# adpcm_predictor

Figure 1. Met1 routing (adpcm_predictor).
Scale: 3 px per µm. Supply wires on this layer in grey.
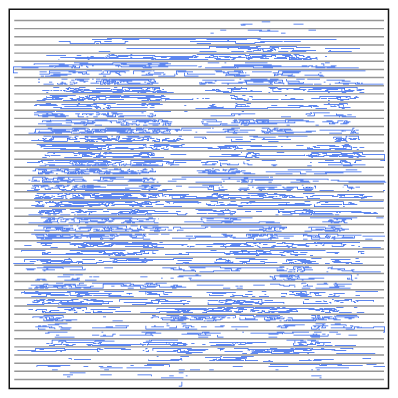
Figure 2. The metal 2 layer (adpcm_predictor).
Scale: 2 px per µm. Cells faint in the background.
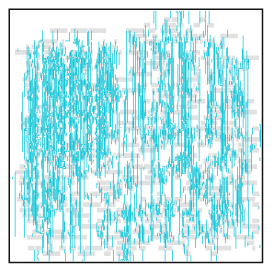
Figure 3. Metal 3 (adpcm_predictor).
Scale: 3 px per µm.
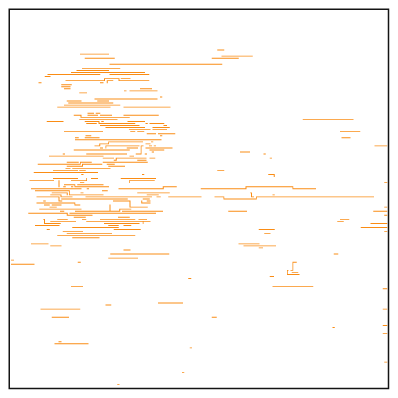
## config.mk

```make
export PLATFORM = sky130hd
export DESIGN_NAME = adpcm_predictor
export DESIGN_NICKNAME = d
export VERILOG_FILES = /design/src/rtl/adpcm_pkg.sv /design/src/rtl/adpcm_step_adapt.sv /design/src/rtl/adpcm_predictor.sv
export SDC_FILE = /design/constraint.sdc
export NUM_CORES = 1
export LEC_CHECK = 0
export CAP_MARGIN = 20
export CORE_UTILIZATION = 45
export DETAILED_ROUTE_END_ITERATION = 16
export GPL_ROUTABILITY_DRIVEN = 0
export HOLD_SLACK_MARGIN = 0.02
export SETUP_SLACK_MARGIN = 0.05
export SLEW_MARGIN = 30
export SYNTH_ARGS = -nofsm -noshare
export SYNTH_HDL_FRONTEND = slang
export SYNTH_SLANG_ARGS = --single-unit
```

## constraint.sdc

```tcl
create_clock -name clk -period 14.6 [get_ports clk]
set_clock_uncertainty 0.2 [all_clocks]
set_input_delay 1.46 -clock clk [delete_from_list [all_inputs] [get_ports clk]]
set_output_delay 1.46 -clock clk [all_outputs]
set_load 0.05 [all_outputs]
```

## src/rtl/adpcm_pkg.sv

```systemverilog
// Shared constants, step tables and FSM encoding for the ADPCM predictor path.
package adpcm_pkg;

    localparam int unsigned PRED_W  = 16;
    localparam int unsigned STEP_W  = 16;
    localparam int unsigned INDEX_W = 7;
    localparam int unsigned ACC_W   = 17;
    localparam int unsigned SUM_W   = 18;
    localparam int unsigned ADJ_W   = 5;
    localparam int unsigned NSTEPS  = 89;

    localparam logic [INDEX_W-1:0] MAX_INDEX = 7'd88;

    // IMA ADPCM step sizes indexed by step_index
    localparam logic [STEP_W-1:0] STEP_TABLE [0:NSTEPS-1] = '{
        16'd7,     16'd8,     16'd9,     16'd10,    16'd11,    16'd12,    16'd13,    16'd14,    16'd16,    16'd17,
        16'd19,    16'd21,    16'd23,    16'd25,    16'd28,    16'd31,    16'd34,    16'd37,    16'd41,    16'd45,
        16'd50,    16'd55,    16'd60,    16'd66,    16'd73,    16'd80,    16'd88,    16'd97,    16'd107,   16'd118,
        16'd130,   16'd143,   16'd157,   16'd173,   16'd190,   16'd209,   16'd230,   16'd253,   16'd279,   16'd307,
        16'd337,   16'd371,   16'd408,   16'd449,   16'd494,   16'd544,   16'd598,   16'd658,   16'd724,   16'd796,
        16'd876,   16'd963,   16'd1060,  16'd1166,  16'd1282,  16'd1411,  16'd1552,  16'd1707,  16'd1878,  16'd2066,
        16'd2272,  16'd2499,  16'd2749,  16'd3024,  16'd3327,  16'd3660,  16'd4026,  16'd4428,  16'd4871,  16'd5358,
        16'd5894,  16'd6484,  16'd7132,  16'd7845,  16'd8630,  16'd9493,  16'd10442, 16'd11487, 16'd12635, 16'd13899,
        16'd15289, 16'd16818, 16'd18500, 16'd20350, 16'd22385, 16'd24623, 16'd27086, 16'd29794, 16'd32767
    };

    // Step-index adjustment per code magnitude
    localparam logic signed [ADJ_W-1:0] ADJ [0:7] = '{
        -5'sd1, -5'sd1, -5'sd1, -5'sd1, 5'sd2, 5'sd4, 5'sd6, 5'sd8
    };

    typedef enum logic [2:0] {
        ST_IDLE   = 3'd0,
        ST_ADD2   = 3'd1,
        ST_ADD1   = 3'd2,
        ST_ADD0   = 3'd3,
        ST_COMMIT = 3'd4
    } state_t;

endpackage

```

## src/rtl/adpcm_step_adapt.sv

```systemverilog
// Combinational step-index adaptation: clamped next index and its step size.
module adpcm_step_adapt
    import adpcm_pkg::*;
(
    input  logic [INDEX_W-1:0] i_index,
    input  logic [2:0]         i_mag,
    output logic [INDEX_W-1:0] o_index_c,
    output logic [STEP_W-1:0]  o_step_c
);

    logic signed [ADJ_W-1:0]   w_adj;
    logic signed [INDEX_W:0]   w_sum;
    logic [INDEX_W-1:0]        w_index;

    // Apply the table adjustment and clamp into [0, MAX_INDEX]
    always_comb begin
        w_adj   = ADJ[i_mag];
        w_sum   = $signed({1'b0, i_index}) + $signed({{(INDEX_W+1-ADJ_W){w_adj[ADJ_W-1]}}, w_adj});
        w_index = w_sum[INDEX_W-1:0];
        if (w_sum < $signed((INDEX_W+1)'(0))) begin
            w_index = '0;
        end else if (w_sum > $signed({1'b0, MAX_INDEX})) begin
            w_index = MAX_INDEX;
        end
    end

    assign o_index_c = w_index;
    assign o_step_c  = STEP_TABLE[w_index];

endmodule

```

## src/rtl/adpcm_predictor.sv

```systemverilog
// ADPCM reconstruction stage: dequantizes a 4-bit code with a shift-add
// sequence, updates the saturating predicted sample and the step index.
module adpcm_predictor
    import adpcm_pkg::*;
#(
    parameter logic signed [15:0] INIT_PRED  = 16'sd0,
    parameter logic [6:0]         INIT_INDEX = 7'd0
) (
    input  logic                     clk,
    input  logic                     rst_n,
    input  logic                     clear,
    input  logic                     code_valid,
    input  logic [3:0]               code,
    output logic                     code_ready,
    output logic signed [PRED_W-1:0] predicted,
    output logic [STEP_W-1:0]        step_size,
    output logic [INDEX_W-1:0]       step_index,
    output logic                     recon_valid
);

    localparam logic [STEP_W-1:0] INIT_STEP = STEP_TABLE[INIT_INDEX];

    state_t                    r_state;
    logic                      r_ready;
    logic                      r_recon;
    logic signed [PRED_W-1:0]  r_pred;
    logic [INDEX_W-1:0]        r_index;
    logic [STEP_W-1:0]         r_step;
    logic [3:0]                r_code;
    logic [ACC_W-1:0]          r_acc;

    logic signed [SUM_W-1:0]   w_pred_ext;
    logic signed [SUM_W-1:0]   w_acc_ext;
    logic signed [SUM_W-1:0]   w_sum;
    logic signed [PRED_W-1:0]  w_pred_sat;
    logic [INDEX_W-1:0]        w_new_index;
    logic [STEP_W-1:0]         w_new_step;

    adpcm_step_adapt u_step_adapt (
        .i_index   (r_index),
        .i_mag     (r_code[2:0]),
        .o_index_c (w_new_index),
        .o_step_c  (w_new_step)
    );

    // Signed predictor update with saturation to the 16-bit sample range
    always_comb begin
        w_pred_ext = $signed({{(SUM_W-PRED_W){r_pred[PRED_W-1]}}, r_pred});
        w_acc_ext  = $signed({{(SUM_W-ACC_W){1'b0}}, r_acc});
        w_sum      = r_code[3] ? (w_pred_ext - w_acc_ext) : (w_pred_ext + w_acc_ext);
        w_pred_sat = w_sum[PRED_W-1:0];
        if (w_sum > 18'sd32767) begin
            w_pred_sat = 16'sh7FFF;
        end else if (w_sum < -18'sd32768) begin
            w_pred_sat = 16'sh8000;
        end
    end

    // Control FSM and shift-add datapath; outputs only move at COMMIT
    always_ff @(posedge clk or negedge rst_n) begin
        if (!rst_n) begin
            r_state <= ST_IDLE;
            r_ready <= 1'b1;
            r_recon <= 1'b0;
            r_pred  <= INIT_PRED;
            r_index <= INIT_INDEX;
            r_step  <= INIT_STEP;
            r_code  <= '0;
            r_acc   <= '0;
        end else if (clear) begin
            r_state <= ST_IDLE;
            r_ready <= 1'b1;
            r_recon <= 1'b0;
            r_pred  <= INIT_PRED;
            r_index <= INIT_INDEX;
            r_step  <= INIT_STEP;
            r_code  <= '0;
            r_acc   <= '0;
        end else begin
            r_recon <= 1'b0;
            case (r_state)
                ST_IDLE: begin
                    if (code_valid && r_ready) begin
                        r_code  <= code;
                        r_acc   <= ACC_W'(r_step >> 3);
                        r_ready <= 1'b0;
                        r_state <= ST_ADD2;
                    end
                end
                ST_ADD2: begin
                    if (r_code[2]) r_acc <= r_acc + ACC_W'(r_step);
                    r_state <= ST_ADD1;
                end
                ST_ADD1: begin
                    if (r_code[1]) r_acc <= r_acc + ACC_W'(r_step >> 1);
                    r_state <= ST_ADD0;
                end
                ST_ADD0: begin
                    if (r_code[0]) r_acc <= r_acc + ACC_W'(r_step >> 2);
                    r_state <= ST_COMMIT;
                end
                ST_COMMIT: begin
                    r_pred  <= w_pred_sat;
                    r_index <= w_new_index;
                    r_step  <= w_new_step;
                    r_recon <= 1'b1;
                    r_ready <= 1'b1;
                    r_state <= ST_IDLE;
                end
                default: begin
                    r_ready <= 1'b1;
                    r_state <= ST_IDLE;
                end
            endcase
        end
    end

    assign code_ready  = r_ready;
    assign predicted   = r_pred;
    assign step_size   = r_step;
    assign step_index  = r_index;
    assign recon_valid = r_recon;

endmodule

```

==> GITHUB_STEP_SUMMARY <==
### Flow metrics

| Metric | Value |
|---|---|
| Gr busiest metal | `met2` |
| Buffers excl. clock | `roughly 62` |
| Worst Hold Launch | `step_index[5]` |
| # Cells Yosys | `roughly 860` |
| WL/cell | `between 20 and 25 µm` |
| Adder share | `a little over a tenth` |
| Chip area | `between 15000 and 20000 µm²` |
| Core Util, Final | `between 50% and 60%` |
| Fin. Hold Viols | `0` |
| Non-clk invs | `26` |
| CP required | `approximately 15000 ps` |
| CP Cell Sequence | `inv_1, ha_1, fa_1, a21o_1, a21oi_2, xor2_1, o31ai_1, a21oi_1, buf_4, and2_1, inv_1, ha_1, or3_1, a21oi_1, o21ai_1, a221o_1` |
| Clock power frac | `between 20% and 30%` |
| Distinct lib cells | `approximately 88` |
| Detailed Routing Iterations Pass 1 | `5` |
| Diode count | `0` |
| Outcome | `completed` |
| Max_cap viols | `0` |
| Critical Path Source | `r_code[2]` |
| PortBufs | `47` |
| Hold endpoint | `step_index[5]` |
| Largest Pwr Group | `combinational logic` |
| Total of fill cells in the finished design | `around 1400` |
| Number of setup buffers added after CTS | `0` |
| Post-synthesis xor/xnor area fraction | `just over 7%` |
| Post-layout period usage | `a little under two fifths` |
| Post-Syn Area | `approximately 6900 µm²` |
| Setup CP Type | `flip-flop to flip-flop` |
| Most common logic cells in the final layout | `nand2_1 (86), nor2_1 (74), o21ai_0 (69)` |
| First-pass GRT wire length | `around 36000 µm` |
| Mapped Cells | `between 800 and 900` |
| Combinational power | `just over 0.4 mW` |
| Synth Seq Share | `23.3%` |
| Placed instance area | `between 7000 and 8000 µm²` |
| Avg Inst Size Synth | `~8.0 µm²` |
| GR Util All Layers | `29.0%` |
## Picture notes: Figure 1
The longest straight run is 51.1 µm. The layer carries 9630 µm of wire. The wires run mostly horizontal.
GR Layer Usage met1: 37.7%
via count: 7091
DRT Wirelength: 22900 µm

## Picture notes: Figure 2
The layer holds 47% of the routed length. 784 nets have wire on it. The wires run mostly vertical.
routing usage on met2: 47.7%

## Picture notes: Figure 3
117 nets have wire on it. The longest straight run is 39.1 µm.
met3 usage: 3.87%

flip-flops by register name (all words and copies together) (netlist names):
register and flops:
recon_valid 1, step_size 15, step_index 7, r_code 4, r_acc 17, code_ready 1, predicted 16, r_state 3
synthesized netlist by cell type (13+ instances only):
cell type,instances,area [µm²]
nor3_1,25,125
inv_1,25,93.8
clkbuf_1,33,124
dfrtp_1,60,1500
nand2_1,86,323
a221o_1,17,170
o21ai_0,69,345
nor2_1,75,282
o21a_1,13,97.6
a31oi_1,17,106
xor2_1,14,123
a211oi_1,17,128
nand3_1,13,65.1
ha_1,53,663
xnor2_1,34,298
mux2i_1,23,230
a21oi_1,55,275
a311oi_1,13,114
worst register-to-register path, stage by stage, from the launching register on:
cell and delay, ps:
dfrtp_1 520, inv_1 260, ha_1 280, fa_1 450, a21o_1 230, a21oi_2 190, xor2_1 690, o31ai_1 280
a21oi_1 210, buf_4 210, and2_1 250, inv_1 190, ha_1 360, or3_1 450, a21oi_1 150, o21ai_1 70
a221o_1 320
kinds of logic after synthesis:
logic type / after synthesis
adders and majority gates: 56
and+or+nand+nor: 271
other: 1
AOI/OAI and AO/OA: 313
xor gates and xnor gates: 52
DFF: 64
buffers and inverters: 77
muxes: 25

# fetch_issue_unit

### src/rtl/fetch_issue_unit.sv
// ---------------------------------------------------------------------------
// fetch_issue_unit
//   Pipeline front end. Reads 16-bit words from instruction memory at pc and
//   issues registered {instr, imm, pc} bundles to decode. A two-word LDM
//   (opcode 3'b001) is folded into one bundle. Pending interrupts are injected
//   as a NOP bundle flagged with o_int, and only at instruction boundaries.
//   Redirects (i_flush) and decode back-pressure (i_stall) come from later
//   stages.
//
// Handshake: o_valid marks a bundle. i_stall acts as "decode not ready": while
//   it is high every output, pc and the FSM hold. A bundle is consumed on the
//   first rising edge where o_valid=1 and i_stall=0. i_flush overrides the
//   stall and kills the current bundle.
//
// Ports
//   i_clk, i_rst_n    clock, asynchronous active-low reset
//   o_imem_addr       instruction-memory address (= pc, combinational)
//   i_imem_data       instruction-memory read data, same cycle
//   i_stall           hold everything
//   i_flush           squash in-flight work and load i_flush_pc
//   i_flush_pc        redirect target
//   i_interrupt       interrupt request, level sampled every cycle
//   o_valid, o_int    bundle valid / bundle is an interrupt entry
//   o_instr, o_imm    instruction word / LDM immediate (else 0)
//   o_pc              address of the first word of the issued instruction
//   o_state           debug view of the FSM (0 = S_FETCH, 1 = S_IMM)
// ---------------------------------------------------------------------------
module fetch_issue_unit #(
  parameter int                 PC_W         = 16,
  parameter logic [PC_W-1:0]    RESET_VECTOR = 'h0000,
  parameter logic [PC_W-1:0]    INT_VECTOR   = 'h0002
) (
  input  logic            i_clk,
  input  logic            i_rst_n,
  output logic [PC_W-1:0] o_imem_addr,
  input  logic [15:0]     i_imem_data,
  input  logic            i_stall,
  input  logic            i_flush,
  input  logic [PC_W-1:0] i_flush_pc,
  input  logic            i_interrupt,
  output logic            o_valid,
  output logic [15:0]     o_instr,
  output logic [15:0]     o_imm,
  output logic [PC_W-1:0] o_pc,
  output logic            o_int,
  output logic            o_state
);

  typedef enum logic {S_FETCH = 1'b0, S_IMM = 1'b1} state_t;

  localparam logic [15:0]     NOP_WORD = 16'hA000;
  localparam logic [2:0]      OP_LDM   = 3'b001;
  localparam logic [PC_W-1:0] PC_ONE   = 1;

  state_t          state_q, state_d;
  logic [PC_W-1:0] pc_q, pc_d;
  logic [15:0]     hold_q, hold_d;
  logic            int_pend_q, int_pend_d;
  logic            valid_d, int_d;
  logic [15:0]     instr_d, imm_d;
  logic [PC_W-1:0] opc_d;

  assign o_imem_addr = pc_q;
  assign o_state     = state_q;

  always_ff @(posedge i_clk or negedge i_rst_n) begin
    if (!i_rst_n) begin
      state_q    <= S_FETCH;
      pc_q       <= RESET_VECTOR;
      hold_q     <= '0;
      int_pend_q <= 1'b0;
      o_valid    <= 1'b0;
      o_int      <= 1'b0;
      o_instr    <= '0;
      o_imm      <= '0;
      o_pc       <= '0;
    end else begin
      state_q    <= state_d;
      pc_q       <= pc_d;
      hold_q     <= hold_d;
      int_pend_q <= int_pend_d;
      o_valid    <= valid_d;
      o_int      <= int_d;
      o_instr    <= instr_d;
      o_imm      <= imm_d;
      o_pc       <= opc_d;
    end
  end

  // Priority: flush > stall > interrupt > normal issue.
  always_comb begin
    state_d    = state_q;
    pc_d       = pc_q;
    hold_d     = hold_q;
    valid_d    = o_valid;
    int_d      = o_int;
    instr_d    = o_instr;
    imm_d      = o_imm;
    opc_d      = o_pc;
    // The request is latched even while stalled or flushed so it is never lost.
    int_pend_d = int_pend_q | i_interrupt;

    if (i_flush) begin
      // A half-fetched LDM is simply abandoned by returning to S_FETCH.
      pc_d    = i_flush_pc;
      state_d = S_FETCH;
      valid_d = 1'b0;
      int_d   = 1'b0;
    end else if (!i_stall) begin
      unique case (state_q)
        S_FETCH: begin
          if (int_pend_q) begin
            // The word at pc is not consumed; o_pc is the return address.
            valid_d    = 1'b1;
            int_d      = 1'b1;
            instr_d    = NOP_WORD;
            imm_d      = '0;
            opc_d      = pc_q;
            pc_d       = INT_VECTOR;
            int_pend_d = i_interrupt;
          end else if (i_imem_data[15:13] == OP_LDM) begin
            hold_d  = i_imem_data;
            opc_d   = pc_q;
            pc_d    = pc_q + PC_ONE;
            valid_d = 1'b0;
            int_d   = 1'b0;
            state_d = S_IMM;
          end else begin
            valid_d = 1'b1;
            int_d   = 1'b0;
            instr_d = i_imem_data;
            imm_d   = '0;
            opc_d   = pc_q;
            pc_d    = pc_q + PC_ONE;
          end
        end
        S_IMM: begin
          // o_pc already holds the first-word address from the S_FETCH cycle.
          valid_d = 1'b1;
          int_d   = 1'b0;
          instr_d = hold_q;
          imm_d   = i_imem_data;
          pc_d    = pc_q + PC_ONE;
          state_d = S_FETCH;
        end
        default: state_d = S_FETCH;
      endcase
    end
  end

endmodule

### config.mk
export PLATFORM = sky130hd
export DESIGN_NAME = fetch_issue_unit
export DESIGN_NICKNAME = d
export VERILOG_FILES = /design/src/rtl/fetch_issue_unit.sv
export SDC_FILE = /design/constraint.sdc
export NUM_CORES = 1
export LEC_CHECK = 0
export CELL_PAD_IN_SITES_DETAIL_PLACEMENT = 0
export CELL_PAD_IN_SITES_GLOBAL_PLACEMENT = 1
export CORE_MARGIN = 3
export CORE_UTILIZATION = 33
export CTS_CLUSTER_DIAMETER = 50
export DETAILED_ROUTE_END_ITERATION = 8
export PLACE_DENSITY = 0.79
export SYNTH_ARGS = -nofsm -noshare
export SYNTH_HDL_FRONTEND = slang
export SYNTH_SLANG_ARGS = --single-unit
### constraint.sdc
create_clock -name i_clk -period 3.1 [get_ports i_clk]
set_clock_uncertainty 0.15 [all_clocks]
set_input_delay 0.31 -clock i_clk [delete_from_list [all_inputs] [get_ports i_clk]]
set_output_delay 0.31 -clock i_clk [all_outputs]
set_load 0.1 [all_outputs]
==> GITHUB_STEP_SUMMARY <==
### Flow metrics

| Metric | Value |
|---|---|
| Diode count | `0` |
| Relative slew slack | `roughly 28%` |
| # Cells Yosys | `roughly 350` |
| Synthesized Nets | `between 300 and 400` |
| Delay of the slowest critical-path stage | `around 860 ps` |
| Post-detail-place hpwl | `approximately 6200 µm` |
| Yosys top cell by instances | `dfrtp_1` |
| Unrepaired setup endpoints after global routing | `no` |
| Max_cap viols | `0` |
| Dominant synthesized flop cell | `dfrtp_1` |
| Synth Seq Share | `between 50% and 60%` |
| Total power | `3.39 mW` |
| Crit path time final | `about 2200 ps` |
| CP Capture Type | `flip-flop` |
| WL/cell | `about 15 µm` |
| Post-synthesis xor/xnor area fraction | `under 10%` |
| Met2 routed WL | `roughly 4000 µm` |
| GP Congestion | `between 0.7 and 0.8` |
| PortBufs | `slightly above 100` |
| Worst slew pin tran | `1080 ps` |
| Pin count of the biggest net entering global routing | `approximately 85` |
| Resized cells post-CTS | `0` |
| Clk slew on worst S/H paths | `around 60 ps` |
| Area leader share | `between 50% and 60%` |
| EDFF count, synth | `0` |
| Outcome | `completed` |
| Clock Path Buffers | `2` |
| Vias in the first global route | `a little under 3000` |
| GR Util All Layers | `between 10% and 20%` |
| Comb area leader | `simple AND/OR/NAND/NOR gates` |
| Setup TNS | `0 ps` |
| CTS tree | `done` |
| Max Slew Vio Count | `0` |
| Post-layout period usage | `between 70% and 80%` |
| Critical Path Source | `o_state` |
| DRC viols | `0` |
| Nets | `491` |
| Die X | `roughly 110 µm` |
| Commonest Layout Cell | `dfrtp_1` |
| Avg Inst Size Synth | `about 11 µm²` |
| Core area | `11000 µm²` |
-- where the power goes --
group          leakage (nW)  internal (mW)  switching, mW
clock                 0.159          0.718          0.464
combinational          1.14          0.232          0.706
sequential             1.10           1.19         0.0760
-- final cells by class --
| class | count | area, µm² |
|---|---|---|
| Clock buffer | 9 | 225 |
| Multi-Input combinational cell | 242 | 1530 |
| Clock inverter | 7 | 105 |
| Sequential cell | 84 | 2100 |
| Fill cell | 1047 | 5900 |
| Tap cell | 140 | 175 |
| Inverter | 6 | 22.5 |
| Timing Repair Buffer | 110 | 926 |
-- worst paths after layout --
check	depth (start not counted)	to
worst max-delay path	4	o_instr[8]
worst min-delay path	1	o_imm[0]
worst max register to register	4	o_instr[8]
worst min register to register	2	o_imm[6]
max in group asynchronous	1	o_imem_addr[0]
min in group i_clk	2	o_imm[6]
-- metrics by stage --
step	hold slack, ps	area (µm²)
finish	7.22	5080
global route	95.3	5080
CTS	59.7	5080
detailed placement	303	4750
global placement	300	4750
floorplan	-136	3750
-- sequential cells by signal, summed over array words and instances, names as in the netlist --
register     count
o_int            1
o_imem_addr     16
o_state          1
hold_q          16
o_imm           16
int_pend_q       1
o_valid          1
o_pc            16
o_instr         16
Figure 4. Met1 routing (fetch_issue_unit).
Scale: 3 px per µm. Supply wires on this layer in grey.
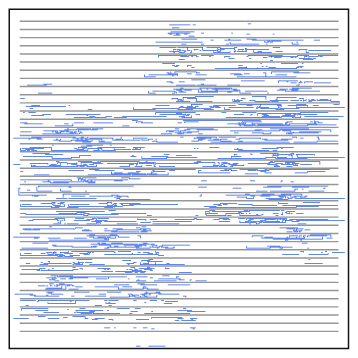
The longest straight run is 31.7 µm. The layer holds 47% of the routed length.
DRT Wirelength: 9190 µm
via count: 2979
GR Layer Usage met1: 20.6%


# ddr_access_burst_ctrl_flat

**src/rtl/ddr_access_burst_ctrl_if.sv**
```systemverilog
// Handshake and data bundle between the burst controller, the DDR3 access
// buffer / scheduler, and the DDR3 native controller command port.
interface ddr_access_burst_ctrl_if #(
  parameter int ADDR_W = 26,
  parameter int LEN_W  = 8
);
  // Scheduler request side
  logic              i_req;
  logic              i_req_wr_rdn;
  logic [ADDR_W-1:0] i_req_addr;
  logic [LEN_W-1:0]  i_req_len;
  logic              o_req_rdy;

  // Access buffer side
  logic              o_ddr3_wr_rdn;
  logic              o_ddr3_ack;
  logic              o_ddr3_wr_data_rdy;
  logic [127:0]      i_ddr3_wr_data;
  logic              o_ddr3_op_done;
  logic              o_ddr3_rd_data_vld;
  logic [127:0]      o_ddr3_rd_data;

  // DDR3 native controller side
  logic              o_mem_cmd_vld;
  logic              o_mem_cmd_wr;
  logic [ADDR_W-1:0] o_mem_addr;
  logic              i_mem_cmd_rdy;
  logic              i_mem_datain_rdy;
  logic [127:0]      o_mem_wr_data;
  logic              i_mem_rd_data_vld;
  logic [127:0]      i_mem_rd_data;

  // Controller view
  modport slave (
    input  i_req, i_req_wr_rdn, i_req_addr, i_req_len,
    input  i_ddr3_wr_data,
    input  i_mem_cmd_rdy, i_mem_datain_rdy, i_mem_rd_data_vld, i_mem_rd_data,
    output o_req_rdy, o_ddr3_wr_rdn, o_ddr3_ack, o_ddr3_wr_data_rdy,
    output o_ddr3_op_done, o_ddr3_rd_data_vld, o_ddr3_rd_data,
    output o_mem_cmd_vld, o_mem_cmd_wr, o_mem_addr, o_mem_wr_data
  );

  // Buffer / scheduler / memory view
  modport master (
    output i_req, i_req_wr_rdn, i_req_addr, i_req_len,
    output i_ddr3_wr_data,
    output i_mem_cmd_rdy, i_mem_datain_rdy, i_mem_rd_data_vld, i_mem_rd_data,
    input  o_req_rdy, o_ddr3_wr_rdn, o_ddr3_ack, o_ddr3_wr_data_rdy,
    input  o_ddr3_op_done, o_ddr3_rd_data_vld, o_ddr3_rd_data,
    input  o_mem_cmd_vld, o_mem_cmd_wr, o_mem_addr, o_mem_wr_data
  );
endinterface

```
**src/rtl/ddr_access_burst_ctrl.sv**
```systemverilog
// Burst sequencer: accepts one request from the scheduler, acks the access
// buffer, then issues per-beat DDR3 commands and moves write/read beats.
module ddr_access_burst_ctrl #(
  parameter int ADDR_W     = 26,
  parameter int LEN_W      = 8,
  parameter int ADDR_INC   = 8,
  parameter int WR_PREFILL = 8
) (
  input logic                    i_ddr3_sclk,
  input logic                    i_rst_n,
  ddr_access_burst_ctrl_if.slave bus
);

  localparam int                CNT_W        = LEN_W + 1;
  localparam logic [ADDR_W-1:0] ADDR_STEP    = ADDR_W'(ADDR_INC);
  localparam logic [7:0]        PREFILL_LAST = 8'(WR_PREFILL - 1);

  typedef enum logic [2:0] {
    S_IDLE,
    S_SETUP,
    S_ACK,
    S_PREFILL,
    S_XFER,
    S_DONE
  } state_t;

  state_t            state_q, state_d;
  logic              op_wr_q;
  logic [ADDR_W-1:0] addr_q;
  logic [CNT_W-1:0]  len_q;
  logic [CNT_W-1:0]  cmd_cnt_q, cmd_cnt_d;
  logic [CNT_W-1:0]  data_cnt_q, data_cnt_d;
  logic [7:0]        prefill_cnt_q;
  logic              rd_vld_q;
  logic [127:0]      rd_data_q;

  logic accept;
  logic cmd_vld;
  logic cmd_fire;
  logic wr_strb;
  logic rd_take;

  // NOTE: every signal assigned here gets a default first, so no path leaves
  // a value unassigned and no latch is inferred.
  always_comb begin
    state_d    = state_q;
    accept     = (state_q == S_IDLE) && bus.i_req;
    cmd_vld    = (state_q == S_XFER) && (cmd_cnt_q < len_q);
    cmd_fire   = cmd_vld && bus.i_mem_cmd_rdy;
    wr_strb    = (state_q == S_XFER) && op_wr_q && bus.i_mem_datain_rdy
                 && (data_cnt_q < len_q);
    rd_take    = (state_q == S_XFER) && !op_wr_q && bus.i_mem_rd_data_vld
                 && (data_cnt_q < len_q);
    cmd_cnt_d  = cmd_cnt_q + CNT_W'(cmd_fire);
    data_cnt_d = data_cnt_q + CNT_W'(wr_strb | rd_take);

    unique case (state_q)
      S_IDLE:    if (bus.i_req) state_d = S_SETUP;
      S_SETUP:   state_d = S_ACK;
      S_ACK:     state_d = op_wr_q ? S_PREFILL : S_XFER;
      S_PREFILL: if (prefill_cnt_q == PREFILL_LAST) state_d = S_XFER;
      // Look at the post-increment counts so the last beat and the last
      // command landing together still leave one cycle early enough.
      S_XFER:    if ((cmd_cnt_d == len_q) && (data_cnt_d == len_q)) state_d = S_DONE;
      S_DONE:    state_d = S_IDLE;
      default:   state_d = S_IDLE;
    endcase
  end

  // NOTE: state and data registers use non-blocking assignments so every
  // register samples the pre-edge values regardless of statement order.
  always_ff @(posedge i_ddr3_sclk) begin
    if (!i_rst_n) begin
      state_q       <= S_IDLE;
      op_wr_q       <= 1'b0;
      addr_q        <= '0;
      len_q         <= '0;
      cmd_cnt_q     <= '0;
      data_cnt_q    <= '0;
      prefill_cnt_q <= '0;
    end else begin
      state_q <= state_d;

      if (accept) begin
        op_wr_q    <= bus.i_req_wr_rdn;
        addr_q     <= bus.i_req_addr;
        len_q      <= (bus.i_req_len == '0) ? {1'b1, {LEN_W{1'b0}}}
                                            : {1'b0, bus.i_req_len};
        cmd_cnt_q  <= '0;
        data_cnt_q <= '0;
      end else begin
        if (state_q == S_DONE) op_wr_q <= 1'b0;
        if (cmd_fire) addr_q <= addr_q + ADDR_STEP;
        cmd_cnt_q  <= cmd_cnt_d;
        data_cnt_q <= data_cnt_d;
      end

      prefill_cnt_q <= (state_q == S_PREFILL) ? prefill_cnt_q + 8'd1 : 8'd0;
    end
  end

  // NOTE: the read data register is reset even though it is pure datapath,
  // because the buffer-facing bus must read as zero straight out of reset.
  always_ff @(posedge i_ddr3_sclk) begin
    if (!i_rst_n) begin
      rd_vld_q  <= 1'b0;
      rd_data_q <= '0;
    end else begin
      rd_vld_q <= rd_take;
      if (rd_take) rd_data_q <= bus.i_mem_rd_data;
    end
  end

  assign bus.o_req_rdy          = (state_q == S_IDLE);
  assign bus.o_ddr3_wr_rdn      = op_wr_q;
  assign bus.o_ddr3_ack         = (state_q == S_ACK);
  assign bus.o_ddr3_op_done     = (state_q == S_DONE);
  assign bus.o_ddr3_wr_data_rdy = wr_strb;
  assign bus.o_ddr3_rd_data_vld = rd_vld_q;
  assign bus.o_ddr3_rd_data     = rd_data_q;

  assign bus.o_mem_cmd_vld      = cmd_vld;
  assign bus.o_mem_cmd_wr       = cmd_vld && op_wr_q;
  assign bus.o_mem_addr         = addr_q;
  // Buffer data arrives one cycle after the pop strobe, which is exactly when
  // the DDR3 controller samples its write data, so no staging is needed.
  assign bus.o_mem_wr_data      = bus.i_ddr3_wr_data;

endmodule

```
**src/flat_wrapper.sv**
```systemverilog
// flat-port wrapper written by rule: the top's interface ports become plain ports
module ddr_access_burst_ctrl_flat 
#(
  parameter int ADDR_W     = 26,
  parameter int LEN_W      = 8,
  parameter int ADDR_INC   = 8,
  parameter int WR_PREFILL = 8
)
  (i_ddr3_sclk, i_rst_n, bus_i_req, bus_i_req_wr_rdn, bus_i_req_addr, bus_i_req_len, bus_i_ddr3_wr_data, bus_i_mem_cmd_rdy, bus_i_mem_datain_rdy, bus_i_mem_rd_data_vld, bus_i_mem_rd_data, bus_o_req_rdy, bus_o_ddr3_wr_rdn, bus_o_ddr3_ack, bus_o_ddr3_wr_data_rdy, bus_o_ddr3_op_done, bus_o_ddr3_rd_data_vld, bus_o_ddr3_rd_data, bus_o_mem_cmd_vld, bus_o_mem_cmd_wr, bus_o_mem_addr, bus_o_mem_wr_data);
  ddr_access_burst_ctrl_if #(.ADDR_W(ADDR_W), .LEN_W(LEN_W)) bus_i ();
  input logic i_ddr3_sclk;
  input logic i_rst_n;
  input wire logic [$bits(bus_i.i_req)-1:0] bus_i_req;
  input wire logic [$bits(bus_i.i_req_wr_rdn)-1:0] bus_i_req_wr_rdn;
  input wire logic [$bits(bus_i.i_req_addr)-1:0] bus_i_req_addr;
  input wire logic [$bits(bus_i.i_req_len)-1:0] bus_i_req_len;
  input wire logic [$bits(bus_i.i_ddr3_wr_data)-1:0] bus_i_ddr3_wr_data;
  input wire logic [$bits(bus_i.i_mem_cmd_rdy)-1:0] bus_i_mem_cmd_rdy;
  input wire logic [$bits(bus_i.i_mem_datain_rdy)-1:0] bus_i_mem_datain_rdy;
  input wire logic [$bits(bus_i.i_mem_rd_data_vld)-1:0] bus_i_mem_rd_data_vld;
  input wire logic [$bits(bus_i.i_mem_rd_data)-1:0] bus_i_mem_rd_data;
  output wire logic [$bits(bus_i.o_req_rdy)-1:0] bus_o_req_rdy;
  output wire logic [$bits(bus_i.o_ddr3_wr_rdn)-1:0] bus_o_ddr3_wr_rdn;
  output wire logic [$bits(bus_i.o_ddr3_ack)-1:0] bus_o_ddr3_ack;
  output wire logic [$bits(bus_i.o_ddr3_wr_data_rdy)-1:0] bus_o_ddr3_wr_data_rdy;
  output wire logic [$bits(bus_i.o_ddr3_op_done)-1:0] bus_o_ddr3_op_done;
  output wire logic [$bits(bus_i.o_ddr3_rd_data_vld)-1:0] bus_o_ddr3_rd_data_vld;
  output wire logic [$bits(bus_i.o_ddr3_rd_data)-1:0] bus_o_ddr3_rd_data;
  output wire logic [$bits(bus_i.o_mem_cmd_vld)-1:0] bus_o_mem_cmd_vld;
  output wire logic [$bits(bus_i.o_mem_cmd_wr)-1:0] bus_o_mem_cmd_wr;
  output wire logic [$bits(bus_i.o_mem_addr)-1:0] bus_o_mem_addr;
  output wire logic [$bits(bus_i.o_mem_wr_data)-1:0] bus_o_mem_wr_data;
  assign bus_i.i_req = bus_i_req;
  assign bus_i.i_req_wr_rdn = bus_i_req_wr_rdn;
  assign bus_i.i_req_addr = bus_i_req_addr;
  assign bus_i.i_req_len = bus_i_req_len;
  assign bus_i.i_ddr3_wr_data = bus_i_ddr3_wr_data;
  assign bus_i.i_mem_cmd_rdy = bus_i_mem_cmd_rdy;
  assign bus_i.i_mem_datain_rdy = bus_i_mem_datain_rdy;
  assign bus_i.i_mem_rd_data_vld = bus_i_mem_rd_data_vld;
  assign bus_i.i_mem_rd_data = bus_i_mem_rd_data;
  assign bus_o_req_rdy = bus_i.o_req_rdy;
  assign bus_o_ddr3_wr_rdn = bus_i.o_ddr3_wr_rdn;
  assign bus_o_ddr3_ack = bus_i.o_ddr3_ack;
  assign bus_o_ddr3_wr_data_rdy = bus_i.o_ddr3_wr_data_rdy;
  assign bus_o_ddr3_op_done = bus_i.o_ddr3_op_done;
  assign bus_o_ddr3_rd_data_vld = bus_i.o_ddr3_rd_data_vld;
  assign bus_o_ddr3_rd_data = bus_i.o_ddr3_rd_data;
  assign bus_o_mem_cmd_vld = bus_i.o_mem_cmd_vld;
  assign bus_o_mem_cmd_wr = bus_i.o_mem_cmd_wr;
  assign bus_o_mem_addr = bus_i.o_mem_addr;
  assign bus_o_mem_wr_data = bus_i.o_mem_wr_data;
  ddr_access_burst_ctrl #(.ADDR_W(ADDR_W), .LEN_W(LEN_W), .ADDR_INC(ADDR_INC), .WR_PREFILL(WR_PREFILL)) u_core (.i_ddr3_sclk(i_ddr3_sclk), .i_rst_n(i_rst_n), .bus(bus_i));
endmodule
```
**config.mk**
```make
export PLATFORM = sky130hd
export DESIGN_NAME = ddr_access_burst_ctrl_flat
export DESIGN_NICKNAME = d
export VERILOG_FILES = /design/src/rtl/ddr_access_burst_ctrl_if.sv /design/src/rtl/ddr_access_burst_ctrl.sv /design/src/flat_wrapper.sv
export SDC_FILE = /design/constraint.sdc
export NUM_CORES = 1
export LEC_CHECK = 0
export ABC_CLOCK_PERIOD_IN_PS = 4700
export CAP_MARGIN = 30
export CORE_AREA = 8 8 219 221
export DETAILED_ROUTE_END_ITERATION = 6
export DIE_AREA = 0 0 227 229
export PLACE_DENSITY_LB_ADDON = 0.2
export SYNTH_ARGS = -nofsm -noshare
export SYNTH_HDL_FRONTEND = slang
export SYNTH_SLANG_ARGS = --single-unit
```
**constraint.sdc**
```tcl
create_clock -name i_ddr3_sclk -period 4.7 [get_ports i_ddr3_sclk]
set_input_delay 1.41 -clock i_ddr3_sclk [delete_from_list [all_inputs] [get_ports i_ddr3_sclk]]
set_output_delay 1.41 -clock i_ddr3_sclk [all_outputs]
set_load 0.02 [all_outputs]
```
Figure 5. Met1 routing (ddr_access_burst_ctrl_flat).
Scale: 1.5 px per µm. Supply wires on this layer in grey.
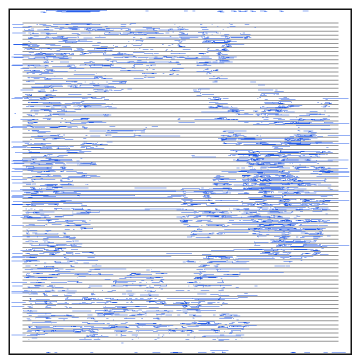
1404 nets have wire on it. The layer holds 40% of the routed length.
GR Layer Usage met1: 14.7%
DRT Wirelength: 35500 µm
via count: 8276

==> GITHUB_STEP_SUMMARY <==
### Flow metrics

| Metric | Value |
|---|---|
| Outcome | `completed` |
| Layout area overhead | `38.0%` |
| Commonest Layout Cell | `clkdlybuf4s50_1` |
| Fraction of area in registers | `~29%` |
| Clock Path Buffers | `2` |
| Setup CP Type | `flip-flop to primary output` |
| WL/cell | `roughly 18 µm` |
| Top cells by count, synth | `nand2_1 (306), dfxtp_1 (194), mux2i_1 (133)` |
| Die X | `~230 µm` |
| Comb area leader | `simple AND/OR/NAND/NOR gates` |
| Fmax | `roughly 230 MHz` |
| Final setup skew | `12.6 ps` |
| Slowest-stage cell, CP | `clkdlybuf4s50_1` |
| Avg Inst Size Synth | `8.58 µm²` |
| Fin. Hold Viols | `0` |
| Most common logic cells in the final layout | `clkdlybuf4s50_1 (329), nand2_1 (305), dfxtp_1 (194)` |
| Worst slew pin tran | `between 800 and 900 ps` |
| CP Cell Sequence | `inv_1, ha_1, a21o_1, a21o_1, a41oi_1, nor2_1, nor4_1, clkdlybuf4s50_1` |
| Post-synth regs | `~190` |
| Die H | `around 230 µm` |
| Ranking of synthesized cells by area | `dfxtp_1 (40%), mux2i_1 (14%), nand2_1 (12%)` |
| H-Tree Depth | `4` |
| Post-route cell area | `roughly 14000 µm²` |
| TAP cells | `600` |
| Max VDD drop | `0.220 mV` |
| Clk slew on worst S/H paths | `roughly 80 ps` |
| Highest metal used | `met5` |
| Worst slack, placed | `-205 ps` |
| Synth area leader | `dfxtp_1` |
| Mux cell area share | `~14%` |
| WP buf/inv | `2` |
| CP Capture Type | `primary output` |
| CTS Buf Count | `17` |
| Adder share | `under 10%` |
| Initial antenna violation count | `8` |
| Yosys warnings | `0` |
| Final setup viols | `0` |
Figure 6. The metal 2 layer (ddr_access_burst_ctrl_flat).
Scale: 1 px per µm. Cells faint in the background.
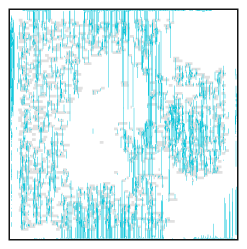
The layer holds 45% of the routed length. The layer carries 16000 µm of wire. 1360 nets have wire on it. The wires run mostly vertical. The longest straight run is 109 µm.
routing usage on met2: 21.3%

sequential cells by signal (all words and copies together) (netlist names), 3 cells and up:
register / cells
u_core.bus.o_ddr3_rd_data: 128
u_core.bus.o_mem_addr: 26
u_core.cmd_cnt_q: 9
u_core.data_cnt_q: 9
u_core.len_q: 9
u_core.prefill_cnt_q: 8
u_core.state_q: 3
power breakdown:
part	internal (mW)	switching, mW	total (mW)
Combinational	0.455	0.550	1.00
Clock	0.867	0.752	1.62
Sequential	1.74	0.114	1.85
Total	3.06	1.42	4.48
worst paths after layout:
check             slack, ps               startpoint                      end  depth (start not counted)
setup / recovery        300          u_core.len_q[1]   bus_o_ddr3_wr_data_rdy                          8
hold / removal          440  u_core.prefill_cnt_q[0]  u_core.prefill_cnt_q[0]                          1
setup reg to reg        350          u_core.len_q[1]        u_core.state_q[0]                         16
hold reg to reg         440  u_core.prefill_cnt_q[0]  u_core.prefill_cnt_q[0]                          1
per-stage QoR:
step | utilization (%) | power [mW]
after floorplan | - | 2.55
after CTS | 30.3 | 4.58
final | 30.3 | 4.48
after global routing | 30.3 | 4.71
after detailed placement | 28.9 | 2.91
after global placement | 28.8 | 2.91

# pipeline_ctrl

==> src/rtl/pipeline_ctrl.sv <==
// Pipeline stall/flush controller with a one-entry multicycle-op scoreboard.
// Optional performance counters are compiled in when PIPE_PERF_EN is defined.
module pipeline_ctrl #(
    parameter int unsigned REGW = 6
) (
    input  logic            clk,
    input  logic            rst,
    input  logic            lwstall,
    input  logic [REGW-1:0] rs0D,
    input  logic [REGW-1:0] rs1D,
    input  logic            branch_takenE,
    input  logic            mc_startE,
    input  logic [REGW-1:0] mc_rdE,
    input  logic            mc_done,
    input  logic            mem_busy,
    output logic            stallF,
    output logic            stallD,
    output logic            stallE,
    output logic            stallM,
    output logic            flushD,
    output logic            flushE,
    output logic            mc_pending,
    output logic            mc_issue
`ifdef PIPE_PERF_EN
    ,
    output logic [31:0]     perf_stall_cycles,
    output logic [31:0]     perf_flush_count,
    output logic [31:0]     perf_mc_wait
`endif
);

    typedef enum logic [1:0] {
        ST_RUN      = 2'd0,
        ST_MEM_WAIT = 2'd1,
        ST_MC_FULL  = 2'd2
    } state_t;

    state_t          state;
    state_t          state_nx;
    logic [REGW-1:0] pend_rd;
    logic [REGW-1:0] pend_rd_nx;
    logic            pending_nx;
    logic            sb_hit;
    logic            mc_free;
    logic            run_eval;
    logic            branch_flush;

    // Register 0 is hard-wired, so a pending write to it never creates a hazard.
    assign sb_hit = mc_pending & ~mc_done & (pend_rd != '0)
                  & ((rs0D == pend_rd) | (rs1D == pend_rd));
    assign mc_free = ~mc_pending | mc_done;

    // Next-state, scoreboard update and combinational stall/flush outputs.
    always_comb begin
        state_nx     = state;
        pend_rd_nx   = pend_rd;
        pending_nx   = mc_pending;
        stallF       = 1'b0;
        stallD       = 1'b0;
        stallE       = 1'b0;
        stallM       = 1'b0;
        flushD       = 1'b0;
        flushE       = 1'b0;
        mc_issue     = 1'b0;
        run_eval     = 1'b0;
        branch_flush = 1'b0;

        case (state)
            ST_RUN: begin
                run_eval = 1'b1;
            end
            ST_MEM_WAIT: begin
                if (mem_busy) begin
                    stallF   = 1'b1;
                    stallD   = 1'b1;
                    stallE   = 1'b1;
                    stallM   = 1'b1;
                    state_nx = ST_MEM_WAIT;
                end else begin
                    run_eval = 1'b1;
                end
            end
            ST_MC_FULL: begin
                if (mem_busy) begin
                    stallF   = 1'b1;
                    stallD   = 1'b1;
                    stallE   = 1'b1;
                    stallM   = 1'b1;
                    state_nx = ST_MEM_WAIT;
                end else if (mc_done) begin
                    mc_issue = 1'b1;
                    state_nx = ST_RUN;
                end else begin
                    stallF = 1'b1;
                    stallD = 1'b1;
                    stallE = 1'b1;
                end
            end
            default: begin
                state_nx = ST_RUN;
            end
        endcase

        // Normal evaluation; a blocked multicycle issue freezes E and bubbles M.
        if (run_eval) begin
            state_nx = ST_RUN;
            if (mem_busy) begin
                stallF   = 1'b1;
                stallD   = 1'b1;
                stallE   = 1'b1;
                stallM   = 1'b1;
                state_nx = ST_MEM_WAIT;
            end else if (mc_startE && !mc_free) begin
                stallF   = 1'b1;
                stallD   = 1'b1;
                stallE   = 1'b1;
                state_nx = ST_MC_FULL;
            end else begin
                if (branch_takenE) begin
                    flushD       = 1'b1;
                    flushE       = 1'b1;
                    branch_flush = 1'b1;
                end else if (lwstall || sb_hit) begin
                    stallF = 1'b1;
                    stallD = 1'b1;
                    flushE = 1'b1;
                end
                mc_issue = mc_startE;
            end
        end

        if (mc_issue) begin
            pend_rd_nx = mc_rdE;
            pending_nx = 1'b1;
        end else if (mc_done) begin
            pending_nx = 1'b0;
        end

        if (rst) begin
            stallF       = 1'b0;
            stallD       = 1'b0;
            stallE       = 1'b0;
            stallM       = 1'b0;
            flushD       = 1'b1;
            flushE       = 1'b1;
            mc_issue     = 1'b0;
            branch_flush = 1'b0;
        end
    end

    // State and scoreboard registers.
    always_ff @(posedge clk) begin
        if (rst) begin
            state      <= ST_RUN;
            mc_pending <= 1'b0;
            pend_rd    <= '0;
        end else begin
            state      <= state_nx;
            mc_pending <= pending_nx;
            pend_rd    <= pend_rd_nx;
        end
    end

`ifdef PIPE_PERF_EN
    // Free-running event counters; wrap naturally at 2^32.
    always_ff @(posedge clk) begin
        if (rst) begin
            perf_stall_cycles <= 32'd0;
            perf_flush_count  <= 32'd0;
            perf_mc_wait      <= 32'd0;
        end else begin
            if (stallF)
                perf_stall_cycles <= perf_stall_cycles + 32'd1;
            if (branch_flush)
                perf_flush_count <= perf_flush_count + 32'd1;
            if (sb_hit || (state == ST_MC_FULL))
                perf_mc_wait <= perf_mc_wait + 32'd1;
        end
    end
`endif

endmodule
==> config.mk <==
export PLATFORM = sky130hd
export DESIGN_NAME = pipeline_ctrl
export DESIGN_NICKNAME = d
export VERILOG_FILES = /design/src/rtl/pipeline_ctrl.sv
export SDC_FILE = /design/constraint.sdc
export NUM_CORES = 1
export LEC_CHECK = 0
export CORE_AREA = 2 2 44 46
export DETAILED_ROUTE_END_ITERATION = 6
export DIE_AREA = 0 0 46 48
export GPL_TIMING_DRIVEN = 0
export PLACE_DENSITY = 0.8
export SYNTH_ARGS = -nofsm -noshare
export SYNTH_HDL_FRONTEND = slang
export SYNTH_SLANG_ARGS = --single-unit
==> constraint.sdc <==
create_clock -name clk -period 3.05 [get_ports clk]
set_clock_uncertainty 0.05 [all_clocks]
set_input_delay 0.61 -clock clk [delete_from_list [all_inputs] [get_ports clk]]
set_output_delay 0.61 -clock clk [all_outputs]
set_load 0.02 [all_outputs]
Figure 7. Met1 routing (pipeline_ctrl).
Scale: 8 px per µm. Supply wires on this layer in grey.
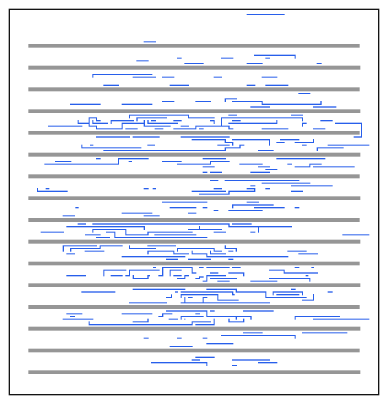
The longest straight run is 17.0 µm. The layer carries 755 µm of wire. 128 nets have wire on it. The wires run mostly horizontal.
GR Layer Usage met1: 20.4%
via count: 754
DRT Wirelength: 1920 µm

Figure 8. The metal 2 layer (pipeline_ctrl).
Scale: 6 px per µm. Cells faint in the background.
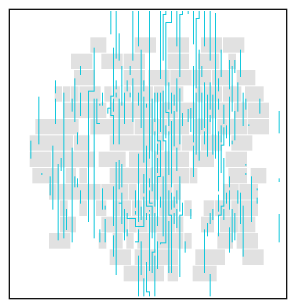
The layer holds 55% of the routed length. The longest straight run is 24.5 µm.
routing usage on met2: 33.9%

==> GITHUB_STEP_SUMMARY <==
### Flow metrics

| Metric | Value |
|---|---|
| Outcome | `completed` |
| Synth Seq Share | `about a quarter` |
| LEAKAGE | `about 0.43 nW` |
| Yosys chip area | `roughly 710 µm²` |
| DRT iter0 DRCs | `18` |
| Post-synth regs | `9` |
| GR Util All Layers | `18.4%` |
| Clock Sinks | `9` |
| Core area | `1690 µm²` |
| Row cnt | `15` |
| Dominant synthesized flop cell | `dfxtp_1` |
| Met3 usage | `2.26%` |
| Worst slew pin tran | `around 410 ps` |
| WL/cell | `approximately 14 µm` |
| Setup TNS | `0 ps` |
| GP Congestion | `0.739` |
| Ranking of synthesized cells by area | `dfxtp_1 (25%), xnor2_1 (15%), mux2i_1 (8.5%)` |
| Setup crit start kind | `input port` |
| Crit path time final | `roughly 3000 ps` |
| First-pass GRT wire length | `2810 µm` |
| Distinct lib cells | `28` |
| Die X | `46 µm` |
| Post-layout period usage | `between 90% and 100%` |
| Nets | `about 150` |
| Mapped Cells | `87` |
| Fmax | `~330 MHz` |
| Comb area | `482 µm²` |
| H-Tree Depth | `1` |
| Fp util | `between 40% and 50%` |
| Yosys warnings | `0` |
| Logic depth of the worst setup path including buffers | `5` |
| Top delay family on crit path | `buffers and inverters` |
| Core Util, Final | `a little under two thirds` |
| Top Ports | `33` |
| Post-detail-place hpwl | `approximately 1600 µm` |
| Max Slew Vio Count | `0` |
## worst min-delay path by stage
stage                  start  cells after the start       end
detailed placement  state[0]                      2  state[0]
CTS                 state[0]                      2  state[0]
global placement    state[0]                      2  state[0]
floorplan           state[0]                      2  state[0]
global route        state[0]                      2  state[0]
finish              state[0]                      2  state[0]
## power breakdown
part / leakage, nW / internal [mW] / switching [mW]
Clock: 0.0150 / 0.0503 / 0.0403
Sequential: 0.0735 / 0.123 / 0.00745
Combinational: 0.338 / 0.0688 / 0.0513
## sequential cells by signal, indices dropped and copies added, names as in the netlist
| name | flops |
|---|---|
| pend_rd | 6 |
| state | 2 |
| mc_pending | 1 |
## through the flow
step	hold WS, ps	worst slack (ps)	total power, mW	area [µm²]	std cells
final	482	59.4	0.342	1070	140
after global routing	516	3.69	0.361	1070	140
after CTS	489	13.6	0.346	1070	140
after detailed placement	475	-252	0.255	1040	135
after global placement	455	-235	0.252	1040	135
after floorplan	434	340	0.197	711	87
## area by class of cell
class | instances | share of cell area (%)
sequential | 9 | 16.8
timing repair buffer | 32 | 29.3
multi-input combinational | 68 | 44.9
inverter | 7 | 2.45
clock buffer | 4 | 2.45
buffer | 3 | 2.10
tap | 17 | 1.98

# demux_rr_sched

**src/rtl/demux_sched_pkg.sv**
```systemverilog
// Shared types and constants for the 1-to-4 demux scheduler.
package demux_sched_pkg;

  localparam int unsigned NUM_CH = 4;
  localparam int unsigned CH_W   = 2;

  localparam logic MODE_FIXED = 1'b0;
  localparam logic MODE_RR    = 1'b1;

  localparam logic [CH_W-1:0]   DEF_SEL   = '0;
  localparam logic [NUM_CH-1:0] DEF_MASK  = '1;
  localparam int unsigned       DEF_BURST = 1;

  typedef enum logic [1:0] {
    RUN,
    DRAIN,
    APPLY
  } state_t;

endpackage

```
**src/rtl/demux_rr_pick.sv**
```systemverilog
// Masked rotate-priority picker: first enabled channel at or after ptr.
module demux_rr_pick
  import demux_sched_pkg::*;
(
  input  logic [CH_W-1:0]   ptr,
  input  logic [NUM_CH-1:0] mask,
  output logic [CH_W-1:0]   target,
  output logic              found
);

  always_comb begin
    logic [CH_W-1:0] idx;
    idx    = '0;
    target = '0;
    found  = 1'b0;
    for (int unsigned i = 0; i < NUM_CH; i++) begin
      idx = ptr + CH_W'(i);
      if (!found && mask[idx]) begin
        target = idx;
        found  = 1'b1;
      end
    end
  end

endmodule

```
**src/rtl/demux_rr_sched.sv**
```systemverilog
// Stream scheduler feeding the 1-to-4 demux: one-entry output slot,
// fixed or round-robin channel choice, config applied after a drain.
module demux_rr_sched
  import demux_sched_pkg::*;
#(
  parameter int DATA_W  = 1,
  parameter int BURST_W = 4
) (
  input  logic               clk,
  input  logic               rst_n,
  input  logic               in_valid,
  input  logic [DATA_W-1:0]  in_data,
  output logic               in_ready,
  input  logic [3:0]         out_ready,
  output logic [3:0]         out_valid,
  output logic [DATA_W-1:0]  out_data,
  output logic               enable,
  output logic [1:0]         sig,
  input  logic               cfg_load,
  input  logic               cfg_mode,
  input  logic [1:0]         cfg_sel,
  input  logic [3:0]         cfg_mask,
  input  logic [BURST_W-1:0] cfg_burst,
  output logic               busy,
  output logic               cfg_err
);

  state_t              state;
  logic                full;
  logic [CH_W-1:0]     chan;
  logic [DATA_W-1:0]   data;
  logic [CH_W-1:0]     ptr;
  logic [BURST_W-1:0]  burst_cnt;
  logic                act_mode;
  logic [CH_W-1:0]     act_sel;
  logic [NUM_CH-1:0]   act_mask;
  logic [BURST_W-1:0]  act_burst;
  logic                err_q;

  logic [CH_W-1:0]     rr_target;
  logic                rr_found;
  logic [CH_W-1:0]     target;
  logic                found;
  logic                drain;
  logic                accept;
  logic [BURST_W-1:0]  burst_lim;
  logic [BURST_W:0]    cnt_next;
  logic                last_beat;

  demux_rr_pick u_pick (
    .ptr    (ptr),
    .mask   (act_mask),
    .target (rr_target),
    .found  (rr_found)
  );

  always_comb begin
    target = act_sel;
    found  = 1'b1;
    if (act_mode == MODE_RR) begin
      target = rr_target;
      found  = rr_found;
    end
  end

  assign drain     = full & out_ready[chan];
  assign in_ready  = rst_n & (state == RUN) & found & (~full | out_ready[chan]);
  assign accept    = in_valid & in_ready;
  // A configured burst of 0 dwells like a burst of 1.
  assign burst_lim = (act_burst == '0) ? BURST_W'(1) : act_burst;
  assign cnt_next  = {1'b0, burst_cnt} + {{BURST_W{1'b0}}, 1'b1};
  assign last_beat = cnt_next >= {1'b0, burst_lim};

  assign out_valid = full ? (NUM_CH'(1) << chan) : '0;
  assign out_data  = data;
  assign enable    = full;
  assign sig       = chan;
  assign busy      = full | (state != RUN);
  assign cfg_err   = err_q;

  always_ff @(posedge clk) begin
    if (!rst_n) begin
      state     <= RUN;
      full      <= 1'b0;
      chan      <= '0;
      data      <= '0;
      ptr       <= '0;
      burst_cnt <= '0;
      act_mode  <= MODE_FIXED;
      act_sel   <= DEF_SEL;
      act_mask  <= DEF_MASK;
      act_burst <= BURST_W'(DEF_BURST);
      err_q     <= 1'b0;
    end else begin
      if (accept) begin
        full <= 1'b1;
        chan <= target;
        data <= in_data;
      end else if (drain) begin
        full <= 1'b0;
      end

      if (accept && act_mode == MODE_RR) begin
        if (last_beat) begin
          burst_cnt <= '0;
          ptr       <= target + CH_W'(1);
        end else begin
          burst_cnt <= cnt_next[BURST_W-1:0];
        end
      end

      unique case (state)
        RUN: if (cfg_load) state <= DRAIN;
        DRAIN: if (!full || drain) state <= APPLY;
        APPLY: begin
          act_mode  <= cfg_mode;
          act_sel   <= cfg_sel;
          act_mask  <= cfg_mask;
          act_burst <= cfg_burst;
          ptr       <= '0;
          burst_cnt <= '0;
          err_q     <= (cfg_mode == MODE_RR) && (cfg_mask == '0);
          state     <= RUN;
        end
        default: state <= RUN;
      endcase
    end
  end

endmodule

```
**config.mk**
```make
export PLATFORM = sky130hd
export DESIGN_NAME = demux_rr_sched
export DESIGN_NICKNAME = d
export VERILOG_FILES = /design/src/rtl/demux_sched_pkg.sv /design/src/rtl/demux_rr_pick.sv /design/src/rtl/demux_rr_sched.sv
export SDC_FILE = /design/constraint.sdc
export NUM_CORES = 1
export LEC_CHECK = 0
export ABC_AREA = 1
export CAP_MARGIN = 10
export CORE_UTILIZATION = 35
export DETAILED_ROUTE_END_ITERATION = 12
export HOLD_SLACK_MARGIN = 0.08
export PLACE_DENSITY = 0.56
export SLEW_MARGIN = 20
export SYNTH_ARGS = -nofsm -noshare
export SYNTH_HDL_FRONTEND = slang
export SYNTH_HIERARCHICAL = 1
export SYNTH_SLANG_ARGS = --single-unit
```
**constraint.sdc**
```tcl
create_clock -name clk -period 2.95 [get_ports clk]
set_clock_uncertainty 0.1 [all_clocks]
set_input_delay 0.295 -clock clk [delete_from_list [all_inputs] [get_ports clk]]
set_output_delay 0.295 -clock clk [all_outputs]
set_load 0.01 [all_outputs]
```
Figure 9. Met1 routing (demux_rr_sched).
Scale: 6 px per µm. Supply wires on this layer in grey.
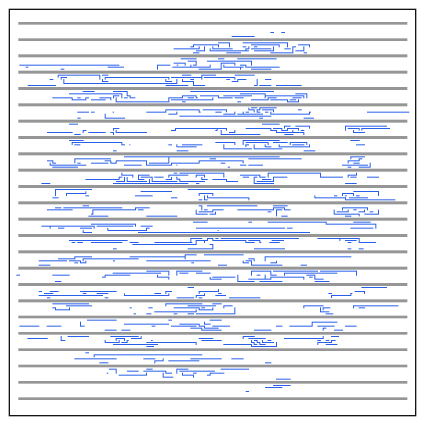
The layer holds 53% of the routed length. The wires run mostly horizontal.
GR Layer Usage met1: 20.5%
via count: 1408
DRT Wirelength: 3140 µm

==> GITHUB_STEP_SUMMARY <==
### Flow metrics

| Metric | Value |
|---|---|
| Cell Count, Final, Fillers Out | `303` |
| Post-layout period usage | `between 90% and 100%` |
| Synth Area in Compound Gates | `a little under a tenth` |
| # Cells Yosys | `221` |
| Outcome | `completed` |
| EDFF count, synth | `0` |
| Fmax | `374 MHz` |
| Post-detail-place hpwl | `roughly 2500 µm` |
| Layout cells sized above 1 | `14.2%` |
| CTS tree | `done` |
| R2R setup slack | `roughly 840 ps` |
| Comb area leader | `simple AND/OR/NAND/NOR gates` |
| Gr busiest metal | `met2` |
| CTS Buf Count | `3` |
| Worst setup margin | `274 ps` |
| Power Dens Cells | `397 nW/µm²` |
| Logic depth of the worst setup path including buffers | `8` |
| HP Class | `flip-flop to flip-flop` |
| Worst Hold Launch | `state[1]` |
| Clock Sinks | `24` |
| CP max FO | `12` |
| WP buf/inv | `2` |
| Top cells by count, synth | `nand2_1 (58), inv_1 (25), dfxtp_1 (24)` |
| Fin. Hold Viols | `0` |
| Hold Buf Count CTS | `0` |
| Initial antenna violation count | `0` |
| Met2 routed WL | `about 1300 µm` |
| Final hold slack | `between 300 and 400 ps` |
| Unrepaired setup endpoints after global routing | `no` |
| DRT iter0 DRCs | `44` |
| Highest metal used | `met4` |
| GP Congestion | `0.849` |
| Clk slew on worst S/H paths | `approximately 90 ps` |
| LEAKAGE | `0.882 nW` |
| Nets | `~280` |
| Post-synthesis xor/xnor area fraction | `1.75%` |
| Vias per cell | `approximately 4.6` |
| Post-Syn Area | `1500 µm²` |
| GR Util All Layers | `roughly 16%` |
| CP required | `~2600 ps` |
| Basic Gates by Area | `about 43%` |
| Die H | `roughly 67 µm` |
| Met1 Wirelength | `~1700 µm` |
| Pin count of the biggest net entering global routing | `15` |
| Fp util | `between 30 and 40%` |
| Avg Inst Size Synth | `~6.8 µm²` |
| Max Slew Vio Count | `0` |
| Synthesized Nets | `246` |
Figure 10. The metal 2 layer (demux_rr_sched).
Scale: 4 px per µm. Cells faint in the background.
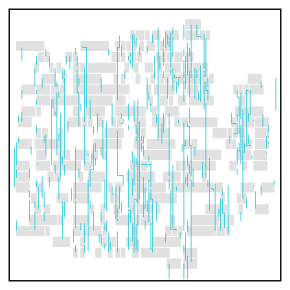
The wires run mostly vertical. 200 nets have wire on it. The layer carries 1300 µm of wire. The layer holds 42% of the routed length.
routing usage on met2: 24.6%

[power breakdown]
| part | switching, mW | total (mW) | internal (mW) | leakage, nW |
|---|---|---|---|---|
| Sequential | 0.0102 | 0.347 | 0.337 | 0.196 |
| Combinational | 0.0680 | 0.133 | 0.0649 | 0.651 |
| Clock | 0.106 | 0.287 | 0.181 | 0.0357 |
[registers in the layout (all words and copies together), names as in the netlist]
register	flops
act_sel	2
burst_cnt	4
sig	2
cfg_err	1
enable	1
act_burst	4
act_mask	4
state	2
act_mode	1
ptr	2
out_data	1
[cell families after synthesis]
logic type	after synthesis
AOI/OAI and AO/OA	26
buffers and inverters	34
muxes	2
DFF	24
and+or+nand+nor	127
adders and majority gates	5
xor gates and xnor gates	3
[final cells by class]
| type | instances | area [µm²] |
|---|---|---|
| clock buffers | 3 | 41.3 |
| clock inverters | 1 | 30.0 |
| fillers | 439 | 2130 |
| inverters | 30 | 113 |
| multi-input cells | 163 | 885 |
| flip-flops and latches | 24 | 482 |
| well taps | 50 | 62.6 |
| repair buffers | 32 | 315 |

# mlp_eval_sequencer

==> src/rtl/mlp_eval_pkg.sv <==
// Shared types and default sizes for the printed-MLP evaluation sequencer.
package mlp_eval_pkg;

    localparam int NUM_A_DEF    = 4;
    localparam int WIDTH_A_DEF  = 4;
    localparam int OUTWIDTH_DEF = 2;

    typedef enum logic [1:0] {
        ST_IDLE,
        ST_SETTLE,
        ST_RESULT
    } state_e;

endpackage

==> src/rtl/sat_counter.sv <==
// Saturating up-counter with a synchronous clear that wins over increment.
module sat_counter #(
    parameter int W = 16
) (
    input  logic         clk,
    input  logic         rst,
    input  logic         clr,
    input  logic         inc,
    output logic [W-1:0] q
);

    localparam logic [W-1:0] ONE = {{(W-1){1'b0}}, 1'b1};

    logic [W-1:0] q_d;
    logic [W-1:0] q_q;

    // Sticks at all-ones so long campaigns never wrap back to a small count.
    always_comb begin
        q_d = q_q;
        if (clr) begin
            q_d = '0;
        end else if (inc && (q_q != '1)) begin
            q_d = q_q + ONE;
        end
    end

    always_ff @(posedge clk) begin
        if (rst) begin
            q_q <= '0;
        end else begin
            q_q <= q_d;
        end
    end

    assign q = q_q;

endmodule

==> src/rtl/mlp_eval_sequencer.sv <==
// Drives one combinational MLP classifier from a sample stream, holds the
// features for a settle time, captures and scores the class, and keeps stats.
module mlp_eval_sequencer
    import mlp_eval_pkg::*;
#(
    parameter int NUM_A         = NUM_A_DEF,
    parameter int WIDTH_A       = WIDTH_A_DEF,
    parameter int OUTWIDTH      = OUTWIDTH_DEF,
    parameter int SETTLE_CYCLES = 8,
    parameter int CNT_W         = 16
) (
    input  logic                     clk,
    input  logic                     rst,
    input  logic                     in_valid,
    output logic                     in_ready,
    input  logic [NUM_A*WIDTH_A-1:0] in_feat,
    input  logic [OUTWIDTH-1:0]      in_label,
    output logic [NUM_A*WIDTH_A-1:0] cls_inp,
    input  logic [OUTWIDTH-1:0]      cls_out,
    output logic                     res_valid,
    input  logic                     res_ready,
    output logic [OUTWIDTH-1:0]      res_class,
    output logic                     res_match,
    input  logic                     stats_clr,
    output logic [CNT_W-1:0]         sample_cnt,
    output logic [CNT_W-1:0]         err_cnt,
    output logic                     busy
);

    localparam int FW  = NUM_A * WIDTH_A;
    localparam int SCW = (SETTLE_CYCLES > 1) ? $clog2(SETTLE_CYCLES) : 1;
    localparam logic [SCW-1:0] SETTLE_LOAD = SCW'(SETTLE_CYCLES - 1);
    localparam logic [SCW-1:0] SETTLE_ONE  = SCW'(1);

    state_e              state_d, state_q;
    logic [FW-1:0]       cls_inp_d, cls_inp_q;
    logic [OUTWIDTH-1:0] label_d, label_q;
    logic [SCW-1:0]      cnt_d, cnt_q;
    logic [OUTWIDTH-1:0] res_class_d, res_class_q;
    logic                res_match_d, res_match_q;
    logic                res_valid_d, res_valid_q;
    logic                res_hs;

    assign in_ready = (state_q == ST_IDLE) && !rst;
    assign res_hs   = res_valid_q && res_ready;

    // The classifier is shared, so a new sample is only taken from IDLE and
    // cls_out is looked at solely on the final settle edge.
    always_comb begin
        state_d     = state_q;
        cls_inp_d   = cls_inp_q;
        label_d     = label_q;
        cnt_d       = cnt_q;
        res_class_d = res_class_q;
        res_match_d = res_match_q;
        res_valid_d = res_valid_q;
        case (state_q)
            ST_IDLE: begin
                if (in_valid && in_ready) begin
                    cls_inp_d = in_feat;
                    label_d   = in_label;
                    cnt_d     = SETTLE_LOAD;
                    state_d   = ST_SETTLE;
                end
            end
            ST_SETTLE: begin
                if (cnt_q == '0) begin
                    res_class_d = cls_out;
                    res_match_d = (cls_out == label_q);
                    res_valid_d = 1'b1;
                    state_d     = ST_RESULT;
                end else begin
                    cnt_d = cnt_q - SETTLE_ONE;
                end
            end
            ST_RESULT: begin
                if (res_ready) begin
                    res_valid_d = 1'b0;
                    state_d     = ST_IDLE;
                end
            end
            default: begin
                res_valid_d = 1'b0;
                state_d     = ST_IDLE;
            end
        endcase
    end

    always_ff @(posedge clk) begin
        if (rst) begin
            state_q     <= ST_IDLE;
            cls_inp_q   <= '0;
            label_q     <= '0;
            cnt_q       <= '0;
            res_class_q <= '0;
            res_match_q <= 1'b0;
            res_valid_q <= 1'b0;
        end else begin
            state_q     <= state_d;
            cls_inp_q   <= cls_inp_d;
            label_q     <= label_d;
            cnt_q       <= cnt_d;
            res_class_q <= res_class_d;
            res_match_q <= res_match_d;
            res_valid_q <= res_valid_d;
        end
    end

    sat_counter #(.W(CNT_W)) u_sample_cnt (
        .clk (clk),
        .rst (rst),
        .clr (stats_clr),
        .inc (res_hs),
        .q   (sample_cnt)
    );

    sat_counter #(.W(CNT_W)) u_err_cnt (
        .clk (clk),
        .rst (rst),
        .clr (stats_clr),
        .inc (res_hs && !res_match_q),
        .q   (err_cnt)
    );

    assign cls_inp   = cls_inp_q;
    assign res_valid = res_valid_q;
    assign res_class = res_class_q;
    assign res_match = res_match_q;
    assign busy      = (state_q != ST_IDLE);

endmodule

==> config.mk <==
export PLATFORM = sky130hd
export DESIGN_NAME = mlp_eval_sequencer
export DESIGN_NICKNAME = d
export VERILOG_FILES = /design/src/rtl/mlp_eval_pkg.sv /design/src/rtl/sat_counter.sv /design/src/rtl/mlp_eval_sequencer.sv
export SDC_FILE = /design/constraint.sdc
export NUM_CORES = 1
export LEC_CHECK = 0
export ABC_AREA = 0
export ABC_CLOCK_PERIOD_IN_PS = 1600
export CAP_MARGIN = 20
export CORE_ASPECT_RATIO = 1.4
export CORE_MARGIN = 3
export CORE_UTILIZATION = 43
export DETAILED_ROUTE_END_ITERATION = 10
export HOLD_SLACK_MARGIN = 0.06
export PLACE_DENSITY = 0.85
export SETUP_SLACK_MARGIN = 0.15
export SYNTH_ARGS = -nofsm -noshare
export SYNTH_HDL_FRONTEND = slang
export SYNTH_HIERARCHICAL = 1
export SYNTH_SLANG_ARGS = --single-unit
==> constraint.sdc <==
create_clock -name clk -period 1.6 [get_ports clk]
set_input_delay 0.32 -clock clk [delete_from_list [all_inputs] [get_ports clk]]
set_output_delay 0.32 -clock clk [all_outputs]
set_load 0.01 [all_outputs]
Figure 11. Met1 routing (mlp_eval_sequencer).
Scale: 4 px per µm. Supply wires on this layer in grey.
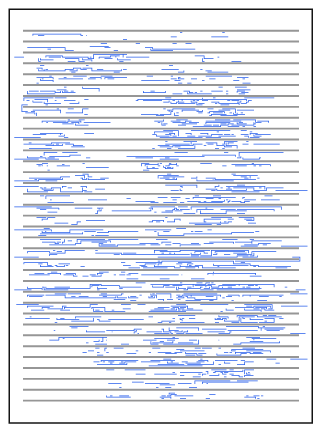
The layer carries 3050 µm of wire. The longest straight run is 27.1 µm. The layer holds 41% of the routed length.
GR Layer Usage met1: 22.3%
DRT Wirelength: 7460 µm
via count: 2832

Figure 12. The metal 2 layer (mlp_eval_sequencer).
Scale: 3 px per µm. Cells faint in the background.
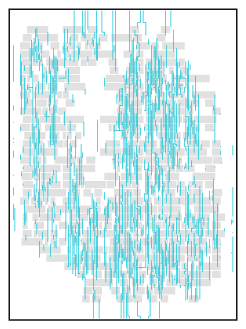
412 nets have wire on it. The layer holds 50% of the routed length. The wires run mostly vertical. The longest straight run is 32.6 µm. The layer carries 3770 µm of wire.
routing usage on met2: 33.7%

==> GITHUB_STEP_SUMMARY <==
### Flow metrics

| Metric | Value |
|---|---|
| DRC viols | `0` |
| Power Dens Cells | `between 700 and 800 nW/µm²` |
| Max Slew Vio Count | `0` |
| Max_cap viols | `0` |
| Pin count of the biggest net entering global routing | `37` |
| Data buffer area share | `between 20% and 30%` |
| Switch Pwr | `a little over 0.8 mW` |
| Setup crit start kind | `flip-flop` |
| Fin. Hold Viols | `0` |
| R2R setup slack | `~97 ps` |
| P_clk | `between 1 and 1.5 mW` |
| Synth Area in Compound Gates | `18.0%` |
| Core area | `approximately 6400 µm²` |
| Dominant synthesized flop cell | `dfxtp_1` |
| Placed instance area | `3940 µm²` |
| H-Tree Depth | `3` |
| CP max FO | `6` |
| Registers | `59` |
| Async S/R FF share, synth | `0%` |
| Outcome | `completed` |
| Comb area leader | `simple AND/OR/NAND/NOR gates` |
| Slowest-stage cell, CP | `dfxtp_2` |
| Clock Sinks | `about 59` |
| LEAKAGE | `approximately 1.8 nW` |
| Clock power frac | `41.9%` |
| Multi-input combinational area share | `40.5%` |
| WL/cell | `roughly 15 µm` |
| WP buf/inv | `0` |
| Worst Hold Launch | `cls_inp[2]` |
| GP Congestion | `around 0.85` |
| #MultiIn Comb | `between 200 and 250` |
| Post-synth regs | `59` |
| Logic depth of the worst setup path including buffers | `6` |
| Distinct lib cells | `between 40 and 50` |
| Antenna viol nets, final | `0` |
| Met3 usage | `roughly 6.5%` |
| Buffers excl. clock | `between 100 and 150` |
| EDFF count, synth | `0` |
| CP Capture Type | `flip-flop` |
| Reg-to-reg endpoint | `u_err_cnt/q[7]` |
| Resized cells post-CTS | `101` |
| DRT iter0 DRCs | `102` |
| Yosys warnings | `6` |
| Top Ports | `between 70 and 80` |
| Sequential Power Share | `between 40% and 50%` |
| Top delay family on crit path | `simple AND/OR/NAND/NOR gates` |
| Post-layout period usage | `approximately 94%` |
| Met1 Wirelength | `3050 µm` |
| Highest metal used | `met4` |
| HP Class | `flip-flop to flip-flop` |
| Final setup viols | `0` |
| Chip area | `~7800 µm²` |
| Mux cell area share | `under 10%` |
| ClkCell Share | `under 10%` |
| Seq power | `around 1.6 mW` |
| Relative slew slack | `slightly below 80%` |
| PortBufs | `roughly 80` |
| Fraction of area in registers | `about 28%` |
| Hold endpoint | `cls_inp[2]` |
| Total power | `3.40 mW` |
| Seq. cell area | `between 1000 and 1500 µm²` |
-- Yosys cell counts, types with 4 or more instances --
library cell	number
ha_1	4
nand3_1	10
inv_1	5
nor3_1	4
and2_2	4
a21oi_1	16
o21ai_0	26
o21ai_1	4
dfxtp_1	59
buf_6	4
nand2_1	46
nand2b_1	18
and3_1	6
mux2i_1	14
a211oi_1	6
clkbuf_1	4
a2111o_1	4
a31oi_1	8
or3_1	9
and2_1	5
nor2_1	11
and3_4	4
or3_2	6
nand4_1	6
-- state kept, by name (all words and copies together), names as in the netlist --
signal / flops
res_valid: 1
cnt_q: 3
u_sample_cnt/q: 16
res_class: 2
state_q: 2
label_q: 2
res_match: 1
u_err_cnt/q: 16
cls_inp: 16
-- worst max-delay path by stage --
stage,from,end,slack [ps]
floorplan,res_valid,u_err_cnt/q[8],80
global placement,res_ready,u_err_cnt/q[12],-410
detailed placement,res_ready,u_err_cnt/q[12],-450
CTS,res_valid,u_err_cnt/q[12],50
global route,res_valid,u_err_cnt/q[7],10
finish,res_valid,u_err_cnt/q[7],100

# sd_block_reader

[config.mk]
export PLATFORM = sky130hd
export DESIGN_NAME = sd_block_reader
export DESIGN_NICKNAME = d
export VERILOG_FILES = /design/src/rtl/sd_pkg.sv /design/src/rtl/sd_block_reader.sv
export SDC_FILE = /design/constraint.sdc
export NUM_CORES = 1
export LEC_CHECK = 0
export CORE_MARGIN = 8
export CORE_UTILIZATION = 46
export CTS_CLUSTER_DIAMETER = 120
export DETAILED_ROUTE_END_ITERATION = 8
export GPL_ROUTABILITY_DRIVEN = 0
export PLACE_DENSITY = 0.79
export SLEW_MARGIN = 0
export SYNTH_ARGS = -nofsm -noshare
export SYNTH_HDL_FRONTEND = slang
export SYNTH_SLANG_ARGS = --single-unit
[constraint.sdc]
create_clock -name clk -period 2.48 [get_ports clk]
set_clock_uncertainty 0.15 [all_clocks]
set_input_delay 0.496 -clock clk [delete_from_list [all_inputs] [get_ports clk]]
set_output_delay 0.496 -clock clk [all_outputs]
set_load 0.03 [all_outputs]
[src/rtl/sd_pkg.sv]
// sd_pkg: shared SD-over-SPI types and constants for the init and block-read sequencers.
package sd_pkg;
    typedef enum logic [3:0] {
        RD_IDLE,
        RD_SEND_CMD,
        RD_WAIT_R1,
        RD_POLL_TOKEN,
        RD_WAIT_TOKEN,
        RD_READ_BYTE,
        RD_WAIT_BYTE,
        RD_READ_CRC,
        RD_WAIT_CRC,
        RD_DONE,
        RD_ERROR
    } rd_state_t;

    typedef enum logic [2:0] {
        ERR_NONE,
        ERR_R1,
        ERR_TIMEOUT,
        ERR_TOKEN,
        ERR_SPI,
        ERR_NOT_READY
    } rd_err_t;

    localparam logic [7:0] CMD17_IDX  = 8'h51;
    localparam logic [7:0] DATA_TOKEN = 8'hFE;
    localparam logic [7:0] DUMMY_CRC  = 8'hFF;
endpackage

[src/rtl/sd_block_reader.sv]
// sd_block_reader: CMD17 single-block read sequencer driving the shared SPI command engine.
module sd_block_reader
    import sd_pkg::*;
#(
    parameter int BLOCK_BYTES   = 512,
    parameter int TOKEN_TIMEOUT = 1024,
    parameter int CNT_W         = 11
) (
    input  logic        clk,
    input  logic        res_n,
    input  logic        sd_ready,
    input  logic        sd_hc,
    input  logic        rd_req,
    input  logic [31:0] rd_addr,
    output logic        rd_busy,
    output logic [7:0]  rd_data,
    output logic        rd_valid,
    output logic        rd_done,
    output logic        rd_error,
    output logic [2:0]  rd_err_code,
    output logic        spi_cmd,
    output logic [47:0] spi_cmd_data,
    output logic [9:0]  spi_response_len,
    output logic        spi_rd,
    input  logic        spi_busy,
    input  logic        spi_error,
    input  logic [7:0]  spi_response,
    input  logic        spi_avail
);
    localparam logic [CNT_W-1:0] LAST_BYTE = CNT_W'(BLOCK_BYTES - 1);
    localparam logic [CNT_W-1:0] POLL_MAX  = CNT_W'(TOKEN_TIMEOUT);

    rd_state_t        state;
    rd_err_t          fail_code;
    logic [31:0]      addr;
    logic [31:0]      arg;
    logic [CNT_W-1:0] byte_cnt;
    logic [CNT_W-1:0] poll_cnt;
    logic [CNT_W-1:0] poll_nxt;
    logic             crc_cnt;
    logic             wait_st;
    logic             fail;

    // SDSC cards take a byte address; high block bits simply wrap away
    assign arg      = sd_hc ? addr : {addr[22:0], 9'b0};
    assign poll_nxt = poll_cnt + 1'b1;
    assign wait_st  = state inside {RD_WAIT_R1, RD_WAIT_TOKEN, RD_WAIT_BYTE, RD_WAIT_CRC};
    assign fail     = fail_code != ERR_NONE;

    // every abort path funnels through one code; spi_error outranks a coincident byte
    always_comb begin
        fail_code = ERR_NONE;
        if (state == RD_IDLE)
            fail_code = (rd_req && !sd_ready) ? ERR_NOT_READY : ERR_NONE;
        else if (wait_st && spi_error)
            fail_code = ERR_SPI;
        else if (spi_avail && state == RD_WAIT_R1)
            fail_code = (spi_response != 8'h00) ? ERR_R1 : ERR_NONE;
        else if (spi_avail && state == RD_WAIT_TOKEN)
            fail_code = (spi_response == DATA_TOKEN) ? ERR_NONE :
                        (spi_response != 8'hFF)      ? ERR_TOKEN :
                        (poll_nxt == POLL_MAX)       ? ERR_TIMEOUT : ERR_NONE;
    end

    always_ff @(posedge clk or negedge res_n) begin
        if (!res_n) begin
            state            <= RD_IDLE;
            addr             <= '0;
            byte_cnt         <= '0;
            poll_cnt         <= '0;
            crc_cnt          <= 1'b0;
            rd_busy          <= 1'b0;
            rd_data          <= '0;
            rd_valid         <= 1'b0;
            rd_done          <= 1'b0;
            rd_error         <= 1'b0;
            rd_err_code      <= '0;
            spi_cmd          <= 1'b0;
            spi_cmd_data     <= '0;
            spi_response_len <= '0;
            spi_rd           <= 1'b0;
        end else begin
            spi_cmd  <= 1'b0;
            spi_rd   <= 1'b0;
            rd_valid <= 1'b0;
            rd_done  <= 1'b0;
            rd_error <= 1'b0;
            if (fail) begin
                state       <= (fail_code == ERR_NOT_READY) ? RD_IDLE : RD_ERROR;
                rd_err_code <= fail_code;
                rd_error    <= 1'b1;
                rd_busy     <= 1'b0;
            end else begin
                case (state)
                    RD_IDLE: if (rd_req && sd_ready && !spi_busy) begin
                        addr        <= rd_addr;
                        rd_err_code <= ERR_NONE;
                        rd_busy     <= 1'b1;
                        state       <= RD_SEND_CMD;
                    end
                    RD_SEND_CMD: if (!spi_busy) begin
                        spi_cmd          <= 1'b1;
                        spi_cmd_data     <= {CMD17_IDX, arg, DUMMY_CRC};
                        spi_response_len <= 10'd1;
                        state            <= RD_WAIT_R1;
                    end
                    RD_WAIT_R1: if (spi_avail) begin
                        poll_cnt <= '0;
                        state    <= RD_POLL_TOKEN;
                    end
                    RD_POLL_TOKEN, RD_READ_BYTE, RD_READ_CRC: if (!spi_busy) begin
                        spi_rd <= 1'b1;
                        state  <= (state == RD_POLL_TOKEN) ? RD_WAIT_TOKEN :
                                  (state == RD_READ_BYTE)  ? RD_WAIT_BYTE : RD_WAIT_CRC;
                    end
                    RD_WAIT_TOKEN: if (spi_avail) begin
                        byte_cnt <= '0;
                        poll_cnt <= poll_nxt;
                        state    <= (spi_response == DATA_TOKEN) ? RD_READ_BYTE : RD_POLL_TOKEN;
                    end
                    RD_WAIT_BYTE: if (spi_avail) begin
                        rd_data  <= spi_response;
                        rd_valid <= 1'b1;
                        byte_cnt <= byte_cnt + 1'b1;
                        crc_cnt  <= 1'b0;
                        state    <= (byte_cnt == LAST_BYTE) ? RD_READ_CRC : RD_READ_BYTE;
                    end
                    RD_WAIT_CRC: if (spi_avail) begin
                        crc_cnt <= 1'b1;
                        rd_done <= crc_cnt;
                        rd_busy <= !crc_cnt;
                        state   <= crc_cnt ? RD_DONE : RD_READ_CRC;
                    end
                    default: state <= RD_IDLE;
                endcase
            end
        end
    end
endmodule

Figure 13. Met1 routing (sd_block_reader).
Scale: 3 px per µm. Supply wires on this layer in grey.
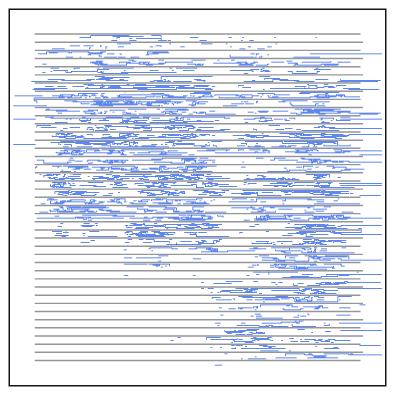
607 nets have wire on it. The longest straight run is 34.0 µm. The layer carries 5920 µm of wire.
GR Layer Usage met1: 22.0%
via count: 4462
DRT Wirelength: 14100 µm

==> GITHUB_STEP_SUMMARY <==
### Flow metrics

| Metric | Value |
|---|---|
| Distinct lib cells | `roughly 60` |
| Worst setup margin | `72.7 ps` |
| Layout cells sized above 1 | `20.8%` |
| Latency at later pin | `roughly 360 ps` |
| Met3 WL | `around 1000 µm` |
| Final hold slack | `between 200 and 300 ps` |
| Pin count of the biggest net entering global routing | `approximately 67` |
| Seq. cell area | `approximately 2700 µm²` |
| Area leader share | `between 40% and 50%` |
| CTS root buf | `clkbuf_16` |
| Cell Count, Final, Fillers Out | `791` |
| Avg Inst Size Synth | `around 11 µm²` |
| Outcome | `completed` |
| Nets | `a little under 700` |
| TAP cells | `~150` |
| Fmax | `415 MHz` |
| CP Cell Sequence | `clkdlybuf4s50_1, nor3b_1, o221a_4, buf_4, o21bai_1, nand2b_1, or2_2, o32ai_1` |
| Mapped Cells | `~510` |
| Worst slew pin tran | `just over 500 ps` |
| ClkCell Share | `between 4 and 5%` |
| Synth area leader | `dfrtp_1` |
| Post-layout period usage | `just under 100%` |
| Data buffer area share | `a little over a fifth` |
| WP buf/inv | `2` |
| Crit path time final | `approximately 2400 ps` |
| Setup CP Type | `input port to flip-flop` |
| Core Util, Final | `61.3%` |
| Placed instance area | `between 6000 and 7000 µm²` |
| Most common logic cells in the final layout | `dfrtp_1 (108), clkdlybuf4s50_1 (105), nand2_1 (65)` |
| H-Tree Depth | `3` |
| Async S/R FF share, synth | `100%` |
| CP Capture Type | `flip-flop` |
| Final setup viols | `0` |
| Clock buffers | `12` |
| Top Ports | `123` |
| WL/cell | `~18 µm` |
| # Cells Yosys | `about 510` |
| Antenna viol nets, final | `0` |
| Fin. Hold Viols | `0` |
| Row cnt | `about 40` |
| CTS Buf Count | `9` |
| R2R setup slack | `between 100 and 150 ps` |
| Registers | `roughly 110` |
| Max Slew Vio Count | `0` |
| Diode count | `0` |
| Met2 routed WL | `6910 µm` |
| Total of fill cells in the finished design | `between 900 and 1000` |
| Die H | `125 µm` |
| CP max FO | `5` |
| Max VDD drop | `between 0.5 and 0.6 mV` |
| LEAKAGE | `approximately 3.2 nW` |
| Setup crit start kind | `input port` |
| Power Dens Cells | `roughly 1200 nW/µm²` |
| Worst slack, placed | `-388 ps` |
| Commonest Layout Cell | `dfrtp_1` |
| Biggest register | `spi_cmd_data` |
| Initial antenna violation count | `0` |
| Yosys top cell by instances | `dfrtp_1` |
| Multi-input combinational area share | `roughly a third` |
| Top class by area | `sequential cells` |
| Gr busiest metal | `met2` |
| DRT iter0 DRCs | `441` |
| Dominant synthesized flop cell | `dfrtp_1` |
| Met1 Wirelength | `5920 µm` |
Figure 14. The metal 2 layer (sd_block_reader).
Scale: 2 px per µm. Cells faint in the background.
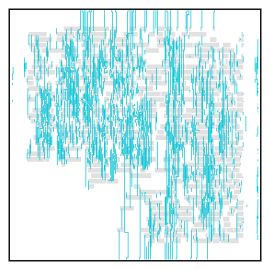
The longest straight run is 57.3 µm. The layer carries 6910 µm of wire. The layer holds 49% of the routed length.
routing usage on met2: 30.5%

## repair_timing
| item | 4_1_cts | 5_1_grt |
|---|---|---|
| hold endpoints to repair | 32 | 0 |
| resized | 0 | 13 |
| setup buffers | 0 | 1 |
| hold buffers | 1 | 0 |
| endpoints found under the setup margin | 0 | 23 |
## path summary, 6_finish.rpt
kind / startpoint / to / depth (start not counted)
max in group asynchronous: res_n / state[3] / 3
worst max-delay path: rd_req / state[3] / 8
worst min-delay path: sd_hc / spi_cmd_data[9] / 3
worst min register to register: spi_cmd_data[37] / spi_cmd_data[37] / 2
worst max register to register: poll_cnt[0] / byte_cnt[4] / 8
min in group asynchronous: res_n / spi_cmd_data[36] / 2
## logic make-up (layout without fill, tap and decap cells)
logic type / after synthesis / count (layout) / synth area share, %
and+or+nand+nor: 154 / 154 / 14.3
AOI/OAI and AO/OA: 116 / 116 / 15.3
DFF: 109 / 109 / 49.9
buffers and inverters: 66 / 184 / 7.19
muxes: 63 / 63 / 12.5
adders and majority gates: 2 / 2 / 0.458
xor gates and xnor gates: 2 / 2 / 0.321
other: 1 / 14 / 0.0686
## where the power goes
part | switching, mW | internal (mW)
clock network | 0.645 | 0.844
registers | 0.643 | 2.54
logic | 2.27 | 1.88

# soc_slot_fabric

Figure 15. Met1 routing (soc_slot_fabric).
Scale: 3 px per µm. Supply wires on this layer in grey.
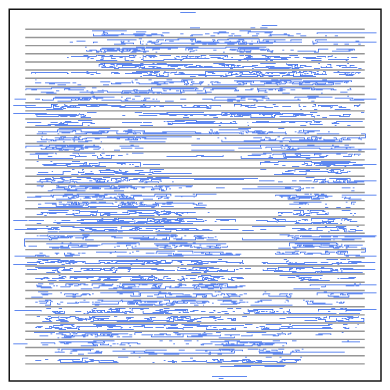
Figure 16. Metal 4 (soc_slot_fabric).
Scale: 3 px per µm. Supply wires on this layer in grey.
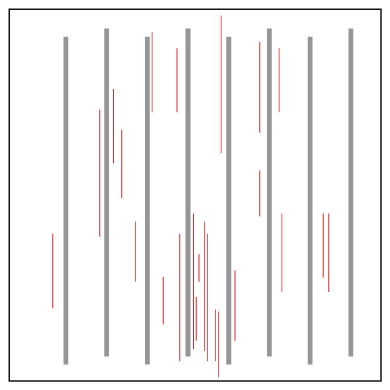
File: src/rtl/soc_slot_fabric.sv
// rtl/soc_slot_fabric.sv - address decode, write routing, registered read mux and sticky done flags (optional irq: SOC_FABRIC_IRQ_EN)
module soc_slot_fabric #(
  parameter int          NUM_SLOTS   = 4,
  parameter int          DW          = 32,
  parameter logic [31:0] MEM_TOP     = 32'h0000_0800,
  parameter logic [31:0] SLOT_BASE   = 32'h0000_0800,
  parameter logic [31:0] SLOT_STRIDE = 32'h0000_0200,
  parameter logic [31:0] STATUS_ADDR = 32'h0000_1F00
) (
  input  logic                    clk,
  input  logic                    reset,
  input  logic [31:0]             addr,
  input  logic [DW-1:0]           wdata,
  input  logic                    we,
  input  logic                    re,
  output logic [DW-1:0]           rdata,
  output logic                    rvalid,
  output logic                    err,
  output logic                    mem_we,
  input  logic [DW-1:0]           mem_rdata,
  output logic [NUM_SLOTS-1:0]    slot_we,
  output logic [1:0]              slot_a,
  input  logic [NUM_SLOTS*DW-1:0] slot_rdata,
  input  logic [NUM_SLOTS-1:0]    slot_done,
  output logic [NUM_SLOTS-1:0]    done_flags
`ifdef SOC_FABRIC_IRQ_EN
  ,
  output logic                    irq
`endif
);

  localparam logic [31:0] SLOT_END = SLOT_BASE + NUM_SLOTS * SLOT_STRIDE;

  // Parameter sanity: slot window must not swallow the status register.
  if (NUM_SLOTS < 1 || NUM_SLOTS > 8) begin : g_num_slots_err
    $error("soc_slot_fabric: NUM_SLOTS must be 1..8");
  end
  if (STATUS_ADDR >= SLOT_BASE && STATUS_ADDR < SLOT_END) begin : g_overlap_err
    $error("soc_slot_fabric: STATUS_ADDR overlaps slot address space");
  end

  logic                 mem_hit;
  logic                 in_slots;
  logic [NUM_SLOTS-1:0] slot_hit;
  logic                 status_hit;
  logic                 mask_hit;
  logic                 none_hit;
  logic [31:0]          slot_off;
  logic [31:0]          slot_idx;
  logic [DW-1:0]        rd_src;
  logic [NUM_SLOTS-1:0] done_q;
  logic [NUM_SLOTS-1:0] done_rise;
  logic [NUM_SLOTS-1:0] done_clr;
  logic [NUM_SLOTS-1:0] irq_mask_val;

  // Upper write-data bits only matter to the targets, not to the fabric.
  logic unused_wdata;
  assign unused_wdata = ^wdata;

`ifdef SOC_FABRIC_IRQ_EN
  logic [NUM_SLOTS-1:0] irq_mask;
  assign irq_mask_val = irq_mask;
`else
  assign irq_mask_val = '0;
`endif

  // Address decode: exactly one target (or none) is selected per access.
  always_comb begin
    slot_off   = addr - SLOT_BASE;
    slot_idx   = slot_off / SLOT_STRIDE;
    mem_hit    = (addr < MEM_TOP);
    in_slots   = !mem_hit && (addr >= SLOT_BASE) && (slot_idx < 32'(NUM_SLOTS));
    slot_hit   = '0;
    for (int k = 0; k < NUM_SLOTS; k++) begin
      slot_hit[k] = in_slots && (slot_idx == 32'(k));
    end
    status_hit = !mem_hit && !in_slots && (addr == STATUS_ADDR);
`ifdef SOC_FABRIC_IRQ_EN
    mask_hit   = !mem_hit && !in_slots && (addr == STATUS_ADDR + 32'd4);
`else
    mask_hit   = 1'b0;
`endif
    none_hit   = !(mem_hit || in_slots || status_hit || mask_hit);
  end

  assign mem_we  = we & mem_hit;
  assign slot_we = {NUM_SLOTS{we}} & slot_hit;
  assign slot_a  = addr[3:2];

  // Read source mux; status and mask read back their pre-edge values.
  always_comb begin
    rd_src = '0;
    if (mem_hit) rd_src = mem_rdata;
    for (int k = 0; k < NUM_SLOTS; k++) begin
      if (slot_hit[k]) rd_src = slot_rdata[k*DW +: DW];
    end
    if (status_hit) rd_src = DW'(done_flags);
    if (mask_hit)   rd_src = DW'(irq_mask_val);
  end

  // Flag set on rising done; cleared by slot access or W1C to status.
  always_comb begin
    done_rise = slot_done & ~done_q;
    done_clr  = {NUM_SLOTS{we | re}} & slot_hit;
    if (we && status_hit) done_clr = done_clr | wdata[NUM_SLOTS-1:0];
  end

  // Read response, error pulse and done-flag state.
  always_ff @(posedge clk) begin
    if (reset) begin
      rdata      <= '0;
      rvalid     <= 1'b0;
      err        <= 1'b0;
      done_q     <= '0;
      done_flags <= '0;
    end else begin
      rvalid     <= re;
      err        <= (we | re) & none_hit;
      if (re) rdata <= rd_src;
      done_q     <= slot_done;
      done_flags <= (done_flags & ~done_clr) | done_rise;
    end
  end

`ifdef SOC_FABRIC_IRQ_EN
  // Interrupt mask register and registered interrupt output.
  always_ff @(posedge clk) begin
    if (reset) begin
      irq_mask <= '0;
      irq      <= 1'b0;
    end else begin
      if (we && mask_hit) irq_mask <= wdata[NUM_SLOTS-1:0];
      irq <= |(done_flags & irq_mask);
    end
  end
`endif

endmodule

File: config.mk
export PLATFORM = sky130hd
export DESIGN_NAME = soc_slot_fabric
export DESIGN_NICKNAME = d
export VERILOG_FILES = /design/src/rtl/soc_slot_fabric.sv
export SDC_FILE = /design/constraint.sdc
export NUM_CORES = 1
export LEC_CHECK = 0
export ABC_AREA = 1
export CORE_MARGIN = 5
export CORE_UTILIZATION = 34
export DETAILED_ROUTE_END_ITERATION = 10
export PLACE_DENSITY = 0.77
export RECOVER_POWER = 50
export SLEW_MARGIN = 25
export SYNTH_ARGS = -nofsm -noshare
export SYNTH_HDL_FRONTEND = slang
export SYNTH_SLANG_ARGS = --single-unit
File: constraint.sdc
create_clock -name clk -period 2.3 [get_ports clk]
set_input_delay 0.46 -clock clk [delete_from_list [all_inputs] [get_ports clk]]
set_output_delay 0.46 -clock clk [all_outputs]
set_load 0.01 [all_outputs]
==> GITHUB_STEP_SUMMARY <==
### Flow metrics

| Metric | Value |
|---|---|
| Slowest-stage cell, CP | `dlygate4sd2_1` |
| Power Dens Cells | `between 200 and 300 nW/µm²` |
| Hold Buf Count CTS | `0` |
| Outcome | `finished with violations` |
| Synth Seq Share | `approximately 19%` |
| Failing checks | `setup timing` |
| Detailed Routing Iterations Pass 1 | `4` |
| Top cells by count, synth | `nand2_1 (269), nor2_1 (151), inv_1 (116)` |
| CTS root buf | `clkbuf_16` |
| Vias in the first global route | `roughly 6200` |
| Layout area overhead | `101%` |
| Worst setup margin | `-477 ps` |
| Yosys warnings | `0` |
| Commonest Layout Cell | `nand2_1` |
| Final setup viols | `around 40` |
| Mux cell area share | `0%` |
| Met1 Wirelength | `between 8000 and 9000 µm` |
| Dominant synthesized flop cell | `dfxtp_1` |
| Post-synthesis xor/xnor area fraction | `less than 1%` |
| Highest metal used | `met4` |
| Avg Inst Size Synth | `around 5.2 µm²` |
| Initial antenna violation count | `0` |
| Placed instance area | `between 7000 and 8000 µm²` |
| Fp util | `around a third` |
| Diode count | `0` |
| Reg2reg start | `done_flags[2]` |
About Figure 15:
The wires run mostly horizontal. The longest straight run is 41.4 µm.
via count: 6580
DRT Wirelength: 21100 µm
GR Layer Usage met1: 30.5%

About Figure 16:
23 nets have wire on it. The layer holds 3.0% of the routed length. The wires run mostly vertical.

## power by group
group	switching (mW)	internal (mW)	leakage, nW	total (mW)
Combinational	0.307	0.471	3.80	0.778
Sequential	0.00966	0.744	0.342	0.753
Clock	0.286	0.430	0.0729	0.716
Total	0.603	1.64	4.22	2.25
## sequential cells by signal, summed over array words and instances, names as in the netlist
name        flops
err             1
rdata          32
done_flags      4
rvalid          1
done_q          4
## per-stage QoR
step           power [mW]  utilization (%)  std cells  hold WS, ps  TNS, ps
5_1_grt              2.35             69.6       1357          442   -18320
4_1_cts              2.22             65.7       1349          427    -7360
2_1_floorplan       0.940                -        835          399        0
3_3_place_gp         1.46             61.4       1321          404   -36420
6_report             2.25             69.6       1357          410   -12510
3_5_place_dp         1.46             61.4       1321          418   -38840
## path summary, 6_finish.rpt
check	to	slack, ps	depth (start not counted)
setup / recovery	slot_we[2]	-480	13
hold reg to reg	done_flags[0]	410	1
setup reg to reg	rdata[2]	1550	4
hold / removal	done_flags[0]	410	1
## area by class of cell
class                      count  share of cell area, %
timing repair buffer         376                   41.2
multi-input combinational    636                   39.7
sequential                    42                   9.57
inverter                     123                   5.31
tap                          172                   2.45
clock buffer                   6                   1.58
clock inverter                 2                  0.142

# teller_dispatch_scheduler

Figure 17. Met1 routing (teller_dispatch_scheduler).
Scale: 3 px per µm. Supply wires on this layer in grey.
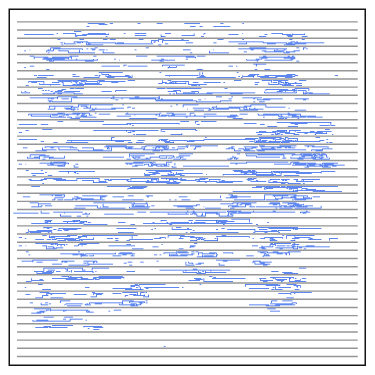
--- src/rtl/teller_dispatch_scheduler.sv ---
// Bank-queue scheduler: issues tickets, tracks waiting customers and hands them
// round-robin to idle tellers whose service countdowns run off a shared tick.

module teller_lane #(
  parameter int SERVICE_TICKS = 5
) (
  input  logic FPGA_clk,
  input  logic reset,
  input  logic tick,
  input  logic load,
  output logic busy
);
  logic [7:0] count_q, count_d;
  logic       busy_q, busy_d;

  // load only ever hits an idle lane, so it never collides with a decrement
  always_comb begin
    count_d = count_q;
    busy_d  = busy_q;
    if (load) begin
      count_d = 8'(SERVICE_TICKS);
      busy_d  = 1'b1;
    end else if (tick && busy_q) begin
      count_d = count_q - 8'd1;
      busy_d  = (count_q != 8'd1);
    end
  end

  always_ff @(posedge FPGA_clk) begin
    if (reset) begin
      count_q <= '0;
      busy_q  <= 1'b0;
    end else begin
      count_q <= count_d;
      busy_q  <= busy_d;
    end
  end

  assign busy = busy_q;
endmodule

module teller_dispatch_scheduler #(
  parameter int TICK_DIV      = 25_000_000,
  parameter int N_TELLERS     = 3,
  parameter int SERVICE_TICKS = 5,
  parameter int QMAX          = 15,
  parameter int TICKET_MOD    = 100
) (
  input  logic                       FPGA_clk,
  input  logic                       reset,
  input  logic                       enable,
  input  logic                       arrive,
  output logic [$clog2(QMAX+1)-1:0]  pending,
  output logic                       full,
  output logic [6:0]                 arrive_ticket,
  output logic [N_TELLERS-1:0]       teller_busy,
  output logic                       disp_valid,
  output logic [2:0]                 disp_teller,
  output logic [6:0]                 disp_ticket,
  output logic                       tick
);
  localparam int PW = $clog2(QMAX+1);
  localparam int CW = $clog2(TICK_DIV);

  typedef struct packed {
    logic       valid;
    logic [2:0] teller;
    logic [6:0] ticket;
  } disp_t;

  logic [CW-1:0]        pre_q, pre_d;
  logic                 tick_q, tick_d;
  logic [PW-1:0]        pending_q, pending_d;
  logic                 full_q, full_d;
  logic [6:0]           next_ticket_q, next_ticket_d;
  logic [6:0]           serve_ticket_q, serve_ticket_d;
  logic [6:0]           arrive_ticket_q, arrive_ticket_d;
  logic [2:0]           rr_ptr_q, rr_ptr_d;
  disp_t                disp_q, disp_d;
  logic [N_TELLERS-1:0] busy, load;
  logic [7:0]           idle_pad;
  logic [3:0]           cand;
  logic [2:0]           grant;
  logic                 grant_ok, accept, dispatch;

  function automatic logic [6:0] tkt_inc(input logic [6:0] t);
    return (t == 7'(TICKET_MOD-1)) ? 7'd0 : t + 7'd1;
  endfunction

  // Round-robin: first idle teller at or after rr_ptr, wrapping
  always_comb begin
    idle_pad                = '0;
    idle_pad[N_TELLERS-1:0] = ~busy;
    grant_ok                = 1'b0;
    grant                   = '0;
    cand                    = '0;
    for (int i = 0; i < N_TELLERS; i++) begin
      cand = {1'b0, rr_ptr_q} + 4'(i);
      if (cand >= 4'(N_TELLERS)) cand = cand - 4'(N_TELLERS);
      if (!grant_ok && idle_pad[cand[2:0]]) begin
        grant_ok = 1'b1;
        grant    = cand[2:0];
      end
    end
  end

  always_comb begin
    dispatch        = grant_ok && (pending_q != '0);
    accept          = arrive && (pending_q < PW'(QMAX));
    pending_d       = pending_q + PW'(accept) - PW'(dispatch);
    full_d          = (pending_d == PW'(QMAX));
    next_ticket_d   = accept ? tkt_inc(next_ticket_q) : next_ticket_q;
    arrive_ticket_d = accept ? next_ticket_q : arrive_ticket_q;
    serve_ticket_d  = dispatch ? tkt_inc(serve_ticket_q) : serve_ticket_q;
    rr_ptr_d        = rr_ptr_q;
    disp_d          = '{valid: 1'b0, teller: disp_q.teller, ticket: disp_q.ticket};
    if (dispatch) begin
      rr_ptr_d = (grant == 3'(N_TELLERS-1)) ? 3'd0 : grant + 3'd1;
      disp_d   = '{valid: 1'b1, teller: grant, ticket: serve_ticket_q};
    end
    pre_d  = pre_q;
    tick_d = 1'b0;
    if (enable) begin
      tick_d = (pre_q == CW'(TICK_DIV-1));
      pre_d  = tick_d ? '0 : pre_q + CW'(1);
    end
  end

  always_ff @(posedge FPGA_clk) begin
    if (reset) begin
      pre_q           <= '0;
      tick_q          <= 1'b0;
      pending_q       <= '0;
      full_q          <= 1'b0;
      next_ticket_q   <= '0;
      serve_ticket_q  <= '0;
      arrive_ticket_q <= '0;
      rr_ptr_q        <= '0;
      disp_q          <= '0;
    end else begin
      pre_q           <= pre_d;
      tick_q          <= tick_d;
      pending_q       <= pending_d;
      full_q          <= full_d;
      next_ticket_q   <= next_ticket_d;
      serve_ticket_q  <= serve_ticket_d;
      arrive_ticket_q <= arrive_ticket_d;
      rr_ptr_q        <= rr_ptr_d;
      disp_q          <= disp_d;
    end
  end

  for (genvar k = 0; k < N_TELLERS; k++) begin : g_lane
    assign load[k] = dispatch && (grant == 3'(k));
    teller_lane #(.SERVICE_TICKS(SERVICE_TICKS)) u_lane (
      .FPGA_clk (FPGA_clk),
      .reset    (reset),
      .tick     (tick_q),
      .load     (load[k]),
      .busy     (busy[k])
    );
  end

  assign pending       = pending_q;
  assign full          = full_q;
  assign arrive_ticket = arrive_ticket_q;
  assign teller_busy   = busy;
  assign disp_valid    = disp_q.valid;
  assign disp_teller   = disp_q.teller;
  assign disp_ticket   = disp_q.ticket;
  assign tick          = tick_q;
endmodule

--- config.mk ---
export PLATFORM = sky130hd
export DESIGN_NAME = teller_dispatch_scheduler
export DESIGN_NICKNAME = d
export VERILOG_FILES = /design/src/rtl/teller_dispatch_scheduler.sv
export SDC_FILE = /design/constraint.sdc
export NUM_CORES = 1
export LEC_CHECK = 0
export ABC_CLOCK_PERIOD_IN_PS = 5100
export CELL_PAD_IN_SITES_DETAIL_PLACEMENT = 0
export CELL_PAD_IN_SITES_GLOBAL_PLACEMENT = 1
export CORE_MARGIN = 2
export CORE_UTILIZATION = 35
export CTS_BUF_LIST = sky130_fd_sc_hd__clkbuf_4
export DETAILED_ROUTE_END_ITERATION = 10
export MAX_ROUTING_LAYER = met4
export PLACE_DENSITY = 0.68
export RECOVER_POWER = 25
export SLEW_MARGIN = 20
export SYNTH_ARGS = -nofsm -noshare
export SYNTH_HDL_FRONTEND = slang
export SYNTH_SLANG_ARGS = --single-unit
--- constraint.sdc ---
create_clock -name FPGA_clk -period 5.1 [get_ports FPGA_clk]
set_clock_uncertainty 0.2 [all_clocks]
set_input_delay 0.765 -clock FPGA_clk [delete_from_list [all_inputs] [get_ports FPGA_clk]]
set_output_delay 0.765 -clock FPGA_clk [all_outputs]
set_load 0.03 [all_outputs]
==> GITHUB_STEP_SUMMARY <==
### Flow metrics

| Metric | Value |
|---|---|
| GP Congestion | `roughly 0.84` |
| Worst Hold Launch | `arrive_ticket[3]` |
| Clock Path Buffers | `2` |
| Yosys top cell by instances | `dfxtp_1` |
| Fin. Hold Viols | `0` |
| Total power | `between 2 and 2.5 mW` |
| Fp util | `a little over a third` |
| Fmax | `approximately 240 MHz` |
| Synth Seq Share | `around two fifths` |
| Top delay family on crit path | `adder cells` |
| PortBufs | `30` |
| Post-synth regs | `93` |
| Outcome | `completed` |
| Final setup viols | `0` |
| CTS Buf Count | `9` |
| DRT Wirelength | `roughly 9400 µm` |
| Latency at later pin | `460 ps` |
| Adder share | `between 6 and 7%` |
| Combinational Power Share | `45.4%` |
| Switch Pwr | `a little over 1 mW` |
| Delay of the slowest critical-path stage | `about 670 ps` |
| WP buf/inv | `1` |
| Antenna viol nets, final | `0` |
| CTS root buf | `clkbuf_4` |
| Total of fill cells in the finished design | `~1400` |
| Chip area | `14000 µm²` |
| Worst EP arrival | `between 4000 and 5000 ps` |
Notes on Figure 17 above:
The wires run mostly horizontal. The longest straight run is 36.3 µm. The layer carries 4650 µm of wire.
GR Layer Usage met1: 18.3%
via count: 3562

-- stage by stage --
step	instance area [µm²]	hold WS (ps)	util [%]	setup slack, ps
finish	5100	269	40.3	950
global route	5100	291	40.3	639
CTS	5110	271	40.3	942
detailed placement	4960	252	39.2	982
global placement	4960	249	39.2	1080
floorplan	4560	246	-	1450
-- area by class of cell --
cell class                 instances  area [µm²]  share of cell area [%]
clock buffer                       9        67.6                    1.32
tap                              172         215                    4.22
inverter                          18        67.6                    1.32
sequential                        93        1860                    36.5
timing repair buffer              33         314                    6.15
clock inverter                     5        77.6                    1.52
multi-input combinational        397        2500                    49.0
-- power by group through the flow --
stage | Sequential, mW | Combinational [mW] | Clock [mW]
after global placement | 0.936 | 1.12 | 0
final | 0.918 | 1.12 | 0.432
after CTS | 0.921 | 1.13 | 0.458
after global routing | 0.936 | 1.25 | 0.487
after detailed placement | 0.938 | 1.12 | 0
after floorplan | 0.946 | 0.903 | 0
-- per-layer routing --
layer | GRT usage [%] | vias to the layer above | part of all wire (%)
met5 | - | - | 0
met4 | 5.27 | 0 | 2.1
met3 | 4.49 | 14 | 3.5
met2 | 22.4 | 34 | 45
met1 | 18.3 | 1646 | 49
li1 | - | 1868 | -

# spi_ram_ctrl

Figure 18. Met1 routing (spi_ram_ctrl).
Scale: 1 px per µm. Supply wires on this layer in grey.
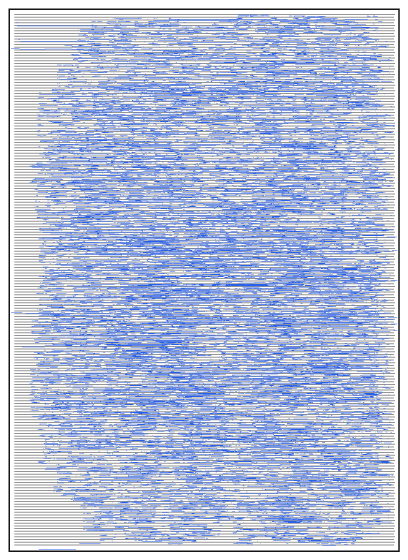
Figure 19. The metal 2 layer (spi_ram_ctrl).
Scale: 1 px per µm. Cells faint in the background.
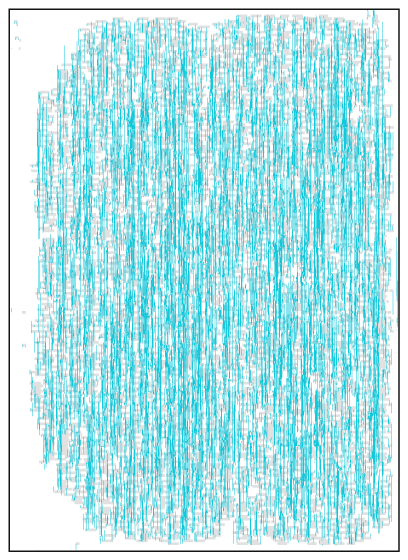
Figure 20. Metal 3 (spi_ram_ctrl).
Scale: 1 px per µm.
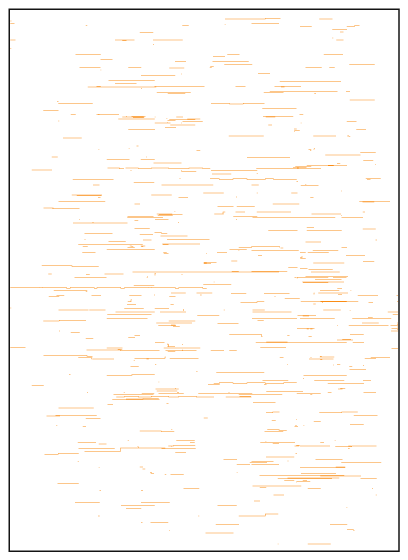
[src/rtl/spi_ram_pkg.sv]
// rtl/spi_ram_pkg.sv - shared opcodes, FSM encoding and default sizes for the SPI RAM stage
package spi_ram_pkg;

  localparam int DEF_MEM_DEPTH = 256;
  localparam int DEF_ADDR_SIZE = 8;

  localparam logic [1:0] OP_WR_ADDR = 2'b00;
  localparam logic [1:0] OP_WR_DATA = 2'b01;
  localparam logic [1:0] OP_RD_ADDR = 2'b10;
  localparam logic [1:0] OP_RD_DATA = 2'b11;

  typedef enum logic {
    IDLE    = 1'b0,
    TX_HOLD = 1'b1
  } state_t;

endpackage

[src/rtl/spi_ram_mem.sv]
// rtl/spi_ram_mem.sv - byte-wide RAM, one synchronous write port and one registered read port
module spi_ram_mem #(
  parameter int MEM_DEPTH = 256,
  parameter int ADDR_SIZE = 8
) (
  input  logic                 clk,
  input  logic                 rst,
  input  logic                 wr_en,
  input  logic [ADDR_SIZE-1:0] wr_addr,
  input  logic [7:0]           wr_data,
  input  logic                 rd_en,
  input  logic [ADDR_SIZE-1:0] rd_addr,
  output logic [7:0]           rd_data
);

  logic [7:0] mem [MEM_DEPTH];

  // Array contents are deliberately left unreset; only the read register clears.
  always_ff @(posedge clk) begin
    if (wr_en) begin
      mem[wr_addr] <= wr_data;
    end
  end

  always_ff @(posedge clk) begin
    if (rst) begin
      rd_data <= 8'h00;
    end else if (rd_en) begin
      rd_data <= mem[rd_addr];
    end
  end

endmodule

[src/rtl/spi_ram_ctrl.sv]
// rtl/spi_ram_ctrl.sv - SPI command decoder and RAM front end; SPI_RAM_AUTO_INC_EN enables address auto-increment
module spi_ram_ctrl
  import spi_ram_pkg::*;
#(
  parameter int MEM_DEPTH = DEF_MEM_DEPTH,
  parameter int ADDR_SIZE = DEF_ADDR_SIZE
) (
  input  logic       clk,
  input  logic       rst,
  input  logic [9:0] rx_data,
  input  logic       rx_valid,
  output logic [7:0] tx_data,
  output logic       tx_valid,
  output logic       cmd_err
);

  state_t               state;
  logic                 rx_valid_d;
  logic                 accept;
  logic [1:0]           opcode;
  logic [7:0]           payload;
  logic [ADDR_SIZE-1:0] payload_addr;
  logic [ADDR_SIZE-1:0] wr_addr;
  logic [ADDR_SIZE-1:0] rd_addr;
  logic                 rd_addr_vld;
  logic                 mem_wr_en;
  logic                 mem_rd_en;

  assign accept       = rx_valid & ~rx_valid_d;
  assign opcode       = rx_data[9:8];
  assign payload      = rx_data[7:0];
  assign payload_addr = payload[ADDR_SIZE-1:0];

  assign mem_wr_en = accept && (state == IDLE) && (opcode == OP_WR_DATA);
  assign mem_rd_en = accept && (state == IDLE) && (opcode == OP_RD_DATA);

`ifdef SPI_RAM_AUTO_INC_EN
  localparam logic [ADDR_SIZE-1:0] ADDR_ONE = 1;
`endif

  spi_ram_mem #(
    .MEM_DEPTH(MEM_DEPTH),
    .ADDR_SIZE(ADDR_SIZE)
  ) u_mem (
    .clk    (clk),
    .rst    (rst),
    .wr_en  (mem_wr_en),
    .wr_addr(wr_addr),
    .wr_data(payload),
    .rd_en  (mem_rd_en),
    .rd_addr(rd_addr),
    .rd_data(tx_data)
  );

  always_ff @(posedge clk) begin
    if (rst) begin
      state       <= IDLE;
      rx_valid_d  <= 1'b0;
      tx_valid    <= 1'b0;
      cmd_err     <= 1'b0;
      wr_addr     <= '0;
      rd_addr     <= '0;
      rd_addr_vld <= 1'b0;
    end else begin
      rx_valid_d <= rx_valid;
      cmd_err    <= 1'b0;
      case (state)
        IDLE: begin
          if (accept) begin
            case (opcode)
              OP_WR_ADDR: wr_addr <= payload_addr;
              OP_WR_DATA: begin
`ifdef SPI_RAM_AUTO_INC_EN
                wr_addr <= wr_addr + ADDR_ONE;
`endif
              end
              OP_RD_ADDR: begin
                rd_addr     <= payload_addr;
                rd_addr_vld <= 1'b1;
              end
              default: begin
                // A read without an address is still served so the SPI slave never stalls.
                tx_valid <= 1'b1;
                cmd_err  <= ~rd_addr_vld;
                state    <= TX_HOLD;
`ifdef SPI_RAM_AUTO_INC_EN
                rd_addr <= rd_addr + ADDR_ONE;
`else
                rd_addr_vld <= 1'b0;
`endif
              end
            endcase
          end
        end
        TX_HOLD: begin
          if (!rx_valid) begin
            tx_valid <= 1'b0;
            state    <= IDLE;
          end
        end
        default: state <= IDLE;
      endcase
    end
  end

endmodule
[config.mk]
export PLATFORM = sky130hd
export DESIGN_NAME = spi_ram_ctrl
export DESIGN_NICKNAME = d
export VERILOG_FILES = /design/src/rtl/spi_ram_pkg.sv /design/src/rtl/spi_ram_mem.sv /design/src/rtl/spi_ram_ctrl.sv
export SDC_FILE = /design/constraint.sdc
export NUM_CORES = 2
export LEC_CHECK = 0
export CAP_MARGIN = 20
export CELL_PAD_IN_SITES_DETAIL_PLACEMENT = 1
export CELL_PAD_IN_SITES_GLOBAL_PLACEMENT = 2
export CORE_ASPECT_RATIO = 1.4
export CORE_MARGIN = 4
export CORE_UTILIZATION = 40
export CTS_CLUSTER_DIAMETER = 40
export DETAILED_ROUTE_END_ITERATION = 6
export GPL_ROUTABILITY_DRIVEN = 1
export HOLD_SLACK_MARGIN = 0.02
export PLACE_DENSITY_LB_ADDON = 0.1
export RECOVER_POWER = 50
export SLEW_MARGIN = 30
export SYNTH_ARGS = -nofsm -noshare
export SYNTH_HDL_FRONTEND = slang
export SYNTH_SLANG_ARGS = --single-unit
[constraint.sdc]
create_clock -name clk -period 3.4 [get_ports clk]
set_input_delay 0.34 -clock clk [delete_from_list [all_inputs] [get_ports clk]]
set_output_delay 0.34 -clock clk [all_outputs]
set_load 0.03 [all_outputs]
==> GITHUB_STEP_SUMMARY <==
### Flow metrics

| Metric | Value |
|---|---|
| Setup TNS | `0 ps` |
| Most common logic cells in the final layout | `edfxtp_1 (2048), buf_4 (534), mux4_2 (403)` |
| Top delay family on crit path | `AND-OR/OR-AND gates` |
| CP Capture Type | `flip-flop` |
| Total of fill cells in the finished design | `roughly 19000` |
| Post-synthesis xor/xnor area fraction | `0%` |
| Seq. cell area | `around 62000 µm²` |
| Failing checks | `capacitance limit, slew limit` |
| Max VDD drop | `0.371 mV` |
| Post-route cell area | `around 96000 µm²` |
| Reg2reg start | `rd_addr[4]` |
| Logic depth of the worst setup path including buffers | `9` |
| Core area | `202000 µm²` |
| CP required | `roughly 4200 ps` |
| Crit path to | `u_mem.rd_data[2]` |
| TAP cells | `2659` |
| Clk slew on worst S/H paths | `about 60 ps` |
| Max Slew Vio Count | `slightly below 800` |
| Final setup skew | `52.7 ps` |
| Combinational Power Share | `under 10%` |
| Comb area | `about 17000 µm²` |
| Yosys warnings | `0` |
| Basic Gates by Area | `under 10%` |
| Max_cap viols | `9` |
| CTS Buf Count | `between 200 and 250` |
| Outcome | `finished with violations` |
| CTS tree | `done` |
| Initial antenna violation count | `7` |
| OpenROAD warnings | `33` |
| DP Cell Count | `7017` |
About Figure 18:
The layer carries 97.7 mm of wire. The wires run mostly horizontal. The layer holds 41% of the routed length.
via count: 41700
GR Layer Usage met1: 29.5%
DRT Wirelength: 239000 µm

About Figure 19:
4205 nets have wire on it. The longest straight run is 185 µm. The layer carries 126 mm of wire. The wires run mostly vertical. The layer holds 53% of the routed length.
routing usage on met2: 40.7%

About Figure 20:
The layer holds 3.8% of the routed length. The layer carries 9020 µm of wire. The wires run mostly horizontal.
met3 usage: 2.39%

[routing by layer]
metal / vias up / share of wire, % / wire length (µm) / GRT usage [%]
met5: - / 0 / 0 / 0
met4: 0 / 2.6 / 6140 / 5.69
met3: 297 / 3.8 / 9020 / 2.39
met2: 901 / 53 / 126000 / 40.7
met1: 22700 / 41 / 97700 / 29.5
li1: 17700 / - / - / -
[cells in the mapped netlist, types with 7 or more instances]
cell type / number
a2111oi_0: 14
a211oi_1: 20
a21oi_1: 55
a22o_1: 15
a22oi_1: 45
a31oi_1: 11
and2_1: 10
buf_1: 15
buf_12: 14
buf_2: 49
buf_4: 25
buf_6: 34
buf_8: 16
clkbuf_1: 72
dfxtp_1: 29
edfxtp_1: 2048
mux2i_1: 239
mux4_1: 17
mux4_2: 403
nand2_1: 119
nand3_1: 39
nand4_1: 15
nor2_1: 339
nor2b_1: 15
nor3_1: 32
nor4_1: 18
o211ai_1: 7
o21ai_0: 24
o221ai_1: 46
o22ai_1: 78
or3_1: 10
[flip-flops by register name, summed over array words and instances (netlist names)]
name,flops
cmd_err,1
rx_valid_d,1
u_mem.rd_data,8
wr_addr,8
rd_addr,8
state,1
rd_addr_vld,1
tx_valid,1
u_mem.mem,2048

# alu_issue_stage

$ cat config.mk
export PLATFORM = sky130hd
export DESIGN_NAME = alu_issue_stage
export DESIGN_NICKNAME = d
export VERILOG_FILES = /design/src/rtl/alu_issue_stage.sv
export SDC_FILE = /design/constraint.sdc
export NUM_CORES = 1
export LEC_CHECK = 0
export ABC_AREA = 1
export CORE_ASPECT_RATIO = 2
export CORE_MARGIN = 5
export CORE_UTILIZATION = 65
export DETAILED_ROUTE_END_ITERATION = 12
export DONT_BUFFER_PORTS = 1
export HOLD_SLACK_MARGIN = 0.06
export PLACE_DENSITY = 0.93
export SLEW_MARGIN = 20
export SYNTH_ARGS = -nofsm -noshare
export SYNTH_HDL_FRONTEND = slang
export SYNTH_SLANG_ARGS = --single-unit
$ cat constraint.sdc
create_clock -name clk -period 2.8 [get_ports clk]
set_input_delay 0.56 -clock clk [delete_from_list [all_inputs] [get_ports clk]]
set_output_delay 0.56 -clock clk [all_outputs]
set_load 0.01 [all_outputs]
$ cat src/rtl/alu_issue_stage.sv
// ID/EX pipeline register and operand-issue front end for the EX-stage ALU.
// Optional build macro ORI_ZERO_EXT_EN: zero-extend the immediate for OR-with-immediate.
module alu_issue_stage #(
  parameter int DATA_W = 32,
  parameter int REG_AW = 5,
  parameter int IMM_W  = 16
) (
  input  logic              clk,
  input  logic              rst,
  // decoded instruction from ID
  input  logic              id_valid,
  input  logic [REG_AW-1:0] id_rs,
  input  logic [REG_AW-1:0] id_rt,
  input  logic [REG_AW-1:0] id_rd,
  input  logic [DATA_W-1:0] id_rs_data,
  input  logic [DATA_W-1:0] id_rt_data,
  input  logic [IMM_W-1:0]  id_imm,
  input  logic              id_use_imm,
  input  logic [1:0]        id_alu_op,
  input  logic              id_mem_read,
  input  logic              id_reg_write,
  input  logic              flush,
  // forwarding sources
  input  logic              exmem_reg_write,
  input  logic [REG_AW-1:0] exmem_rd,
  input  logic [DATA_W-1:0] exmem_result,
  input  logic              memwb_reg_write,
  input  logic [REG_AW-1:0] memwb_rd,
  input  logic [DATA_W-1:0] memwb_result,
  // ALU operand interface and EX-stage control
  output logic [DATA_W-1:0] op1,
  output logic [DATA_W-1:0] op2,
  output logic [1:0]        alu_op,
  output logic              ex_valid,
  output logic              ex_mem_read,
  output logic              ex_reg_write,
  output logic [REG_AW-1:0] ex_rd,
  output logic              stall
);

  typedef enum logic [1:0] {
    ALU_OR  = 2'b00,
    ALU_ADD = 2'b01,
    ALU_MUL = 2'b10,
    ALU_SLE = 2'b11
  } alu_op_e;

  // ID/EX state
  logic              valid_q,     valid_d;
  logic [REG_AW-1:0] rs_q,        rs_d;
  logic [REG_AW-1:0] rt_q,        rt_d;
  logic [REG_AW-1:0] rd_q,        rd_d;
  logic [DATA_W-1:0] rs_data_q,   rs_data_d;
  logic [DATA_W-1:0] rt_data_q,   rt_data_d;
  logic [DATA_W-1:0] ext_imm_q,   ext_imm_d;
  logic              use_imm_q,   use_imm_d;
  logic [1:0]        alu_op_q,    alu_op_d;
  logic              mem_read_q,  mem_read_d;
  logic              reg_write_q, reg_write_d;

  logic              hazard;
  logic              bubble;
  logic              ori_zero_ext;
  logic [DATA_W-1:0] ext_imm;
  logic [DATA_W-1:0] src1;
  logic [DATA_W-1:0] src2;

  // Load-use: the loaded value is not available until MEM, so a dependent
  // instruction in ID must wait one cycle behind a bubble.
  always_comb begin
    hazard = valid_q && mem_read_q && (rd_q != '0) && id_valid &&
             ((id_rs == rd_q) || (!id_use_imm && (id_rt == rd_q)));
    stall  = hazard && !flush;
    bubble = hazard || flush;
  end

  always_comb begin
`ifdef ORI_ZERO_EXT_EN
    ori_zero_ext = id_use_imm && (alu_op_e'(id_alu_op) == ALU_OR);
`else
    ori_zero_ext = 1'b0;
`endif
    if (ori_zero_ext) begin
      ext_imm = {{(DATA_W-IMM_W){1'b0}}, id_imm};
    end else begin
      ext_imm = {{(DATA_W-IMM_W){id_imm[IMM_W-1]}}, id_imm};
    end
  end

  // Data fields load unconditionally; only the control bits are squashed
  // for a bubble, since a bubble's data is never consumed.
  always_comb begin
    valid_d     = id_valid     && !bubble;
    mem_read_d  = id_mem_read  && !bubble;
    reg_write_d = id_reg_write && !bubble;
    rs_d        = id_rs;
    rt_d        = id_rt;
    rd_d        = id_rd;
    rs_data_d   = id_rs_data;
    rt_data_d   = id_rt_data;
    ext_imm_d   = ext_imm;
    use_imm_d   = id_use_imm;
    alu_op_d    = id_alu_op;
  end

  // NOTE: sequential state uses non-blocking assignments so every register
  // samples pre-edge values regardless of statement order.
  always_ff @(posedge clk) begin
    if (rst) begin
      // NOTE: data registers are cleared too so ex_rd/alu_op read a defined
      // zero straight out of reset.
      valid_q     <= 1'b0;
      rs_q        <= '0;
      rt_q        <= '0;
      rd_q        <= '0;
      rs_data_q   <= '0;
      rt_data_q   <= '0;
      ext_imm_q   <= '0;
      use_imm_q   <= 1'b0;
      alu_op_q    <= 2'b00;
      mem_read_q  <= 1'b0;
      reg_write_q <= 1'b0;
    end else begin
      valid_q     <= valid_d;
      rs_q        <= rs_d;
      rt_q        <= rt_d;
      rd_q        <= rd_d;
      rs_data_q   <= rs_data_d;
      rt_data_q   <= rt_data_d;
      ext_imm_q   <= ext_imm_d;
      use_imm_q   <= use_imm_d;
      alu_op_q    <= alu_op_d;
      mem_read_q  <= mem_read_d;
      reg_write_q <= reg_write_d;
    end
  end

  // EX/MEM is younger than MEM/WB, so it wins; r0 is hardwired and never forwarded.
  function automatic logic [DATA_W-1:0] forward(input logic [REG_AW-1:0] idx,
                                                input logic [DATA_W-1:0] rf_data);
    if (exmem_reg_write && (exmem_rd != '0) && (exmem_rd == idx)) begin
      return exmem_result;
    end else if (memwb_reg_write && (memwb_rd != '0) && (memwb_rd == idx)) begin
      return memwb_result;
    end else begin
      return rf_data;
    end
  endfunction

  // NOTE: every combinational output is assigned on every path so no latch is inferred.
  always_comb begin
    src1 = forward(rs_q, rs_data_q);
    src2 = forward(rt_q, rt_data_q);
    op1  = src1;
    op2  = use_imm_q ? ext_imm_q : src2;
  end

  assign alu_op       = alu_op_q;
  assign ex_valid     = valid_q;
  assign ex_mem_read  = mem_read_q;
  assign ex_reg_write = reg_write_q;
  assign ex_rd        = rd_q;

endmodule

Figure 21. Metal 3 (alu_issue_stage).
Scale: 3 px per µm.
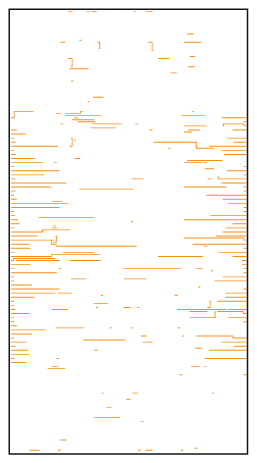
168 nets have wire on it. The wires run mostly horizontal. The layer carries 1190 µm of wire.
via count: 5698
DRT Wirelength: 17500 µm
met3 usage: 5.91%

Figure 22. Metal 4 (alu_issue_stage).
Scale: 3 px per µm. Supply wires on this layer in grey.
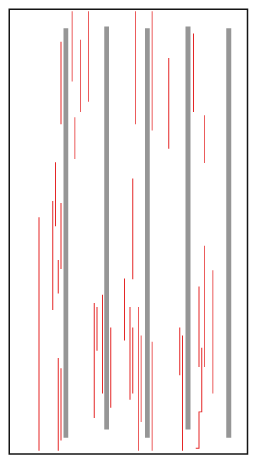
32 nets have wire on it. The longest straight run is 77.5 µm. The layer carries 1010 µm of wire. The layer holds 5.8% of the routed length.

==> GITHUB_STEP_SUMMARY <==
### Flow metrics

| Metric | Value |
|---|---|
| Avg Inst Size Synth | `roughly 6.3 µm²` |
| Adder share | `0%` |
| Row cnt | `around 50` |
| Outcome | `completed` |
| Worst slew pin tran | `between 1000 and 1500 ps` |
| Fp util | `about 66%` |
| Unrepaired setup endpoints after global routing | `no` |
| Clock Sinks | `101` |
| Gr ovfl total | `0` |
| Async S/R FF share, synth | `0%` |
| HP Class | `input port to flip-flop` |
| Buffers excl. clock | `16` |
| Worst setup margin | `about 180 ps` |
| Fmax | `382 MHz` |
| WL/cell | `16.5 µm` |
| Relative slew slack | `between 30% and 40%` |
| Synthesized Nets | `1156` |
| DRT iter0 DRCs | `roughly 270` |
| First-pass GRT wire length | `around 27000 µm` |
| DRC viols | `0` |
| Top Ports | `255` |
| Switch Pwr | `approximately 0.89 mW` |
| Dominant synthesized flop cell | `dfxtp_1` |
| Resized cells post-CTS | `0` |
| Max Slew Vio Count | `0` |
| Commonest Layout Cell | `nand2_1` |
| Met2 routed WL | `around 9600 µm` |
| H-Tree Depth | `3` |
| Fin. Hold Viols | `0` |
| Registers | `a little over 100` |
| Sequential Power Share | `a little under half` |
| Die X | `approximately 79 µm` |
| Setup crit start kind | `flip-flop` |
| CP Capture Type | `primary output` |
| Latency at later pin | `around 330 ps` |
| Highest metal used | `met4` |
| CTS tree | `done` |
| # Cells Yosys | `~980` |
| Vias per cell | `5.39` |
| Most common logic cells in the final layout | `nand2_1 (264), inv_1 (237), nor2_1 (111)` |
| Basic Gates by Area | `about 44%` |
| Post-layout period usage | `93.6%` |
| CP max FO | `32` |
| Nets | `1130` |
| Worst Hold Launch | `rst` |
| Detailed Routing Iterations Pass 1 | `5` |
| Multi-input combinational area share | `45.5%` |
| Top cells by count, synth | `nand2_1 (264), inv_1 (238), nor2_1 (111)` |
| Yosys top cell by instances | `nand2_1` |
## power by group through the flow
stage	registers [mW]	logic, mW	clock network (mW)
after floorplan	1.57	0.442	0
after global placement	1.58	0.509	0
after global routing	1.55	0.584	1.29
final	1.55	0.525	1.20
after detailed placement	1.58	0.522	0
after CTS	1.55	0.523	1.22
## per-stage QoR
step	cells	power (mW)	cell area, µm²	util, %
global route	1057	3.43	6450	69.2
global placement	1043	2.09	6160	66.1
floorplan	976	2.01	6170	-
CTS	1057	3.29	6450	69.2
finish	1057	3.27	6450	69.2
detailed placement	1043	2.10	6160	66.1
## registers in the layout, summed over array words and instances (netlist names)
| signal | count |
|---|---|
| ex_valid | 1 |
| ex_rd | 5 |
| use_imm_q | 1 |
| alu_op | 2 |
| ex_reg_write | 1 |
| rs_q | 5 |
| ex_mem_read | 1 |
| rs_data_q | 32 |
| rt_q | 5 |
| ext_imm_q | 16 |
| rt_data_q | 32 |
## cell families after synthesis
logic type                after synthesis
xor gates and xnor gates               21
DFF                                   101
AOI/OAI and AO/OA                       8
and+or+nand+nor                       553
buffers and inverters                 293
## critical path, cell delays in order (launching register included)
cell      delay, ps
dfxtp_1         340
clkinv_1        780
nand2_1         380
inv_1            70
nand2_1          70
nand2_1          90

# mem_stage

Figure 23. Met1 routing (mem_stage).
Scale: 4 px per µm. Supply wires on this layer in grey.
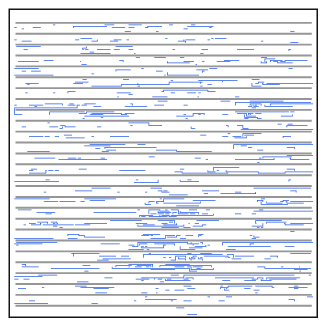
Figure 24. The metal 2 layer (mem_stage).
Scale: 4 px per µm. Cells faint in the background.
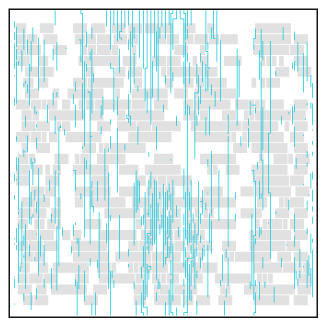
Figure 25. Metal 3 (mem_stage).
Scale: 4 px per µm.
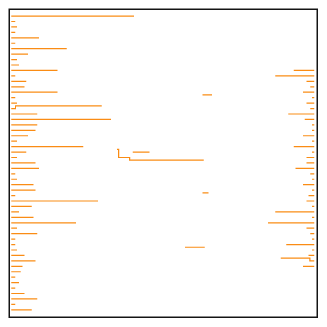
**config.mk**
```make
export PLATFORM = sky130hd
export DESIGN_NAME = mem_stage
export DESIGN_NICKNAME = d
export VERILOG_FILES = /design/src/rtl/mem_stage_pkg.sv /design/src/rtl/mem_wb_reg.sv /design/src/rtl/mem_stage.sv
export SDC_FILE = /design/constraint.sdc
export NUM_CORES = 1
export LEC_CHECK = 0
export ABC_AREA = 1
export CAP_MARGIN = 0
export CORE_UTILIZATION = 35
export DETAILED_ROUTE_END_ITERATION = 12
export GPL_TIMING_DRIVEN = 0
export PLACE_DENSITY_LB_ADDON = 0.12
export SLEW_MARGIN = 15
export SYNTH_ARGS = -nofsm -noshare
export SYNTH_HDL_FRONTEND = slang
export SYNTH_SLANG_ARGS = --single-unit
```
**constraint.sdc**
```tcl
create_clock -name clk -period 1.85 [get_ports clk]
set_clock_uncertainty 0.2 [all_clocks]
set_input_delay 0.37 -clock clk [delete_from_list [all_inputs] [get_ports clk]]
set_output_delay 0.37 -clock clk [all_outputs]
set_load 0.02 [all_outputs]
```
**src/rtl/mem_stage_pkg.sv**
```systemverilog
// Shared types and default widths for the memory stage.
package mem_stage_pkg;

    localparam int unsigned DefDataW = 16;
    localparam int unsigned DefRegW  = 3;

    typedef enum logic [0:0] {
        StIdle,
        StBusy
    } state_e;

    // Canonical MEM/WB bundle layout at the default widths.
    typedef struct packed {
        logic                valid;
        logic                memtoreg;
        logic                regwrite;
        logic                halt;
        logic                err;
        logic [DefDataW-1:0] memout;
        logic [DefDataW-1:0] data;
        logic [DefRegW-1:0]  wreg;
    } mem_wb_t;

endpackage

```
**src/rtl/mem_wb_reg.sv**
```systemverilog
// MEM/WB pipeline register: bubble clears the bundle, load captures it, otherwise hold.
module mem_wb_reg
    import mem_stage_pkg::*;
#(
    parameter int unsigned DATA_W = DefDataW,
    parameter int unsigned REG_W  = DefRegW
) (
    input  logic              clk,
    input  logic              rst_n,
    input  logic              load,
    input  logic              bubble,
    input  logic              d_valid,
    input  logic              d_memtoreg,
    input  logic              d_regwrite,
    input  logic              d_halt,
    input  logic              d_err,
    input  logic [DATA_W-1:0] d_memout,
    input  logic [DATA_W-1:0] d_data,
    input  logic [REG_W-1:0]  d_wreg,
    output logic              q_valid,
    output logic              q_memtoreg,
    output logic              q_regwrite,
    output logic              q_halt,
    output logic              q_err,
    output logic [DATA_W-1:0] q_memout,
    output logic [DATA_W-1:0] q_data,
    output logic [REG_W-1:0]  q_wreg
);

    // Bubble takes priority over load so a stalled cycle never retires a stale bundle.
    always_ff @(posedge clk or negedge rst_n) begin
        if (!rst_n) begin
            q_valid    <= 1'b0;
            q_memtoreg <= 1'b0;
            q_regwrite <= 1'b0;
            q_halt     <= 1'b0;
            q_err      <= 1'b0;
            q_memout   <= '0;
            q_data     <= '0;
            q_wreg     <= '0;
        end else if (bubble) begin
            q_valid    <= 1'b0;
            q_memtoreg <= 1'b0;
            q_regwrite <= 1'b0;
            q_halt     <= 1'b0;
            q_err      <= 1'b0;
            q_memout   <= '0;
            q_data     <= '0;
            q_wreg     <= '0;
        end else if (load) begin
            q_valid    <= d_valid;
            q_memtoreg <= d_memtoreg;
            q_regwrite <= d_regwrite;
            q_halt     <= d_halt;
            q_err      <= d_err;
            q_memout   <= d_memout;
            q_data     <= d_data;
            q_wreg     <= d_wreg;
        end
    end

endmodule

```
**src/rtl/mem_stage.sv**
```systemverilog
// Memory stage: issues loads/stores to a variable-latency data memory, stalls upstream
// while an access is outstanding, and retires misaligned/timed-out accesses as errors.
module mem_stage
    import mem_stage_pkg::*;
#(
    parameter int unsigned DATA_W   = DefDataW,
    parameter int unsigned REG_W    = DefRegW,
    parameter int unsigned MAX_WAIT = 15
) (
    input  logic              clk,
    input  logic              rst_n,
    input  logic              ex_valid,
    input  logic [DATA_W-1:0] ex_addr,
    input  logic [DATA_W-1:0] ex_wdata,
    input  logic              ex_mem_rd,
    input  logic              ex_mem_wr,
    input  logic              ex_memtoreg,
    input  logic              ex_regwrite,
    input  logic              ex_halt,
    input  logic [REG_W-1:0]  ex_wreg,
    output logic              stall,
    output logic              dmem_req,
    output logic              dmem_wr,
    output logic [DATA_W-1:0] dmem_addr,
    output logic [DATA_W-1:0] dmem_wdata,
    input  logic              dmem_ready,
    input  logic [DATA_W-1:0] dmem_rdata,
    output logic              wb_valid,
    output logic              wb_memtoreg,
    output logic              wb_regwrite,
    output logic              wb_halt,
    output logic              wb_err,
    output logic [DATA_W-1:0] wb_memout,
    output logic [DATA_W-1:0] wb_data,
    output logic [REG_W-1:0]  wb_wreg
);

    localparam int unsigned WcntW = $clog2(MAX_WAIT + 1);

    state_e             state_q;
    logic [WcntW-1:0]   wcnt_q;

    logic               mem_op;
    logic               bad;
    logic               busy;
    logic               last_wait;
    logic               start;
    logic               retire;
    logic               err;
    logic [DATA_W-1:0]  memout;

    assign mem_op    = ex_valid & (ex_mem_rd | ex_mem_wr);
    assign bad       = mem_op & (ex_addr[0] | (ex_mem_rd & ex_mem_wr));
    assign busy      = (state_q == StBusy);
    assign last_wait = (wcnt_q == WcntW'(MAX_WAIT - 1));
    assign start     = ~busy & mem_op & ~bad;

    // Decide whether the EX/MEM bundle retires this cycle, and with what error/load data.
    // In IDLE a clean memory op only launches the request; the bundle retires from BUSY.
    always_comb begin
        retire = 1'b0;
        err    = 1'b0;
        memout = '0;
        if (busy) begin
            retire = dmem_ready | last_wait;
            // Ready beats timeout when both land in the same cycle.
            err    = ~dmem_ready;
            if (dmem_ready && ex_mem_rd) begin
                memout = dmem_rdata;
            end
        end else begin
            retire = ~start;
            err    = bad;
        end
    end

    // Gated with rst_n so the request and stall drop the moment reset asserts.
    assign stall      = rst_n & ~retire;
    assign dmem_req   = rst_n & (busy | start);
    assign dmem_wr    = dmem_req & ex_mem_wr;
    assign dmem_addr  = ex_addr;
    assign dmem_wdata = ex_wdata;

    // Access FSM and wait counter; the counter only advances while waiting in BUSY.
    always_ff @(posedge clk or negedge rst_n) begin
        if (!rst_n) begin
            state_q <= StIdle;
            wcnt_q  <= '0;
        end else begin
            case (state_q)
                StIdle: begin
                    if (start) begin
                        state_q <= StBusy;
                        wcnt_q  <= '0;
                    end
                end
                StBusy: begin
                    if (dmem_ready || last_wait) begin
                        state_q <= StIdle;
                        wcnt_q  <= '0;
                    end else begin
                        wcnt_q <= wcnt_q + WcntW'(1);
                    end
                end
                default: begin
                    state_q <= StIdle;
                    wcnt_q  <= '0;
                end
            endcase
        end
    end

    mem_wb_reg #(
        .DATA_W (DATA_W),
        .REG_W  (REG_W)
    ) u_mem_wb_reg (
        .clk        (clk),
        .rst_n      (rst_n),
        .load       (retire),
        .bubble     (~retire),
        .d_valid    (ex_valid),
        .d_memtoreg (ex_memtoreg & ~(err & ~busy)),
        .d_regwrite (ex_regwrite & ~err),
        .d_halt     (ex_halt),
        .d_err      (err),
        .d_memout   (memout),
        .d_data     (ex_addr),
        .d_wreg     (ex_wreg),
        .q_valid    (wb_valid),
        .q_memtoreg (wb_memtoreg),
        .q_regwrite (wb_regwrite),
        .q_halt     (wb_halt),
        .q_err      (wb_err),
        .q_memout   (wb_memout),
        .q_data     (wb_data),
        .q_wreg     (wb_wreg)
    );

endmodule

```
==> GITHUB_STEP_SUMMARY <==
### Flow metrics

| Metric | Value |
|---|---|
| Outcome | `finished with violations` |
| Failing checks | `setup timing` |
| Highest metal used | `met4` |
| OpenROAD warnings | `29` |
| Chip area | `slightly below 6000 µm²` |
| Post-route cell area | `approximately 3500 µm²` |
| Seq. cell area | `about 1100 µm²` |
| Delay of the slowest critical-path stage | `between 400 and 500 ps` |
| Total power | `around 2.5 mW` |
| DRC viols | `0` |
| H-Tree Depth | `2` |
| Total of fill cells in the finished design | `between 400 and 500` |
| CP max FO | `4` |
| Yosys chip area | `between 1500 and 2000 µm²` |
| Synthesized Nets | `~260` |
| Async S/R FF share, synth | `100%` |
| Worst setup margin | `-86.3 ps` |
| Regs by FF count | `u_mem_wb_reg.q_data x16, u_mem_wb_reg.q_memout x16, wcnt_q x4` |
| Layout cells sized above 1 | `between 20% and 30%` |
| Top cells by count, synth | `dfrtp_1 (45), inv_1 (44), buf_4 (32)` |
| Cell Count, Final, Fillers Out | `~410` |
| # Cells Yosys | `197` |
| GR Util All Layers | `between 10% and 20%` |
| CTS Buf Count | `5` |
| Vias per cell | `a little over 4` |
| WL/cell | `between 10 and 15 µm` |
| HP Class | `input port to flip-flop` |
| Hold Buf Count CTS | `2` |
| Worst slew pin tran | `757 ps` |
| Diode count | `0` |
| Commonest Layout Cell | `clkdlybuf4s50_1` |
| Max_cap viols | `0` |
| Power Dens Cells | `about 710 nW/µm²` |
| Gr ovfl total | `0` |
| Max VDD drop | `approximately 0.31 mV` |
| CTS tree | `done` |
| LEAKAGE | `around 1.8 nW` |
| Unrepaired setup endpoints after global routing | `yes` |
| Antenna viol nets, final | `0` |
| Setup TNS | `-182 ps` |
| GP Congestion | `0.727` |
| DRT iter0 DRCs | `roughly 46` |
| Die X | `around 77 µm` |
| Post-synth regs | `approximately 45` |
| Core Util, Final | `67.5%` |
| Gr busiest metal | `met2` |
| Clock Sinks | `between 40 and 50` |
| Fin. Hold Viols | `0` |
| Crit path time final | `between 1500 and 2000 ps` |
| Yosys top cell by instances | `dfrtp_1` |
| Fmax | `516 MHz` |
| Final setup viols | `3` |
| Number of setup buffers added after CTS | `10` |
| Top Ports | `135` |
| Nets | `between 400 and 500` |
| Setup CP Type | `flip-flop to primary output` |
| Resized cells post-CTS | `52` |
| Top delay family on crit path | `simple AND/OR/NAND/NOR gates` |
| Area leader share | `between 50% and 60%` |
| Vias in the first global route | `about 1600` |
| Synth area leader | `dfrtp_1` |
| Max Slew Vio Count | `0` |
Notes on Figure 23 above:
The longest straight run is 27.6 µm. The wires run mostly horizontal. 320 nets have wire on it.
GR Layer Usage met1: 17.1%
DRT Wirelength: 4510 µm

Notes on Figure 24 above:
The longest straight run is 37.9 µm. The wires run mostly vertical.
routing usage on met2: 28.1%
via count: 1675

Notes on Figure 25 above:
The wires run mostly horizontal. The longest straight run is 30.4 µm. The layer holds 9.6% of the routed length. The layer carries 432 µm of wire.
met3 usage: 6.07%

## power breakdown
group / internal (mW) / switching [mW]
logic: 0.376 / 0.324
registers: 1.05 / 0.0261
clock network: 0.440 / 0.296
## cells by family (layout without fill, tap and decap cells)
family	after synthesis	after routing	share of synthesized area, %
fa+ha+maj	2	2	1.28
buf+inv	80	224	22.4
flops	45	45	57.7
xor+xnor	2	2	0.898
compound gates	5	5	1.28
simple gates	63	63	16.4
## worst paths after layout
| path | end | cells past startpoint | from |
|---|---|---|---|
| setup / recovery | dmem_wr | 8 | busy |
| max in group asynchronous | busy | 2 | rst_n |
| setup reg to reg | u_mem_wb_reg.q_data[4] | 10 | busy |
| min in group asynchronous | u_mem_wb_reg.q_memout[1] | 3 | rst_n |
| hold / removal | u_mem_wb_reg.q_valid | 3 | ex_valid |
| hold reg to reg | wcnt_q[1] | 2 | wcnt_q[1] |
## layout make-up
cell class                 instances  area share (%)
clock buffer                       7            2.44
timing repair buffer             136            37.2
multi-input combinational         72            12.2
buffer                            35            8.07
tap                               70            2.48
sequential                        45            31.9
inverter                          45            4.85
clock inverter                     1           0.850
## tightest hold or removal path, cell delays in order
cell,delay (ps)
dlygate4sd2_1,270
inv_1,60
nor2_1,40

# fpadd_issue_ctrl

===== src/rtl/fp32_pkg.sv =====
// FP32 field layout, special constants and operand classes
// shared by the adder issue stage and its result queue.
package fp32_pkg;

    localparam int SIGN    = 31;
    localparam int EXP_HI  = 30;
    localparam int EXP_LO  = 23;
    localparam int MANT_HI = 22;

    localparam logic [7:0]  EXP_MAX = 8'd255;
    localparam logic [31:0] QNAN    = 32'h7FC0_0000;
    localparam logic [31:0] POS_INF = 32'h7F80_0000;

    localparam int FLAG_INF = 0;
    localparam int FLAG_NAN = 1;
    localparam int FLAG_BYP = 2;
    localparam int FLAG_W   = 3;

    typedef enum logic [1:0] {
        ZERO,
        NORMAL,
        INF,
        NAN
    } fp_class_e;

    typedef struct packed {
        logic              valid;
        logic              bypass;
        logic [FLAG_W-1:0] flags;
        logic [31:0]       data;
    } slot_t;

    function automatic fp_class_e fp_classify(input logic [31:0] x);
        fp_class_e c;
        if (x[EXP_HI:EXP_LO] == 8'd0)
            c = ZERO;
        else if (x[EXP_HI:0] == POS_INF[EXP_HI:0])
            c = INF;
        else if (x[EXP_HI:EXP_LO] == EXP_MAX && x[MANT_HI:0] != '0)
            c = NAN;
        else
            c = NORMAL;
        return c;
    endfunction

endpackage


===== src/rtl/fp_result_fifo.sv =====
// First-word fall-through result queue with occupancy count;
// simultaneous push and pop are both honoured.
module fp_result_fifo #(
    parameter int WIDTH = 35,
    parameter int DEPTH = 8,
    parameter int AW    = $clog2(DEPTH),
    parameter int CW    = $clog2(DEPTH + 1)
) (
    input  logic             clk,
    input  logic             reset,
    input  logic             push,
    input  logic [WIDTH-1:0] push_data,
    input  logic             pop,
    output logic [WIDTH-1:0] pop_data,
    output logic             empty,
    output logic [CW-1:0]    count
);

    logic [WIDTH-1:0] mem [DEPTH];
    logic [AW-1:0]    wr_ptr;
    logic [AW-1:0]    rd_ptr;
    logic             do_push;
    logic             do_pop;

    function automatic logic [AW-1:0] nxt(input logic [AW-1:0] p);
        return (p == AW'(DEPTH - 1)) ? '0 : p + 1'b1;
    endfunction

    assign empty    = (count == '0);
    assign do_push  = push && (count != CW'(DEPTH));
    assign do_pop   = pop && !empty;
    assign pop_data = mem[rd_ptr];

    always_ff @(posedge clk or negedge reset) begin
        if (!reset) begin
            wr_ptr <= '0;
            rd_ptr <= '0;
            count  <= '0;
            for (int i = 0; i < DEPTH; i++)
                mem[i] <= '0;
        end else begin
            if (do_push) begin
                mem[wr_ptr] <= push_data;
                wr_ptr      <= nxt(wr_ptr);
            end
            if (do_pop)
                rd_ptr <= nxt(rd_ptr);
            if (do_push && !do_pop)
                count <= count + 1'b1;
            else if (do_pop && !do_push)
                count <= count - 1'b1;
        end
    end

endmodule


===== src/rtl/fpadd_issue_ctrl.sv =====
// Operand screening and in-order result merge around the
// fixed-latency FP32 adder; special operands bypass the adder.
module fpadd_issue_ctrl
    import fp32_pkg::*;
#(
    parameter int ADD_LATENCY = 2,
    parameter int FIFO_DEPTH  = 8
) (
    input  logic        clk,
    input  logic        reset,
    input  logic        in_valid,
    output logic        in_ready,
    input  logic [31:0] in_a,
    input  logic [31:0] in_b,
    output logic [31:0] add_a,
    output logic [31:0] add_b,
    input  logic [31:0] add_out,
    output logic        res_valid,
    input  logic        res_ready,
    output logic [31:0] res_data,
    output logic [2:0]  res_flags
);

    localparam int NS = ADD_LATENCY + 1;
    localparam int IW = $clog2(NS + 1);
    localparam int CW = $clog2(FIFO_DEPTH + 1);
    localparam int DW = FLAG_W + 32;

    fp_class_e         ca;
    fp_class_e         cb;
    logic              byp;
    logic [31:0]       byp_data;
    logic [FLAG_W-1:0] byp_flags;
    logic              accept;
    slot_t             line [NS];
    slot_t             slot_in;
    logic [IW-1:0]     inflight;
    logic [CW-1:0]     fifo_count;
    logic              fifo_empty;
    logic              push;
    logic [DW-1:0]     push_data;
    logic [DW-1:0]     head;
    int                used;

    always_comb begin
        ca        = fp_classify(in_a);
        cb        = fp_classify(in_b);
        byp       = !(ca == NORMAL && cb == NORMAL);
        byp_data  = '0;
        byp_flags = '0;
        if (ca == NAN || cb == NAN ||
            (ca == INF && cb == INF && in_a[SIGN] != in_b[SIGN])) begin
            byp_data            = QNAN;
            byp_flags[FLAG_NAN] = 1'b1;
        end else if (ca == INF) begin
            byp_data            = in_a;
            byp_flags[FLAG_INF] = 1'b1;
        end else if (cb == INF) begin
            byp_data            = in_b;
            byp_flags[FLAG_INF] = 1'b1;
        end else if (ca == ZERO && cb == ZERO) begin
            // subnormals flush to zero; only a -0 + -0 keeps the sign
            byp_data = {in_a[SIGN] & in_b[SIGN], 31'd0};
        end else if (ca == ZERO) begin
            byp_data = in_b;
        end else begin
            byp_data = in_a;
        end
        byp_flags[FLAG_BYP] = byp;
    end

    always_comb begin
        inflight = '0;
        for (int i = 0; i < NS; i++)
            inflight = inflight + IW'(line[i].valid);
    end

    // credits cover both queued and in-flight slots so add_out is never dropped
    assign used     = int'(fifo_count) + int'(inflight);
    assign in_ready = reset && (used < FIFO_DEPTH);
    assign accept   = in_valid && in_ready;

    always_comb begin
        slot_in.valid  = 1'b1;
        slot_in.bypass = byp;
        slot_in.flags  = byp_flags;
        slot_in.data   = byp_data;
    end

    always_ff @(posedge clk or negedge reset) begin
        if (!reset) begin
            add_a <= '0;
            add_b <= '0;
            for (int i = 0; i < NS; i++)
                line[i] <= '0;
        end else begin
            if (accept && !byp) begin
                add_a <= in_a;
                add_b <= in_b;
            end
            line[0] <= accept ? slot_in : '0;
            for (int i = 1; i < NS; i++)
                line[i] <= line[i-1];
        end
    end

    assign push      = line[NS-1].valid;
    assign push_data = {line[NS-1].flags,
                        line[NS-1].bypass ? line[NS-1].data : add_out};

    fp_result_fifo #(
        .WIDTH (DW),
        .DEPTH (FIFO_DEPTH)
    ) u_fifo (
        .clk       (clk),
        .reset     (reset),
        .push      (push),
        .push_data (push_data),
        .pop       (res_ready),
        .pop_data  (head),
        .empty     (fifo_empty),
        .count     (fifo_count)
    );

    assign res_valid              = !fifo_empty;
    assign {res_flags, res_data}  = fifo_empty ? '0 : head;

endmodule


===== config.mk =====
export PLATFORM = sky130hd
export DESIGN_NAME = fpadd_issue_ctrl
export DESIGN_NICKNAME = d
export VERILOG_FILES = /design/src/rtl/fp32_pkg.sv /design/src/rtl/fp_result_fifo.sv /design/src/rtl/fpadd_issue_ctrl.sv
export SDC_FILE = /design/constraint.sdc
export NUM_CORES = 1
export LEC_CHECK = 0
export ABC_AREA = 1
export CAP_MARGIN = 30
export CORE_MARGIN = 2
export CORE_UTILIZATION = 57
export CTS_CLUSTER_SIZE = 16
export DETAILED_ROUTE_END_ITERATION = 10
export GPL_TIMING_DRIVEN = 0
export PLACE_DENSITY = 0.8
export SYNTH_ARGS = -nofsm -noshare
export SYNTH_HDL_FRONTEND = slang
export SYNTH_SLANG_ARGS = --single-unit
export TNS_END_PERCENT = 1

===== constraint.sdc =====
create_clock -name clk -period 2.6 [get_ports clk]
set_input_delay 0.52 -clock clk [delete_from_list [all_inputs] [get_ports clk]]
set_output_delay 0.52 -clock clk [all_outputs]
set_load 0.03 [all_outputs]

Figure 26. Met1 routing (fpadd_issue_ctrl).
Scale: 2 px per µm. Supply wires on this layer in grey.
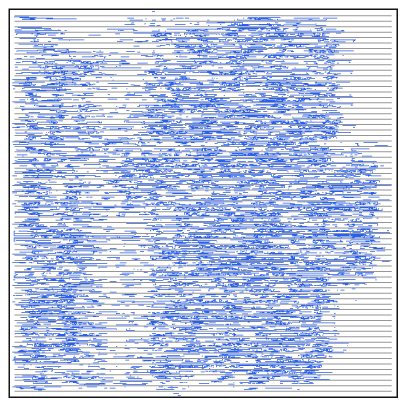
The wires run mostly horizontal. The longest straight run is 46.9 µm. 2661 nets have wire on it. The layer carries 22.4 mm of wire.
DRT Wirelength: 60100 µm
via count: 18400
GR Layer Usage met1: 39.8%

Figure 27. The metal 2 layer (fpadd_issue_ctrl).
Scale: 1.5 px per µm. Cells faint in the background.
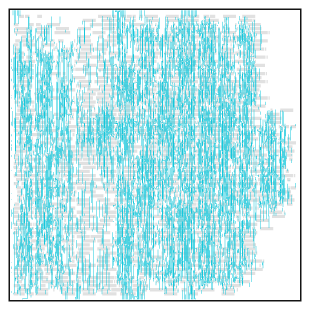
The layer holds 48% of the routed length. The longest straight run is 67.3 µm. 2322 nets have wire on it.
routing usage on met2: 53.1%

==> GITHUB_STEP_SUMMARY <==
### Flow metrics

| Metric | Value |
|---|---|
| Vias in the first global route | `~19000` |
| Clock buffers | `around 63` |
| Layout cells sized above 1 | `between 10% and 20%` |
| Fp util | `between 50 and 60%` |
| Clock power frac | `between 20% and 30%` |
| Failing checks | `hold timing, setup timing` |
| #MultiIn Comb | `1634` |
| Sw frac | `about two fifths` |
| Combinational power | `between 10 and 15 mW` |
| R2R setup slack | `-70 ps` |
| Sequential Power Share | `about a third` |
| Final setup viols | `38` |
| Met1 Wirelength | `about 22000 µm` |
| Row cnt | `roughly 70` |
| Adder share | `less than 1%` |
| Synth Area in Compound Gates | `a little over an eighth` |
| Outcome | `finished with violations` |
| Clock Sinks | `462` |
| Cells on worst reg2reg path | `12` |
| Post-detail-place hpwl | `41400 µm` |
| Reg-to-reg endpoint | `u_fifo.count[3]` |
| Worst EP arrival | `between 2000 and 2500 ps` |
| Multi-input combinational area share | `between 30% and 40%` |
| Mux cell area share | `0%` |
| Setup TNS | `-6580 ps` |
| Met2 routed WL | `~29000 µm` |
| Number of setup buffers added after CTS | `11` |
| Post-Syn Area | `between 20000 and 25000 µm²` |
| CP Capture Type | `primary output` |
| Fin. Hold Viols | `roughly 100` |
| Pin count of the biggest net entering global routing | `130` |
| Clock Path Buffers | `3` |
| Diode count | `0` |
| Critical Path Source | `u_fifo.rd_ptr[0]` |
| Relative slew slack | `around half` |
| Final hold slack | `-126 ps` |
| Worst setup margin | `-237 ps` |
| Top Ports | `201` |
| Placed instance area | `approximately 23000 µm²` |
| Comb area leader | `simple AND/OR/NAND/NOR gates` |
| Pint | `just under 20 mW` |
Figure 28. Metal 3 (fpadd_issue_ctrl).
Scale: 2 px per µm.
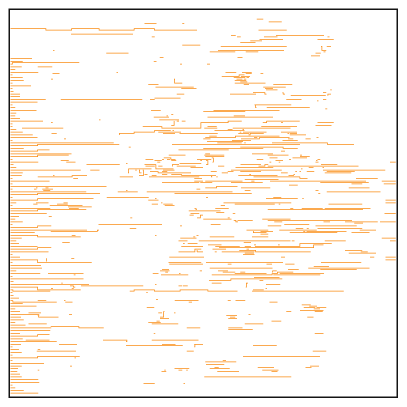
The longest straight run is 63.7 µm. The layer holds 9.8% of the routed length. The layer carries 5910 µm of wire. 427 nets have wire on it. The wires run mostly horizontal.
met3 usage: 7.95%

[cell usage after synthesis, drive strengths merged]
| cell | instances | area (µm²) |
|---|---|---|
| nand3b | 1 | 7.51 |
| clkbuf | 73 | 274 |
| nor2 | 117 | 543 |
| xnor2 | 2 | 17.5 |
| o22ai | 6 | 37.5 |
| nor4 | 1 | 6.26 |
| a31oi | 32 | 200 |
| inv | 221 | 830 |
| fa | 2 | 40.0 |
| o21a | 1 | 7.51 |
| o21ai | 343 | 1720 |
| clkinv | 2 | 7.51 |
| nor3 | 4 | 31.3 |
| xor2 | 1 | 8.76 |
| nand3 | 75 | 375 |
| nand2 | 876 | 3300 |
| or2 | 1 | 8.76 |
| o2111ai | 22 | 193 |
| buf | 77 | 413 |
| ha | 9 | 113 |
| a21oi | 130 | 651 |
| nand4 | 11 | 83.8 |
| dfrtp | 462 | 11600 |
[flip-flops by register name (all words and copies together), names as in the netlist]
signal,count
u_fifo.count,4
add_b,32
u_fifo.mem,280
u_fifo.rd_ptr,3
line,107
push,1
u_fifo.wr_ptr,3
add_a,32

# pe_serial_feeder

`src/rtl/pe_serial_feeder.sv`:
```
// Upstream sequencer for a binary-serial border PE: loads a weight, then streams ifm operands,
// holding each for IWIDTH cycles while idx sweeps the bit positions.
module pe_serial_feeder #(
  parameter int unsigned IWIDTH = 8,
  parameter int unsigned IDEPTH = 3
) (
  input  logic                     clk,
  input  logic                     rst,
  input  logic                     flush,
  input  logic                     w_valid,
  input  logic signed [IWIDTH-1:0] w_data,
  output logic                     w_ready,
  input  logic                     i_valid,
  input  logic signed [IWIDTH-1:0] i_data,
  input  logic                     i_last,
  output logic                     i_ready,
  output logic signed [IWIDTH-1:0] ifm,
  output logic signed [IWIDTH-1:0] wght,
  output logic [IDEPTH-1:0]        idx,
  output logic                     en_i,
  output logic                     clr_i,
  output logic                     en_w,
  output logic                     clr_w,
  output logic                     en_o,
  output logic                     clr_o,
  output logic                     done
);

  if (IWIDTH != 2 ** IDEPTH) begin : g_param_check
    $error("pe_serial_feeder: IWIDTH must equal 2**IDEPTH");
  end

  localparam logic [1:0] StIdle   = 2'd0;
  localparam logic [1:0] StWaitI  = 2'd1;
  localparam logic [1:0] StSerial = 2'd2;

  localparam logic [IDEPTH-1:0] IdxLast = IDEPTH'(IWIDTH - 1);
  localparam logic [IDEPTH-1:0] IdxPen  = IDEPTH'(IWIDTH - 2);

  logic [1:0]               state_q, state_d;
  logic signed [IWIDTH-1:0] ifm_q, ifm_d;
  logic signed [IWIDTH-1:0] wght_q, wght_d;
  logic [IDEPTH-1:0]        idx_q, idx_d;
  logic                     en_i_q, en_i_d, clr_i_q, clr_i_d;
  logic                     en_w_q, en_w_d, clr_w_q, clr_w_d;
  logic                     en_o_q, en_o_d, clr_o_q, clr_o_d;
  logic                     done_q, done_d;
  logic                     last_q, last_d;
  logic                     start_q, start_d;
  logic                     w_fire, i_fire;

  // Readys are decoded from state; flush blocks any handshake in its cycle.
  assign w_ready = (state_q == StIdle) && !flush;
  assign i_ready = !flush && ((state_q == StWaitI) ||
                              ((state_q == StSerial) && (idx_q == IdxLast) && !last_q));
  assign w_fire  = w_valid && w_ready;
  assign i_fire  = i_valid && i_ready;

  always_comb begin
    state_d = state_q;
    ifm_d   = ifm_q;
    wght_d  = wght_q;
    idx_d   = idx_q;
    last_d  = last_q;
    start_d = start_q;
    en_i_d  = 1'b0;
    clr_i_d = 1'b0;
    en_w_d  = 1'b0;
    clr_w_d = 1'b0;
    en_o_d  = 1'b0;
    clr_o_d = 1'b0;
    done_d  = 1'b0;
    if (flush) begin
      state_d = StIdle;
      idx_d   = '0;
      start_d = 1'b0;
      clr_i_d = 1'b1;
      clr_w_d = 1'b1;
      clr_o_d = 1'b1;
    end else begin
      case (state_q)
        StIdle: begin
          if (w_fire) begin
            wght_d  = w_data;
            en_w_d  = 1'b1;
            start_d = 1'b1;
            state_d = StWaitI;
          end
        end
        StSerial: begin
          if (idx_q != IdxLast) begin
            idx_d  = idx_q + 1'b1;
            en_o_d = (idx_q == IdxPen);
          end else if (!i_fire) begin
            if (last_q) begin
              done_d  = 1'b1;
              state_d = StIdle;
            end else begin
              state_d = StWaitI;
            end
          end
        end
        StWaitI: ;
        default: state_d = StIdle;
      endcase
      // Operand load, either from WAIT_I or back-to-back on the final bit.
      if (i_fire) begin
        ifm_d   = i_data;
        en_i_d  = 1'b1;
        idx_d   = '0;
        clr_o_d = start_q;
        start_d = 1'b0;
        last_d  = i_last;
        state_d = StSerial;
      end
    end
  end

  always_ff @(posedge clk) begin
    if (rst) begin
      state_q <= StIdle;
      ifm_q   <= '0;
      wght_q  <= '0;
      idx_q   <= '0;
      last_q  <= 1'b0;
      start_q <= 1'b0;
      en_i_q  <= 1'b0;
      clr_i_q <= 1'b0;
      en_w_q  <= 1'b0;
      clr_w_q <= 1'b0;
      en_o_q  <= 1'b0;
      clr_o_q <= 1'b0;
      done_q  <= 1'b0;
    end else begin
      state_q <= state_d;
      ifm_q   <= ifm_d;
      wght_q  <= wght_d;
      idx_q   <= idx_d;
      last_q  <= last_d;
      start_q <= start_d;
      en_i_q  <= en_i_d;
      clr_i_q <= clr_i_d;
      en_w_q  <= en_w_d;
      clr_w_q <= clr_w_d;
      en_o_q  <= en_o_d;
      clr_o_q <= clr_o_d;
      done_q  <= done_d;
    end
  end

  assign ifm   = ifm_q;
  assign wght  = wght_q;
  assign idx   = idx_q;
  assign en_i  = en_i_q;
  assign clr_i = clr_i_q;
  assign en_w  = en_w_q;
  assign clr_w = clr_w_q;
  assign en_o  = en_o_q;
  assign clr_o = clr_o_q;
  assign done  = done_q;

endmodule

```
`config.mk`:
```
export PLATFORM = sky130hd
export DESIGN_NAME = pe_serial_feeder
export DESIGN_NICKNAME = d
export VERILOG_FILES = /design/src/rtl/pe_serial_feeder.sv
export SDC_FILE = /design/constraint.sdc
export NUM_CORES = 1
export LEC_CHECK = 0
export CORE_AREA = 2 2 57 59
export CTS_CLUSTER_DIAMETER = 100
export DETAILED_ROUTE_END_ITERATION = 10
export DIE_AREA = 0 0 59 61
export GPL_ROUTABILITY_DRIVEN = 1
export GPL_TIMING_DRIVEN = 1
export PLACE_DENSITY = 0.78
export SYNTH_ARGS = -nofsm -noshare
export SYNTH_HDL_FRONTEND = slang
export SYNTH_SLANG_ARGS = --single-unit
```
`constraint.sdc`:
```
create_clock -name clk -period 2.02 [get_ports clk]
set_input_delay 0.303 -clock clk [delete_from_list [all_inputs] [get_ports clk]]
set_output_delay 0.303 -clock clk [all_outputs]
set_load 0.05 [all_outputs]
```
Figure 29. Met1 routing (pe_serial_feeder).
Scale: 6 px per µm. Supply wires on this layer in grey.
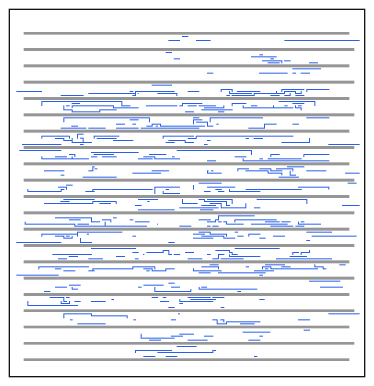
The longest straight run is 16.1 µm. The layer carries 1090 µm of wire. The layer holds 42% of the routed length.
DRT Wirelength: 2610 µm
GR Layer Usage met1: 16.9%
via count: 1053

critical path, stage by stage (launching register included):
cell and delay (ps):
dfxtp_4 370, ha_1 150, ha_2 190, and4bb_2 290
nor2_4 50, nor2_4 100, buf_6 160
registers in the layout, indices dropped and copies added, names as in the netlist:
name and cells:
ifm 8, last_q 1, en_w 1, state_q 2, en_o 1, idx 3
start_q 1, en_i 1, clr_o 1, clr_w 1, wght 8, done 1
layer usage:
metal  vias to the layer above  track usage, %  share of wire (%)
li1                        528               -                  -
met1                       476            16.9                 42
met2                        46            27.1                 48
met3                         3            8.10                 10
met4                         0            3.90               0.80
met5                         -               0                  0
kinds of logic (layout without fill, tap and decap cells):
group | count (synthesis) | in the layout | share of synthesized area, %
xor gates and xnor gates | 1 | 1 | 0.749
adders and majority gates | 3 | 3 | 3.21
and+or+nand+nor | 55 | 55 | 24.2
AOI/OAI and AO/OA | 16 | 16 | 9.41
muxes | 9 | 9 | 7.70
DFF | 29 | 29 | 49.6
buffers and inverters | 10 | 70 | 5.13
path summary, 6_finish.rpt:
kind              to  slack, ps  cells after the start
min          wght[6]        460                      2
min reg2reg  wght[6]        460                      2
max          i_ready         80                      6
max reg2reg   idx[1]        220                      6
==> GITHUB_STEP_SUMMARY <==
### Flow metrics

| Metric | Value |
|---|---|
| Gr ovfl total | `0` |
| HP Class | `flip-flop to flip-flop` |
| Critical Path Source | `idx[0]` |
| Max VDD drop | `approximately 0.45 mV` |
| Final hold slack | `roughly 460 ps` |
| Mapped Cells | `~120` |
| Setup TNS | `0 ps` |
| Crit path time final | `1940 ps` |
| #MultiIn Comb | `84` |
| Yosys top cell by instances | `nand2_1` |
| Layout area overhead | `57.3%` |
| Worst EP arrival | `approximately 1600 ps` |
| DRT iter0 DRCs | `20` |
| Top cells by count, synth | `nand2_1 (34), dfxtp_1 (29), a21oi_1 (9), mux2i_1 (9), nor2_1 (8)` |
| Max Slew Vio Count | `0` |
| First-pass GRT wire length | `4140 µm` |
| Setup CP Type | `flip-flop to primary output` |
| Outcome | `completed` |
| GP Congestion | `between 0.7 and 0.8` |
| Top class by area | `sequential cells` |
| Post-layout period usage | `between 90 and 100%` |
| Worst setup margin | `79.1 ps` |
| Nets | `a little over 200` |
| Die X | `~60 µm` |
| Avg Inst Size Synth | `9.51 µm²` |
| Worst slew pin tran | `505 ps` |
| EDFF count, synth | `0` |
| Switch Pwr | `between 0.3 and 0.4 mW` |
| Most common logic cells in the final layout | `clkdlybuf4s50_1 (47), nand2_1 (34), dfxtp_1 (27)` |
| Distinct lib cells | `28` |
| Final setup viols | `0` |
| P_clk | `between 0.3 and 0.4 mW` |
| Resized cells post-CTS | `4` |
| Detailed Routing Iterations Pass 1 | `4` |
| Layout cells sized above 1 | `roughly a fifth` |
| Synth Seq Share | `between 40% and 50%` |
| Seq. cell area | `approximately 600 µm²` |
| Core Util, Final | `roughly 62%` |
| Core area | `about 3000 µm²` |
| CP Capture Type | `primary output` |
| Multi-input combinational area share | `29.7%` |
| Post-route cell area | `1840 µm²` |
| Area leader share | `49.6%` |
| Vias per cell | `slightly below 5` |
| CP required | `1720 ps` |
| Setup crit start kind | `flip-flop` |
| Relative slew slack | `around two thirds` |
| Power Dens Cells | `640 nW/µm²` |
| Combinational power | `0.192 mW` |
| Buffers excl. clock | `just under 60` |
| # Cells Yosys | `around 120` |
| Combinational Power Share | `roughly 16%` |
| LEAKAGE | `a little under 0.7 nW` |
| Post-Syn Area | `between 1000 and 1500 µm²` |
| Dominant synthesized flop cell | `dfxtp_1` |
| Diode count | `0` |
| Post-synth regs | `29` |
| Comb area | `around 550 µm²` |

# axi_sync_channel_buffer_flat

Figure 30. Met1 routing (axi_sync_channel_buffer_flat).
Scale: 1 px per µm. Supply wires on this layer in grey.
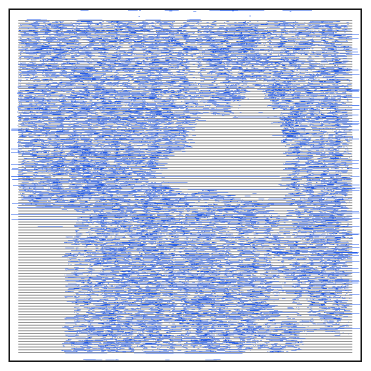
Figure 31. The metal 2 layer (axi_sync_channel_buffer_flat).
Scale: 1 px per µm. Cells faint in the background.
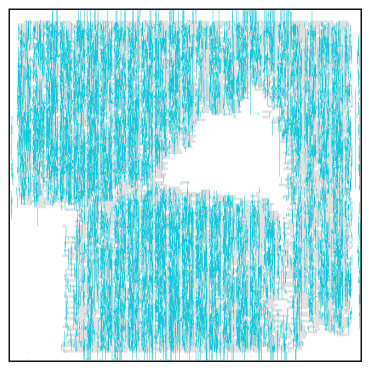
Figure 32. Metal 3 (axi_sync_channel_buffer_flat).
Scale: 1 px per µm.
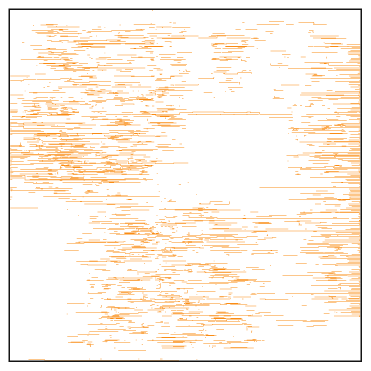
<file path="config.mk">
export PLATFORM = sky130hd
export DESIGN_NAME = axi_sync_channel_buffer_flat
export DESIGN_NICKNAME = d
export VERILOG_FILES = /design/src/rtl/axi_sync_channel_buffer_if.sv /design/src/rtl/axi_sync_channel_buffer.sv /design/src/flat_wrapper.sv
export SDC_FILE = /design/constraint.sdc
export NUM_CORES = 1
export LEC_CHECK = 0
export CAP_MARGIN = 5
export CORE_MARGIN = 8
export CORE_UTILIZATION = 60
export DETAILED_ROUTE_END_ITERATION = 12
export GPL_TIMING_DRIVEN = 0
export PLACE_DENSITY = 0.9
export SLEW_MARGIN = 0
export SYNTH_ARGS = -nofsm -noshare
export SYNTH_HDL_FRONTEND = slang
export SYNTH_HIERARCHICAL = 1
export SYNTH_SLANG_ARGS = --single-unit
</file>
<file path="constraint.sdc">
create_clock -name BUS_CLK -period 10.55 [get_ports BUS_CLK]
set_input_delay 3.165 -clock BUS_CLK [delete_from_list [all_inputs] [get_ports BUS_CLK]]
set_output_delay 3.165 -clock BUS_CLK [all_outputs]
set_load 0.02 [all_outputs]
</file>
<file path="src/rtl/axi_sync_channel_buffer_if.sv">
// AXI4 five-channel bundle with opaque packed payloads; master drives AW/W/AR and takes B/R.
interface axi_sync_channel_buffer_if #(
  parameter int ID_W   = 4,
  parameter int ADDR_W = 32,
  parameter int DATA_W = 32
);
  localparam int AX_PW = ID_W + ADDR_W + 8 + 3 + 2;
  localparam int W_PW  = DATA_W + DATA_W / 8 + 1;
  localparam int B_PW  = ID_W + 2;
  localparam int R_PW  = ID_W + DATA_W + 2 + 1;

  logic             aw_valid;
  logic             aw_ready;
  logic [AX_PW-1:0] aw_payload;
  logic             w_valid;
  logic             w_ready;
  logic [W_PW-1:0]  w_payload;
  logic             b_valid;
  logic             b_ready;
  logic [B_PW-1:0]  b_payload;
  logic             ar_valid;
  logic             ar_ready;
  logic [AX_PW-1:0] ar_payload;
  logic             r_valid;
  logic             r_ready;
  logic [R_PW-1:0]  r_payload;

  modport master (
    output aw_valid, aw_payload, w_valid, w_payload, b_ready,
    output ar_valid, ar_payload, r_ready,
    input  aw_ready, w_ready, b_valid, b_payload, ar_ready, r_valid, r_payload
  );

  modport slave (
    input  aw_valid, aw_payload, w_valid, w_payload, b_ready,
    input  ar_valid, ar_payload, r_ready,
    output aw_ready, w_ready, b_valid, b_payload, ar_ready, r_valid, r_payload
  );
endinterface

</file>
<file path="src/rtl/axi_sync_channel_buffer.sv">
// Single-clock AXI4 channel buffer: one FWFT FIFO per channel plus AW/AR outstanding limiters.
// Registered ready/empty state keeps S-side READY and M-side VALID glitch-free and reset-low.
module axi_sync_channel_buffer_fifo #(
  parameter int WIDTH      = 8,
  parameter int DEPTH_LOG2 = 2
) (
  input  logic             clk,
  input  logic             rst_n,
  input  logic             in_valid,
  input  logic [WIDTH-1:0] in_data,
  output logic             in_ready,
  output logic             out_valid,
  output logic [WIDTH-1:0] out_data,
  input  logic             out_ready,
  output logic             empty
);
  localparam int DEPTH = 1 << DEPTH_LOG2;

  logic [WIDTH-1:0]    mem [DEPTH];
  logic [DEPTH_LOG2:0] wr_ptr_reg, rd_ptr_reg, wr_ptr_next, rd_ptr_next;
  logic                ready_reg, empty_reg, push, pop, full_next;

  assign push      = in_valid && ready_reg;
  assign pop       = out_valid && out_ready;
  assign in_ready  = ready_reg;
  assign out_valid = !empty_reg;
  assign empty     = empty_reg;
  assign out_data  = mem[rd_ptr_reg[DEPTH_LOG2-1:0]];

  assign wr_ptr_next = wr_ptr_reg + {{DEPTH_LOG2{1'b0}}, push};
  assign rd_ptr_next = rd_ptr_reg + {{DEPTH_LOG2{1'b0}}, pop};
  // Extra pointer MSB distinguishes full from empty when the index bits match.
  assign full_next = (wr_ptr_next[DEPTH_LOG2] != rd_ptr_next[DEPTH_LOG2]) &&
                     (wr_ptr_next[DEPTH_LOG2-1:0] == rd_ptr_next[DEPTH_LOG2-1:0]);

  always_ff @(posedge clk or negedge rst_n) begin
    if (!rst_n) begin
      wr_ptr_reg <= '0;
      rd_ptr_reg <= '0;
      ready_reg  <= 1'b0;
      empty_reg  <= 1'b1;
    end else begin
      wr_ptr_reg <= wr_ptr_next;
      rd_ptr_reg <= rd_ptr_next;
      ready_reg  <= !full_next;
      empty_reg  <= (wr_ptr_next == rd_ptr_next);
    end
  end

  always_ff @(posedge clk) begin
    if (push) mem[wr_ptr_reg[DEPTH_LOG2-1:0]] <= in_data;
  end
endmodule

module axi_sync_channel_buffer #(
  parameter int ID_W          = 4,
  parameter int ADDR_W        = 32,
  parameter int DATA_W        = 32,
  parameter int AW_DEPTH_LOG2 = 2,
  parameter int AR_DEPTH_LOG2 = 2,
  parameter int W_DEPTH_LOG2  = 4,
  parameter int R_DEPTH_LOG2  = 4,
  parameter int B_DEPTH_LOG2  = 4,
  parameter int MAX_WR_OUTST  = 4,
  parameter int MAX_RD_OUTST  = 4
) (
  input  logic                     BUS_CLK,
  input  logic                     BUS_RSTN,
  axi_sync_channel_buffer_if.slave  s,
  axi_sync_channel_buffer_if.master m,
  output logic [4:0]               fifo_empty_flag,
  output logic [7:0]               wr_outst_cnt,
  output logic [7:0]               rd_outst_cnt
);
  localparam int AX_PW = ID_W + ADDR_W + 8 + 3 + 2;
  localparam int W_PW  = DATA_W + DATA_W / 8 + 1;
  localparam int B_PW  = ID_W + 2;
  localparam int R_PW  = ID_W + DATA_W + 2 + 1;

  logic aw_fifo_valid, ar_fifo_valid;
  logic aw_hold_reg, ar_hold_reg, aw_gate, ar_gate;
  logic aw_empty, w_empty, b_empty, ar_empty, r_empty;
  logic wr_inc, wr_dec, rd_inc, rd_dec;

  // Once VALID is up the gate stays open until the handshake, so VALID never retracts.
  assign aw_gate    = aw_hold_reg || (wr_outst_cnt < 8'(MAX_WR_OUTST));
  assign ar_gate    = ar_hold_reg || (rd_outst_cnt < 8'(MAX_RD_OUTST));
  assign m.aw_valid = aw_fifo_valid && aw_gate;
  assign m.ar_valid = ar_fifo_valid && ar_gate;

  assign wr_inc = m.aw_valid && m.aw_ready;
  assign wr_dec = m.b_valid && m.b_ready;
  assign rd_inc = m.ar_valid && m.ar_ready;
  assign rd_dec = m.r_valid && m.r_ready && m.r_payload[0];

  assign fifo_empty_flag = {r_empty, ar_empty, b_empty, w_empty, aw_empty};

  axi_sync_channel_buffer_fifo #(.WIDTH(AX_PW), .DEPTH_LOG2(AW_DEPTH_LOG2)) aw_fifo (
    .clk(BUS_CLK), .rst_n(BUS_RSTN),
    .in_valid(s.aw_valid), .in_data(s.aw_payload), .in_ready(s.aw_ready),
    .out_valid(aw_fifo_valid), .out_data(m.aw_payload), .out_ready(m.aw_ready && aw_gate),
    .empty(aw_empty)
  );

  axi_sync_channel_buffer_fifo #(.WIDTH(W_PW), .DEPTH_LOG2(W_DEPTH_LOG2)) w_fifo (
    .clk(BUS_CLK), .rst_n(BUS_RSTN),
    .in_valid(s.w_valid), .in_data(s.w_payload), .in_ready(s.w_ready),
    .out_valid(m.w_valid), .out_data(m.w_payload), .out_ready(m.w_ready),
    .empty(w_empty)
  );

  axi_sync_channel_buffer_fifo #(.WIDTH(B_PW), .DEPTH_LOG2(B_DEPTH_LOG2)) b_fifo (
    .clk(BUS_CLK), .rst_n(BUS_RSTN),
    .in_valid(m.b_valid), .in_data(m.b_payload), .in_ready(m.b_ready),
    .out_valid(s.b_valid), .out_data(s.b_payload), .out_ready(s.b_ready),
    .empty(b_empty)
  );

  axi_sync_channel_buffer_fifo #(.WIDTH(AX_PW), .DEPTH_LOG2(AR_DEPTH_LOG2)) ar_fifo (
    .clk(BUS_CLK), .rst_n(BUS_RSTN),
    .in_valid(s.ar_valid), .in_data(s.ar_payload), .in_ready(s.ar_ready),
    .out_valid(ar_fifo_valid), .out_data(m.ar_payload), .out_ready(m.ar_ready && ar_gate),
    .empty(ar_empty)
  );

  axi_sync_channel_buffer_fifo #(.WIDTH(R_PW), .DEPTH_LOG2(R_DEPTH_LOG2)) r_fifo (
    .clk(BUS_CLK), .rst_n(BUS_RSTN),
    .in_valid(m.r_valid), .in_data(m.r_payload), .in_ready(m.r_ready),
    .out_valid(s.r_valid), .out_data(s.r_payload), .out_ready(s.r_ready),
    .empty(r_empty)
  );

  always_ff @(posedge BUS_CLK or negedge BUS_RSTN) begin
    if (!BUS_RSTN) begin
      aw_hold_reg  <= 1'b0;
      ar_hold_reg  <= 1'b0;
      wr_outst_cnt <= 8'd0;
      rd_outst_cnt <= 8'd0;
    end else begin
      aw_hold_reg <= m.aw_valid && !m.aw_ready;
      ar_hold_reg <= m.ar_valid && !m.ar_ready;
      // A response with nothing outstanding is a protocol error; hold at zero.
      case ({wr_inc, wr_dec})
        2'b10:   wr_outst_cnt <= wr_outst_cnt + 8'd1;
        2'b01:   if (wr_outst_cnt != 8'd0) wr_outst_cnt <= wr_outst_cnt - 8'd1;
        default: wr_outst_cnt <= wr_outst_cnt;
      endcase
      case ({rd_inc, rd_dec})
        2'b10:   rd_outst_cnt <= rd_outst_cnt + 8'd1;
        2'b01:   if (rd_outst_cnt != 8'd0) rd_outst_cnt <= rd_outst_cnt - 8'd1;
        default: rd_outst_cnt <= rd_outst_cnt;
      endcase
    end
  end
endmodule

</file>
<file path="src/flat_wrapper.sv">
// flat-port wrapper written by rule: the top's interface ports become plain ports
module axi_sync_channel_buffer_flat 
#(
  parameter int ID_W          = 4,
  parameter int ADDR_W        = 32,
  parameter int DATA_W        = 32,
  parameter int AW_DEPTH_LOG2 = 2,
  parameter int AR_DEPTH_LOG2 = 2,
  parameter int W_DEPTH_LOG2  = 4,
  parameter int R_DEPTH_LOG2  = 4,
  parameter int B_DEPTH_LOG2  = 4,
  parameter int MAX_WR_OUTST  = 4,
  parameter int MAX_RD_OUTST  = 4
)
  (BUS_CLK, BUS_RSTN, fifo_empty_flag, wr_outst_cnt, rd_outst_cnt, s_aw_valid, s_aw_payload, s_w_valid, s_w_payload, s_b_ready, s_ar_valid, s_ar_payload, s_r_ready, s_aw_ready, s_w_ready, s_b_valid, s_b_payload, s_ar_ready, s_r_valid, s_r_payload, m_aw_valid, m_aw_payload, m_w_valid, m_w_payload, m_b_ready, m_ar_valid, m_ar_payload, m_r_ready, m_aw_ready, m_w_ready, m_b_valid, m_b_payload, m_ar_ready, m_r_valid, m_r_payload);
  axi_sync_channel_buffer_if #(.ID_W(ID_W), .ADDR_W(ADDR_W), .DATA_W(DATA_W)) s_i ();
  axi_sync_channel_buffer_if #(.ID_W(ID_W), .ADDR_W(ADDR_W), .DATA_W(DATA_W)) m_i ();
  input  logic BUS_CLK;
  input  logic BUS_RSTN;
  output logic [4:0] fifo_empty_flag;
  output logic [7:0] wr_outst_cnt;
  output logic [7:0] rd_outst_cnt;
  input wire logic [$bits(s_i.aw_valid)-1:0] s_aw_valid;
  input wire logic [$bits(s_i.aw_payload)-1:0] s_aw_payload;
  input wire logic [$bits(s_i.w_valid)-1:0] s_w_valid;
  input wire logic [$bits(s_i.w_payload)-1:0] s_w_payload;
  input wire logic [$bits(s_i.b_ready)-1:0] s_b_ready;
  input wire logic [$bits(s_i.ar_valid)-1:0] s_ar_valid;
  input wire logic [$bits(s_i.ar_payload)-1:0] s_ar_payload;
  input wire logic [$bits(s_i.r_ready)-1:0] s_r_ready;
  output wire logic [$bits(s_i.aw_ready)-1:0] s_aw_ready;
  output wire logic [$bits(s_i.w_ready)-1:0] s_w_ready;
  output wire logic [$bits(s_i.b_valid)-1:0] s_b_valid;
  output wire logic [$bits(s_i.b_payload)-1:0] s_b_payload;
  output wire logic [$bits(s_i.ar_ready)-1:0] s_ar_ready;
  output wire logic [$bits(s_i.r_valid)-1:0] s_r_valid;
  output wire logic [$bits(s_i.r_payload)-1:0] s_r_payload;
  output wire logic [$bits(m_i.aw_valid)-1:0] m_aw_valid;
  output wire logic [$bits(m_i.aw_payload)-1:0] m_aw_payload;
  output wire logic [$bits(m_i.w_valid)-1:0] m_w_valid;
  output wire logic [$bits(m_i.w_payload)-1:0] m_w_payload;
  output wire logic [$bits(m_i.b_ready)-1:0] m_b_ready;
  output wire logic [$bits(m_i.ar_valid)-1:0] m_ar_valid;
  output wire logic [$bits(m_i.ar_payload)-1:0] m_ar_payload;
  output wire logic [$bits(m_i.r_ready)-1:0] m_r_ready;
  input wire logic [$bits(m_i.aw_ready)-1:0] m_aw_ready;
  input wire logic [$bits(m_i.w_ready)-1:0] m_w_ready;
  input wire logic [$bits(m_i.b_valid)-1:0] m_b_valid;
  input wire logic [$bits(m_i.b_payload)-1:0] m_b_payload;
  input wire logic [$bits(m_i.ar_ready)-1:0] m_ar_ready;
  input wire logic [$bits(m_i.r_valid)-1:0] m_r_valid;
  input wire logic [$bits(m_i.r_payload)-1:0] m_r_payload;
  assign s_i.aw_valid = s_aw_valid;
  assign s_i.aw_payload = s_aw_payload;
  assign s_i.w_valid = s_w_valid;
  assign s_i.w_payload = s_w_payload;
  assign s_i.b_ready = s_b_ready;
  assign s_i.ar_valid = s_ar_valid;
  assign s_i.ar_payload = s_ar_payload;
  assign s_i.r_ready = s_r_ready;
  assign s_aw_ready = s_i.aw_ready;
  assign s_w_ready = s_i.w_ready;
  assign s_b_valid = s_i.b_valid;
  assign s_b_payload = s_i.b_payload;
  assign s_ar_ready = s_i.ar_ready;
  assign s_r_valid = s_i.r_valid;
  assign s_r_payload = s_i.r_payload;
  assign m_aw_valid = m_i.aw_valid;
  assign m_aw_payload = m_i.aw_payload;
  assign m_w_valid = m_i.w_valid;
  assign m_w_payload = m_i.w_payload;
  assign m_b_ready = m_i.b_ready;
  assign m_ar_valid = m_i.ar_valid;
  assign m_ar_payload = m_i.ar_payload;
  assign m_r_ready = m_i.r_ready;
  assign m_i.aw_ready = m_aw_ready;
  assign m_i.w_ready = m_w_ready;
  assign m_i.b_valid = m_b_valid;
  assign m_i.b_payload = m_b_payload;
  assign m_i.ar_ready = m_ar_ready;
  assign m_i.r_valid = m_r_valid;
  assign m_i.r_payload = m_r_payload;
  axi_sync_channel_buffer #(.ID_W(ID_W), .ADDR_W(ADDR_W), .DATA_W(DATA_W), .AW_DEPTH_LOG2(AW_DEPTH_LOG2), .AR_DEPTH_LOG2(AR_DEPTH_LOG2), .W_DEPTH_LOG2(W_DEPTH_LOG2), .R_DEPTH_LOG2(R_DEPTH_LOG2), .B_DEPTH_LOG2(B_DEPTH_LOG2), .MAX_WR_OUTST(MAX_WR_OUTST), .MAX_RD_OUTST(MAX_RD_OUTST)) u_core (.BUS_CLK(BUS_CLK), .BUS_RSTN(BUS_RSTN), .s(s_i), .m(m_i), .fifo_empty_flag(fifo_empty_flag), .wr_outst_cnt(wr_outst_cnt), .rd_outst_cnt(rd_outst_cnt));
endmodule
</file>
==> GITHUB_STEP_SUMMARY <==
### Flow metrics

| Metric | Value |
|---|---|
| Worst EP arrival | `between 4000 and 5000 ps` |
| First-pass GRT wire length | `roughly 260000 µm` |
| OpenROAD warnings | `30` |
| Crit path time final | `7300 ps` |
| Buffers excl. clock | `roughly 640` |
| Top cells by count, synth | `edfxtp_1 (1704), mux4_2 (408), a22oi_1 (164)` |
| Multi-input combinational area share | `between 10% and 20%` |
| ClkCell Share | `between 6 and 7%` |
| Non-clk invs | `20` |
| Setup crit start kind | `flip-flop` |
| Synthesized Nets | `about 3100` |
| Async S/R FF share, synth | `3.95%` |
| Yosys warnings | `6` |
| Avg Inst Size Synth | `about 23 µm²` |
| Worst slack, placed | `4220 ps` |
| Chip area | `between 100000 and 150000 µm²` |
| Registers | `about 1800` |
| R2R setup slack | `7590 ps` |
| Total power | `23.7 mW` |
| Mux cell area share | `between 10% and 20%` |
| Post-Syn Area | `between 60000 and 70000 µm²` |
| Clock Path Buffers | `3` |
| Hold Path Depth | `1` |
| CTS root buf | `clkbuf_16` |
| Post-route cell area | `approximately 80000 µm²` |
| Diode count | `23` |
| Latency at later pin | `~790 ps` |
| Met1 Wirelength | `about 60000 µm` |
| Clock power frac | `25.1%` |
| Synth Area in Compound Gates | `under 10%` |
| Clock Sinks | `approximately 1800` |
| Worst slew pin tran | `about 1200 ps` |
| Yosys chip area | `~67000 µm²` |
| Gr ovfl total | `0` |
| Outcome | `completed` |
| Yosys top cell by instances | `edfxtp_1` |
| Fin. Hold Viols | `0` |
| Combinational Power Share | `around 36%` |
| Synth Seq Share | `between 70% and 80%` |
| Comb area | `approximately 14000 µm²` |
| Met2 routed WL | `between 90000 and 100000 µm` |
| CTS tree | `done` |
| DRT iter0 DRCs | `4998` |
| Worst Hold Launch | `u_core/aw_fifo/rd_ptr_reg[2]` |
| Hold endpoint | `u_core/aw_fifo/rd_ptr_reg[2]` |
| H-Tree Depth | `4` |
| #MultiIn Comb | `around 970` |
| Max Slew Vio Count | `0` |
| Fmax | `approximately 140 MHz` |
| Setup TNS | `0 ps` |
| Core Util, Final | `just over 70%` |
| Number of setup buffers added after CTS | `0` |
| Mapped Cells | `a little under 3000` |
## Picture notes: Figure 30
The layer carries 59.7 mm of wire. The layer holds 32% of the routed length. The longest straight run is 116 µm. The wires run mostly horizontal. 3640 nets have wire on it.
via count: 35900
DRT Wirelength: 185000 µm
GR Layer Usage met1: 35.6%

## Picture notes: Figure 31
The layer holds 51% of the routed length. The wires run mostly vertical. 3665 nets have wire on it. The longest straight run is 98.8 µm. The layer carries 93.6 mm of wire.
routing usage on met2: 50.0%

## Picture notes: Figure 32
The layer carries 21.7 mm of wire. 1086 nets have wire on it.
met3 usage: 7.52%

==> placed cells by master, fill, tap and decap left out, types with 23 or more instances in the layout <==
| master | synthesis | final |
|---|---|---|
| xnor2_1 | 32 | 32 |
| a22oi_1 | 164 | 164 |
| diode_2 | 0 | 23 |
| buf_12 | 5 | 26 |
| nand2_1 | 105 | 105 |
| clkinv_2 | 0 | 25 |
| buf_2 | 34 | 34 |
| clkbuf_1 | 47 | 90 |
| xor2_1 | 27 | 27 |
| dfrtp_1 | 65 | 65 |
| nor2_4 | 0 | 24 |
| buf_6 | 19 | 71 |
| clkinv_1 | 0 | 40 |
| mux4_2 | 408 | 408 |
| buf_4 | 27 | 30 |
| clkdlybuf4s50_1 | 0 | 401 |
| clkbuf_16 | 0 | 172 |
| edfxtp_1 | 1704 | 1704 |
| nor2_1 | 56 | 32 |
==> worst max-delay path: stages, from the launching register on <==
cell and delay [ps]:
dfrtp_1 370, clkbuf_1 200, nor2_1 950, clkbuf_1 730, a22oi_1 200, nand2_1 250
clkdlybuf4s50_1 650

# m_div_unit

Figure 33. Met1 routing (m_div_unit).
Scale: 2 px per µm. Supply wires on this layer in grey.
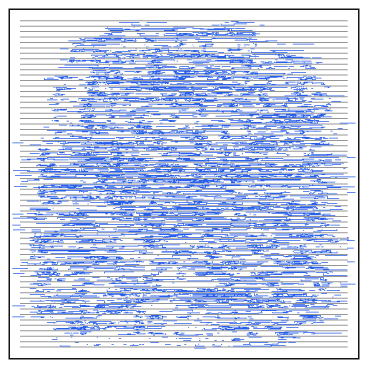
File: src/rtl/m_div_unit.sv
// m_div_unit: self-sequencing restoring divider for the M-extension unit.
// Executes DIV, DIVU, REM and REMU on WIDTH-bit operands, one quotient bit
// per cycle, and strobes valid_o for one cycle when the result is ready.
// Optional build macro: M_DIV_FASTPATH_EN -- when defined, divide-by-zero and
// signed overflow bypass the iteration and complete in a single cycle.
module m_div_unit #(
    parameter int WIDTH = 32
) (
    input  logic             clk,
    input  logic             resetn,
    input  logic             start_i,
    input  logic [1:0]       op_i,
    input  logic [WIDTH-1:0] rs1_i,
    input  logic [WIDTH-1:0] rs2_i,
    input  logic             abort_i,
    output logic             busy_o,
    output logic             valid_o,
    output logic [WIDTH-1:0] result_o
);

    localparam logic [1:0] S_IDLE = 2'd0;
    localparam logic [1:0] S_CALC = 2'd1;
    localparam logic [1:0] S_DONE = 2'd2;

    localparam int CNT_W = $clog2(WIDTH);

    logic [1:0]         state_q;
    logic [1:0]         state_d;
    logic               busy_q;
    logic               valid_q;
    logic [WIDTH-1:0]   r_q;
    logic [2*WIDTH-2:0] d_q;
    logic [WIDTH-1:0]   z_q;
    logic [CNT_W-1:0]   cnt_q;
    logic               rem_op_q;
    logic               neg_q_q;
    logic               neg_r_q;
    logic               div_zero_q;

    logic               is_signed_in;
    logic               rs1_neg;
    logic               rs2_neg;
    logic [WIDTH-1:0]   rs1_mag;
    logic [WIDTH-1:0]   rs2_mag;
    logic               start_ok;
    logic               sub_ok;
    logic [WIDTH-1:0]   r_next;
    logic [WIDTH-1:0]   z_next;
    logic [WIDTH-1:0]   calc_result;
    logic               fast_hit;

    // Operand preparation: signed ops divide magnitudes, signs are fixed up at the end
    always_comb begin
        is_signed_in = ~op_i[0];
        rs1_neg      = is_signed_in & rs1_i[WIDTH-1];
        rs2_neg      = is_signed_in & rs2_i[WIDTH-1];
        rs1_mag      = rs1_neg ? (~rs1_i + 1'b1) : rs1_i;
        rs2_mag      = rs2_neg ? (~rs2_i + 1'b1) : rs2_i;
        start_ok     = start_i & ~abort_i & ((state_q == S_IDLE) | (state_q == S_DONE));
    end

    // One restoring step: subtract the shifted divisor if it fits in the partial remainder
    always_comb begin
        sub_ok = ({{WIDTH{1'b0}}, r_q} >= {1'b0, d_q});
        r_next = sub_ok ? (r_q - d_q[WIDTH-1:0]) : r_q;
        z_next = {z_q[WIDTH-2:0], sub_ok};
        if (rem_op_q) begin
            calc_result = neg_r_q ? (~r_next + 1'b1) : r_next;
        end else begin
            calc_result = (neg_q_q & ~div_zero_q) ? (~z_next + 1'b1) : z_next;
        end
    end

`ifdef M_DIV_FASTPATH_EN
    logic             fast_zero;
    logic             fast_ovf;
    logic [WIDTH-1:0] fast_result;

    // Detect the two corner cases whose results are known without iterating
    always_comb begin
        fast_zero = (rs2_i == '0);
        fast_ovf  = is_signed_in & (rs1_i == {1'b1, {(WIDTH-1){1'b0}}}) & (rs2_i == '1);
        fast_hit  = fast_zero | fast_ovf;
        if (op_i[1]) begin
            fast_result = fast_zero ? rs1_i : '0;
        end else begin
            fast_result = fast_zero ? '1 : {1'b1, {(WIDTH-1){1'b0}}};
        end
    end
`else
    assign fast_hit = 1'b0;
`endif

    // Next-state logic: abort wins over everything, DONE can accept a new start directly
    always_comb begin
        state_d = state_q;
        if (abort_i) begin
            state_d = S_IDLE;
        end else begin
            case (state_q)
                S_IDLE, S_DONE: begin
                    if (start_i) begin
                        state_d = fast_hit ? S_DONE : S_CALC;
                    end else begin
                        state_d = S_IDLE;
                    end
                end
                S_CALC: begin
                    if (cnt_q == '0) begin
                        state_d = S_DONE;
                    end
                end
                default: state_d = S_IDLE;
            endcase
        end
    end

    // State register with registered busy/valid flags derived from the next state
    always_ff @(posedge clk or negedge resetn) begin
        if (!resetn) begin
            state_q <= S_IDLE;
            busy_q  <= 1'b0;
            valid_q <= 1'b0;
        end else begin
            state_q <= state_d;
            busy_q  <= (state_d == S_CALC);
            valid_q <= (state_d == S_DONE);
        end
    end

    // Datapath registers: load on an accepted start, iterate while calculating
    always_ff @(posedge clk or negedge resetn) begin
        if (!resetn) begin
            r_q        <= '0;
            d_q        <= '0;
            z_q        <= '0;
            cnt_q      <= '0;
            rem_op_q   <= 1'b0;
            neg_q_q    <= 1'b0;
            neg_r_q    <= 1'b0;
            div_zero_q <= 1'b0;
        end else if (start_ok) begin
            r_q        <= rs1_mag;
            d_q        <= {rs2_mag, {(WIDTH-1){1'b0}}};
            z_q        <= '0;
            cnt_q      <= CNT_W'(WIDTH - 1);
            rem_op_q   <= op_i[1];
            neg_q_q    <= rs1_neg ^ rs2_neg;
            neg_r_q    <= rs1_neg;
            div_zero_q <= (rs2_i == '0);
        end else if ((state_q == S_CALC) && !abort_i) begin
            r_q   <= r_next;
            d_q   <= d_q >> 1;
            z_q   <= z_next;
            cnt_q <= cnt_q - CNT_W'(1);
        end
    end

    // Result register: written only on the edge that enters DONE, otherwise held
    always_ff @(posedge clk or negedge resetn) begin
        if (!resetn) begin
            result_o <= '0;
        end else if (!abort_i) begin
            if ((state_q == S_CALC) && (cnt_q == '0)) begin
                result_o <= calc_result;
            end
`ifdef M_DIV_FASTPATH_EN
            else if (start_ok && fast_hit) begin
                result_o <= fast_result;
            end
`endif
        end
    end

    assign busy_o  = busy_q;
    assign valid_o = valid_q;

endmodule

File: config.mk
export PLATFORM = sky130hd
export DESIGN_NAME = m_div_unit
export DESIGN_NICKNAME = d
export VERILOG_FILES = /design/src/rtl/m_div_unit.sv
export SDC_FILE = /design/constraint.sdc
export NUM_CORES = 1
export LEC_CHECK = 0
export CAP_MARGIN = 40
export CELL_PAD_IN_SITES_DETAIL_PLACEMENT = 0
export CELL_PAD_IN_SITES_GLOBAL_PLACEMENT = 1
export CORE_MARGIN = 5
export CORE_UTILIZATION = 46
export DETAILED_ROUTE_END_ITERATION = 7
export PLACE_DENSITY = 0.81
export SYNTH_ARGS = -nofsm -noshare
export SYNTH_HDL_FRONTEND = slang
export SYNTH_SLANG_ARGS = --single-unit
File: constraint.sdc
create_clock -name clk -period 9.9 [get_ports clk]
set_input_delay 2.475 -clock clk [delete_from_list [all_inputs] [get_ports clk]]
set_output_delay 2.475 -clock clk [all_outputs]
set_load 0.05 [all_outputs]
==> GITHUB_STEP_SUMMARY <==
### Flow metrics

| Metric | Value |
|---|---|
| Outcome | `completed` |
| Met2 routed WL | `approximately 18000 µm` |
| Top class by area | `combinational gates` |
| Delay of the slowest critical-path stage | `between 500 and 600 ps` |
| Highest metal used | `met4` |
| Total of fill cells in the finished design | `around 2500` |
| Met3 WL | `~2800 µm` |
| CP Cell Sequence | `clkdlybuf4s50_1, or4_1, nor3_1, nand3_1, or3_1, nor4_1, nor3b_1, nor2b_1, nor2_1, xnor2_1, o21ai_0` |
| Max Slew Vio Count | `0` |
| Yosys chip area | `about 12000 µm²` |
| Post-Syn Area | `~12000 µm²` |
| Fp util | `about 46%` |
| Diode count | `0` |
| Final hold slack | `484 ps` |
| Synth Seq Share | `between 30% and 40%` |
| Synth area leader | `dfrtp_1` |
| # Cells Yosys | `1513` |
| R2R setup slack | `4540 ps` |
| Cells on worst reg2reg path | `17` |
| Worst Hold Launch | `result_o[4]` |
| Final setup skew | `between 10 and 15 ps` |
| Logic depth of the worst setup path including buffers | `11` |
| Core Util, Final | `between 50% and 60%` |
| H-Tree Depth | `4` |
| Setup CP Type | `input port to flip-flop` |
| Comb area | `about 7600 µm²` |
| Latency at later pin | `roughly 450 ps` |
| Switch Pwr | `roughly 1.2 mW` |
| Mux cell area share | `under 10%` |
| Top Ports | `around 100` |
| Die H | `approximately 170 µm` |
| Multi-input combinational area share | `52.9%` |
| CTS Buf Count | `17` |
| Post-synth regs | `171` |
| Clock buffers | `18` |
| Dominant synthesized flop cell | `dfrtp_1` |
| Total power | `between 2 and 3 mW` |
| Worst setup margin | `about 4300 ps` |
| GP Congestion | `~0.96` |
| LEAKAGE | `approximately 5.8 nW` |
| Layout cells sized above 1 | `5.24%` |
| DRT iter0 DRCs | `1170` |
| First-pass GRT wire length | `around 62000 µm` |
| Setup crit start kind | `input port` |
| ClkCell Share | `4.08%` |
| Cell Count, Final, Fillers Out | `1924` |
| Unrepaired setup endpoints after global routing | `no` |
| DP Cell Count | `between 1500 and 2000` |
| Async S/R FF share, synth | `100%` |
| OpenROAD warnings | `26` |
| Hold endpoint | `result_o[4]` |
| Clock power frac | `between 20 and 25%` |
| Fraction of area in registers | `29.9%` |
| Row cnt | `about 60` |
| Sequential Power Share | `a little under a third` |
| Initial antenna violation count | `0` |
Notes on Figure 33 above:
The layer holds 45% of the routed length. 1542 nets have wire on it. The longest straight run is 46.2 µm. The layer carries 17600 µm of wire. The wires run mostly horizontal.
GR Layer Usage met1: 36.5%
DRT Wirelength: 39000 µm
via count: 11700

## registers in the layout, indices dropped and copies added (netlist names), 2 cells and up
signal and count:
z_q 31, state_q 2, r_q 32, cnt_q 5
d_q 63, result_o 32
## power groups by stage
stage | clock [mW] | combinational, mW | sequential [mW]
after floorplan | 0 | 0.842 | 0.853
after global placement | 0 | 1.17 | 0.892
after detailed placement | 0 | 1.19 | 0.891
after CTS | 0.690 | 1.20 | 0.878
after global routing | 0.726 | 1.32 | 0.889
final | 0.681 | 1.21 | 0.880
## cells in the final DEF (no fill, tap or decap), types with 10 or more instances in the layout
cell,Yosys,routed
nand2_1,188,187
dfrtp_1,171,171
a21oi_1,133,133
nor2_1,128,127
o21ai_0,126,126
clkdlybuf4s50_1,0,102
xnor2_1,76,76
xor2_1,66,66
inv_1,59,59
a22oi_1,48,48
nor3_1,47,47
ha_1,37,37
a22o_1,31,31
o31ai_1,24,24
nor4_1,23,23
nand3_1,22,22
mux2i_1,21,21
or3_1,18,18
clkbuf_16,0,17
nor2b_1,15,15
a31oi_1,14,14
nand2b_1,13,13
o221ai_1,13,13
a221o_1,12,12
buf_4,1,12
mux2_2,11,11
o21ai_1,10,10
a21o_1,10,10

# vga_sync_decoder

Figure 34. Met1 routing (vga_sync_decoder).
Scale: 4 px per µm. Supply wires on this layer in grey.
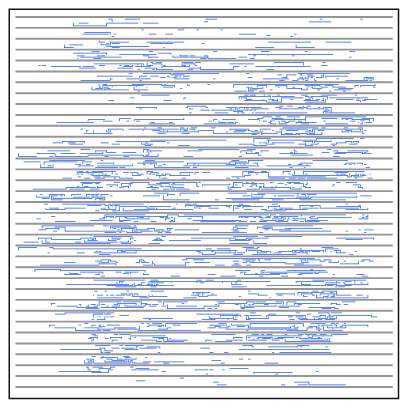
**config.mk**
```make
export PLATFORM = sky130hd
export DESIGN_NAME = vga_sync_decoder
export DESIGN_NICKNAME = d
export VERILOG_FILES = /design/src/rtl/vga_timing_pkg.sv /design/src/rtl/sync_edge_detect.sv /design/src/rtl/vga_sync_decoder.sv
export SDC_FILE = /design/constraint.sdc
export NUM_CORES = 1
export LEC_CHECK = 0
export ABC_AREA = 1
export CORE_UTILIZATION = 45
export DETAILED_ROUTE_END_ITERATION = 7
export PLACE_DENSITY = 0.65
export SLEW_MARGIN = 15
export SYNTH_ARGS = -nofsm -noshare
export SYNTH_HDL_FRONTEND = slang
export SYNTH_SLANG_ARGS = --single-unit
```
**constraint.sdc**
```tcl
create_clock -name clk -period 6.45 [get_ports clk]
set_clock_uncertainty 0.05 [all_clocks]
set_input_delay 1.29 -clock clk [delete_from_list [all_inputs] [get_ports clk]]
set_output_delay 1.29 -clock clk [all_outputs]
set_load 0.02 [all_outputs]
```
**src/rtl/vga_timing_pkg.sv**
```systemverilog
// Shared 640x480@60 raster timing and the decoder lock-state type.
// Imported by the vga timing generator and by vga_sync_decoder.
package vga_timing_pkg;

  localparam int H_VIS   = 640;
  localparam int H_FP    = 16;
  localparam int H_SYNC  = 96;
  localparam int H_BP    = 48;
  localparam int H_TOTAL = 800;

  localparam int V_VIS   = 480;
  localparam int V_FP    = 10;
  localparam int V_SYNC  = 2;
  localparam int V_BP    = 33;
  localparam int V_TOTAL = 525;

  // First pixel / first line on which the sync pulse is asserted
  localparam int H_SYNC_START = H_VIS + H_FP;
  localparam int V_SYNC_START = V_VIS + V_FP;

  // 0 = negative-polarity sync
  localparam bit SYNC_ACTIVE = 1'b0;
  localparam int LOCK_LINES  = 4;

  typedef enum logic [1:0] {
    SEARCH = 2'd0,
    HLOCK  = 2'd1,
    VWAIT  = 2'd2,
    LOCKED = 2'd3
  } lock_state_t;

endpackage

```
**src/rtl/sync_edge_detect.sv**
```systemverilog
// Turns one sync input into a single-sample "sync became active" pulse.
// With VGA_DEC_SYNC_INPUT_EN defined the input is first re-timed by a
// 2-flop synchronizer on clk, so an asynchronous sync source is safe.
module sync_edge_detect #(
  parameter bit ACTIVE = 1'b0
) (
  input  logic clk,
  input  logic rst,
  input  logic pix_en,
  input  logic sync_in,
  output logic edge_pulse
);

  logic sampled;
  logic prev;

`ifdef VGA_DEC_SYNC_INPUT_EN
  logic meta;
  logic stable;

  // Two-stage synchronizer, runs every clk and idles at the inactive level
  always_ff @(posedge clk or posedge rst) begin
    if (rst) begin
      meta   <= ~ACTIVE;
      stable <= ~ACTIVE;
    end else begin
      meta   <= sync_in;
      stable <= meta;
    end
  end

  assign sampled = stable;
`else
  assign sampled = sync_in;
`endif

  // Remember the level seen on the previous pixel strobe
  always_ff @(posedge clk or posedge rst) begin
    if (rst) begin
      prev <= ~ACTIVE;
    end else if (pix_en) begin
      prev <= sampled;
    end
  end

  assign edge_pulse = pix_en && (sampled == ACTIVE) && (prev != ACTIVE);

endmodule

```
**src/rtl/vga_sync_decoder.sv**
```systemverilog
// Recovers raster coordinates from hsync/vsync sampled on a pixel strobe.
// A lock FSM (SEARCH -> HLOCK -> VWAIT -> LOCKED) qualifies the timing
// before the coordinates are trusted; a watchdog catches missing hsync.
// Optional input synchronizers: define VGA_DEC_SYNC_INPUT_EN.
module vga_sync_decoder
  import vga_timing_pkg::*;
#(
  parameter int H_VIS       = vga_timing_pkg::H_VIS,
  parameter int H_FP        = vga_timing_pkg::H_FP,
  parameter int H_SYNC      = vga_timing_pkg::H_SYNC,
  parameter int H_TOTAL     = vga_timing_pkg::H_TOTAL,
  parameter int V_VIS       = vga_timing_pkg::V_VIS,
  parameter int V_FP        = vga_timing_pkg::V_FP,
  parameter int V_TOTAL     = vga_timing_pkg::V_TOTAL,
  parameter bit SYNC_ACTIVE = vga_timing_pkg::SYNC_ACTIVE,
  parameter int LOCK_LINES  = vga_timing_pkg::LOCK_LINES
) (
  input  logic        clk,
  input  logic        rst,
  input  logic        pix_en,
  input  logic        hsync,
  input  logic        vsync,
  output logic [11:0] hdata,
  output logic [11:0] vdata,
  output logic        valid,
  output logic        frame_start,
  output logic        locked,
  output logic        err,
  output logic [7:0]  err_count
);

  localparam int HS_START = H_VIS + H_FP;
  localparam int VS_START = V_VIS + V_FP;
  localparam int WD_LIMIT = 2 * H_TOTAL;
  localparam int WD_W     = $clog2(WD_LIMIT + 1);

  // A sync pulse that runs past the end of the line cannot be decoded
  if (HS_START + H_SYNC > H_TOTAL || VS_START >= V_TOTAL) begin : g_bad_timing
    $error("vga_sync_decoder: inconsistent timing parameters");
  end

  lock_state_t     state, state_n;
  logic [11:0]     hcnt, vcnt, h_next, v_next, hcnt_n, vcnt_n;
  logic [7:0]      good_lines, good_n;
  logic [WD_W-1:0] wd, wd_tick, wd_n;
  logic            hs_edge, vs_edge, h_wrap, v_wrap;
  logic            hs_bad, vs_bad, timeout;
  logic            err_n, frame_n, valid_n;

  sync_edge_detect #(.ACTIVE(SYNC_ACTIVE)) u_hs_edge (
    .clk        (clk),
    .rst        (rst),
    .pix_en     (pix_en),
    .sync_in    (hsync),
    .edge_pulse (hs_edge)
  );

  sync_edge_detect #(.ACTIVE(SYNC_ACTIVE)) u_vs_edge (
    .clk        (clk),
    .rst        (rst),
    .pix_en     (pix_en),
    .sync_in    (vsync),
    .edge_pulse (vs_edge)
  );

  // Free-running raster counters, re-aligned on each sync edge, plus the hsync watchdog
  always_comb begin
    h_wrap  = (hcnt == 12'(H_TOTAL - 1));
    v_wrap  = (vcnt == 12'(V_TOTAL - 1));
    h_next  = h_wrap ? 12'd0 : hcnt + 12'd1;
    v_next  = vcnt;
    if (h_wrap) begin
      v_next = v_wrap ? 12'd0 : vcnt + 12'd1;
    end
    hcnt_n  = hs_edge ? 12'(HS_START) : h_next;
    vcnt_n  = vs_edge ? 12'(VS_START) : v_next;
    hs_bad  = hs_edge && (h_next != 12'(HS_START));
    vs_bad  = vs_edge && (v_next != 12'(VS_START));
    wd_tick = wd + WD_W'(1);
    timeout = !hs_edge && (wd_tick == WD_W'(WD_LIMIT));
    wd_n    = (hs_edge || timeout) ? '0 : wd_tick;
  end

  // Lock FSM next state, plus the error / frame / visible decisions that depend on it
  always_comb begin
    state_n = state;
    good_n  = good_lines;
    err_n   = 1'b0;
    frame_n = 1'b0;
    valid_n = 1'b0;
    if (pix_en) begin
      case (state)
        SEARCH: begin
          if (hs_edge) begin
            state_n = HLOCK;
            good_n  = 8'd0;
          end
        end
        HLOCK: begin
          if (hs_edge) begin
            good_n = hs_bad ? 8'd0 : good_lines + 8'd1;
          end
          if (good_n == 8'(LOCK_LINES)) begin
            state_n = VWAIT;
          end
        end
        VWAIT: begin
          if (hs_bad) begin
            state_n = HLOCK;
            good_n  = 8'd0;
          end else if (vs_edge) begin
            state_n = LOCKED;
          end
        end
        LOCKED: begin
          if (hs_bad || vs_bad) begin
            err_n   = 1'b1;
            state_n = HLOCK;
            good_n  = 8'd0;
          end
        end
        default: begin
          state_n = SEARCH;
          good_n  = 8'd0;
        end
      endcase
      if (timeout) begin
        err_n   = (state == LOCKED);
        state_n = SEARCH;
        good_n  = 8'd0;
      end
      frame_n = (state == LOCKED) && (state_n == LOCKED) && h_wrap &&
                (hcnt_n == 12'd0) && (vcnt_n == 12'd0);
      valid_n = (state_n == LOCKED) && (hcnt_n < 12'(H_VIS)) && (vcnt_n < 12'(V_VIS));
    end
  end

  // Lock FSM state register
  always_ff @(posedge clk or posedge rst) begin
    if (rst) begin
      state <= SEARCH;
    end else begin
      state <= state_n;
    end
  end

  // Counters and registered outputs; pulses last one clk, everything else holds between strobes
  always_ff @(posedge clk or posedge rst) begin
    if (rst) begin
      hcnt        <= '0;
      vcnt        <= '0;
      good_lines  <= '0;
      wd          <= '0;
      valid       <= 1'b0;
      frame_start <= 1'b0;
      locked      <= 1'b0;
      err         <= 1'b0;
      err_count   <= '0;
    end else begin
      frame_start <= 1'b0;
      err         <= 1'b0;
      if (pix_en) begin
        hcnt        <= hcnt_n;
        vcnt        <= vcnt_n;
        good_lines  <= good_n;
        wd          <= wd_n;
        valid       <= valid_n;
        locked      <= (state_n == LOCKED);
        frame_start <= frame_n;
        err         <= err_n;
        if (err_n && (err_count != 8'hFF)) begin
          err_count <= err_count + 8'd1;
        end
      end
    end
  end

  assign hdata = hcnt;
  assign vdata = vcnt;

endmodule

```
==> GITHUB_STEP_SUMMARY <==
### Flow metrics

| Metric | Value |
|---|---|
| Most common logic cells in the final layout | `nand2_1 (140), inv_1 (74), nor2_1 (59)` |
| Seq power | `0.448 mW` |
| CTS tree | `done` |
| Commonest Layout Cell | `nand2_1` |
| Pin count of the biggest net entering global routing | `around 60` |
| Antenna viol nets, final | `0` |
| Distinct lib cells | `~43` |
| Top Ports | `between 40 and 50` |
| LEAKAGE | `between 2 and 2.5 nW` |
| Sequential Power Share | `between 40% and 50%` |
| Placed instance area | `around 4500 µm²` |
| Synth Seq Share | `a little over a third` |
| Top delay family on crit path | `buffers and inverters` |
| Async S/R FF share, synth | `100%` |
| Outcome | `completed` |
| Crit path to | `state[1]` |
| Largest Pwr Group | `sequential cells` |
| Initial antenna violation count | `0` |
| Clock Path Buffers | `2` |
| Post-route cell area | `around 4700 µm²` |
| Setup crit start kind | `input port` |
| Worst EP arrival | `around 4700 ps` |
| Synthesized Nets | `~570` |
| CP Capture Type | `flip-flop` |
| Max VDD drop | `just under 0.1 mV` |
| Gr ovfl total | `0` |
| First-pass GRT wire length | `16500 µm` |
| CP max FO | `39` |
| Final setup viols | `0` |
| Switch Pwr | `~0.36 mW` |
| DP Cell Count | `about 700` |
| Die X | `97.0 µm` |
| Max Slew Vio Count | `0` |
| OpenROAD warnings | `28` |
| Post-layout period usage | `between 60 and 70%` |
## Picture notes: Figure 34
The longest straight run is 32.2 µm. The layer carries 4350 µm of wire.
GR Layer Usage met1: 28.2%
via count: 3724
DRT Wirelength: 9540 µm

## per-layer routing
metal | GRT usage, % | vias up | routed length, µm
li1 | - | 1894 | -
met1 | 28.2 | 1730 | 4350
met2 | 35.5 | 85 | 4590
met3 | 4.12 | 15 | 410
met4 | 8.38 | 0 | 192
met5 | 0 | - | 0
## cell families after synthesis
kind of cell | after synthesis | synth area share, %
fa+ha+maj | 7 | 2.16
flops | 59 | 36.4
xor+xnor | 22 | 4.75
mux | 1 | 0.247
buf+inv | 95 | 9.74
simple gates | 311 | 36.9
compound gates | 63 | 9.74
## worst reg2reg max path: cells and delay by family, from the launching register on
family          cells  cell delay (ps)
compound gates      1               60
fa+ha+maj           1              230
buf+inv             1               80
flops               1              430
simple gates       14             2050
## layout make-up
| type | count | area, µm² |
|---|---|---|
| clock buffers | 12 | 135 |
| clock inverters | 4 | 20.0 |
| fillers | 849 | 4040 |
| inverters | 83 | 313 |
| multi-input cells | 404 | 2180 |
| flip-flops and latches | 59 | 1480 |
| well taps | 108 | 135 |
| repair buffers | 42 | 415 |
## registers in the layout (all words and copies together), names as in the netlist, 2 cells and up
name and flops:
hdata 12, vdata 12, wd 11, err_count 8
good_lines 8, state 2

# saturation_timer

Figure 35. Met1 routing (saturation_timer).
Scale: 8 px per µm. Supply wires on this layer in grey.
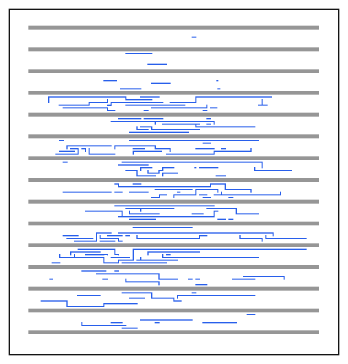
Figure 36. The metal 2 layer (saturation_timer).
Scale: 6 px per µm. Cells faint in the background.
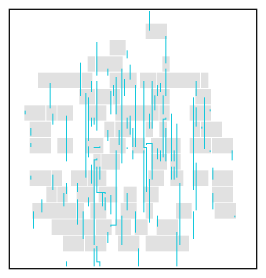
$ cat src/rtl/saturation_timer_pkg.sv
// Shared timer types: default count width and the phase-duration type used by
// the traffic-light blocks.
package saturation_timer_pkg;

  localparam int unsigned BIT_WIDTH_DEFAULT = 6;

  typedef logic [BIT_WIDTH_DEFAULT-1:0] count_t;

endpackage : saturation_timer_pkg

$ cat src/rtl/saturation_timer.sv
// Loadable down-counter with saturation at zero. Serves as the phase timer of
// the traffic-light controller; emgLoad restarts the phase at any time.
module saturation_timer
  import saturation_timer_pkg::*;
#(
  parameter int unsigned BIT_WIDTH = BIT_WIDTH_DEFAULT
) (
  input  logic                 clk,
  input  logic                 rst,
  input  logic                 down,
  input  logic                 emgLoad,
  input  logic [BIT_WIDTH-1:0] loadIn,
  output logic [BIT_WIDTH-1:0] currentCount,
  output logic                 isZero
);

  logic [BIT_WIDTH-1:0] count_d, count_q;

  // Next count: load beats decrement; decrement sticks at zero instead of wrapping.
  always_comb begin
    count_d = count_q;
    if (emgLoad) begin
      count_d = loadIn;
    end else if (down) begin
      count_d = (count_q == '0) ? '0 : count_q - 1'b1;
    end
  end

  // Count register with synchronous reset taking priority over everything.
  always_ff @(posedge clk) begin
    if (rst) begin
      count_q <= '0;
    end else begin
      count_q <= count_d;
    end
  end

  assign currentCount = count_q;
  assign isZero       = (count_q == '0);

endmodule : saturation_timer

$ cat config.mk
export PLATFORM = sky130hd
export DESIGN_NAME = saturation_timer
export DESIGN_NICKNAME = d
export VERILOG_FILES = /design/src/rtl/saturation_timer_pkg.sv /design/src/rtl/saturation_timer.sv
export SDC_FILE = /design/constraint.sdc
export NUM_CORES = 1
export LEC_CHECK = 0
export CORE_AREA = 2 2 39 41
export DETAILED_ROUTE_END_ITERATION = 12
export DIE_AREA = 0 0 41 43
export PLACE_DENSITY = 0.59
export SLEW_MARGIN = 20
export SYNTH_ARGS = -nofsm -noshare
export SYNTH_HDL_FRONTEND = slang
export SYNTH_SLANG_ARGS = --single-unit
$ cat constraint.sdc
create_clock -name clk -period 2.13 [get_ports clk]
set_clock_uncertainty 0.05 [all_clocks]
set_input_delay 0.639 -clock clk [delete_from_list [all_inputs] [get_ports clk]]
set_output_delay 0.639 -clock clk [all_outputs]
set_load 0.02 [all_outputs]
==> GITHUB_STEP_SUMMARY <==
### Flow metrics

| Metric | Value |
|---|---|
| Antenna viol nets, final | `0` |
| H-Tree Depth | `1` |
| Max VDD drop | `0.333 mV` |
| R2R setup slack | `~400 ps` |
| Ranking of synthesized cells by area | `dfxtp_1 (30%), a21oi_1 (7.6%), ha_1 (6.3%)` |
| GP Congestion | `0.823` |
| Top Ports | `17` |
| Cell Count, Final, Fillers Out | `~90` |
| Total of fill cells in the finished design | `about 160` |
| Hold endpoint | `currentCount[5]` |
| Top delay family on crit path | `simple AND/OR/NAND/NOR gates` |
| Diode count | `0` |
| Fraction of area in registers | `18.6%` |
| Row cnt | `14` |
| CTS root buf | `clkbuf_4` |
| # Cells Yosys | `50` |
| Max Slew Vio Count | `0` |
| Hold Path Depth | `2` |
| Area leader share | `a little under a third` |
| Yosys warnings | `0` |
| Clock Sinks | `6` |
| Die H | `around 43 µm` |
| DRC viols | `0` |
| Core Util, Final | `a little under half` |
| ClkCell Share | `approximately 3.5%` |
| Mapped Cells | `roughly 50` |
| Non-clk invs | `6` |
| Multi-input combinational area share | `a little under two fifths` |
| Top cells by count, synth | `a21oi_1 (6), dfxtp_1 (6), inv_1 (6)` |
| Setup crit start kind | `flip-flop` |
| Hold Buf Count CTS | `0` |
| Synthesized Nets | `approximately 62` |
| Avg Inst Size Synth | `between 7 and 8 µm²` |
| LEAKAGE | `0.266 nW` |
| Outcome | `completed` |
| CP Cell Sequence | `or3_1, nor2_1, clkdlybuf4s15_1` |
| Vias in the first global route | `roughly 370` |
| Adder share | `between 6 and 7%` |
| Buffers excl. clock | `24` |
| Layout cells sized above 1 | `~16%` |
| Synth Seq Share | `between 30% and 40%` |
| PortBufs | `16` |
| CP required | `approximately 1400 ps` |
| Post-detail-place hpwl | `811 µm` |
| Worst setup margin | `102 ps` |
About Figure 35:
The layer holds 54% of the routed length. The wires run mostly horizontal. 70 nets have wire on it. The layer carries 574 µm of wire. The longest straight run is 21.6 µm.
via count: 445
DRT Wirelength: 1060 µm
GR Layer Usage met1: 21.9%

About Figure 36:
The wires run mostly vertical. The longest straight run is 15.6 µm. The layer carries 390 µm of wire. The layer holds 37% of the routed length.
routing usage on met2: 16.3%

placed cells by master (no fill, tap or decap), types with 2 or more instances in the layout:
cell,instances
dfxtp_1,6
nor3b_1,2
o211ai_1,3
ha_1,2
inv_1,6
clkdlybuf4s50_1,15
nor2_1,3
o21ai_0,2
a21oi_1,6
clkbuf_4,3
buf_4,8
how the worst max path moves through the flow:
stage          cells after the start             from         endpoint
2_1_floorplan                      4             down  currentCount[5]
3_3_place_gp                       4             down  currentCount[5]
3_5_place_dp                       4             down  currentCount[5]
4_1_cts                            3  currentCount[4]           isZero
5_1_grt                            3  currentCount[4]           isZero
6_report                           3  currentCount[4]           isZero
power breakdown:
group | leakage (nW) | total, mW | switching (mW) | internal, mW
clock | 0.0138 | 0.110 | 0.0458 | 0.0641
combinational | 0.203 | 0.146 | 0.0690 | 0.0772
sequential | 0.0499 | 0.127 | 0.00460 | 0.122
per-layer routing:
metal  up-vias  part of all wire, %
met5         -                    0
met4         0                  3.2
met1       195                   54
met2        15                   37
li1        231                    -
met3         4                  5.6
timing repair:
action                     4_1_cts  5_1_grt
buffers inserted                 0        0
setup endpoints to repair        1        1
gates cloned                     0        0
gates resized                    1        1

# spike_rate_decoder_flat

Figure 37. Met1 routing (spike_rate_decoder_flat).
Scale: 4 px per µm. Supply wires on this layer in grey.
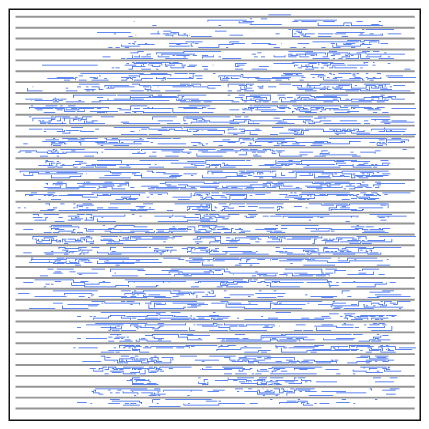
### config.mk
export PLATFORM = sky130hd
export DESIGN_NAME = spike_rate_decoder_flat
export DESIGN_NICKNAME = d
export VERILOG_FILES = /design/src/rtl/spike_dec_pkg.sv /design/src/rtl/spike_rate_decoder_if.sv /design/src/rtl/spike_counter.sv /design/src/rtl/spike_rate_decoder.sv /design/src/flat_wrapper.sv
export SDC_FILE = /design/constraint.sdc
export NUM_CORES = 1
export LEC_CHECK = 0
export ABC_CLOCK_PERIOD_IN_PS = 7300
export CAP_MARGIN = 20
export CORE_UTILIZATION = 67
export CTS_BUF_LIST = sky130_fd_sc_hd__clkbuf_4
export DETAILED_ROUTE_END_ITERATION = 12
export HOLD_SLACK_MARGIN = 0.03
export PLACE_DENSITY = 0.92
export SLEW_MARGIN = 20
export SYNTH_ARGS = -nofsm -noshare
export SYNTH_HDL_FRONTEND = slang
export SYNTH_SLANG_ARGS = --single-unit
### constraint.sdc
create_clock -name clk -period 7.3 [get_ports clk]
set_clock_uncertainty 0.2 [all_clocks]
set_input_delay 1.46 -clock clk [delete_from_list [all_inputs] [get_ports clk]]
set_output_delay 1.46 -clock clk [all_outputs]
set_load 0.02 [all_outputs]
### src/rtl/spike_dec_pkg.sv
// Shared types and default sizing for the spike rate decoder.
package spike_dec_pkg;

  localparam int unsigned NUM_CH_DEF = 8;
  localparam int unsigned CNT_W_DEF  = 8;
  localparam int unsigned WIN_W_DEF  = 8;

  typedef enum logic {IDLE, ACCUM} acc_state_t;
  typedef enum logic {RO_IDLE, RO_SEND} ro_state_t;

endpackage

### src/rtl/spike_rate_decoder_if.sv
// Valid/ready readout stream carrying one (channel, count) word per beat.
interface spike_rate_decoder_if
  import spike_dec_pkg::*;
#(
  parameter int unsigned NUM_CH = NUM_CH_DEF,
  parameter int unsigned CNT_W  = CNT_W_DEF
) ();
  localparam int unsigned CH_W = $clog2(NUM_CH);

  logic             out_valid;
  logic             out_ready;
  logic [CH_W-1:0]  out_ch;
  logic [CNT_W-1:0] out_count;

  modport master (output out_valid, output out_ch, output out_count, input out_ready);
  modport slave  (input out_valid, input out_ch, input out_count, output out_ready);
endinterface

### src/rtl/spike_counter.sv
// One saturating spike accumulator; sum_c is the saturated count including this cycle's spike.
module spike_counter #(
  parameter int unsigned CNT_W = 8
) (
  input  logic             clk,
  input  logic             rst_n,
  input  logic             en,
  input  logic             inc,
  input  logic             clear,
  input  logic             load_leak,
  output logic [CNT_W-1:0] sum_c
);
  logic [CNT_W-1:0] count_q, count_d;

  always_comb begin
    sum_c = (inc && (count_q != '1)) ? count_q + CNT_W'(1) : count_q;
  end

  // clear wins over leak-load, which wins over plain accumulation
  always_comb begin
    count_d = count_q;
    if (clear) begin
      count_d = '0;
    end else if (load_leak) begin
      count_d = sum_c >> 1;
    end else if (en) begin
      count_d = sum_c;
    end
  end

  always_ff @(posedge clk) begin
    if (!rst_n) count_q <= '0;
    else        count_q <= count_d;
  end
endmodule

### src/rtl/spike_rate_decoder.sv
// Windowed per-channel spike counter with snapshot and valid/ready channel-by-channel readout.
// Build option SPIKE_DEC_LEAKY_EN: window end reloads accumulators with half the snapshot.
module spike_rate_decoder
  import spike_dec_pkg::*;
#(
  parameter int unsigned NUM_CH = NUM_CH_DEF,
  parameter int unsigned CNT_W  = CNT_W_DEF,
  parameter int unsigned WIN_W  = WIN_W_DEF
) (
  input  logic                 clk,
  input  logic                 rst_n,
  input  logic                 enable,
  input  logic [WIN_W-1:0]     win_len,
  input  logic [NUM_CH-1:0]    spike_in,
  spike_rate_decoder_if.master rd,
  output logic                 window_done,
  output logic                 overrun
);
  localparam int unsigned CH_W = $clog2(NUM_CH);
`ifdef SPIKE_DEC_LEAKY_EN
  localparam bit LEAKY = 1'b1;
`else
  localparam bit LEAKY = 1'b0;
`endif

  acc_state_t       acc_state_q, acc_state_d;
  ro_state_t        ro_state_q, ro_state_d;
  logic [WIN_W-1:0] rem_q, rem_d;
  logic [CNT_W-1:0] snap_q [NUM_CH];
  logic [CNT_W-1:0] snap_d [NUM_CH];
  logic [CNT_W-1:0] sum_c  [NUM_CH];
  logic             out_valid_q, out_valid_d;
  logic [CH_W-1:0]  out_ch_q, out_ch_d;
  logic [CNT_W-1:0] out_count_q, out_count_d;
  logic             window_done_q, window_done_d;
  logic             overrun_q, overrun_d;
  logic             cnt_en_c, cnt_clr_c, cnt_leak_c, win_end_c;
  logic             hs_c, last_hs_c, take_c;

  for (genvar g = 0; g < NUM_CH; g++) begin : g_cnt
    spike_counter #(.CNT_W(CNT_W)) u_cnt (
      .clk       (clk),
      .rst_n     (rst_n),
      .en        (cnt_en_c),
      .inc       (spike_in[g]),
      .clear     (cnt_clr_c),
      .load_leak (cnt_leak_c),
      .sum_c     (sum_c[g])
    );
  end

  // Accumulation FSM: window timing and counter control
  always_comb begin
    acc_state_d = acc_state_q;
    rem_d       = rem_q;
    cnt_en_c    = 1'b0;
    cnt_clr_c   = 1'b0;
    cnt_leak_c  = 1'b0;
    win_end_c   = 1'b0;
    case (acc_state_q)
      IDLE: begin
        cnt_clr_c = 1'b1;
        if (enable) begin
          acc_state_d = ACCUM;
          rem_d       = win_len;
        end
      end
      ACCUM: begin
        if (!enable) begin
          acc_state_d = IDLE;
          cnt_clr_c   = 1'b1;
          rem_d       = '0;
        end else begin
          cnt_en_c = 1'b1;
          // a loaded 0 wraps through 2^WIN_W-1, giving the full-length window
          if (rem_q == WIN_W'(1)) begin
            win_end_c = 1'b1;
            rem_d     = win_len;
            if (LEAKY) cnt_leak_c = 1'b1;
            else       cnt_clr_c  = 1'b1;
          end else begin
            rem_d = rem_q - WIN_W'(1);
          end
        end
      end
      default: acc_state_d = IDLE;
    endcase
  end

  // Readout FSM: snapshot capture, streaming and overrun detection
  always_comb begin
    ro_state_d    = ro_state_q;
    out_valid_d   = out_valid_q;
    out_ch_d      = out_ch_q;
    out_count_d   = out_count_q;
    window_done_d = 1'b0;
    overrun_d     = overrun_q;
    snap_d        = snap_q;
    hs_c          = out_valid_q && rd.out_ready;
    last_hs_c     = hs_c && (ro_state_q == RO_SEND) && (out_ch_q == CH_W'(NUM_CH - 1));
    take_c        = win_end_c && ((ro_state_q == RO_IDLE) || last_hs_c);
    if (take_c) begin
      snap_d        = sum_c;
      ro_state_d    = RO_SEND;
      out_valid_d   = 1'b1;
      out_ch_d      = '0;
      out_count_d   = sum_c[0];
      window_done_d = 1'b1;
    end else if (ro_state_q == RO_SEND) begin
      if (win_end_c) overrun_d = 1'b1;
      if (last_hs_c) begin
        ro_state_d  = RO_IDLE;
        out_valid_d = 1'b0;
        out_ch_d    = '0;
      end else if (hs_c) begin
        out_ch_d    = out_ch_q + CH_W'(1);
        out_count_d = snap_q[out_ch_q + CH_W'(1)];
      end
    end
  end

  always_ff @(posedge clk) begin
    if (!rst_n) begin
      acc_state_q   <= IDLE;
      ro_state_q    <= RO_IDLE;
      rem_q         <= '0;
      out_valid_q   <= 1'b0;
      out_ch_q      <= '0;
      out_count_q   <= '0;
      window_done_q <= 1'b0;
      overrun_q     <= 1'b0;
      for (int i = 0; i < NUM_CH; i++) snap_q[i] <= '0;
    end else begin
      acc_state_q   <= acc_state_d;
      ro_state_q    <= ro_state_d;
      rem_q         <= rem_d;
      out_valid_q   <= out_valid_d;
      out_ch_q      <= out_ch_d;
      out_count_q   <= out_count_d;
      window_done_q <= window_done_d;
      overrun_q     <= overrun_d;
      snap_q        <= snap_d;
    end
  end

  assign rd.out_valid = out_valid_q;
  assign rd.out_ch    = out_ch_q;
  assign rd.out_count = out_count_q;
  assign window_done  = window_done_q;
  assign overrun      = overrun_q;
endmodule
### src/flat_wrapper.sv
// flat-port wrapper written by rule: the top's interface ports become plain ports
module spike_rate_decoder_flat import spike_dec_pkg::*;
#(
  parameter int unsigned NUM_CH = NUM_CH_DEF,
  parameter int unsigned CNT_W  = CNT_W_DEF,
  parameter int unsigned WIN_W  = WIN_W_DEF
)
  (clk, rst_n, enable, win_len, spike_in, window_done, overrun, rd_out_valid, rd_out_ch, rd_out_count, rd_out_ready);
  spike_rate_decoder_if #(.NUM_CH(NUM_CH), .CNT_W(CNT_W)) rd_i ();
  input  logic clk;
  input  logic rst_n;
  input  logic enable;
  input  logic [WIN_W-1:0] win_len;
  input  logic [NUM_CH-1:0] spike_in;
  output logic window_done;
  output logic overrun;
  output wire logic [$bits(rd_i.out_valid)-1:0] rd_out_valid;
  output wire logic [$bits(rd_i.out_ch)-1:0] rd_out_ch;
  output wire logic [$bits(rd_i.out_count)-1:0] rd_out_count;
  input wire logic [$bits(rd_i.out_ready)-1:0] rd_out_ready;
  assign rd_out_valid = rd_i.out_valid;
  assign rd_out_ch = rd_i.out_ch;
  assign rd_out_count = rd_i.out_count;
  assign rd_i.out_ready = rd_out_ready;
  spike_rate_decoder #(.NUM_CH(NUM_CH), .CNT_W(CNT_W), .WIN_W(WIN_W)) u_core (.clk(clk), .rst_n(rst_n), .enable(enable), .win_len(win_len), .spike_in(spike_in), .rd(rd_i), .window_done(window_done), .overrun(overrun));
endmodule
==> GITHUB_STEP_SUMMARY <==
### Flow metrics

| Metric | Value |
|---|---|
| Die X | `102 µm` |
| Nets | `around 750` |
| CTS Buf Count | `17` |
| Max VDD drop | `~0.13 mV` |
| Synthesized Nets | `around 730` |
| Outcome | `completed` |
| OpenROAD warnings | `27` |
| Layout area overhead | `10.2%` |
| DP Cell Count | `between 800 and 900` |
| Number of setup buffers added after CTS | `0` |
| Async S/R FF share, synth | `0%` |
| Distinct lib cells | `58` |
| Clock Sinks | `around 150` |
| Seq. cell area | `roughly 3000 µm²` |
| CTS root buf | `clkbuf_4` |
| Most common logic cells in the final layout | `dfxtp_1 (152), nor2_1 (67), o2bb2ai_1 (48)` |
| Commonest Layout Cell | `dfxtp_1` |
| Setup crit start kind | `input port` |
| Worst EP arrival | `~4300 ps` |
| Yosys warnings | `0` |
| HP Class | `flip-flop to flip-flop` |
| Comb area | `3480 µm²` |
| Setup TNS | `0 ps` |
| Ranking of synthesized cells by area | `dfxtp_1 (45%), o2bb2ai_1 (6.2%), mux4_2 (5.3%)` |
| EDFF count, synth | `0` |
| Die H | `between 100 and 150 µm` |
| Worst slew pin tran | `slightly above 800 ps` |
| Post-synthesis xor/xnor area fraction | `under 10%` |
| Synth Seq Share | `~45%` |
| Gr ovfl total | `0` |
| Cells on worst reg2reg path | `7` |
| Unrepaired setup endpoints after global routing | `no` |
Notes on Figure 37 above:
The layer carries 6580 µm of wire. The longest straight run is 29.4 µm. The wires run mostly horizontal. The layer holds 42% of the routed length.
GR Layer Usage met1: 40.0%
DRT Wirelength: 15600 µm
via count: 5699

## worst max-delay path: stages
cell and delay, ps:
clkdlybuf4s50_1 960, nand2_1 230, a2111o_1 540, and2_2 380, buf_4 330, a311o_1 370
## per-layer routing
metal	track usage (%)	vias up	wire length [µm]
met5	0	-	0
met4	12.1	0	377
met3	8.89	37	1100
met2	53.7	244	7570
met1	40.0	2752	6580
li1	-	2666	-
## final cells by class
type                       count  area share (%)
multi-input combinational    490            46.8
sequential                   152            40.9
clock buffer                  17            1.72
inverter                      20            1.01
timing repair buffer          37            4.85
clock inverter                15            2.41
tap                          133            2.24
## per-stage QoR
stage	power [mW]	area (µm²)	setup slack [ps]
after floorplan	0.907	6750	4280
after global placement	0.928	7120	2820
after detailed placement	0.931	7120	2720
after CTS	1.46	7430	3330
after global routing	1.51	7430	3160
final	1.46	7430	3270
## power breakdown
part	switching [mW]	internal, mW
logic	0.0419	0.0292
registers	0.00926	0.835
clock network	0.305	0.238
## synth_stat cells (15+ instances only)
master and n:
o21ai_0 21, nand3_1 35, nand4_1 17, clkbuf_1 16
a21oi_1 44, nand2_1 39, inv_1 19, mux4_2 16
nor3_1 15, dfxtp_1 152, o2bb2ai_1 48, nor2_1 67
mux2i_1 26

# bcd_scan_counter

File: src/rtl/bcd_scan_counter.sv
// Multi-digit BCD event counter that time-multiplexes one digit at a time onto a
// shared BCD-to-seven-segment decoder, with optional leading-zero blanking.
module bcd_scan_counter #(
   parameter int unsigned DIGITS   = 4,
   parameter int unsigned SCAN_DIV = 1000,
   parameter bit          BLANK_LZ = 1'b1
) (
   input  logic              clk,
   input  logic              reset,
   input  logic              inc,
   input  logic              en,
   input  logic              clear,
   output logic              W,
   output logic              X,
   output logic              Y,
   output logic              Z,
   output logic [DIGITS-1:0] digit_sel,
   output logic              ovf
);

   localparam int unsigned PW = (SCAN_DIV > 1) ? $clog2(SCAN_DIV) : 1;
   localparam int unsigned IW = (DIGITS > 1) ? $clog2(DIGITS) : 1;

   logic [DIGITS-1:0][3:0] cnt_q, cnt_d;
   logic                   ovf_d;
   logic [PW-1:0]          pre_q, pre_d;
   logic [IW-1:0]          idx_q, idx_d;
   logic [3:0]             bcd_q, bcd_c;
   logic [DIGITS-1:0]      sel_c;
   logic [DIGITS-1:0]      lz_c;

   assign W = bcd_q[3];
   assign X = bcd_q[2];
   assign Y = bcd_q[1];
   assign Z = bcd_q[0];

   // Count update: full single-cycle ripple carry; clear beats inc
   always_comb begin : count_next
      logic carry;
      cnt_d = cnt_q;
      ovf_d = 1'b0;
      carry = 1'b0;
      if (clear) begin
         cnt_d = '0;
      end else if (en && inc) begin
         carry = 1'b1;
         for (int i = 0; i < int'(DIGITS); i++) begin
            if (carry) begin
               if (cnt_q[i] == 4'd9) begin
                  cnt_d[i] = 4'd0;
               end else begin
                  cnt_d[i] = cnt_q[i] + 4'd1;
                  carry    = 1'b0;
               end
            end
         end
         ovf_d = carry;
      end
   end

   // Prescaler and scan index
   always_comb begin
      pre_d = pre_q + PW'(1);
      idx_d = idx_q;
      if (pre_q == PW'(SCAN_DIV - 1)) begin
         pre_d = '0;
         if (DIGITS > 1) begin
            idx_d = (idx_q == IW'(DIGITS - 1)) ? '0 : idx_q + IW'(1);
         end
      end
   end

   // Digit mux; a digit is leading-zero if it and all higher digits are 0 (digit 0 never is)
   always_comb begin : display_next
      logic nz;
      logic blank;
      nz    = 1'b0;
      blank = 1'b0;
      lz_c  = '0;
      bcd_c = 4'd0;
      sel_c = '0;
      for (int i = int'(DIGITS) - 1; i >= 0; i--) begin
         nz      = nz | (cnt_q[i] != 4'd0);
         lz_c[i] = !nz && (i != 0);
      end
      for (int i = 0; i < int'(DIGITS); i++) begin
         if (idx_q == IW'(i)) begin
            bcd_c    = cnt_q[i];
            sel_c[i] = 1'b1;
            blank    = lz_c[i];
         end
      end
      if (BLANK_LZ && blank) begin
         bcd_c = 4'd0;
         sel_c = '0;
      end
   end

   always_ff @(posedge clk) begin
      if (reset) begin
         cnt_q     <= '0;
         ovf       <= 1'b0;
         pre_q     <= '0;
         idx_q     <= '0;
         bcd_q     <= 4'd0;
         digit_sel <= DIGITS'(1);
      end else begin
         cnt_q     <= cnt_d;
         ovf       <= ovf_d;
         pre_q     <= pre_d;
         idx_q     <= idx_d;
         bcd_q     <= bcd_c;
         digit_sel <= sel_c;
      end
   end

endmodule

File: config.mk
export PLATFORM = sky130hd
export DESIGN_NAME = bcd_scan_counter
export DESIGN_NICKNAME = d
export VERILOG_FILES = /design/src/rtl/bcd_scan_counter.sv
export SDC_FILE = /design/constraint.sdc
export NUM_CORES = 1
export LEC_CHECK = 0
export CAP_MARGIN = 20
export CORE_UTILIZATION = 40
export DETAILED_ROUTE_END_ITERATION = 8
export PLACE_DENSITY = 0.62
export REMOVE_ABC_BUFFERS = 1
export SLEW_MARGIN = 20
export SYNTH_ARGS = -nofsm -noshare
export SYNTH_HDL_FRONTEND = slang
export SYNTH_SLANG_ARGS = --single-unit
File: constraint.sdc
create_clock -name clk -period 2.3 [get_ports clk]
set_clock_uncertainty 0.05 [all_clocks]
set_input_delay 0.46 -clock clk [delete_from_list [all_inputs] [get_ports clk]]
set_output_delay 0.46 -clock clk [all_outputs]
set_load 0.02 [all_outputs]
Figure 38. Met1 routing (bcd_scan_counter).
Scale: 6 px per µm. Supply wires on this layer in grey.
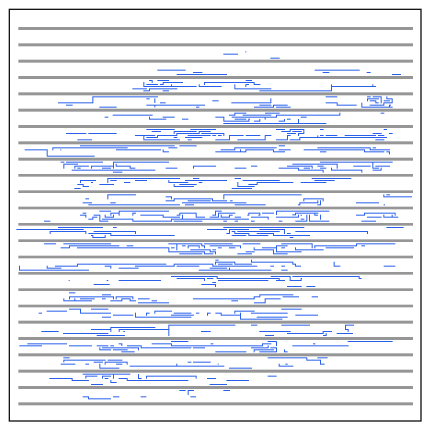
The layer carries 1720 µm of wire. The longest straight run is 17.0 µm.
via count: 1389
DRT Wirelength: 3280 µm
GR Layer Usage met1: 21.7%

Figure 39. The metal 2 layer (bcd_scan_counter).
Scale: 4 px per µm. Cells faint in the background.
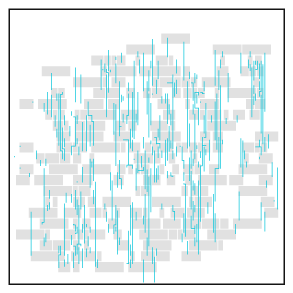
The layer carries 1330 µm of wire. The layer holds 41% of the routed length. The longest straight run is 21.1 µm.
routing usage on met2: 25.2%

==> GITHUB_STEP_SUMMARY <==
### Flow metrics

| Metric | Value |
|---|---|
| Power Dens Cells | `564 nW/µm²` |
| Clock Path Buffers | `2` |
| Core area | `between 4000 and 5000 µm²` |
| Crit path time final | `approximately 1700 ps` |
| Mapped Cells | `slightly above 200` |
| Outcome | `completed` |
| LEAKAGE | `about 0.73 nW` |
| Comb area | `~960 µm²` |
| Fraction of area in registers | `a little over a third` |
| Clock power frac | `39.8%` |
| CTS root buf | `clkbuf_8` |
| Distinct lib cells | `37` |
| Area leader share | `about 42%` |
| Fin. Hold Viols | `0` |
| Combinational Power Share | `3.2%` |
| Avg Inst Size Synth | `~8.6 µm²` |
| CP max FO | `4` |
| Data buffer area share | `between 7 and 8%` |
| Non-clk invs | `4` |
| CP Capture Type | `flip-flop` |
| P_clk | `0.455 mW` |
| Worst Hold Launch | `pre_q[0]` |
| Initial antenna violation count | `0` |
| Registers | `37` |
| Seq. cell area | `approximately 740 µm²` |
| EDFF count, synth | `0` |
| Sequential Power Share | `approximately 57%` |
| Max VDD drop | `between 0.3 and 0.4 mV` |
| DRT iter0 DRCs | `slightly above 70` |
| GR Util All Layers | `~17%` |
| Async S/R FF share, synth | `0%` |
| Switch Pwr | `around 0.24 mW` |
| Resized cells post-CTS | `0` |
| Setup TNS | `0 ps` |
| Crit path to | `idx_q[0]` |
| Top class by area | `combinational gates` |
| Yosys top cell by instances | `dfxtp_1` |
| Nets | `229` |
| Final setup viols | `0` |
| Worst EP arrival | `approximately 1900 ps` |
| Gr busiest metal | `met2` |
| DRC viols | `0` |
| Die X | `approximately 70 µm` |
| PortBufs | `13` |
| H-Tree Depth | `2` |
| Reg-to-reg endpoint | `idx_q[0]` |
| Layout area overhead | `15.1%` |
| Unrepaired setup endpoints after global routing | `no` |
-- sequential cells by signal (all words and copies together) (netlist names) --
register and cells:
pre_q 10, bcd_q 4, idx_q 2, cnt_q 16, ovf 1, digit_sel 4
-- cell families after synthesis --
logic type,share of synthesized area [%]
adders and majority gates,4.26
DFF,42.0
xor gates and xnor gates,7.46
AOI/OAI and AO/OA,8.95
and+or+nand+nor,31.7
buffers and inverters,3.34
muxes,2.27
-- cells in the final DEF (no fill, tap or decap), types with 5 or more instances in the layout --
master	netlist	layout
clkbuf_8	0	6
xor2_1	9	9
nand3_1	6	6
nor3_1	5	5
o21ai_0	5	5
nor2_1	23	23
xnor2_1	6	6
nor2b_1	6	6
a21oi_1	17	17
nor3b_1	5	5
nand2_1	20	20
dfxtp_1	37	37
clkdlybuf4s50_1	0	13
ha_1	6	6
-- metrics by stage --
step | instance area (µm²) | std cells | utilization (%)
floorplan | 1720 | 194 | -
global placement | 1940 | 261 | 47.2
detailed placement | 1940 | 261 | 47.2
CTS | 2030 | 268 | 49.3
global route | 2030 | 268 | 49.3
finish | 2030 | 268 | 49.3

# machine_timer_flat

`src/rtl/machine_timer_pkg.sv`:
```
// Shared definitions for the machine timer: register offsets relative to
// BASE_LO, ctrl bit positions, mtimecmp reset value and the address decoder.
// No ports (package).
package machine_timer_pkg;

  localparam logic [7:0] OFF_MTIME_LO = 8'h00;
  localparam logic [7:0] OFF_MTIME_HI = 8'h04;
  localparam logic [7:0] OFF_CMP_LO   = 8'h08;
  localparam logic [7:0] OFF_CMP_HI   = 8'h0C;
  localparam logic [7:0] OFF_CTRL     = 8'h10;

  localparam int CTRL_EN = 0;
  localparam int CTRL_IE = 1;

  localparam logic [63:0] MTIMECMP_RESET = 64'hFFFF_FFFF_FFFF_FFFF;

  typedef enum logic [2:0] {
    REG_MTIME_LO,
    REG_MTIME_HI,
    REG_CMP_LO,
    REG_CMP_HI,
    REG_CTRL,
    REG_NONE
  } reg_sel_e;

  // Byte-lane bits are masked off so any byte address inside a word selects it.
  function automatic reg_sel_e decode_reg(input logic [7:0] addr, input logic [7:0] base);
    logic [7:0] off;
    off = (addr & 8'hFC) - base;
    case (off)
      OFF_MTIME_LO: decode_reg = REG_MTIME_LO;
      OFF_MTIME_HI: decode_reg = REG_MTIME_HI;
      OFF_CMP_LO:   decode_reg = REG_CMP_LO;
      OFF_CMP_HI:   decode_reg = REG_CMP_HI;
      OFF_CTRL:     decode_reg = REG_CTRL;
      default:      decode_reg = REG_NONE;
    endcase
  endfunction

endpackage

```
`src/rtl/machine_timer_if.sv`:
```
// Peripheral bus bundle for the machine timer (word access only).
//   bus_addr_in    8   byte offset, bits[1:0] ignored
//   bus_wr_en_in   1   write strobe
//   bus_rd_en_in   1   read strobe (ignored when bus_wr_en_in is also high)
//   bus_wdata_in   32  write data
//   bus_rdata_out  32  read data, valid with bus_rvalid_out
//   bus_rvalid_out 1   one-cycle pulse, one cycle after the read strobe
interface machine_timer_if;

  logic [7:0]  bus_addr_in;
  logic        bus_wr_en_in;
  logic        bus_rd_en_in;
  logic [31:0] bus_wdata_in;
  logic [31:0] bus_rdata_out;
  logic        bus_rvalid_out;

  modport master (
    output bus_addr_in, bus_wr_en_in, bus_rd_en_in, bus_wdata_in,
    input  bus_rdata_out, bus_rvalid_out
  );

  modport slave (
    input  bus_addr_in, bus_wr_en_in, bus_rd_en_in, bus_wdata_in,
    output bus_rdata_out, bus_rvalid_out
  );

endinterface

```
`src/rtl/machine_timer_prescaler.sv`:
```
// Prescaler for mtime: counts 0..PRESCALE-1 while enabled and emits a
// one-cycle tick on the last count. PRESCALE must be in 1..65535.
//   clk_in   in   clock
//   rst_in   in   synchronous active-high reset (count -> 0)
//   i_en     in   count enable; low freezes the count
//   i_clr    in   clear count to 0; suppresses the tick in the same cycle
//   o_tick   out  combinational tick pulse
module machine_timer_prescaler #(
  parameter int unsigned PRESCALE = 16
) (
  input  logic clk_in,
  input  logic rst_in,
  input  logic i_en,
  input  logic i_clr,
  output logic o_tick
);

  localparam logic [15:0] LAST = 16'(PRESCALE - 1);

  logic [15:0] r_count;

  assign o_tick = i_en && !i_clr && (r_count == LAST);

  always_ff @(posedge clk_in) begin
    if (rst_in) begin
      r_count <= '0;
    end else if (i_clr) begin
      r_count <= '0;
    end else if (i_en) begin
      r_count <= o_tick ? 16'd0 : r_count + 16'd1;
    end
  end

endmodule

```
`src/rtl/machine_timer.sv`:
```
// RISC-V machine timer: 64-bit mtime advanced by a prescaler, 64-bit mtimecmp,
// ctrl {ie, en}, and a registered level interrupt mtip_out.
//   clk_in         in   clock
//   rst_in         in   synchronous active-high reset
//   bus            slave modport of machine_timer_if (word register access)
//   real_time_out  out  mtime register, to the machine counter real_time_in
//   mtip_out       out  ie && (mtime >= mtimecmp), unsigned 64-bit
module machine_timer
  import machine_timer_pkg::*;
#(
  parameter int unsigned PRESCALE    = 16,
  parameter logic [63:0] MTIME_RESET = 64'h0,
  parameter logic [7:0]  BASE_LO     = 8'h00
) (
  input  logic            clk_in,
  input  logic            rst_in,
  machine_timer_if.slave  bus,
  output logic [63:0]     real_time_out,
  output logic            mtip_out
);

  logic [63:0] r_mtime;
  logic [63:0] r_cmp;
  logic        r_en;
  logic        r_ie;
  logic [31:0] r_rdata;
  logic        r_rvalid;
  logic        r_mtip;

  reg_sel_e    w_sel;
  logic        w_wr;
  logic        w_rd;
  logic        w_wr_mtime;
  logic        w_presc_clr;
  logic        w_tick;
  logic [63:0] w_mtime_nxt;
  logic [63:0] w_cmp_nxt;
  logic        w_en_nxt;
  logic        w_ie_nxt;
  logic [31:0] w_rdata_nxt;

  assign w_sel      = decode_reg(bus.bus_addr_in, BASE_LO);
  assign w_wr       = bus.bus_wr_en_in;
  // A simultaneous write takes the access; no read response is produced.
  assign w_rd       = bus.bus_rd_en_in && !bus.bus_wr_en_in;
  assign w_wr_mtime = w_wr && ((w_sel == REG_MTIME_LO) || (w_sel == REG_MTIME_HI));
  // Restart the prescale period on an mtime write or when counting is re-enabled.
  assign w_presc_clr = w_wr_mtime ||
                       (w_wr && (w_sel == REG_CTRL) && !r_en && bus.bus_wdata_in[CTRL_EN]);

  machine_timer_prescaler #(
    .PRESCALE(PRESCALE)
  ) u_prescaler (
    .clk_in (clk_in),
    .rst_in (rst_in),
    .i_en   (r_en),
    .i_clr  (w_presc_clr),
    .o_tick (w_tick)
  );

  always_comb begin
    w_mtime_nxt = r_mtime;
    w_cmp_nxt   = r_cmp;
    w_en_nxt    = r_en;
    w_ie_nxt    = r_ie;
    if (w_wr_mtime) begin
      if (w_sel == REG_MTIME_LO) w_mtime_nxt[31:0]  = bus.bus_wdata_in;
      else                       w_mtime_nxt[63:32] = bus.bus_wdata_in;
    end else if (w_tick) begin
      w_mtime_nxt = r_mtime + 64'd1;
    end
    if (w_wr) begin
      case (w_sel)
        REG_CMP_LO: w_cmp_nxt[31:0]  = bus.bus_wdata_in;
        REG_CMP_HI: w_cmp_nxt[63:32] = bus.bus_wdata_in;
        REG_CTRL: begin
          w_en_nxt = bus.bus_wdata_in[CTRL_EN];
          w_ie_nxt = bus.bus_wdata_in[CTRL_IE];
        end
        default: ;
      endcase
    end
  end

  // Read mux sees current register values, so a read on an updating edge
  // returns the pre-update value.
  always_comb begin
    w_rdata_nxt = '0;
    case (w_sel)
      REG_MTIME_LO: w_rdata_nxt = r_mtime[31:0];
      REG_MTIME_HI: w_rdata_nxt = r_mtime[63:32];
      REG_CMP_LO:   w_rdata_nxt = r_cmp[31:0];
      REG_CMP_HI:   w_rdata_nxt = r_cmp[63:32];
      REG_CTRL: begin
        w_rdata_nxt[CTRL_EN] = r_en;
        w_rdata_nxt[CTRL_IE] = r_ie;
      end
      default: ;
    endcase
  end

  always_ff @(posedge clk_in) begin
    if (rst_in) begin
      r_mtime  <= MTIME_RESET;
      r_cmp    <= MTIMECMP_RESET;
      r_en     <= 1'b1;
      r_ie     <= 1'b0;
      r_rdata  <= '0;
      r_rvalid <= 1'b0;
      r_mtip   <= 1'b0;
    end else begin
      r_mtime  <= w_mtime_nxt;
      r_cmp    <= w_cmp_nxt;
      r_en     <= w_en_nxt;
      r_ie     <= w_ie_nxt;
      r_rvalid <= w_rd;
      if (w_rd) r_rdata <= w_rdata_nxt;
      // Compare on next-state values so mtip lines up with real_time_out.
      r_mtip   <= w_ie_nxt && (w_mtime_nxt >= w_cmp_nxt);
    end
  end

  assign real_time_out      = r_mtime;
  assign mtip_out           = r_mtip;
  assign bus.bus_rdata_out  = r_rdata;
  assign bus.bus_rvalid_out = r_rvalid;

endmodule

```
`src/flat_wrapper.sv`:
```
// flat-port wrapper written by rule: the top's interface ports become plain ports
module machine_timer_flat import machine_timer_pkg::*;
#(
  parameter int unsigned PRESCALE    = 16,
  parameter logic [63:0] MTIME_RESET = 64'h0,
  parameter logic [7:0]  BASE_LO     = 8'h00
)
  (clk_in, rst_in, real_time_out, mtip_out, bus_bus_addr_in, bus_bus_wr_en_in, bus_bus_rd_en_in, bus_bus_wdata_in, bus_bus_rdata_out, bus_bus_rvalid_out);
  machine_timer_if bus_i ();
  input  logic clk_in;
  input  logic rst_in;
  output logic [63:0] real_time_out;
  output logic mtip_out;
  input wire logic [$bits(bus_i.bus_addr_in)-1:0] bus_bus_addr_in;
  input wire logic [$bits(bus_i.bus_wr_en_in)-1:0] bus_bus_wr_en_in;
  input wire logic [$bits(bus_i.bus_rd_en_in)-1:0] bus_bus_rd_en_in;
  input wire logic [$bits(bus_i.bus_wdata_in)-1:0] bus_bus_wdata_in;
  output wire logic [$bits(bus_i.bus_rdata_out)-1:0] bus_bus_rdata_out;
  output wire logic [$bits(bus_i.bus_rvalid_out)-1:0] bus_bus_rvalid_out;
  assign bus_i.bus_addr_in = bus_bus_addr_in;
  assign bus_i.bus_wr_en_in = bus_bus_wr_en_in;
  assign bus_i.bus_rd_en_in = bus_bus_rd_en_in;
  assign bus_i.bus_wdata_in = bus_bus_wdata_in;
  assign bus_bus_rdata_out = bus_i.bus_rdata_out;
  assign bus_bus_rvalid_out = bus_i.bus_rvalid_out;
  machine_timer #(.PRESCALE(PRESCALE), .MTIME_RESET(MTIME_RESET), .BASE_LO(BASE_LO)) u_core (.clk_in(clk_in), .rst_in(rst_in), .bus(bus_i), .real_time_out(real_time_out), .mtip_out(mtip_out));
endmodule
```
`config.mk`:
```
export PLATFORM = sky130hd
export DESIGN_NAME = machine_timer_flat
export DESIGN_NICKNAME = d
export VERILOG_FILES = /design/src/rtl/machine_timer_pkg.sv /design/src/rtl/machine_timer_if.sv /design/src/rtl/machine_timer_prescaler.sv /design/src/rtl/machine_timer.sv /design/src/flat_wrapper.sv
export SDC_FILE = /design/constraint.sdc
export NUM_CORES = 1
export LEC_CHECK = 0
export CAP_MARGIN = 20
export CORE_AREA = 3 3 182 184
export DETAILED_ROUTE_END_ITERATION = 7
export DIE_AREA = 0 0 185 187
export SYNTH_ARGS = -nofsm -noshare
export SYNTH_HDL_FRONTEND = slang
export SYNTH_HIERARCHICAL = 1
export SYNTH_SLANG_ARGS = --single-unit
```
`constraint.sdc`:
```
create_clock -name clk_in -period 5.4 [get_ports clk_in]
set_clock_uncertainty 0.15 [all_clocks]
set_input_delay 1.08 -clock clk_in [delete_from_list [all_inputs] [get_ports clk_in]]
set_output_delay 1.08 -clock clk_in [all_outputs]
set_load 0.01 [all_outputs]
```
==> GITHUB_STEP_SUMMARY <==
### Flow metrics

| Metric | Value |
|---|---|
| Max_cap viols | `0` |
| Outcome | `completed` |
| Adder share | `7.50%` |
| CP Cell Sequence | `clkdlybuf4s50_1, nor3_1, nand4_1, o31ai_1, nor2_1, and2_1, and3_1, nand3_1, nor3_1, buf_4, mux2_2, nor3_1, ha_1, nand4_1, nor3_1, a2111oi_2, buf_4, inv_1, nor3_1, a21oi_1` |
| Hold Path Depth | `2` |
| CP Capture Type | `flip-flop` |
| Area leader share | `32.7%` |
| DRC viols | `0` |
| Pin count of the biggest net entering global routing | `roughly 72` |
| GP Congestion | `~0.91` |
| DP Cell Count | `roughly 1800` |
| Clock Sinks | `~180` |
| Unrepaired setup endpoints after global routing | `no` |
| Worst Hold Launch | `u_core/u_prescaler/r_count[15]` |
| Row cnt | `between 60 and 70` |
| Yosys chip area | `11000 µm²` |
| Ranking of synthesized cells by area | `dfxtp_1 (33%), ha_1 (7.5%), mux2i_1 (7.3%)` |
| Comb area leader | `simple AND/OR/NAND/NOR gates` |
| Crit path to | `u_core/mtip_out` |
| Max VDD drop | `0.173 mV` |
| Chip area | `between 30000 and 40000 µm²` |
| Worst slew pin tran | `~840 ps` |
| Layout cells sized above 1 | `around 12%` |
| Met2 routed WL | `about 18000 µm` |
| LEAKAGE | `about 5.5 nW` |
| Yosys warnings | `6` |
| Gr busiest metal | `met2` |
| Core Util, Final | `a little over two fifths` |
| Post-layout period usage | `between 90% and 100%` |
| CP required | `between 5000 and 6000 ps` |
| Top Ports | `142` |
| Post-synth regs | `roughly 180` |
## placed cells by master (no fill, tap or decap), types with 12 or more instances in the layout
cell	count
ha_1	66
nand4_1	33
nor2b_1	30
mux4_2	31
nor2_1	138
buf_4	77
clkbuf_16	17
xnor2_1	22
and3_1	14
dfxtp_1	180
a22oi_1	35
inv_1	16
a21oi_1	58
o21ai_0	32
nor4_1	29
nor3_1	57
o22ai_1	12
clkdlybuf4s50_1	136
nand2_1	62
nand2b_1	65
nand3_1	46
a211oi_1	26
mux2i_1	80
## report_power, final
part           internal, mW  switching [mW]  leakage, nW
clock network         0.701           0.586        0.281
registers              1.34          0.0146         1.45
logic                0.0976           0.111         3.76
total                  2.14           0.711         5.50
## worst min-delay path, delay by kind of cell (launching register included)
kind / cells / cell delay, ps
AND-OR/OR-AND: 2 / 120
flip-flops: 1 / 330
## area by class of cell
| type | instances | area (µm²) |
|---|---|---|
| fillers | 3125 | 17700 |
| inverters | 16 | 60.1 |
| flip-flops and latches | 180 | 3600 |
| well taps | 402 | 503 |
| clock buffers | 18 | 439 |
| clock inverters | 13 | 149 |
| multi-input cells | 976 | 7060 |
| repair buffers | 218 | 2010 |
Figure 40. Met1 routing (machine_timer_flat).
Scale: 2 px per µm. Supply wires on this layer in grey.
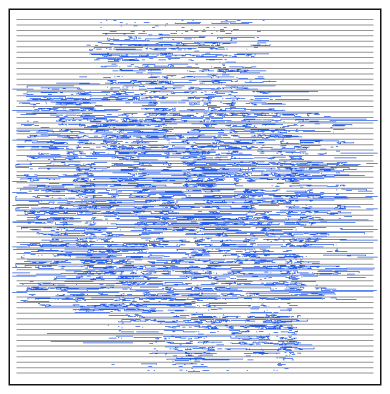
1418 nets have wire on it. The longest straight run is 58.0 µm. The wires run mostly horizontal.
GR Layer Usage met1: 29.9%
via count: 10500
DRT Wirelength: 37900 µm

Figure 41. The metal 2 layer (machine_timer_flat).
Scale: 1.5 px per µm. Cells faint in the background.
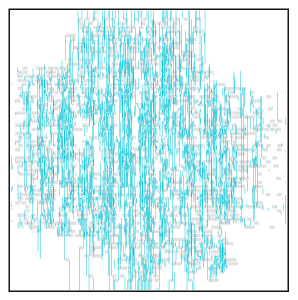
The layer carries 17800 µm of wire. The layer holds 47% of the routed length. The wires run mostly vertical. The longest straight run is 84.1 µm. 1318 nets have wire on it.
routing usage on met2: 35.6%


# seg7_scan_driver

[config.mk]
export PLATFORM = sky130hd
export DESIGN_NAME = seg7_scan_driver
export DESIGN_NICKNAME = d
export VERILOG_FILES = /design/src/rtl/seg7_scan_driver.sv
export SDC_FILE = /design/constraint.sdc
export NUM_CORES = 1
export LEC_CHECK = 0
export CAP_MARGIN = 5
export CORE_MARGIN = 4
export CORE_UTILIZATION = 55
export DETAILED_ROUTE_END_ITERATION = 7
export PLACE_DENSITY = 0.79
export SLEW_MARGIN = 10
export SYNTH_ARGS = -nofsm -noshare
export SYNTH_HDL_FRONTEND = slang
export SYNTH_SLANG_ARGS = --single-unit
[constraint.sdc]
create_clock -name clk -period 3.4 [get_ports clk]
set_input_delay 1.02 -clock clk [delete_from_list [all_inputs] [get_ports clk]]
set_output_delay 1.02 -clock clk [all_outputs]
set_load 0.02 [all_outputs]
[src/rtl/seg7_scan_driver.sv]
// seg7_scan_driver
// Time-multiplexes a BCD ones/tens digit pair onto a 2-digit common-anode
// 7-segment display. A snapshot of both digits is taken once per frame, at the
// end of the tens slot, so a frame never mixes old and new digits. Each digit
// slot starts with GUARD cycles of all anodes off, so segment changes never
// ghost onto the neighbouring digit.
// Optional feature macro: LEADING_ZERO_BLANK_EN -- when defined, a tens digit
// of 0 leaves the tens slot dark (anodes and segments inactive). Slot timing
// is the same either way.
// seg, an and frame_tick are flop outputs. Pin polarity is applied before the
// flops, so the pins never glitch.
module seg7_scan_driver #(
   parameter int REFRESH_DIV    = 50000,
   parameter int GUARD          = 2,
   parameter bit SEG_ACTIVE_LOW = 1'b1,
   parameter bit AN_ACTIVE_LOW  = 1'b1
) (
   input  logic       clk,
   input  logic       rst,
   input  logic [3:0] ones,
   input  logic [3:0] tens,
   output logic [6:0] seg,
   output logic [1:0] an,
   output logic       frame_tick,
   output logic       state_dbg
);

   localparam int               CNT_W     = (REFRESH_DIV > 1) ? $clog2(REFRESH_DIV) : 1;
   localparam logic [CNT_W-1:0] CNT_MAX   = CNT_W'(REFRESH_DIV - 1);
   localparam logic [CNT_W-1:0] CNT_GUARD = CNT_W'(GUARD);
   localparam logic [6:0]       SEG_MASK  = SEG_ACTIVE_LOW ? 7'h7F : 7'h00;
   localparam logic [1:0]       AN_MASK   = AN_ACTIVE_LOW ? 2'b11 : 2'b00;

   typedef enum logic {
      S_ONES = 1'b0,
      S_TENS = 1'b1
   } state_e;

   state_e           state_q;
   logic [CNT_W-1:0] cnt_q, cnt_d;
   logic [3:0]       snap_ones_q, snap_tens_q;
   logic [6:0]       seg_q, seg_d;
   logic [1:0]       an_q, an_d;
   logic             tick_q, tick_d;
   logic             wrap;
   logic             show;
   logic [3:0]       digit;
   logic [6:0]       seg_act;
   logic [1:0]       an_act;

   // BCD to active-high {g,f,e,d,c,b,a}; non-decimal codes show a dash.
   function automatic logic [6:0] bcd_to_seg(input logic [3:0] d);
      logic [6:0] s;
      case (d)
         4'd0:    s = 7'h3F;
         4'd1:    s = 7'h06;
         4'd2:    s = 7'h5B;
         4'd3:    s = 7'h4F;
         4'd4:    s = 7'h66;
         4'd5:    s = 7'h6D;
         4'd6:    s = 7'h7D;
         4'd7:    s = 7'h07;
         4'd8:    s = 7'h7F;
         4'd9:    s = 7'h6F;
         default: s = 7'h40;
      endcase
      return s;
   endfunction

   // Next counter value and the pin values for the current (state, cnt, snapshot).
   always_comb begin
      wrap    = (cnt_q == CNT_MAX);
      cnt_d   = wrap ? '0 : cnt_q + CNT_W'(1);
      digit   = (state_q == S_TENS) ? snap_tens_q : snap_ones_q;
      show    = (cnt_q >= CNT_GUARD);
`ifdef LEADING_ZERO_BLANK_EN
      if ((state_q == S_TENS) && (snap_tens_q == 4'd0)) show = 1'b0;
`endif
      seg_act = show ? bcd_to_seg(digit) : 7'h00;
      an_act  = show ? ((state_q == S_TENS) ? 2'b10 : 2'b01) : 2'b00;
      seg_d   = seg_act ^ SEG_MASK;
      an_d    = an_act ^ AN_MASK;
      tick_d  = wrap && (state_q == S_TENS);
   end

   // Slot FSM, frame snapshot and registered pin drivers.
   always_ff @(posedge clk or negedge rst) begin
      if (!rst) begin
         state_q     <= S_ONES;
         cnt_q       <= '0;
         snap_ones_q <= 4'd0;
         snap_tens_q <= 4'd0;
         seg_q       <= SEG_MASK;
         an_q        <= AN_MASK;
         tick_q      <= 1'b0;
      end else begin
         cnt_q  <= cnt_d;
         seg_q  <= seg_d;
         an_q   <= an_d;
         tick_q <= tick_d;
         if (wrap) begin
            case (state_q)
               S_ONES: state_q <= S_TENS;
               default: begin
                  state_q     <= S_ONES;
                  snap_ones_q <= ones;
                  snap_tens_q <= tens;
               end
            endcase
         end
      end
   end

   assign seg        = seg_q;
   assign an         = an_q;
   assign frame_tick = tick_q;
   assign state_dbg  = state_q;

endmodule

Figure 42. Ports around the boundary (seg7_scan_driver).
Scale: 6 px per µm. Pins as bars across the die edge, other pins in grey.
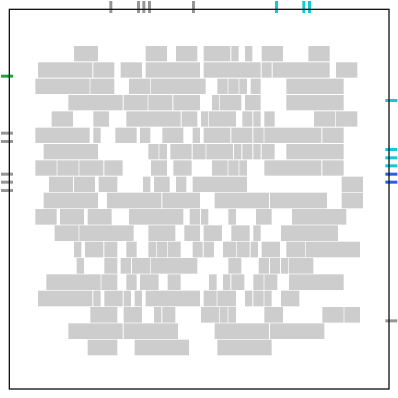
Blue marks `an`, pins 2, direction output, edge right. Cyan marks `seg`, pins 7, direction output, edge 4 right, 3 top. Green marks `clk`, pins 1, direction input, edge left.
All pins by edge: 8 top, 7 right, 6 left.
PortBufs: 20
Die X: 63.0 µm
Die H: 63.0 µm

Figure 43. The metal 2 layer (seg7_scan_driver).
Scale: 4 px per µm. Cells faint in the background.
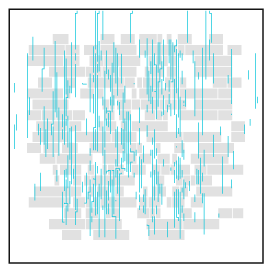
The longest straight run is 23.5 µm. The wires run mostly vertical. The layer holds 48% of the routed length. The layer carries 1470 µm of wire.
DRT Wirelength: 3030 µm
via count: 1134

## sequential cells by signal, indices dropped and copies added (netlist names)
signal	cells
seg	7
an	2
state_dbg	1
snap_ones_q	4
snap_tens_q	4
cnt_q	16
frame_tick	1
## metrics by stage
stage	std cells	hold slack [ps]	setup slack, ps	instance area (µm²)
2_1_floorplan	146	461	1580	1670
3_5_place_dp	196	492	1070	1900
3_3_place_gp	196	484	1100	1900
6_report	204	512	694	1960
5_1_grt	204	528	596	1960
4_1_cts	204	505	676	1960
## cell families after synthesis
group / Yosys count / synth area share, %
AOI/OAI and AO/OA: 12 / 3.98
xor gates and xnor gates: 15 / 7.88
adders and majority gates: 7 / 5.26
buffers and inverters: 10 / 2.78
DFF: 35 / 53.2
muxes: 14 / 9.08
and+or+nand+nor: 53 / 17.8
## per-layer routing
| layer | share of wire (%) | routed length (µm) |
|---|---|---|
| met1 | 46 | 1400 |
| met2 | 48 | 1470 |
| met3 | 4.1 | 123 |
| met4 | 1.3 | 40 |
| met5 | 0 | 0 |
## power by group
group,switching [mW],internal (mW),leakage [nW]
combinational,0.0350,0.0324,0.411
clock,0.132,0.100,0.0353
sequential,0.00502,0.433,0.425
total,0.172,0.565,0.871
==> GITHUB_STEP_SUMMARY <==
### Flow metrics

| Metric | Value |
|---|---|
| CP required | `2380 ps` |
| Registers | `35` |
| Crit path time final | `roughly 2700 ps` |
| Final setup skew | `roughly 14 ps` |
| Core area | `between 2000 and 3000 µm²` |
| Number of setup buffers added after CTS | `0` |
| Layout area overhead | `17.4%` |
| Resized cells post-CTS | `0` |
| Outcome | `completed` |
| Non-clk invs | `8` |
| EDFF count, synth | `0` |
| GR Layer Usage met1 | `22.8%` |
| Clk slew on worst S/H paths | `approximately 110 ps` |
| Gr busiest metal | `met2` |
| Row cnt | `19` |
| CTS root buf | `clkbuf_4` |
| Clock Sinks | `35` |
| Post-synth regs | `35` |
| GP Congestion | `roughly 0.82` |
| CTS tree | `done` |
| LEAKAGE | `around 0.87 nW` |
| Multi-input combinational area share | `37.5%` |
| Max VDD drop | `0.357 mV` |


## Gallery

Placed standard cells.
(a)
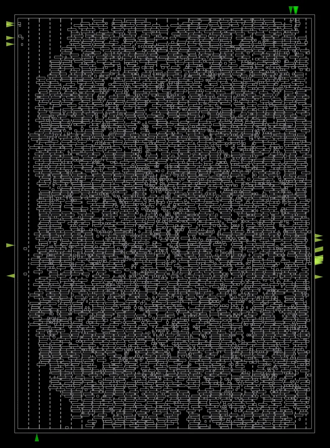
(b)
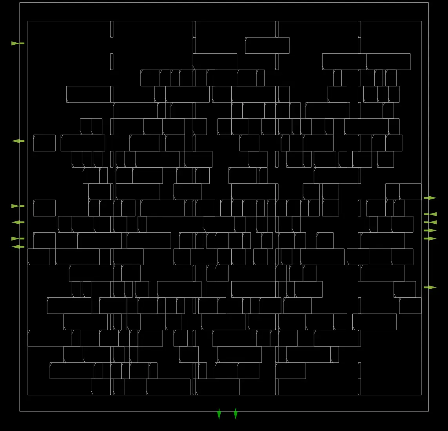
(c)
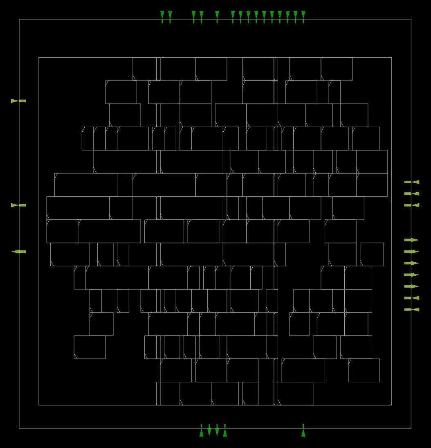
(d)
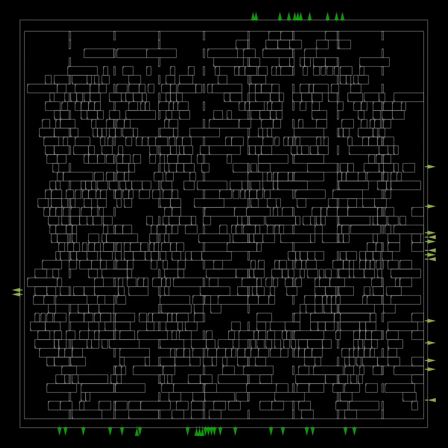
(e)
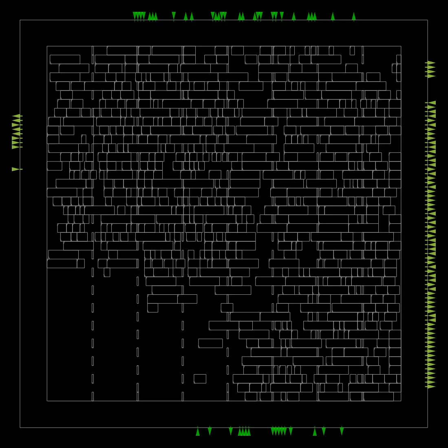
(f)
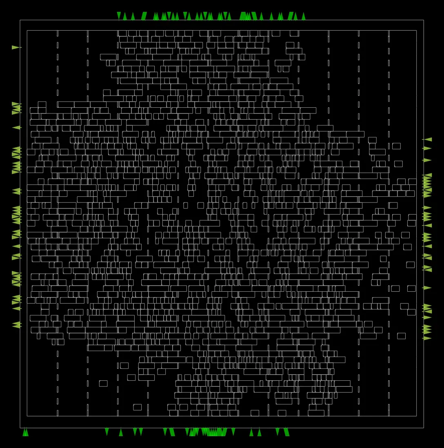
Of these, fewest sequential cells: (c)
(b) -> bcd_scan_counter
(e) -> sd_block_reader
(f) -> machine_timer_flat
(a) -> spi_ram_ctrl
(c) -> pipeline_ctrl
(d) -> adpcm_predictor


==> notes/layouts.md <==
Pictures saved along the way, in no particular order.

Metal 4.
Plate I
Scale: 2 px per µm. Supply wires on this layer in grey.
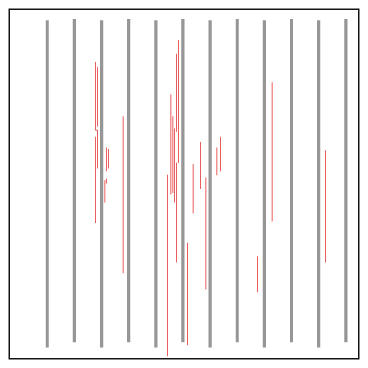
Plate II
Scale: 3 px per µm. Supply wires on this layer in grey.
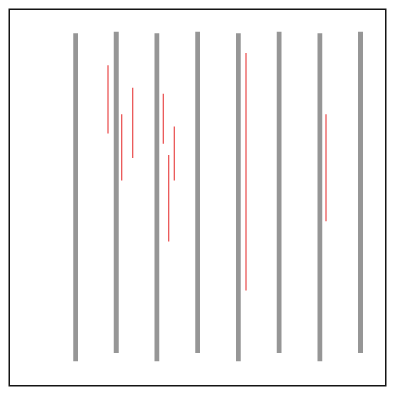
Plate III
Scale: 1 px per µm. Supply wires on this layer in grey.
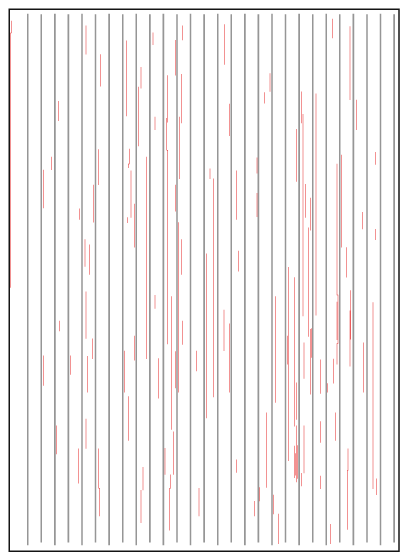
Plate IV
Scale: 1.5 px per µm. Supply wires on this layer in grey.
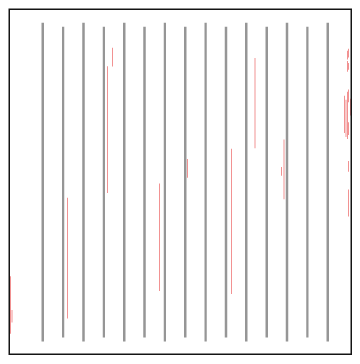
Plate V
Scale: 2 px per µm. Supply wires on this layer in grey.
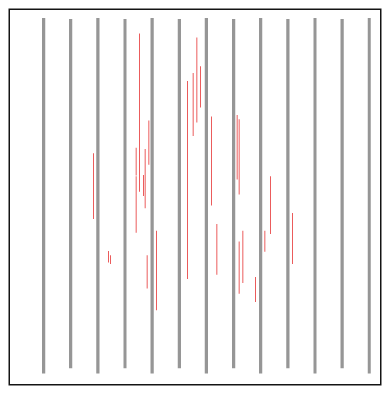
Plate VI
Scale: 1 px per µm. Supply wires on this layer in grey.
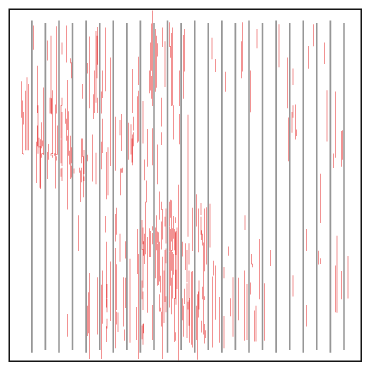
m_div_unit is Plate I.
ddr_access_burst_ctrl_flat is Plate IV.
axi_sync_channel_buffer_flat is Plate VI.
spi_ram_ctrl is Plate III.
machine_timer_flat is Plate V.
sd_block_reader is Plate II.

Key to Plate II:
The layer holds 1.7% of the routed length. The wires run mostly vertical.

Power figures rest on the tool's default switching activity, not on a simulated workload.
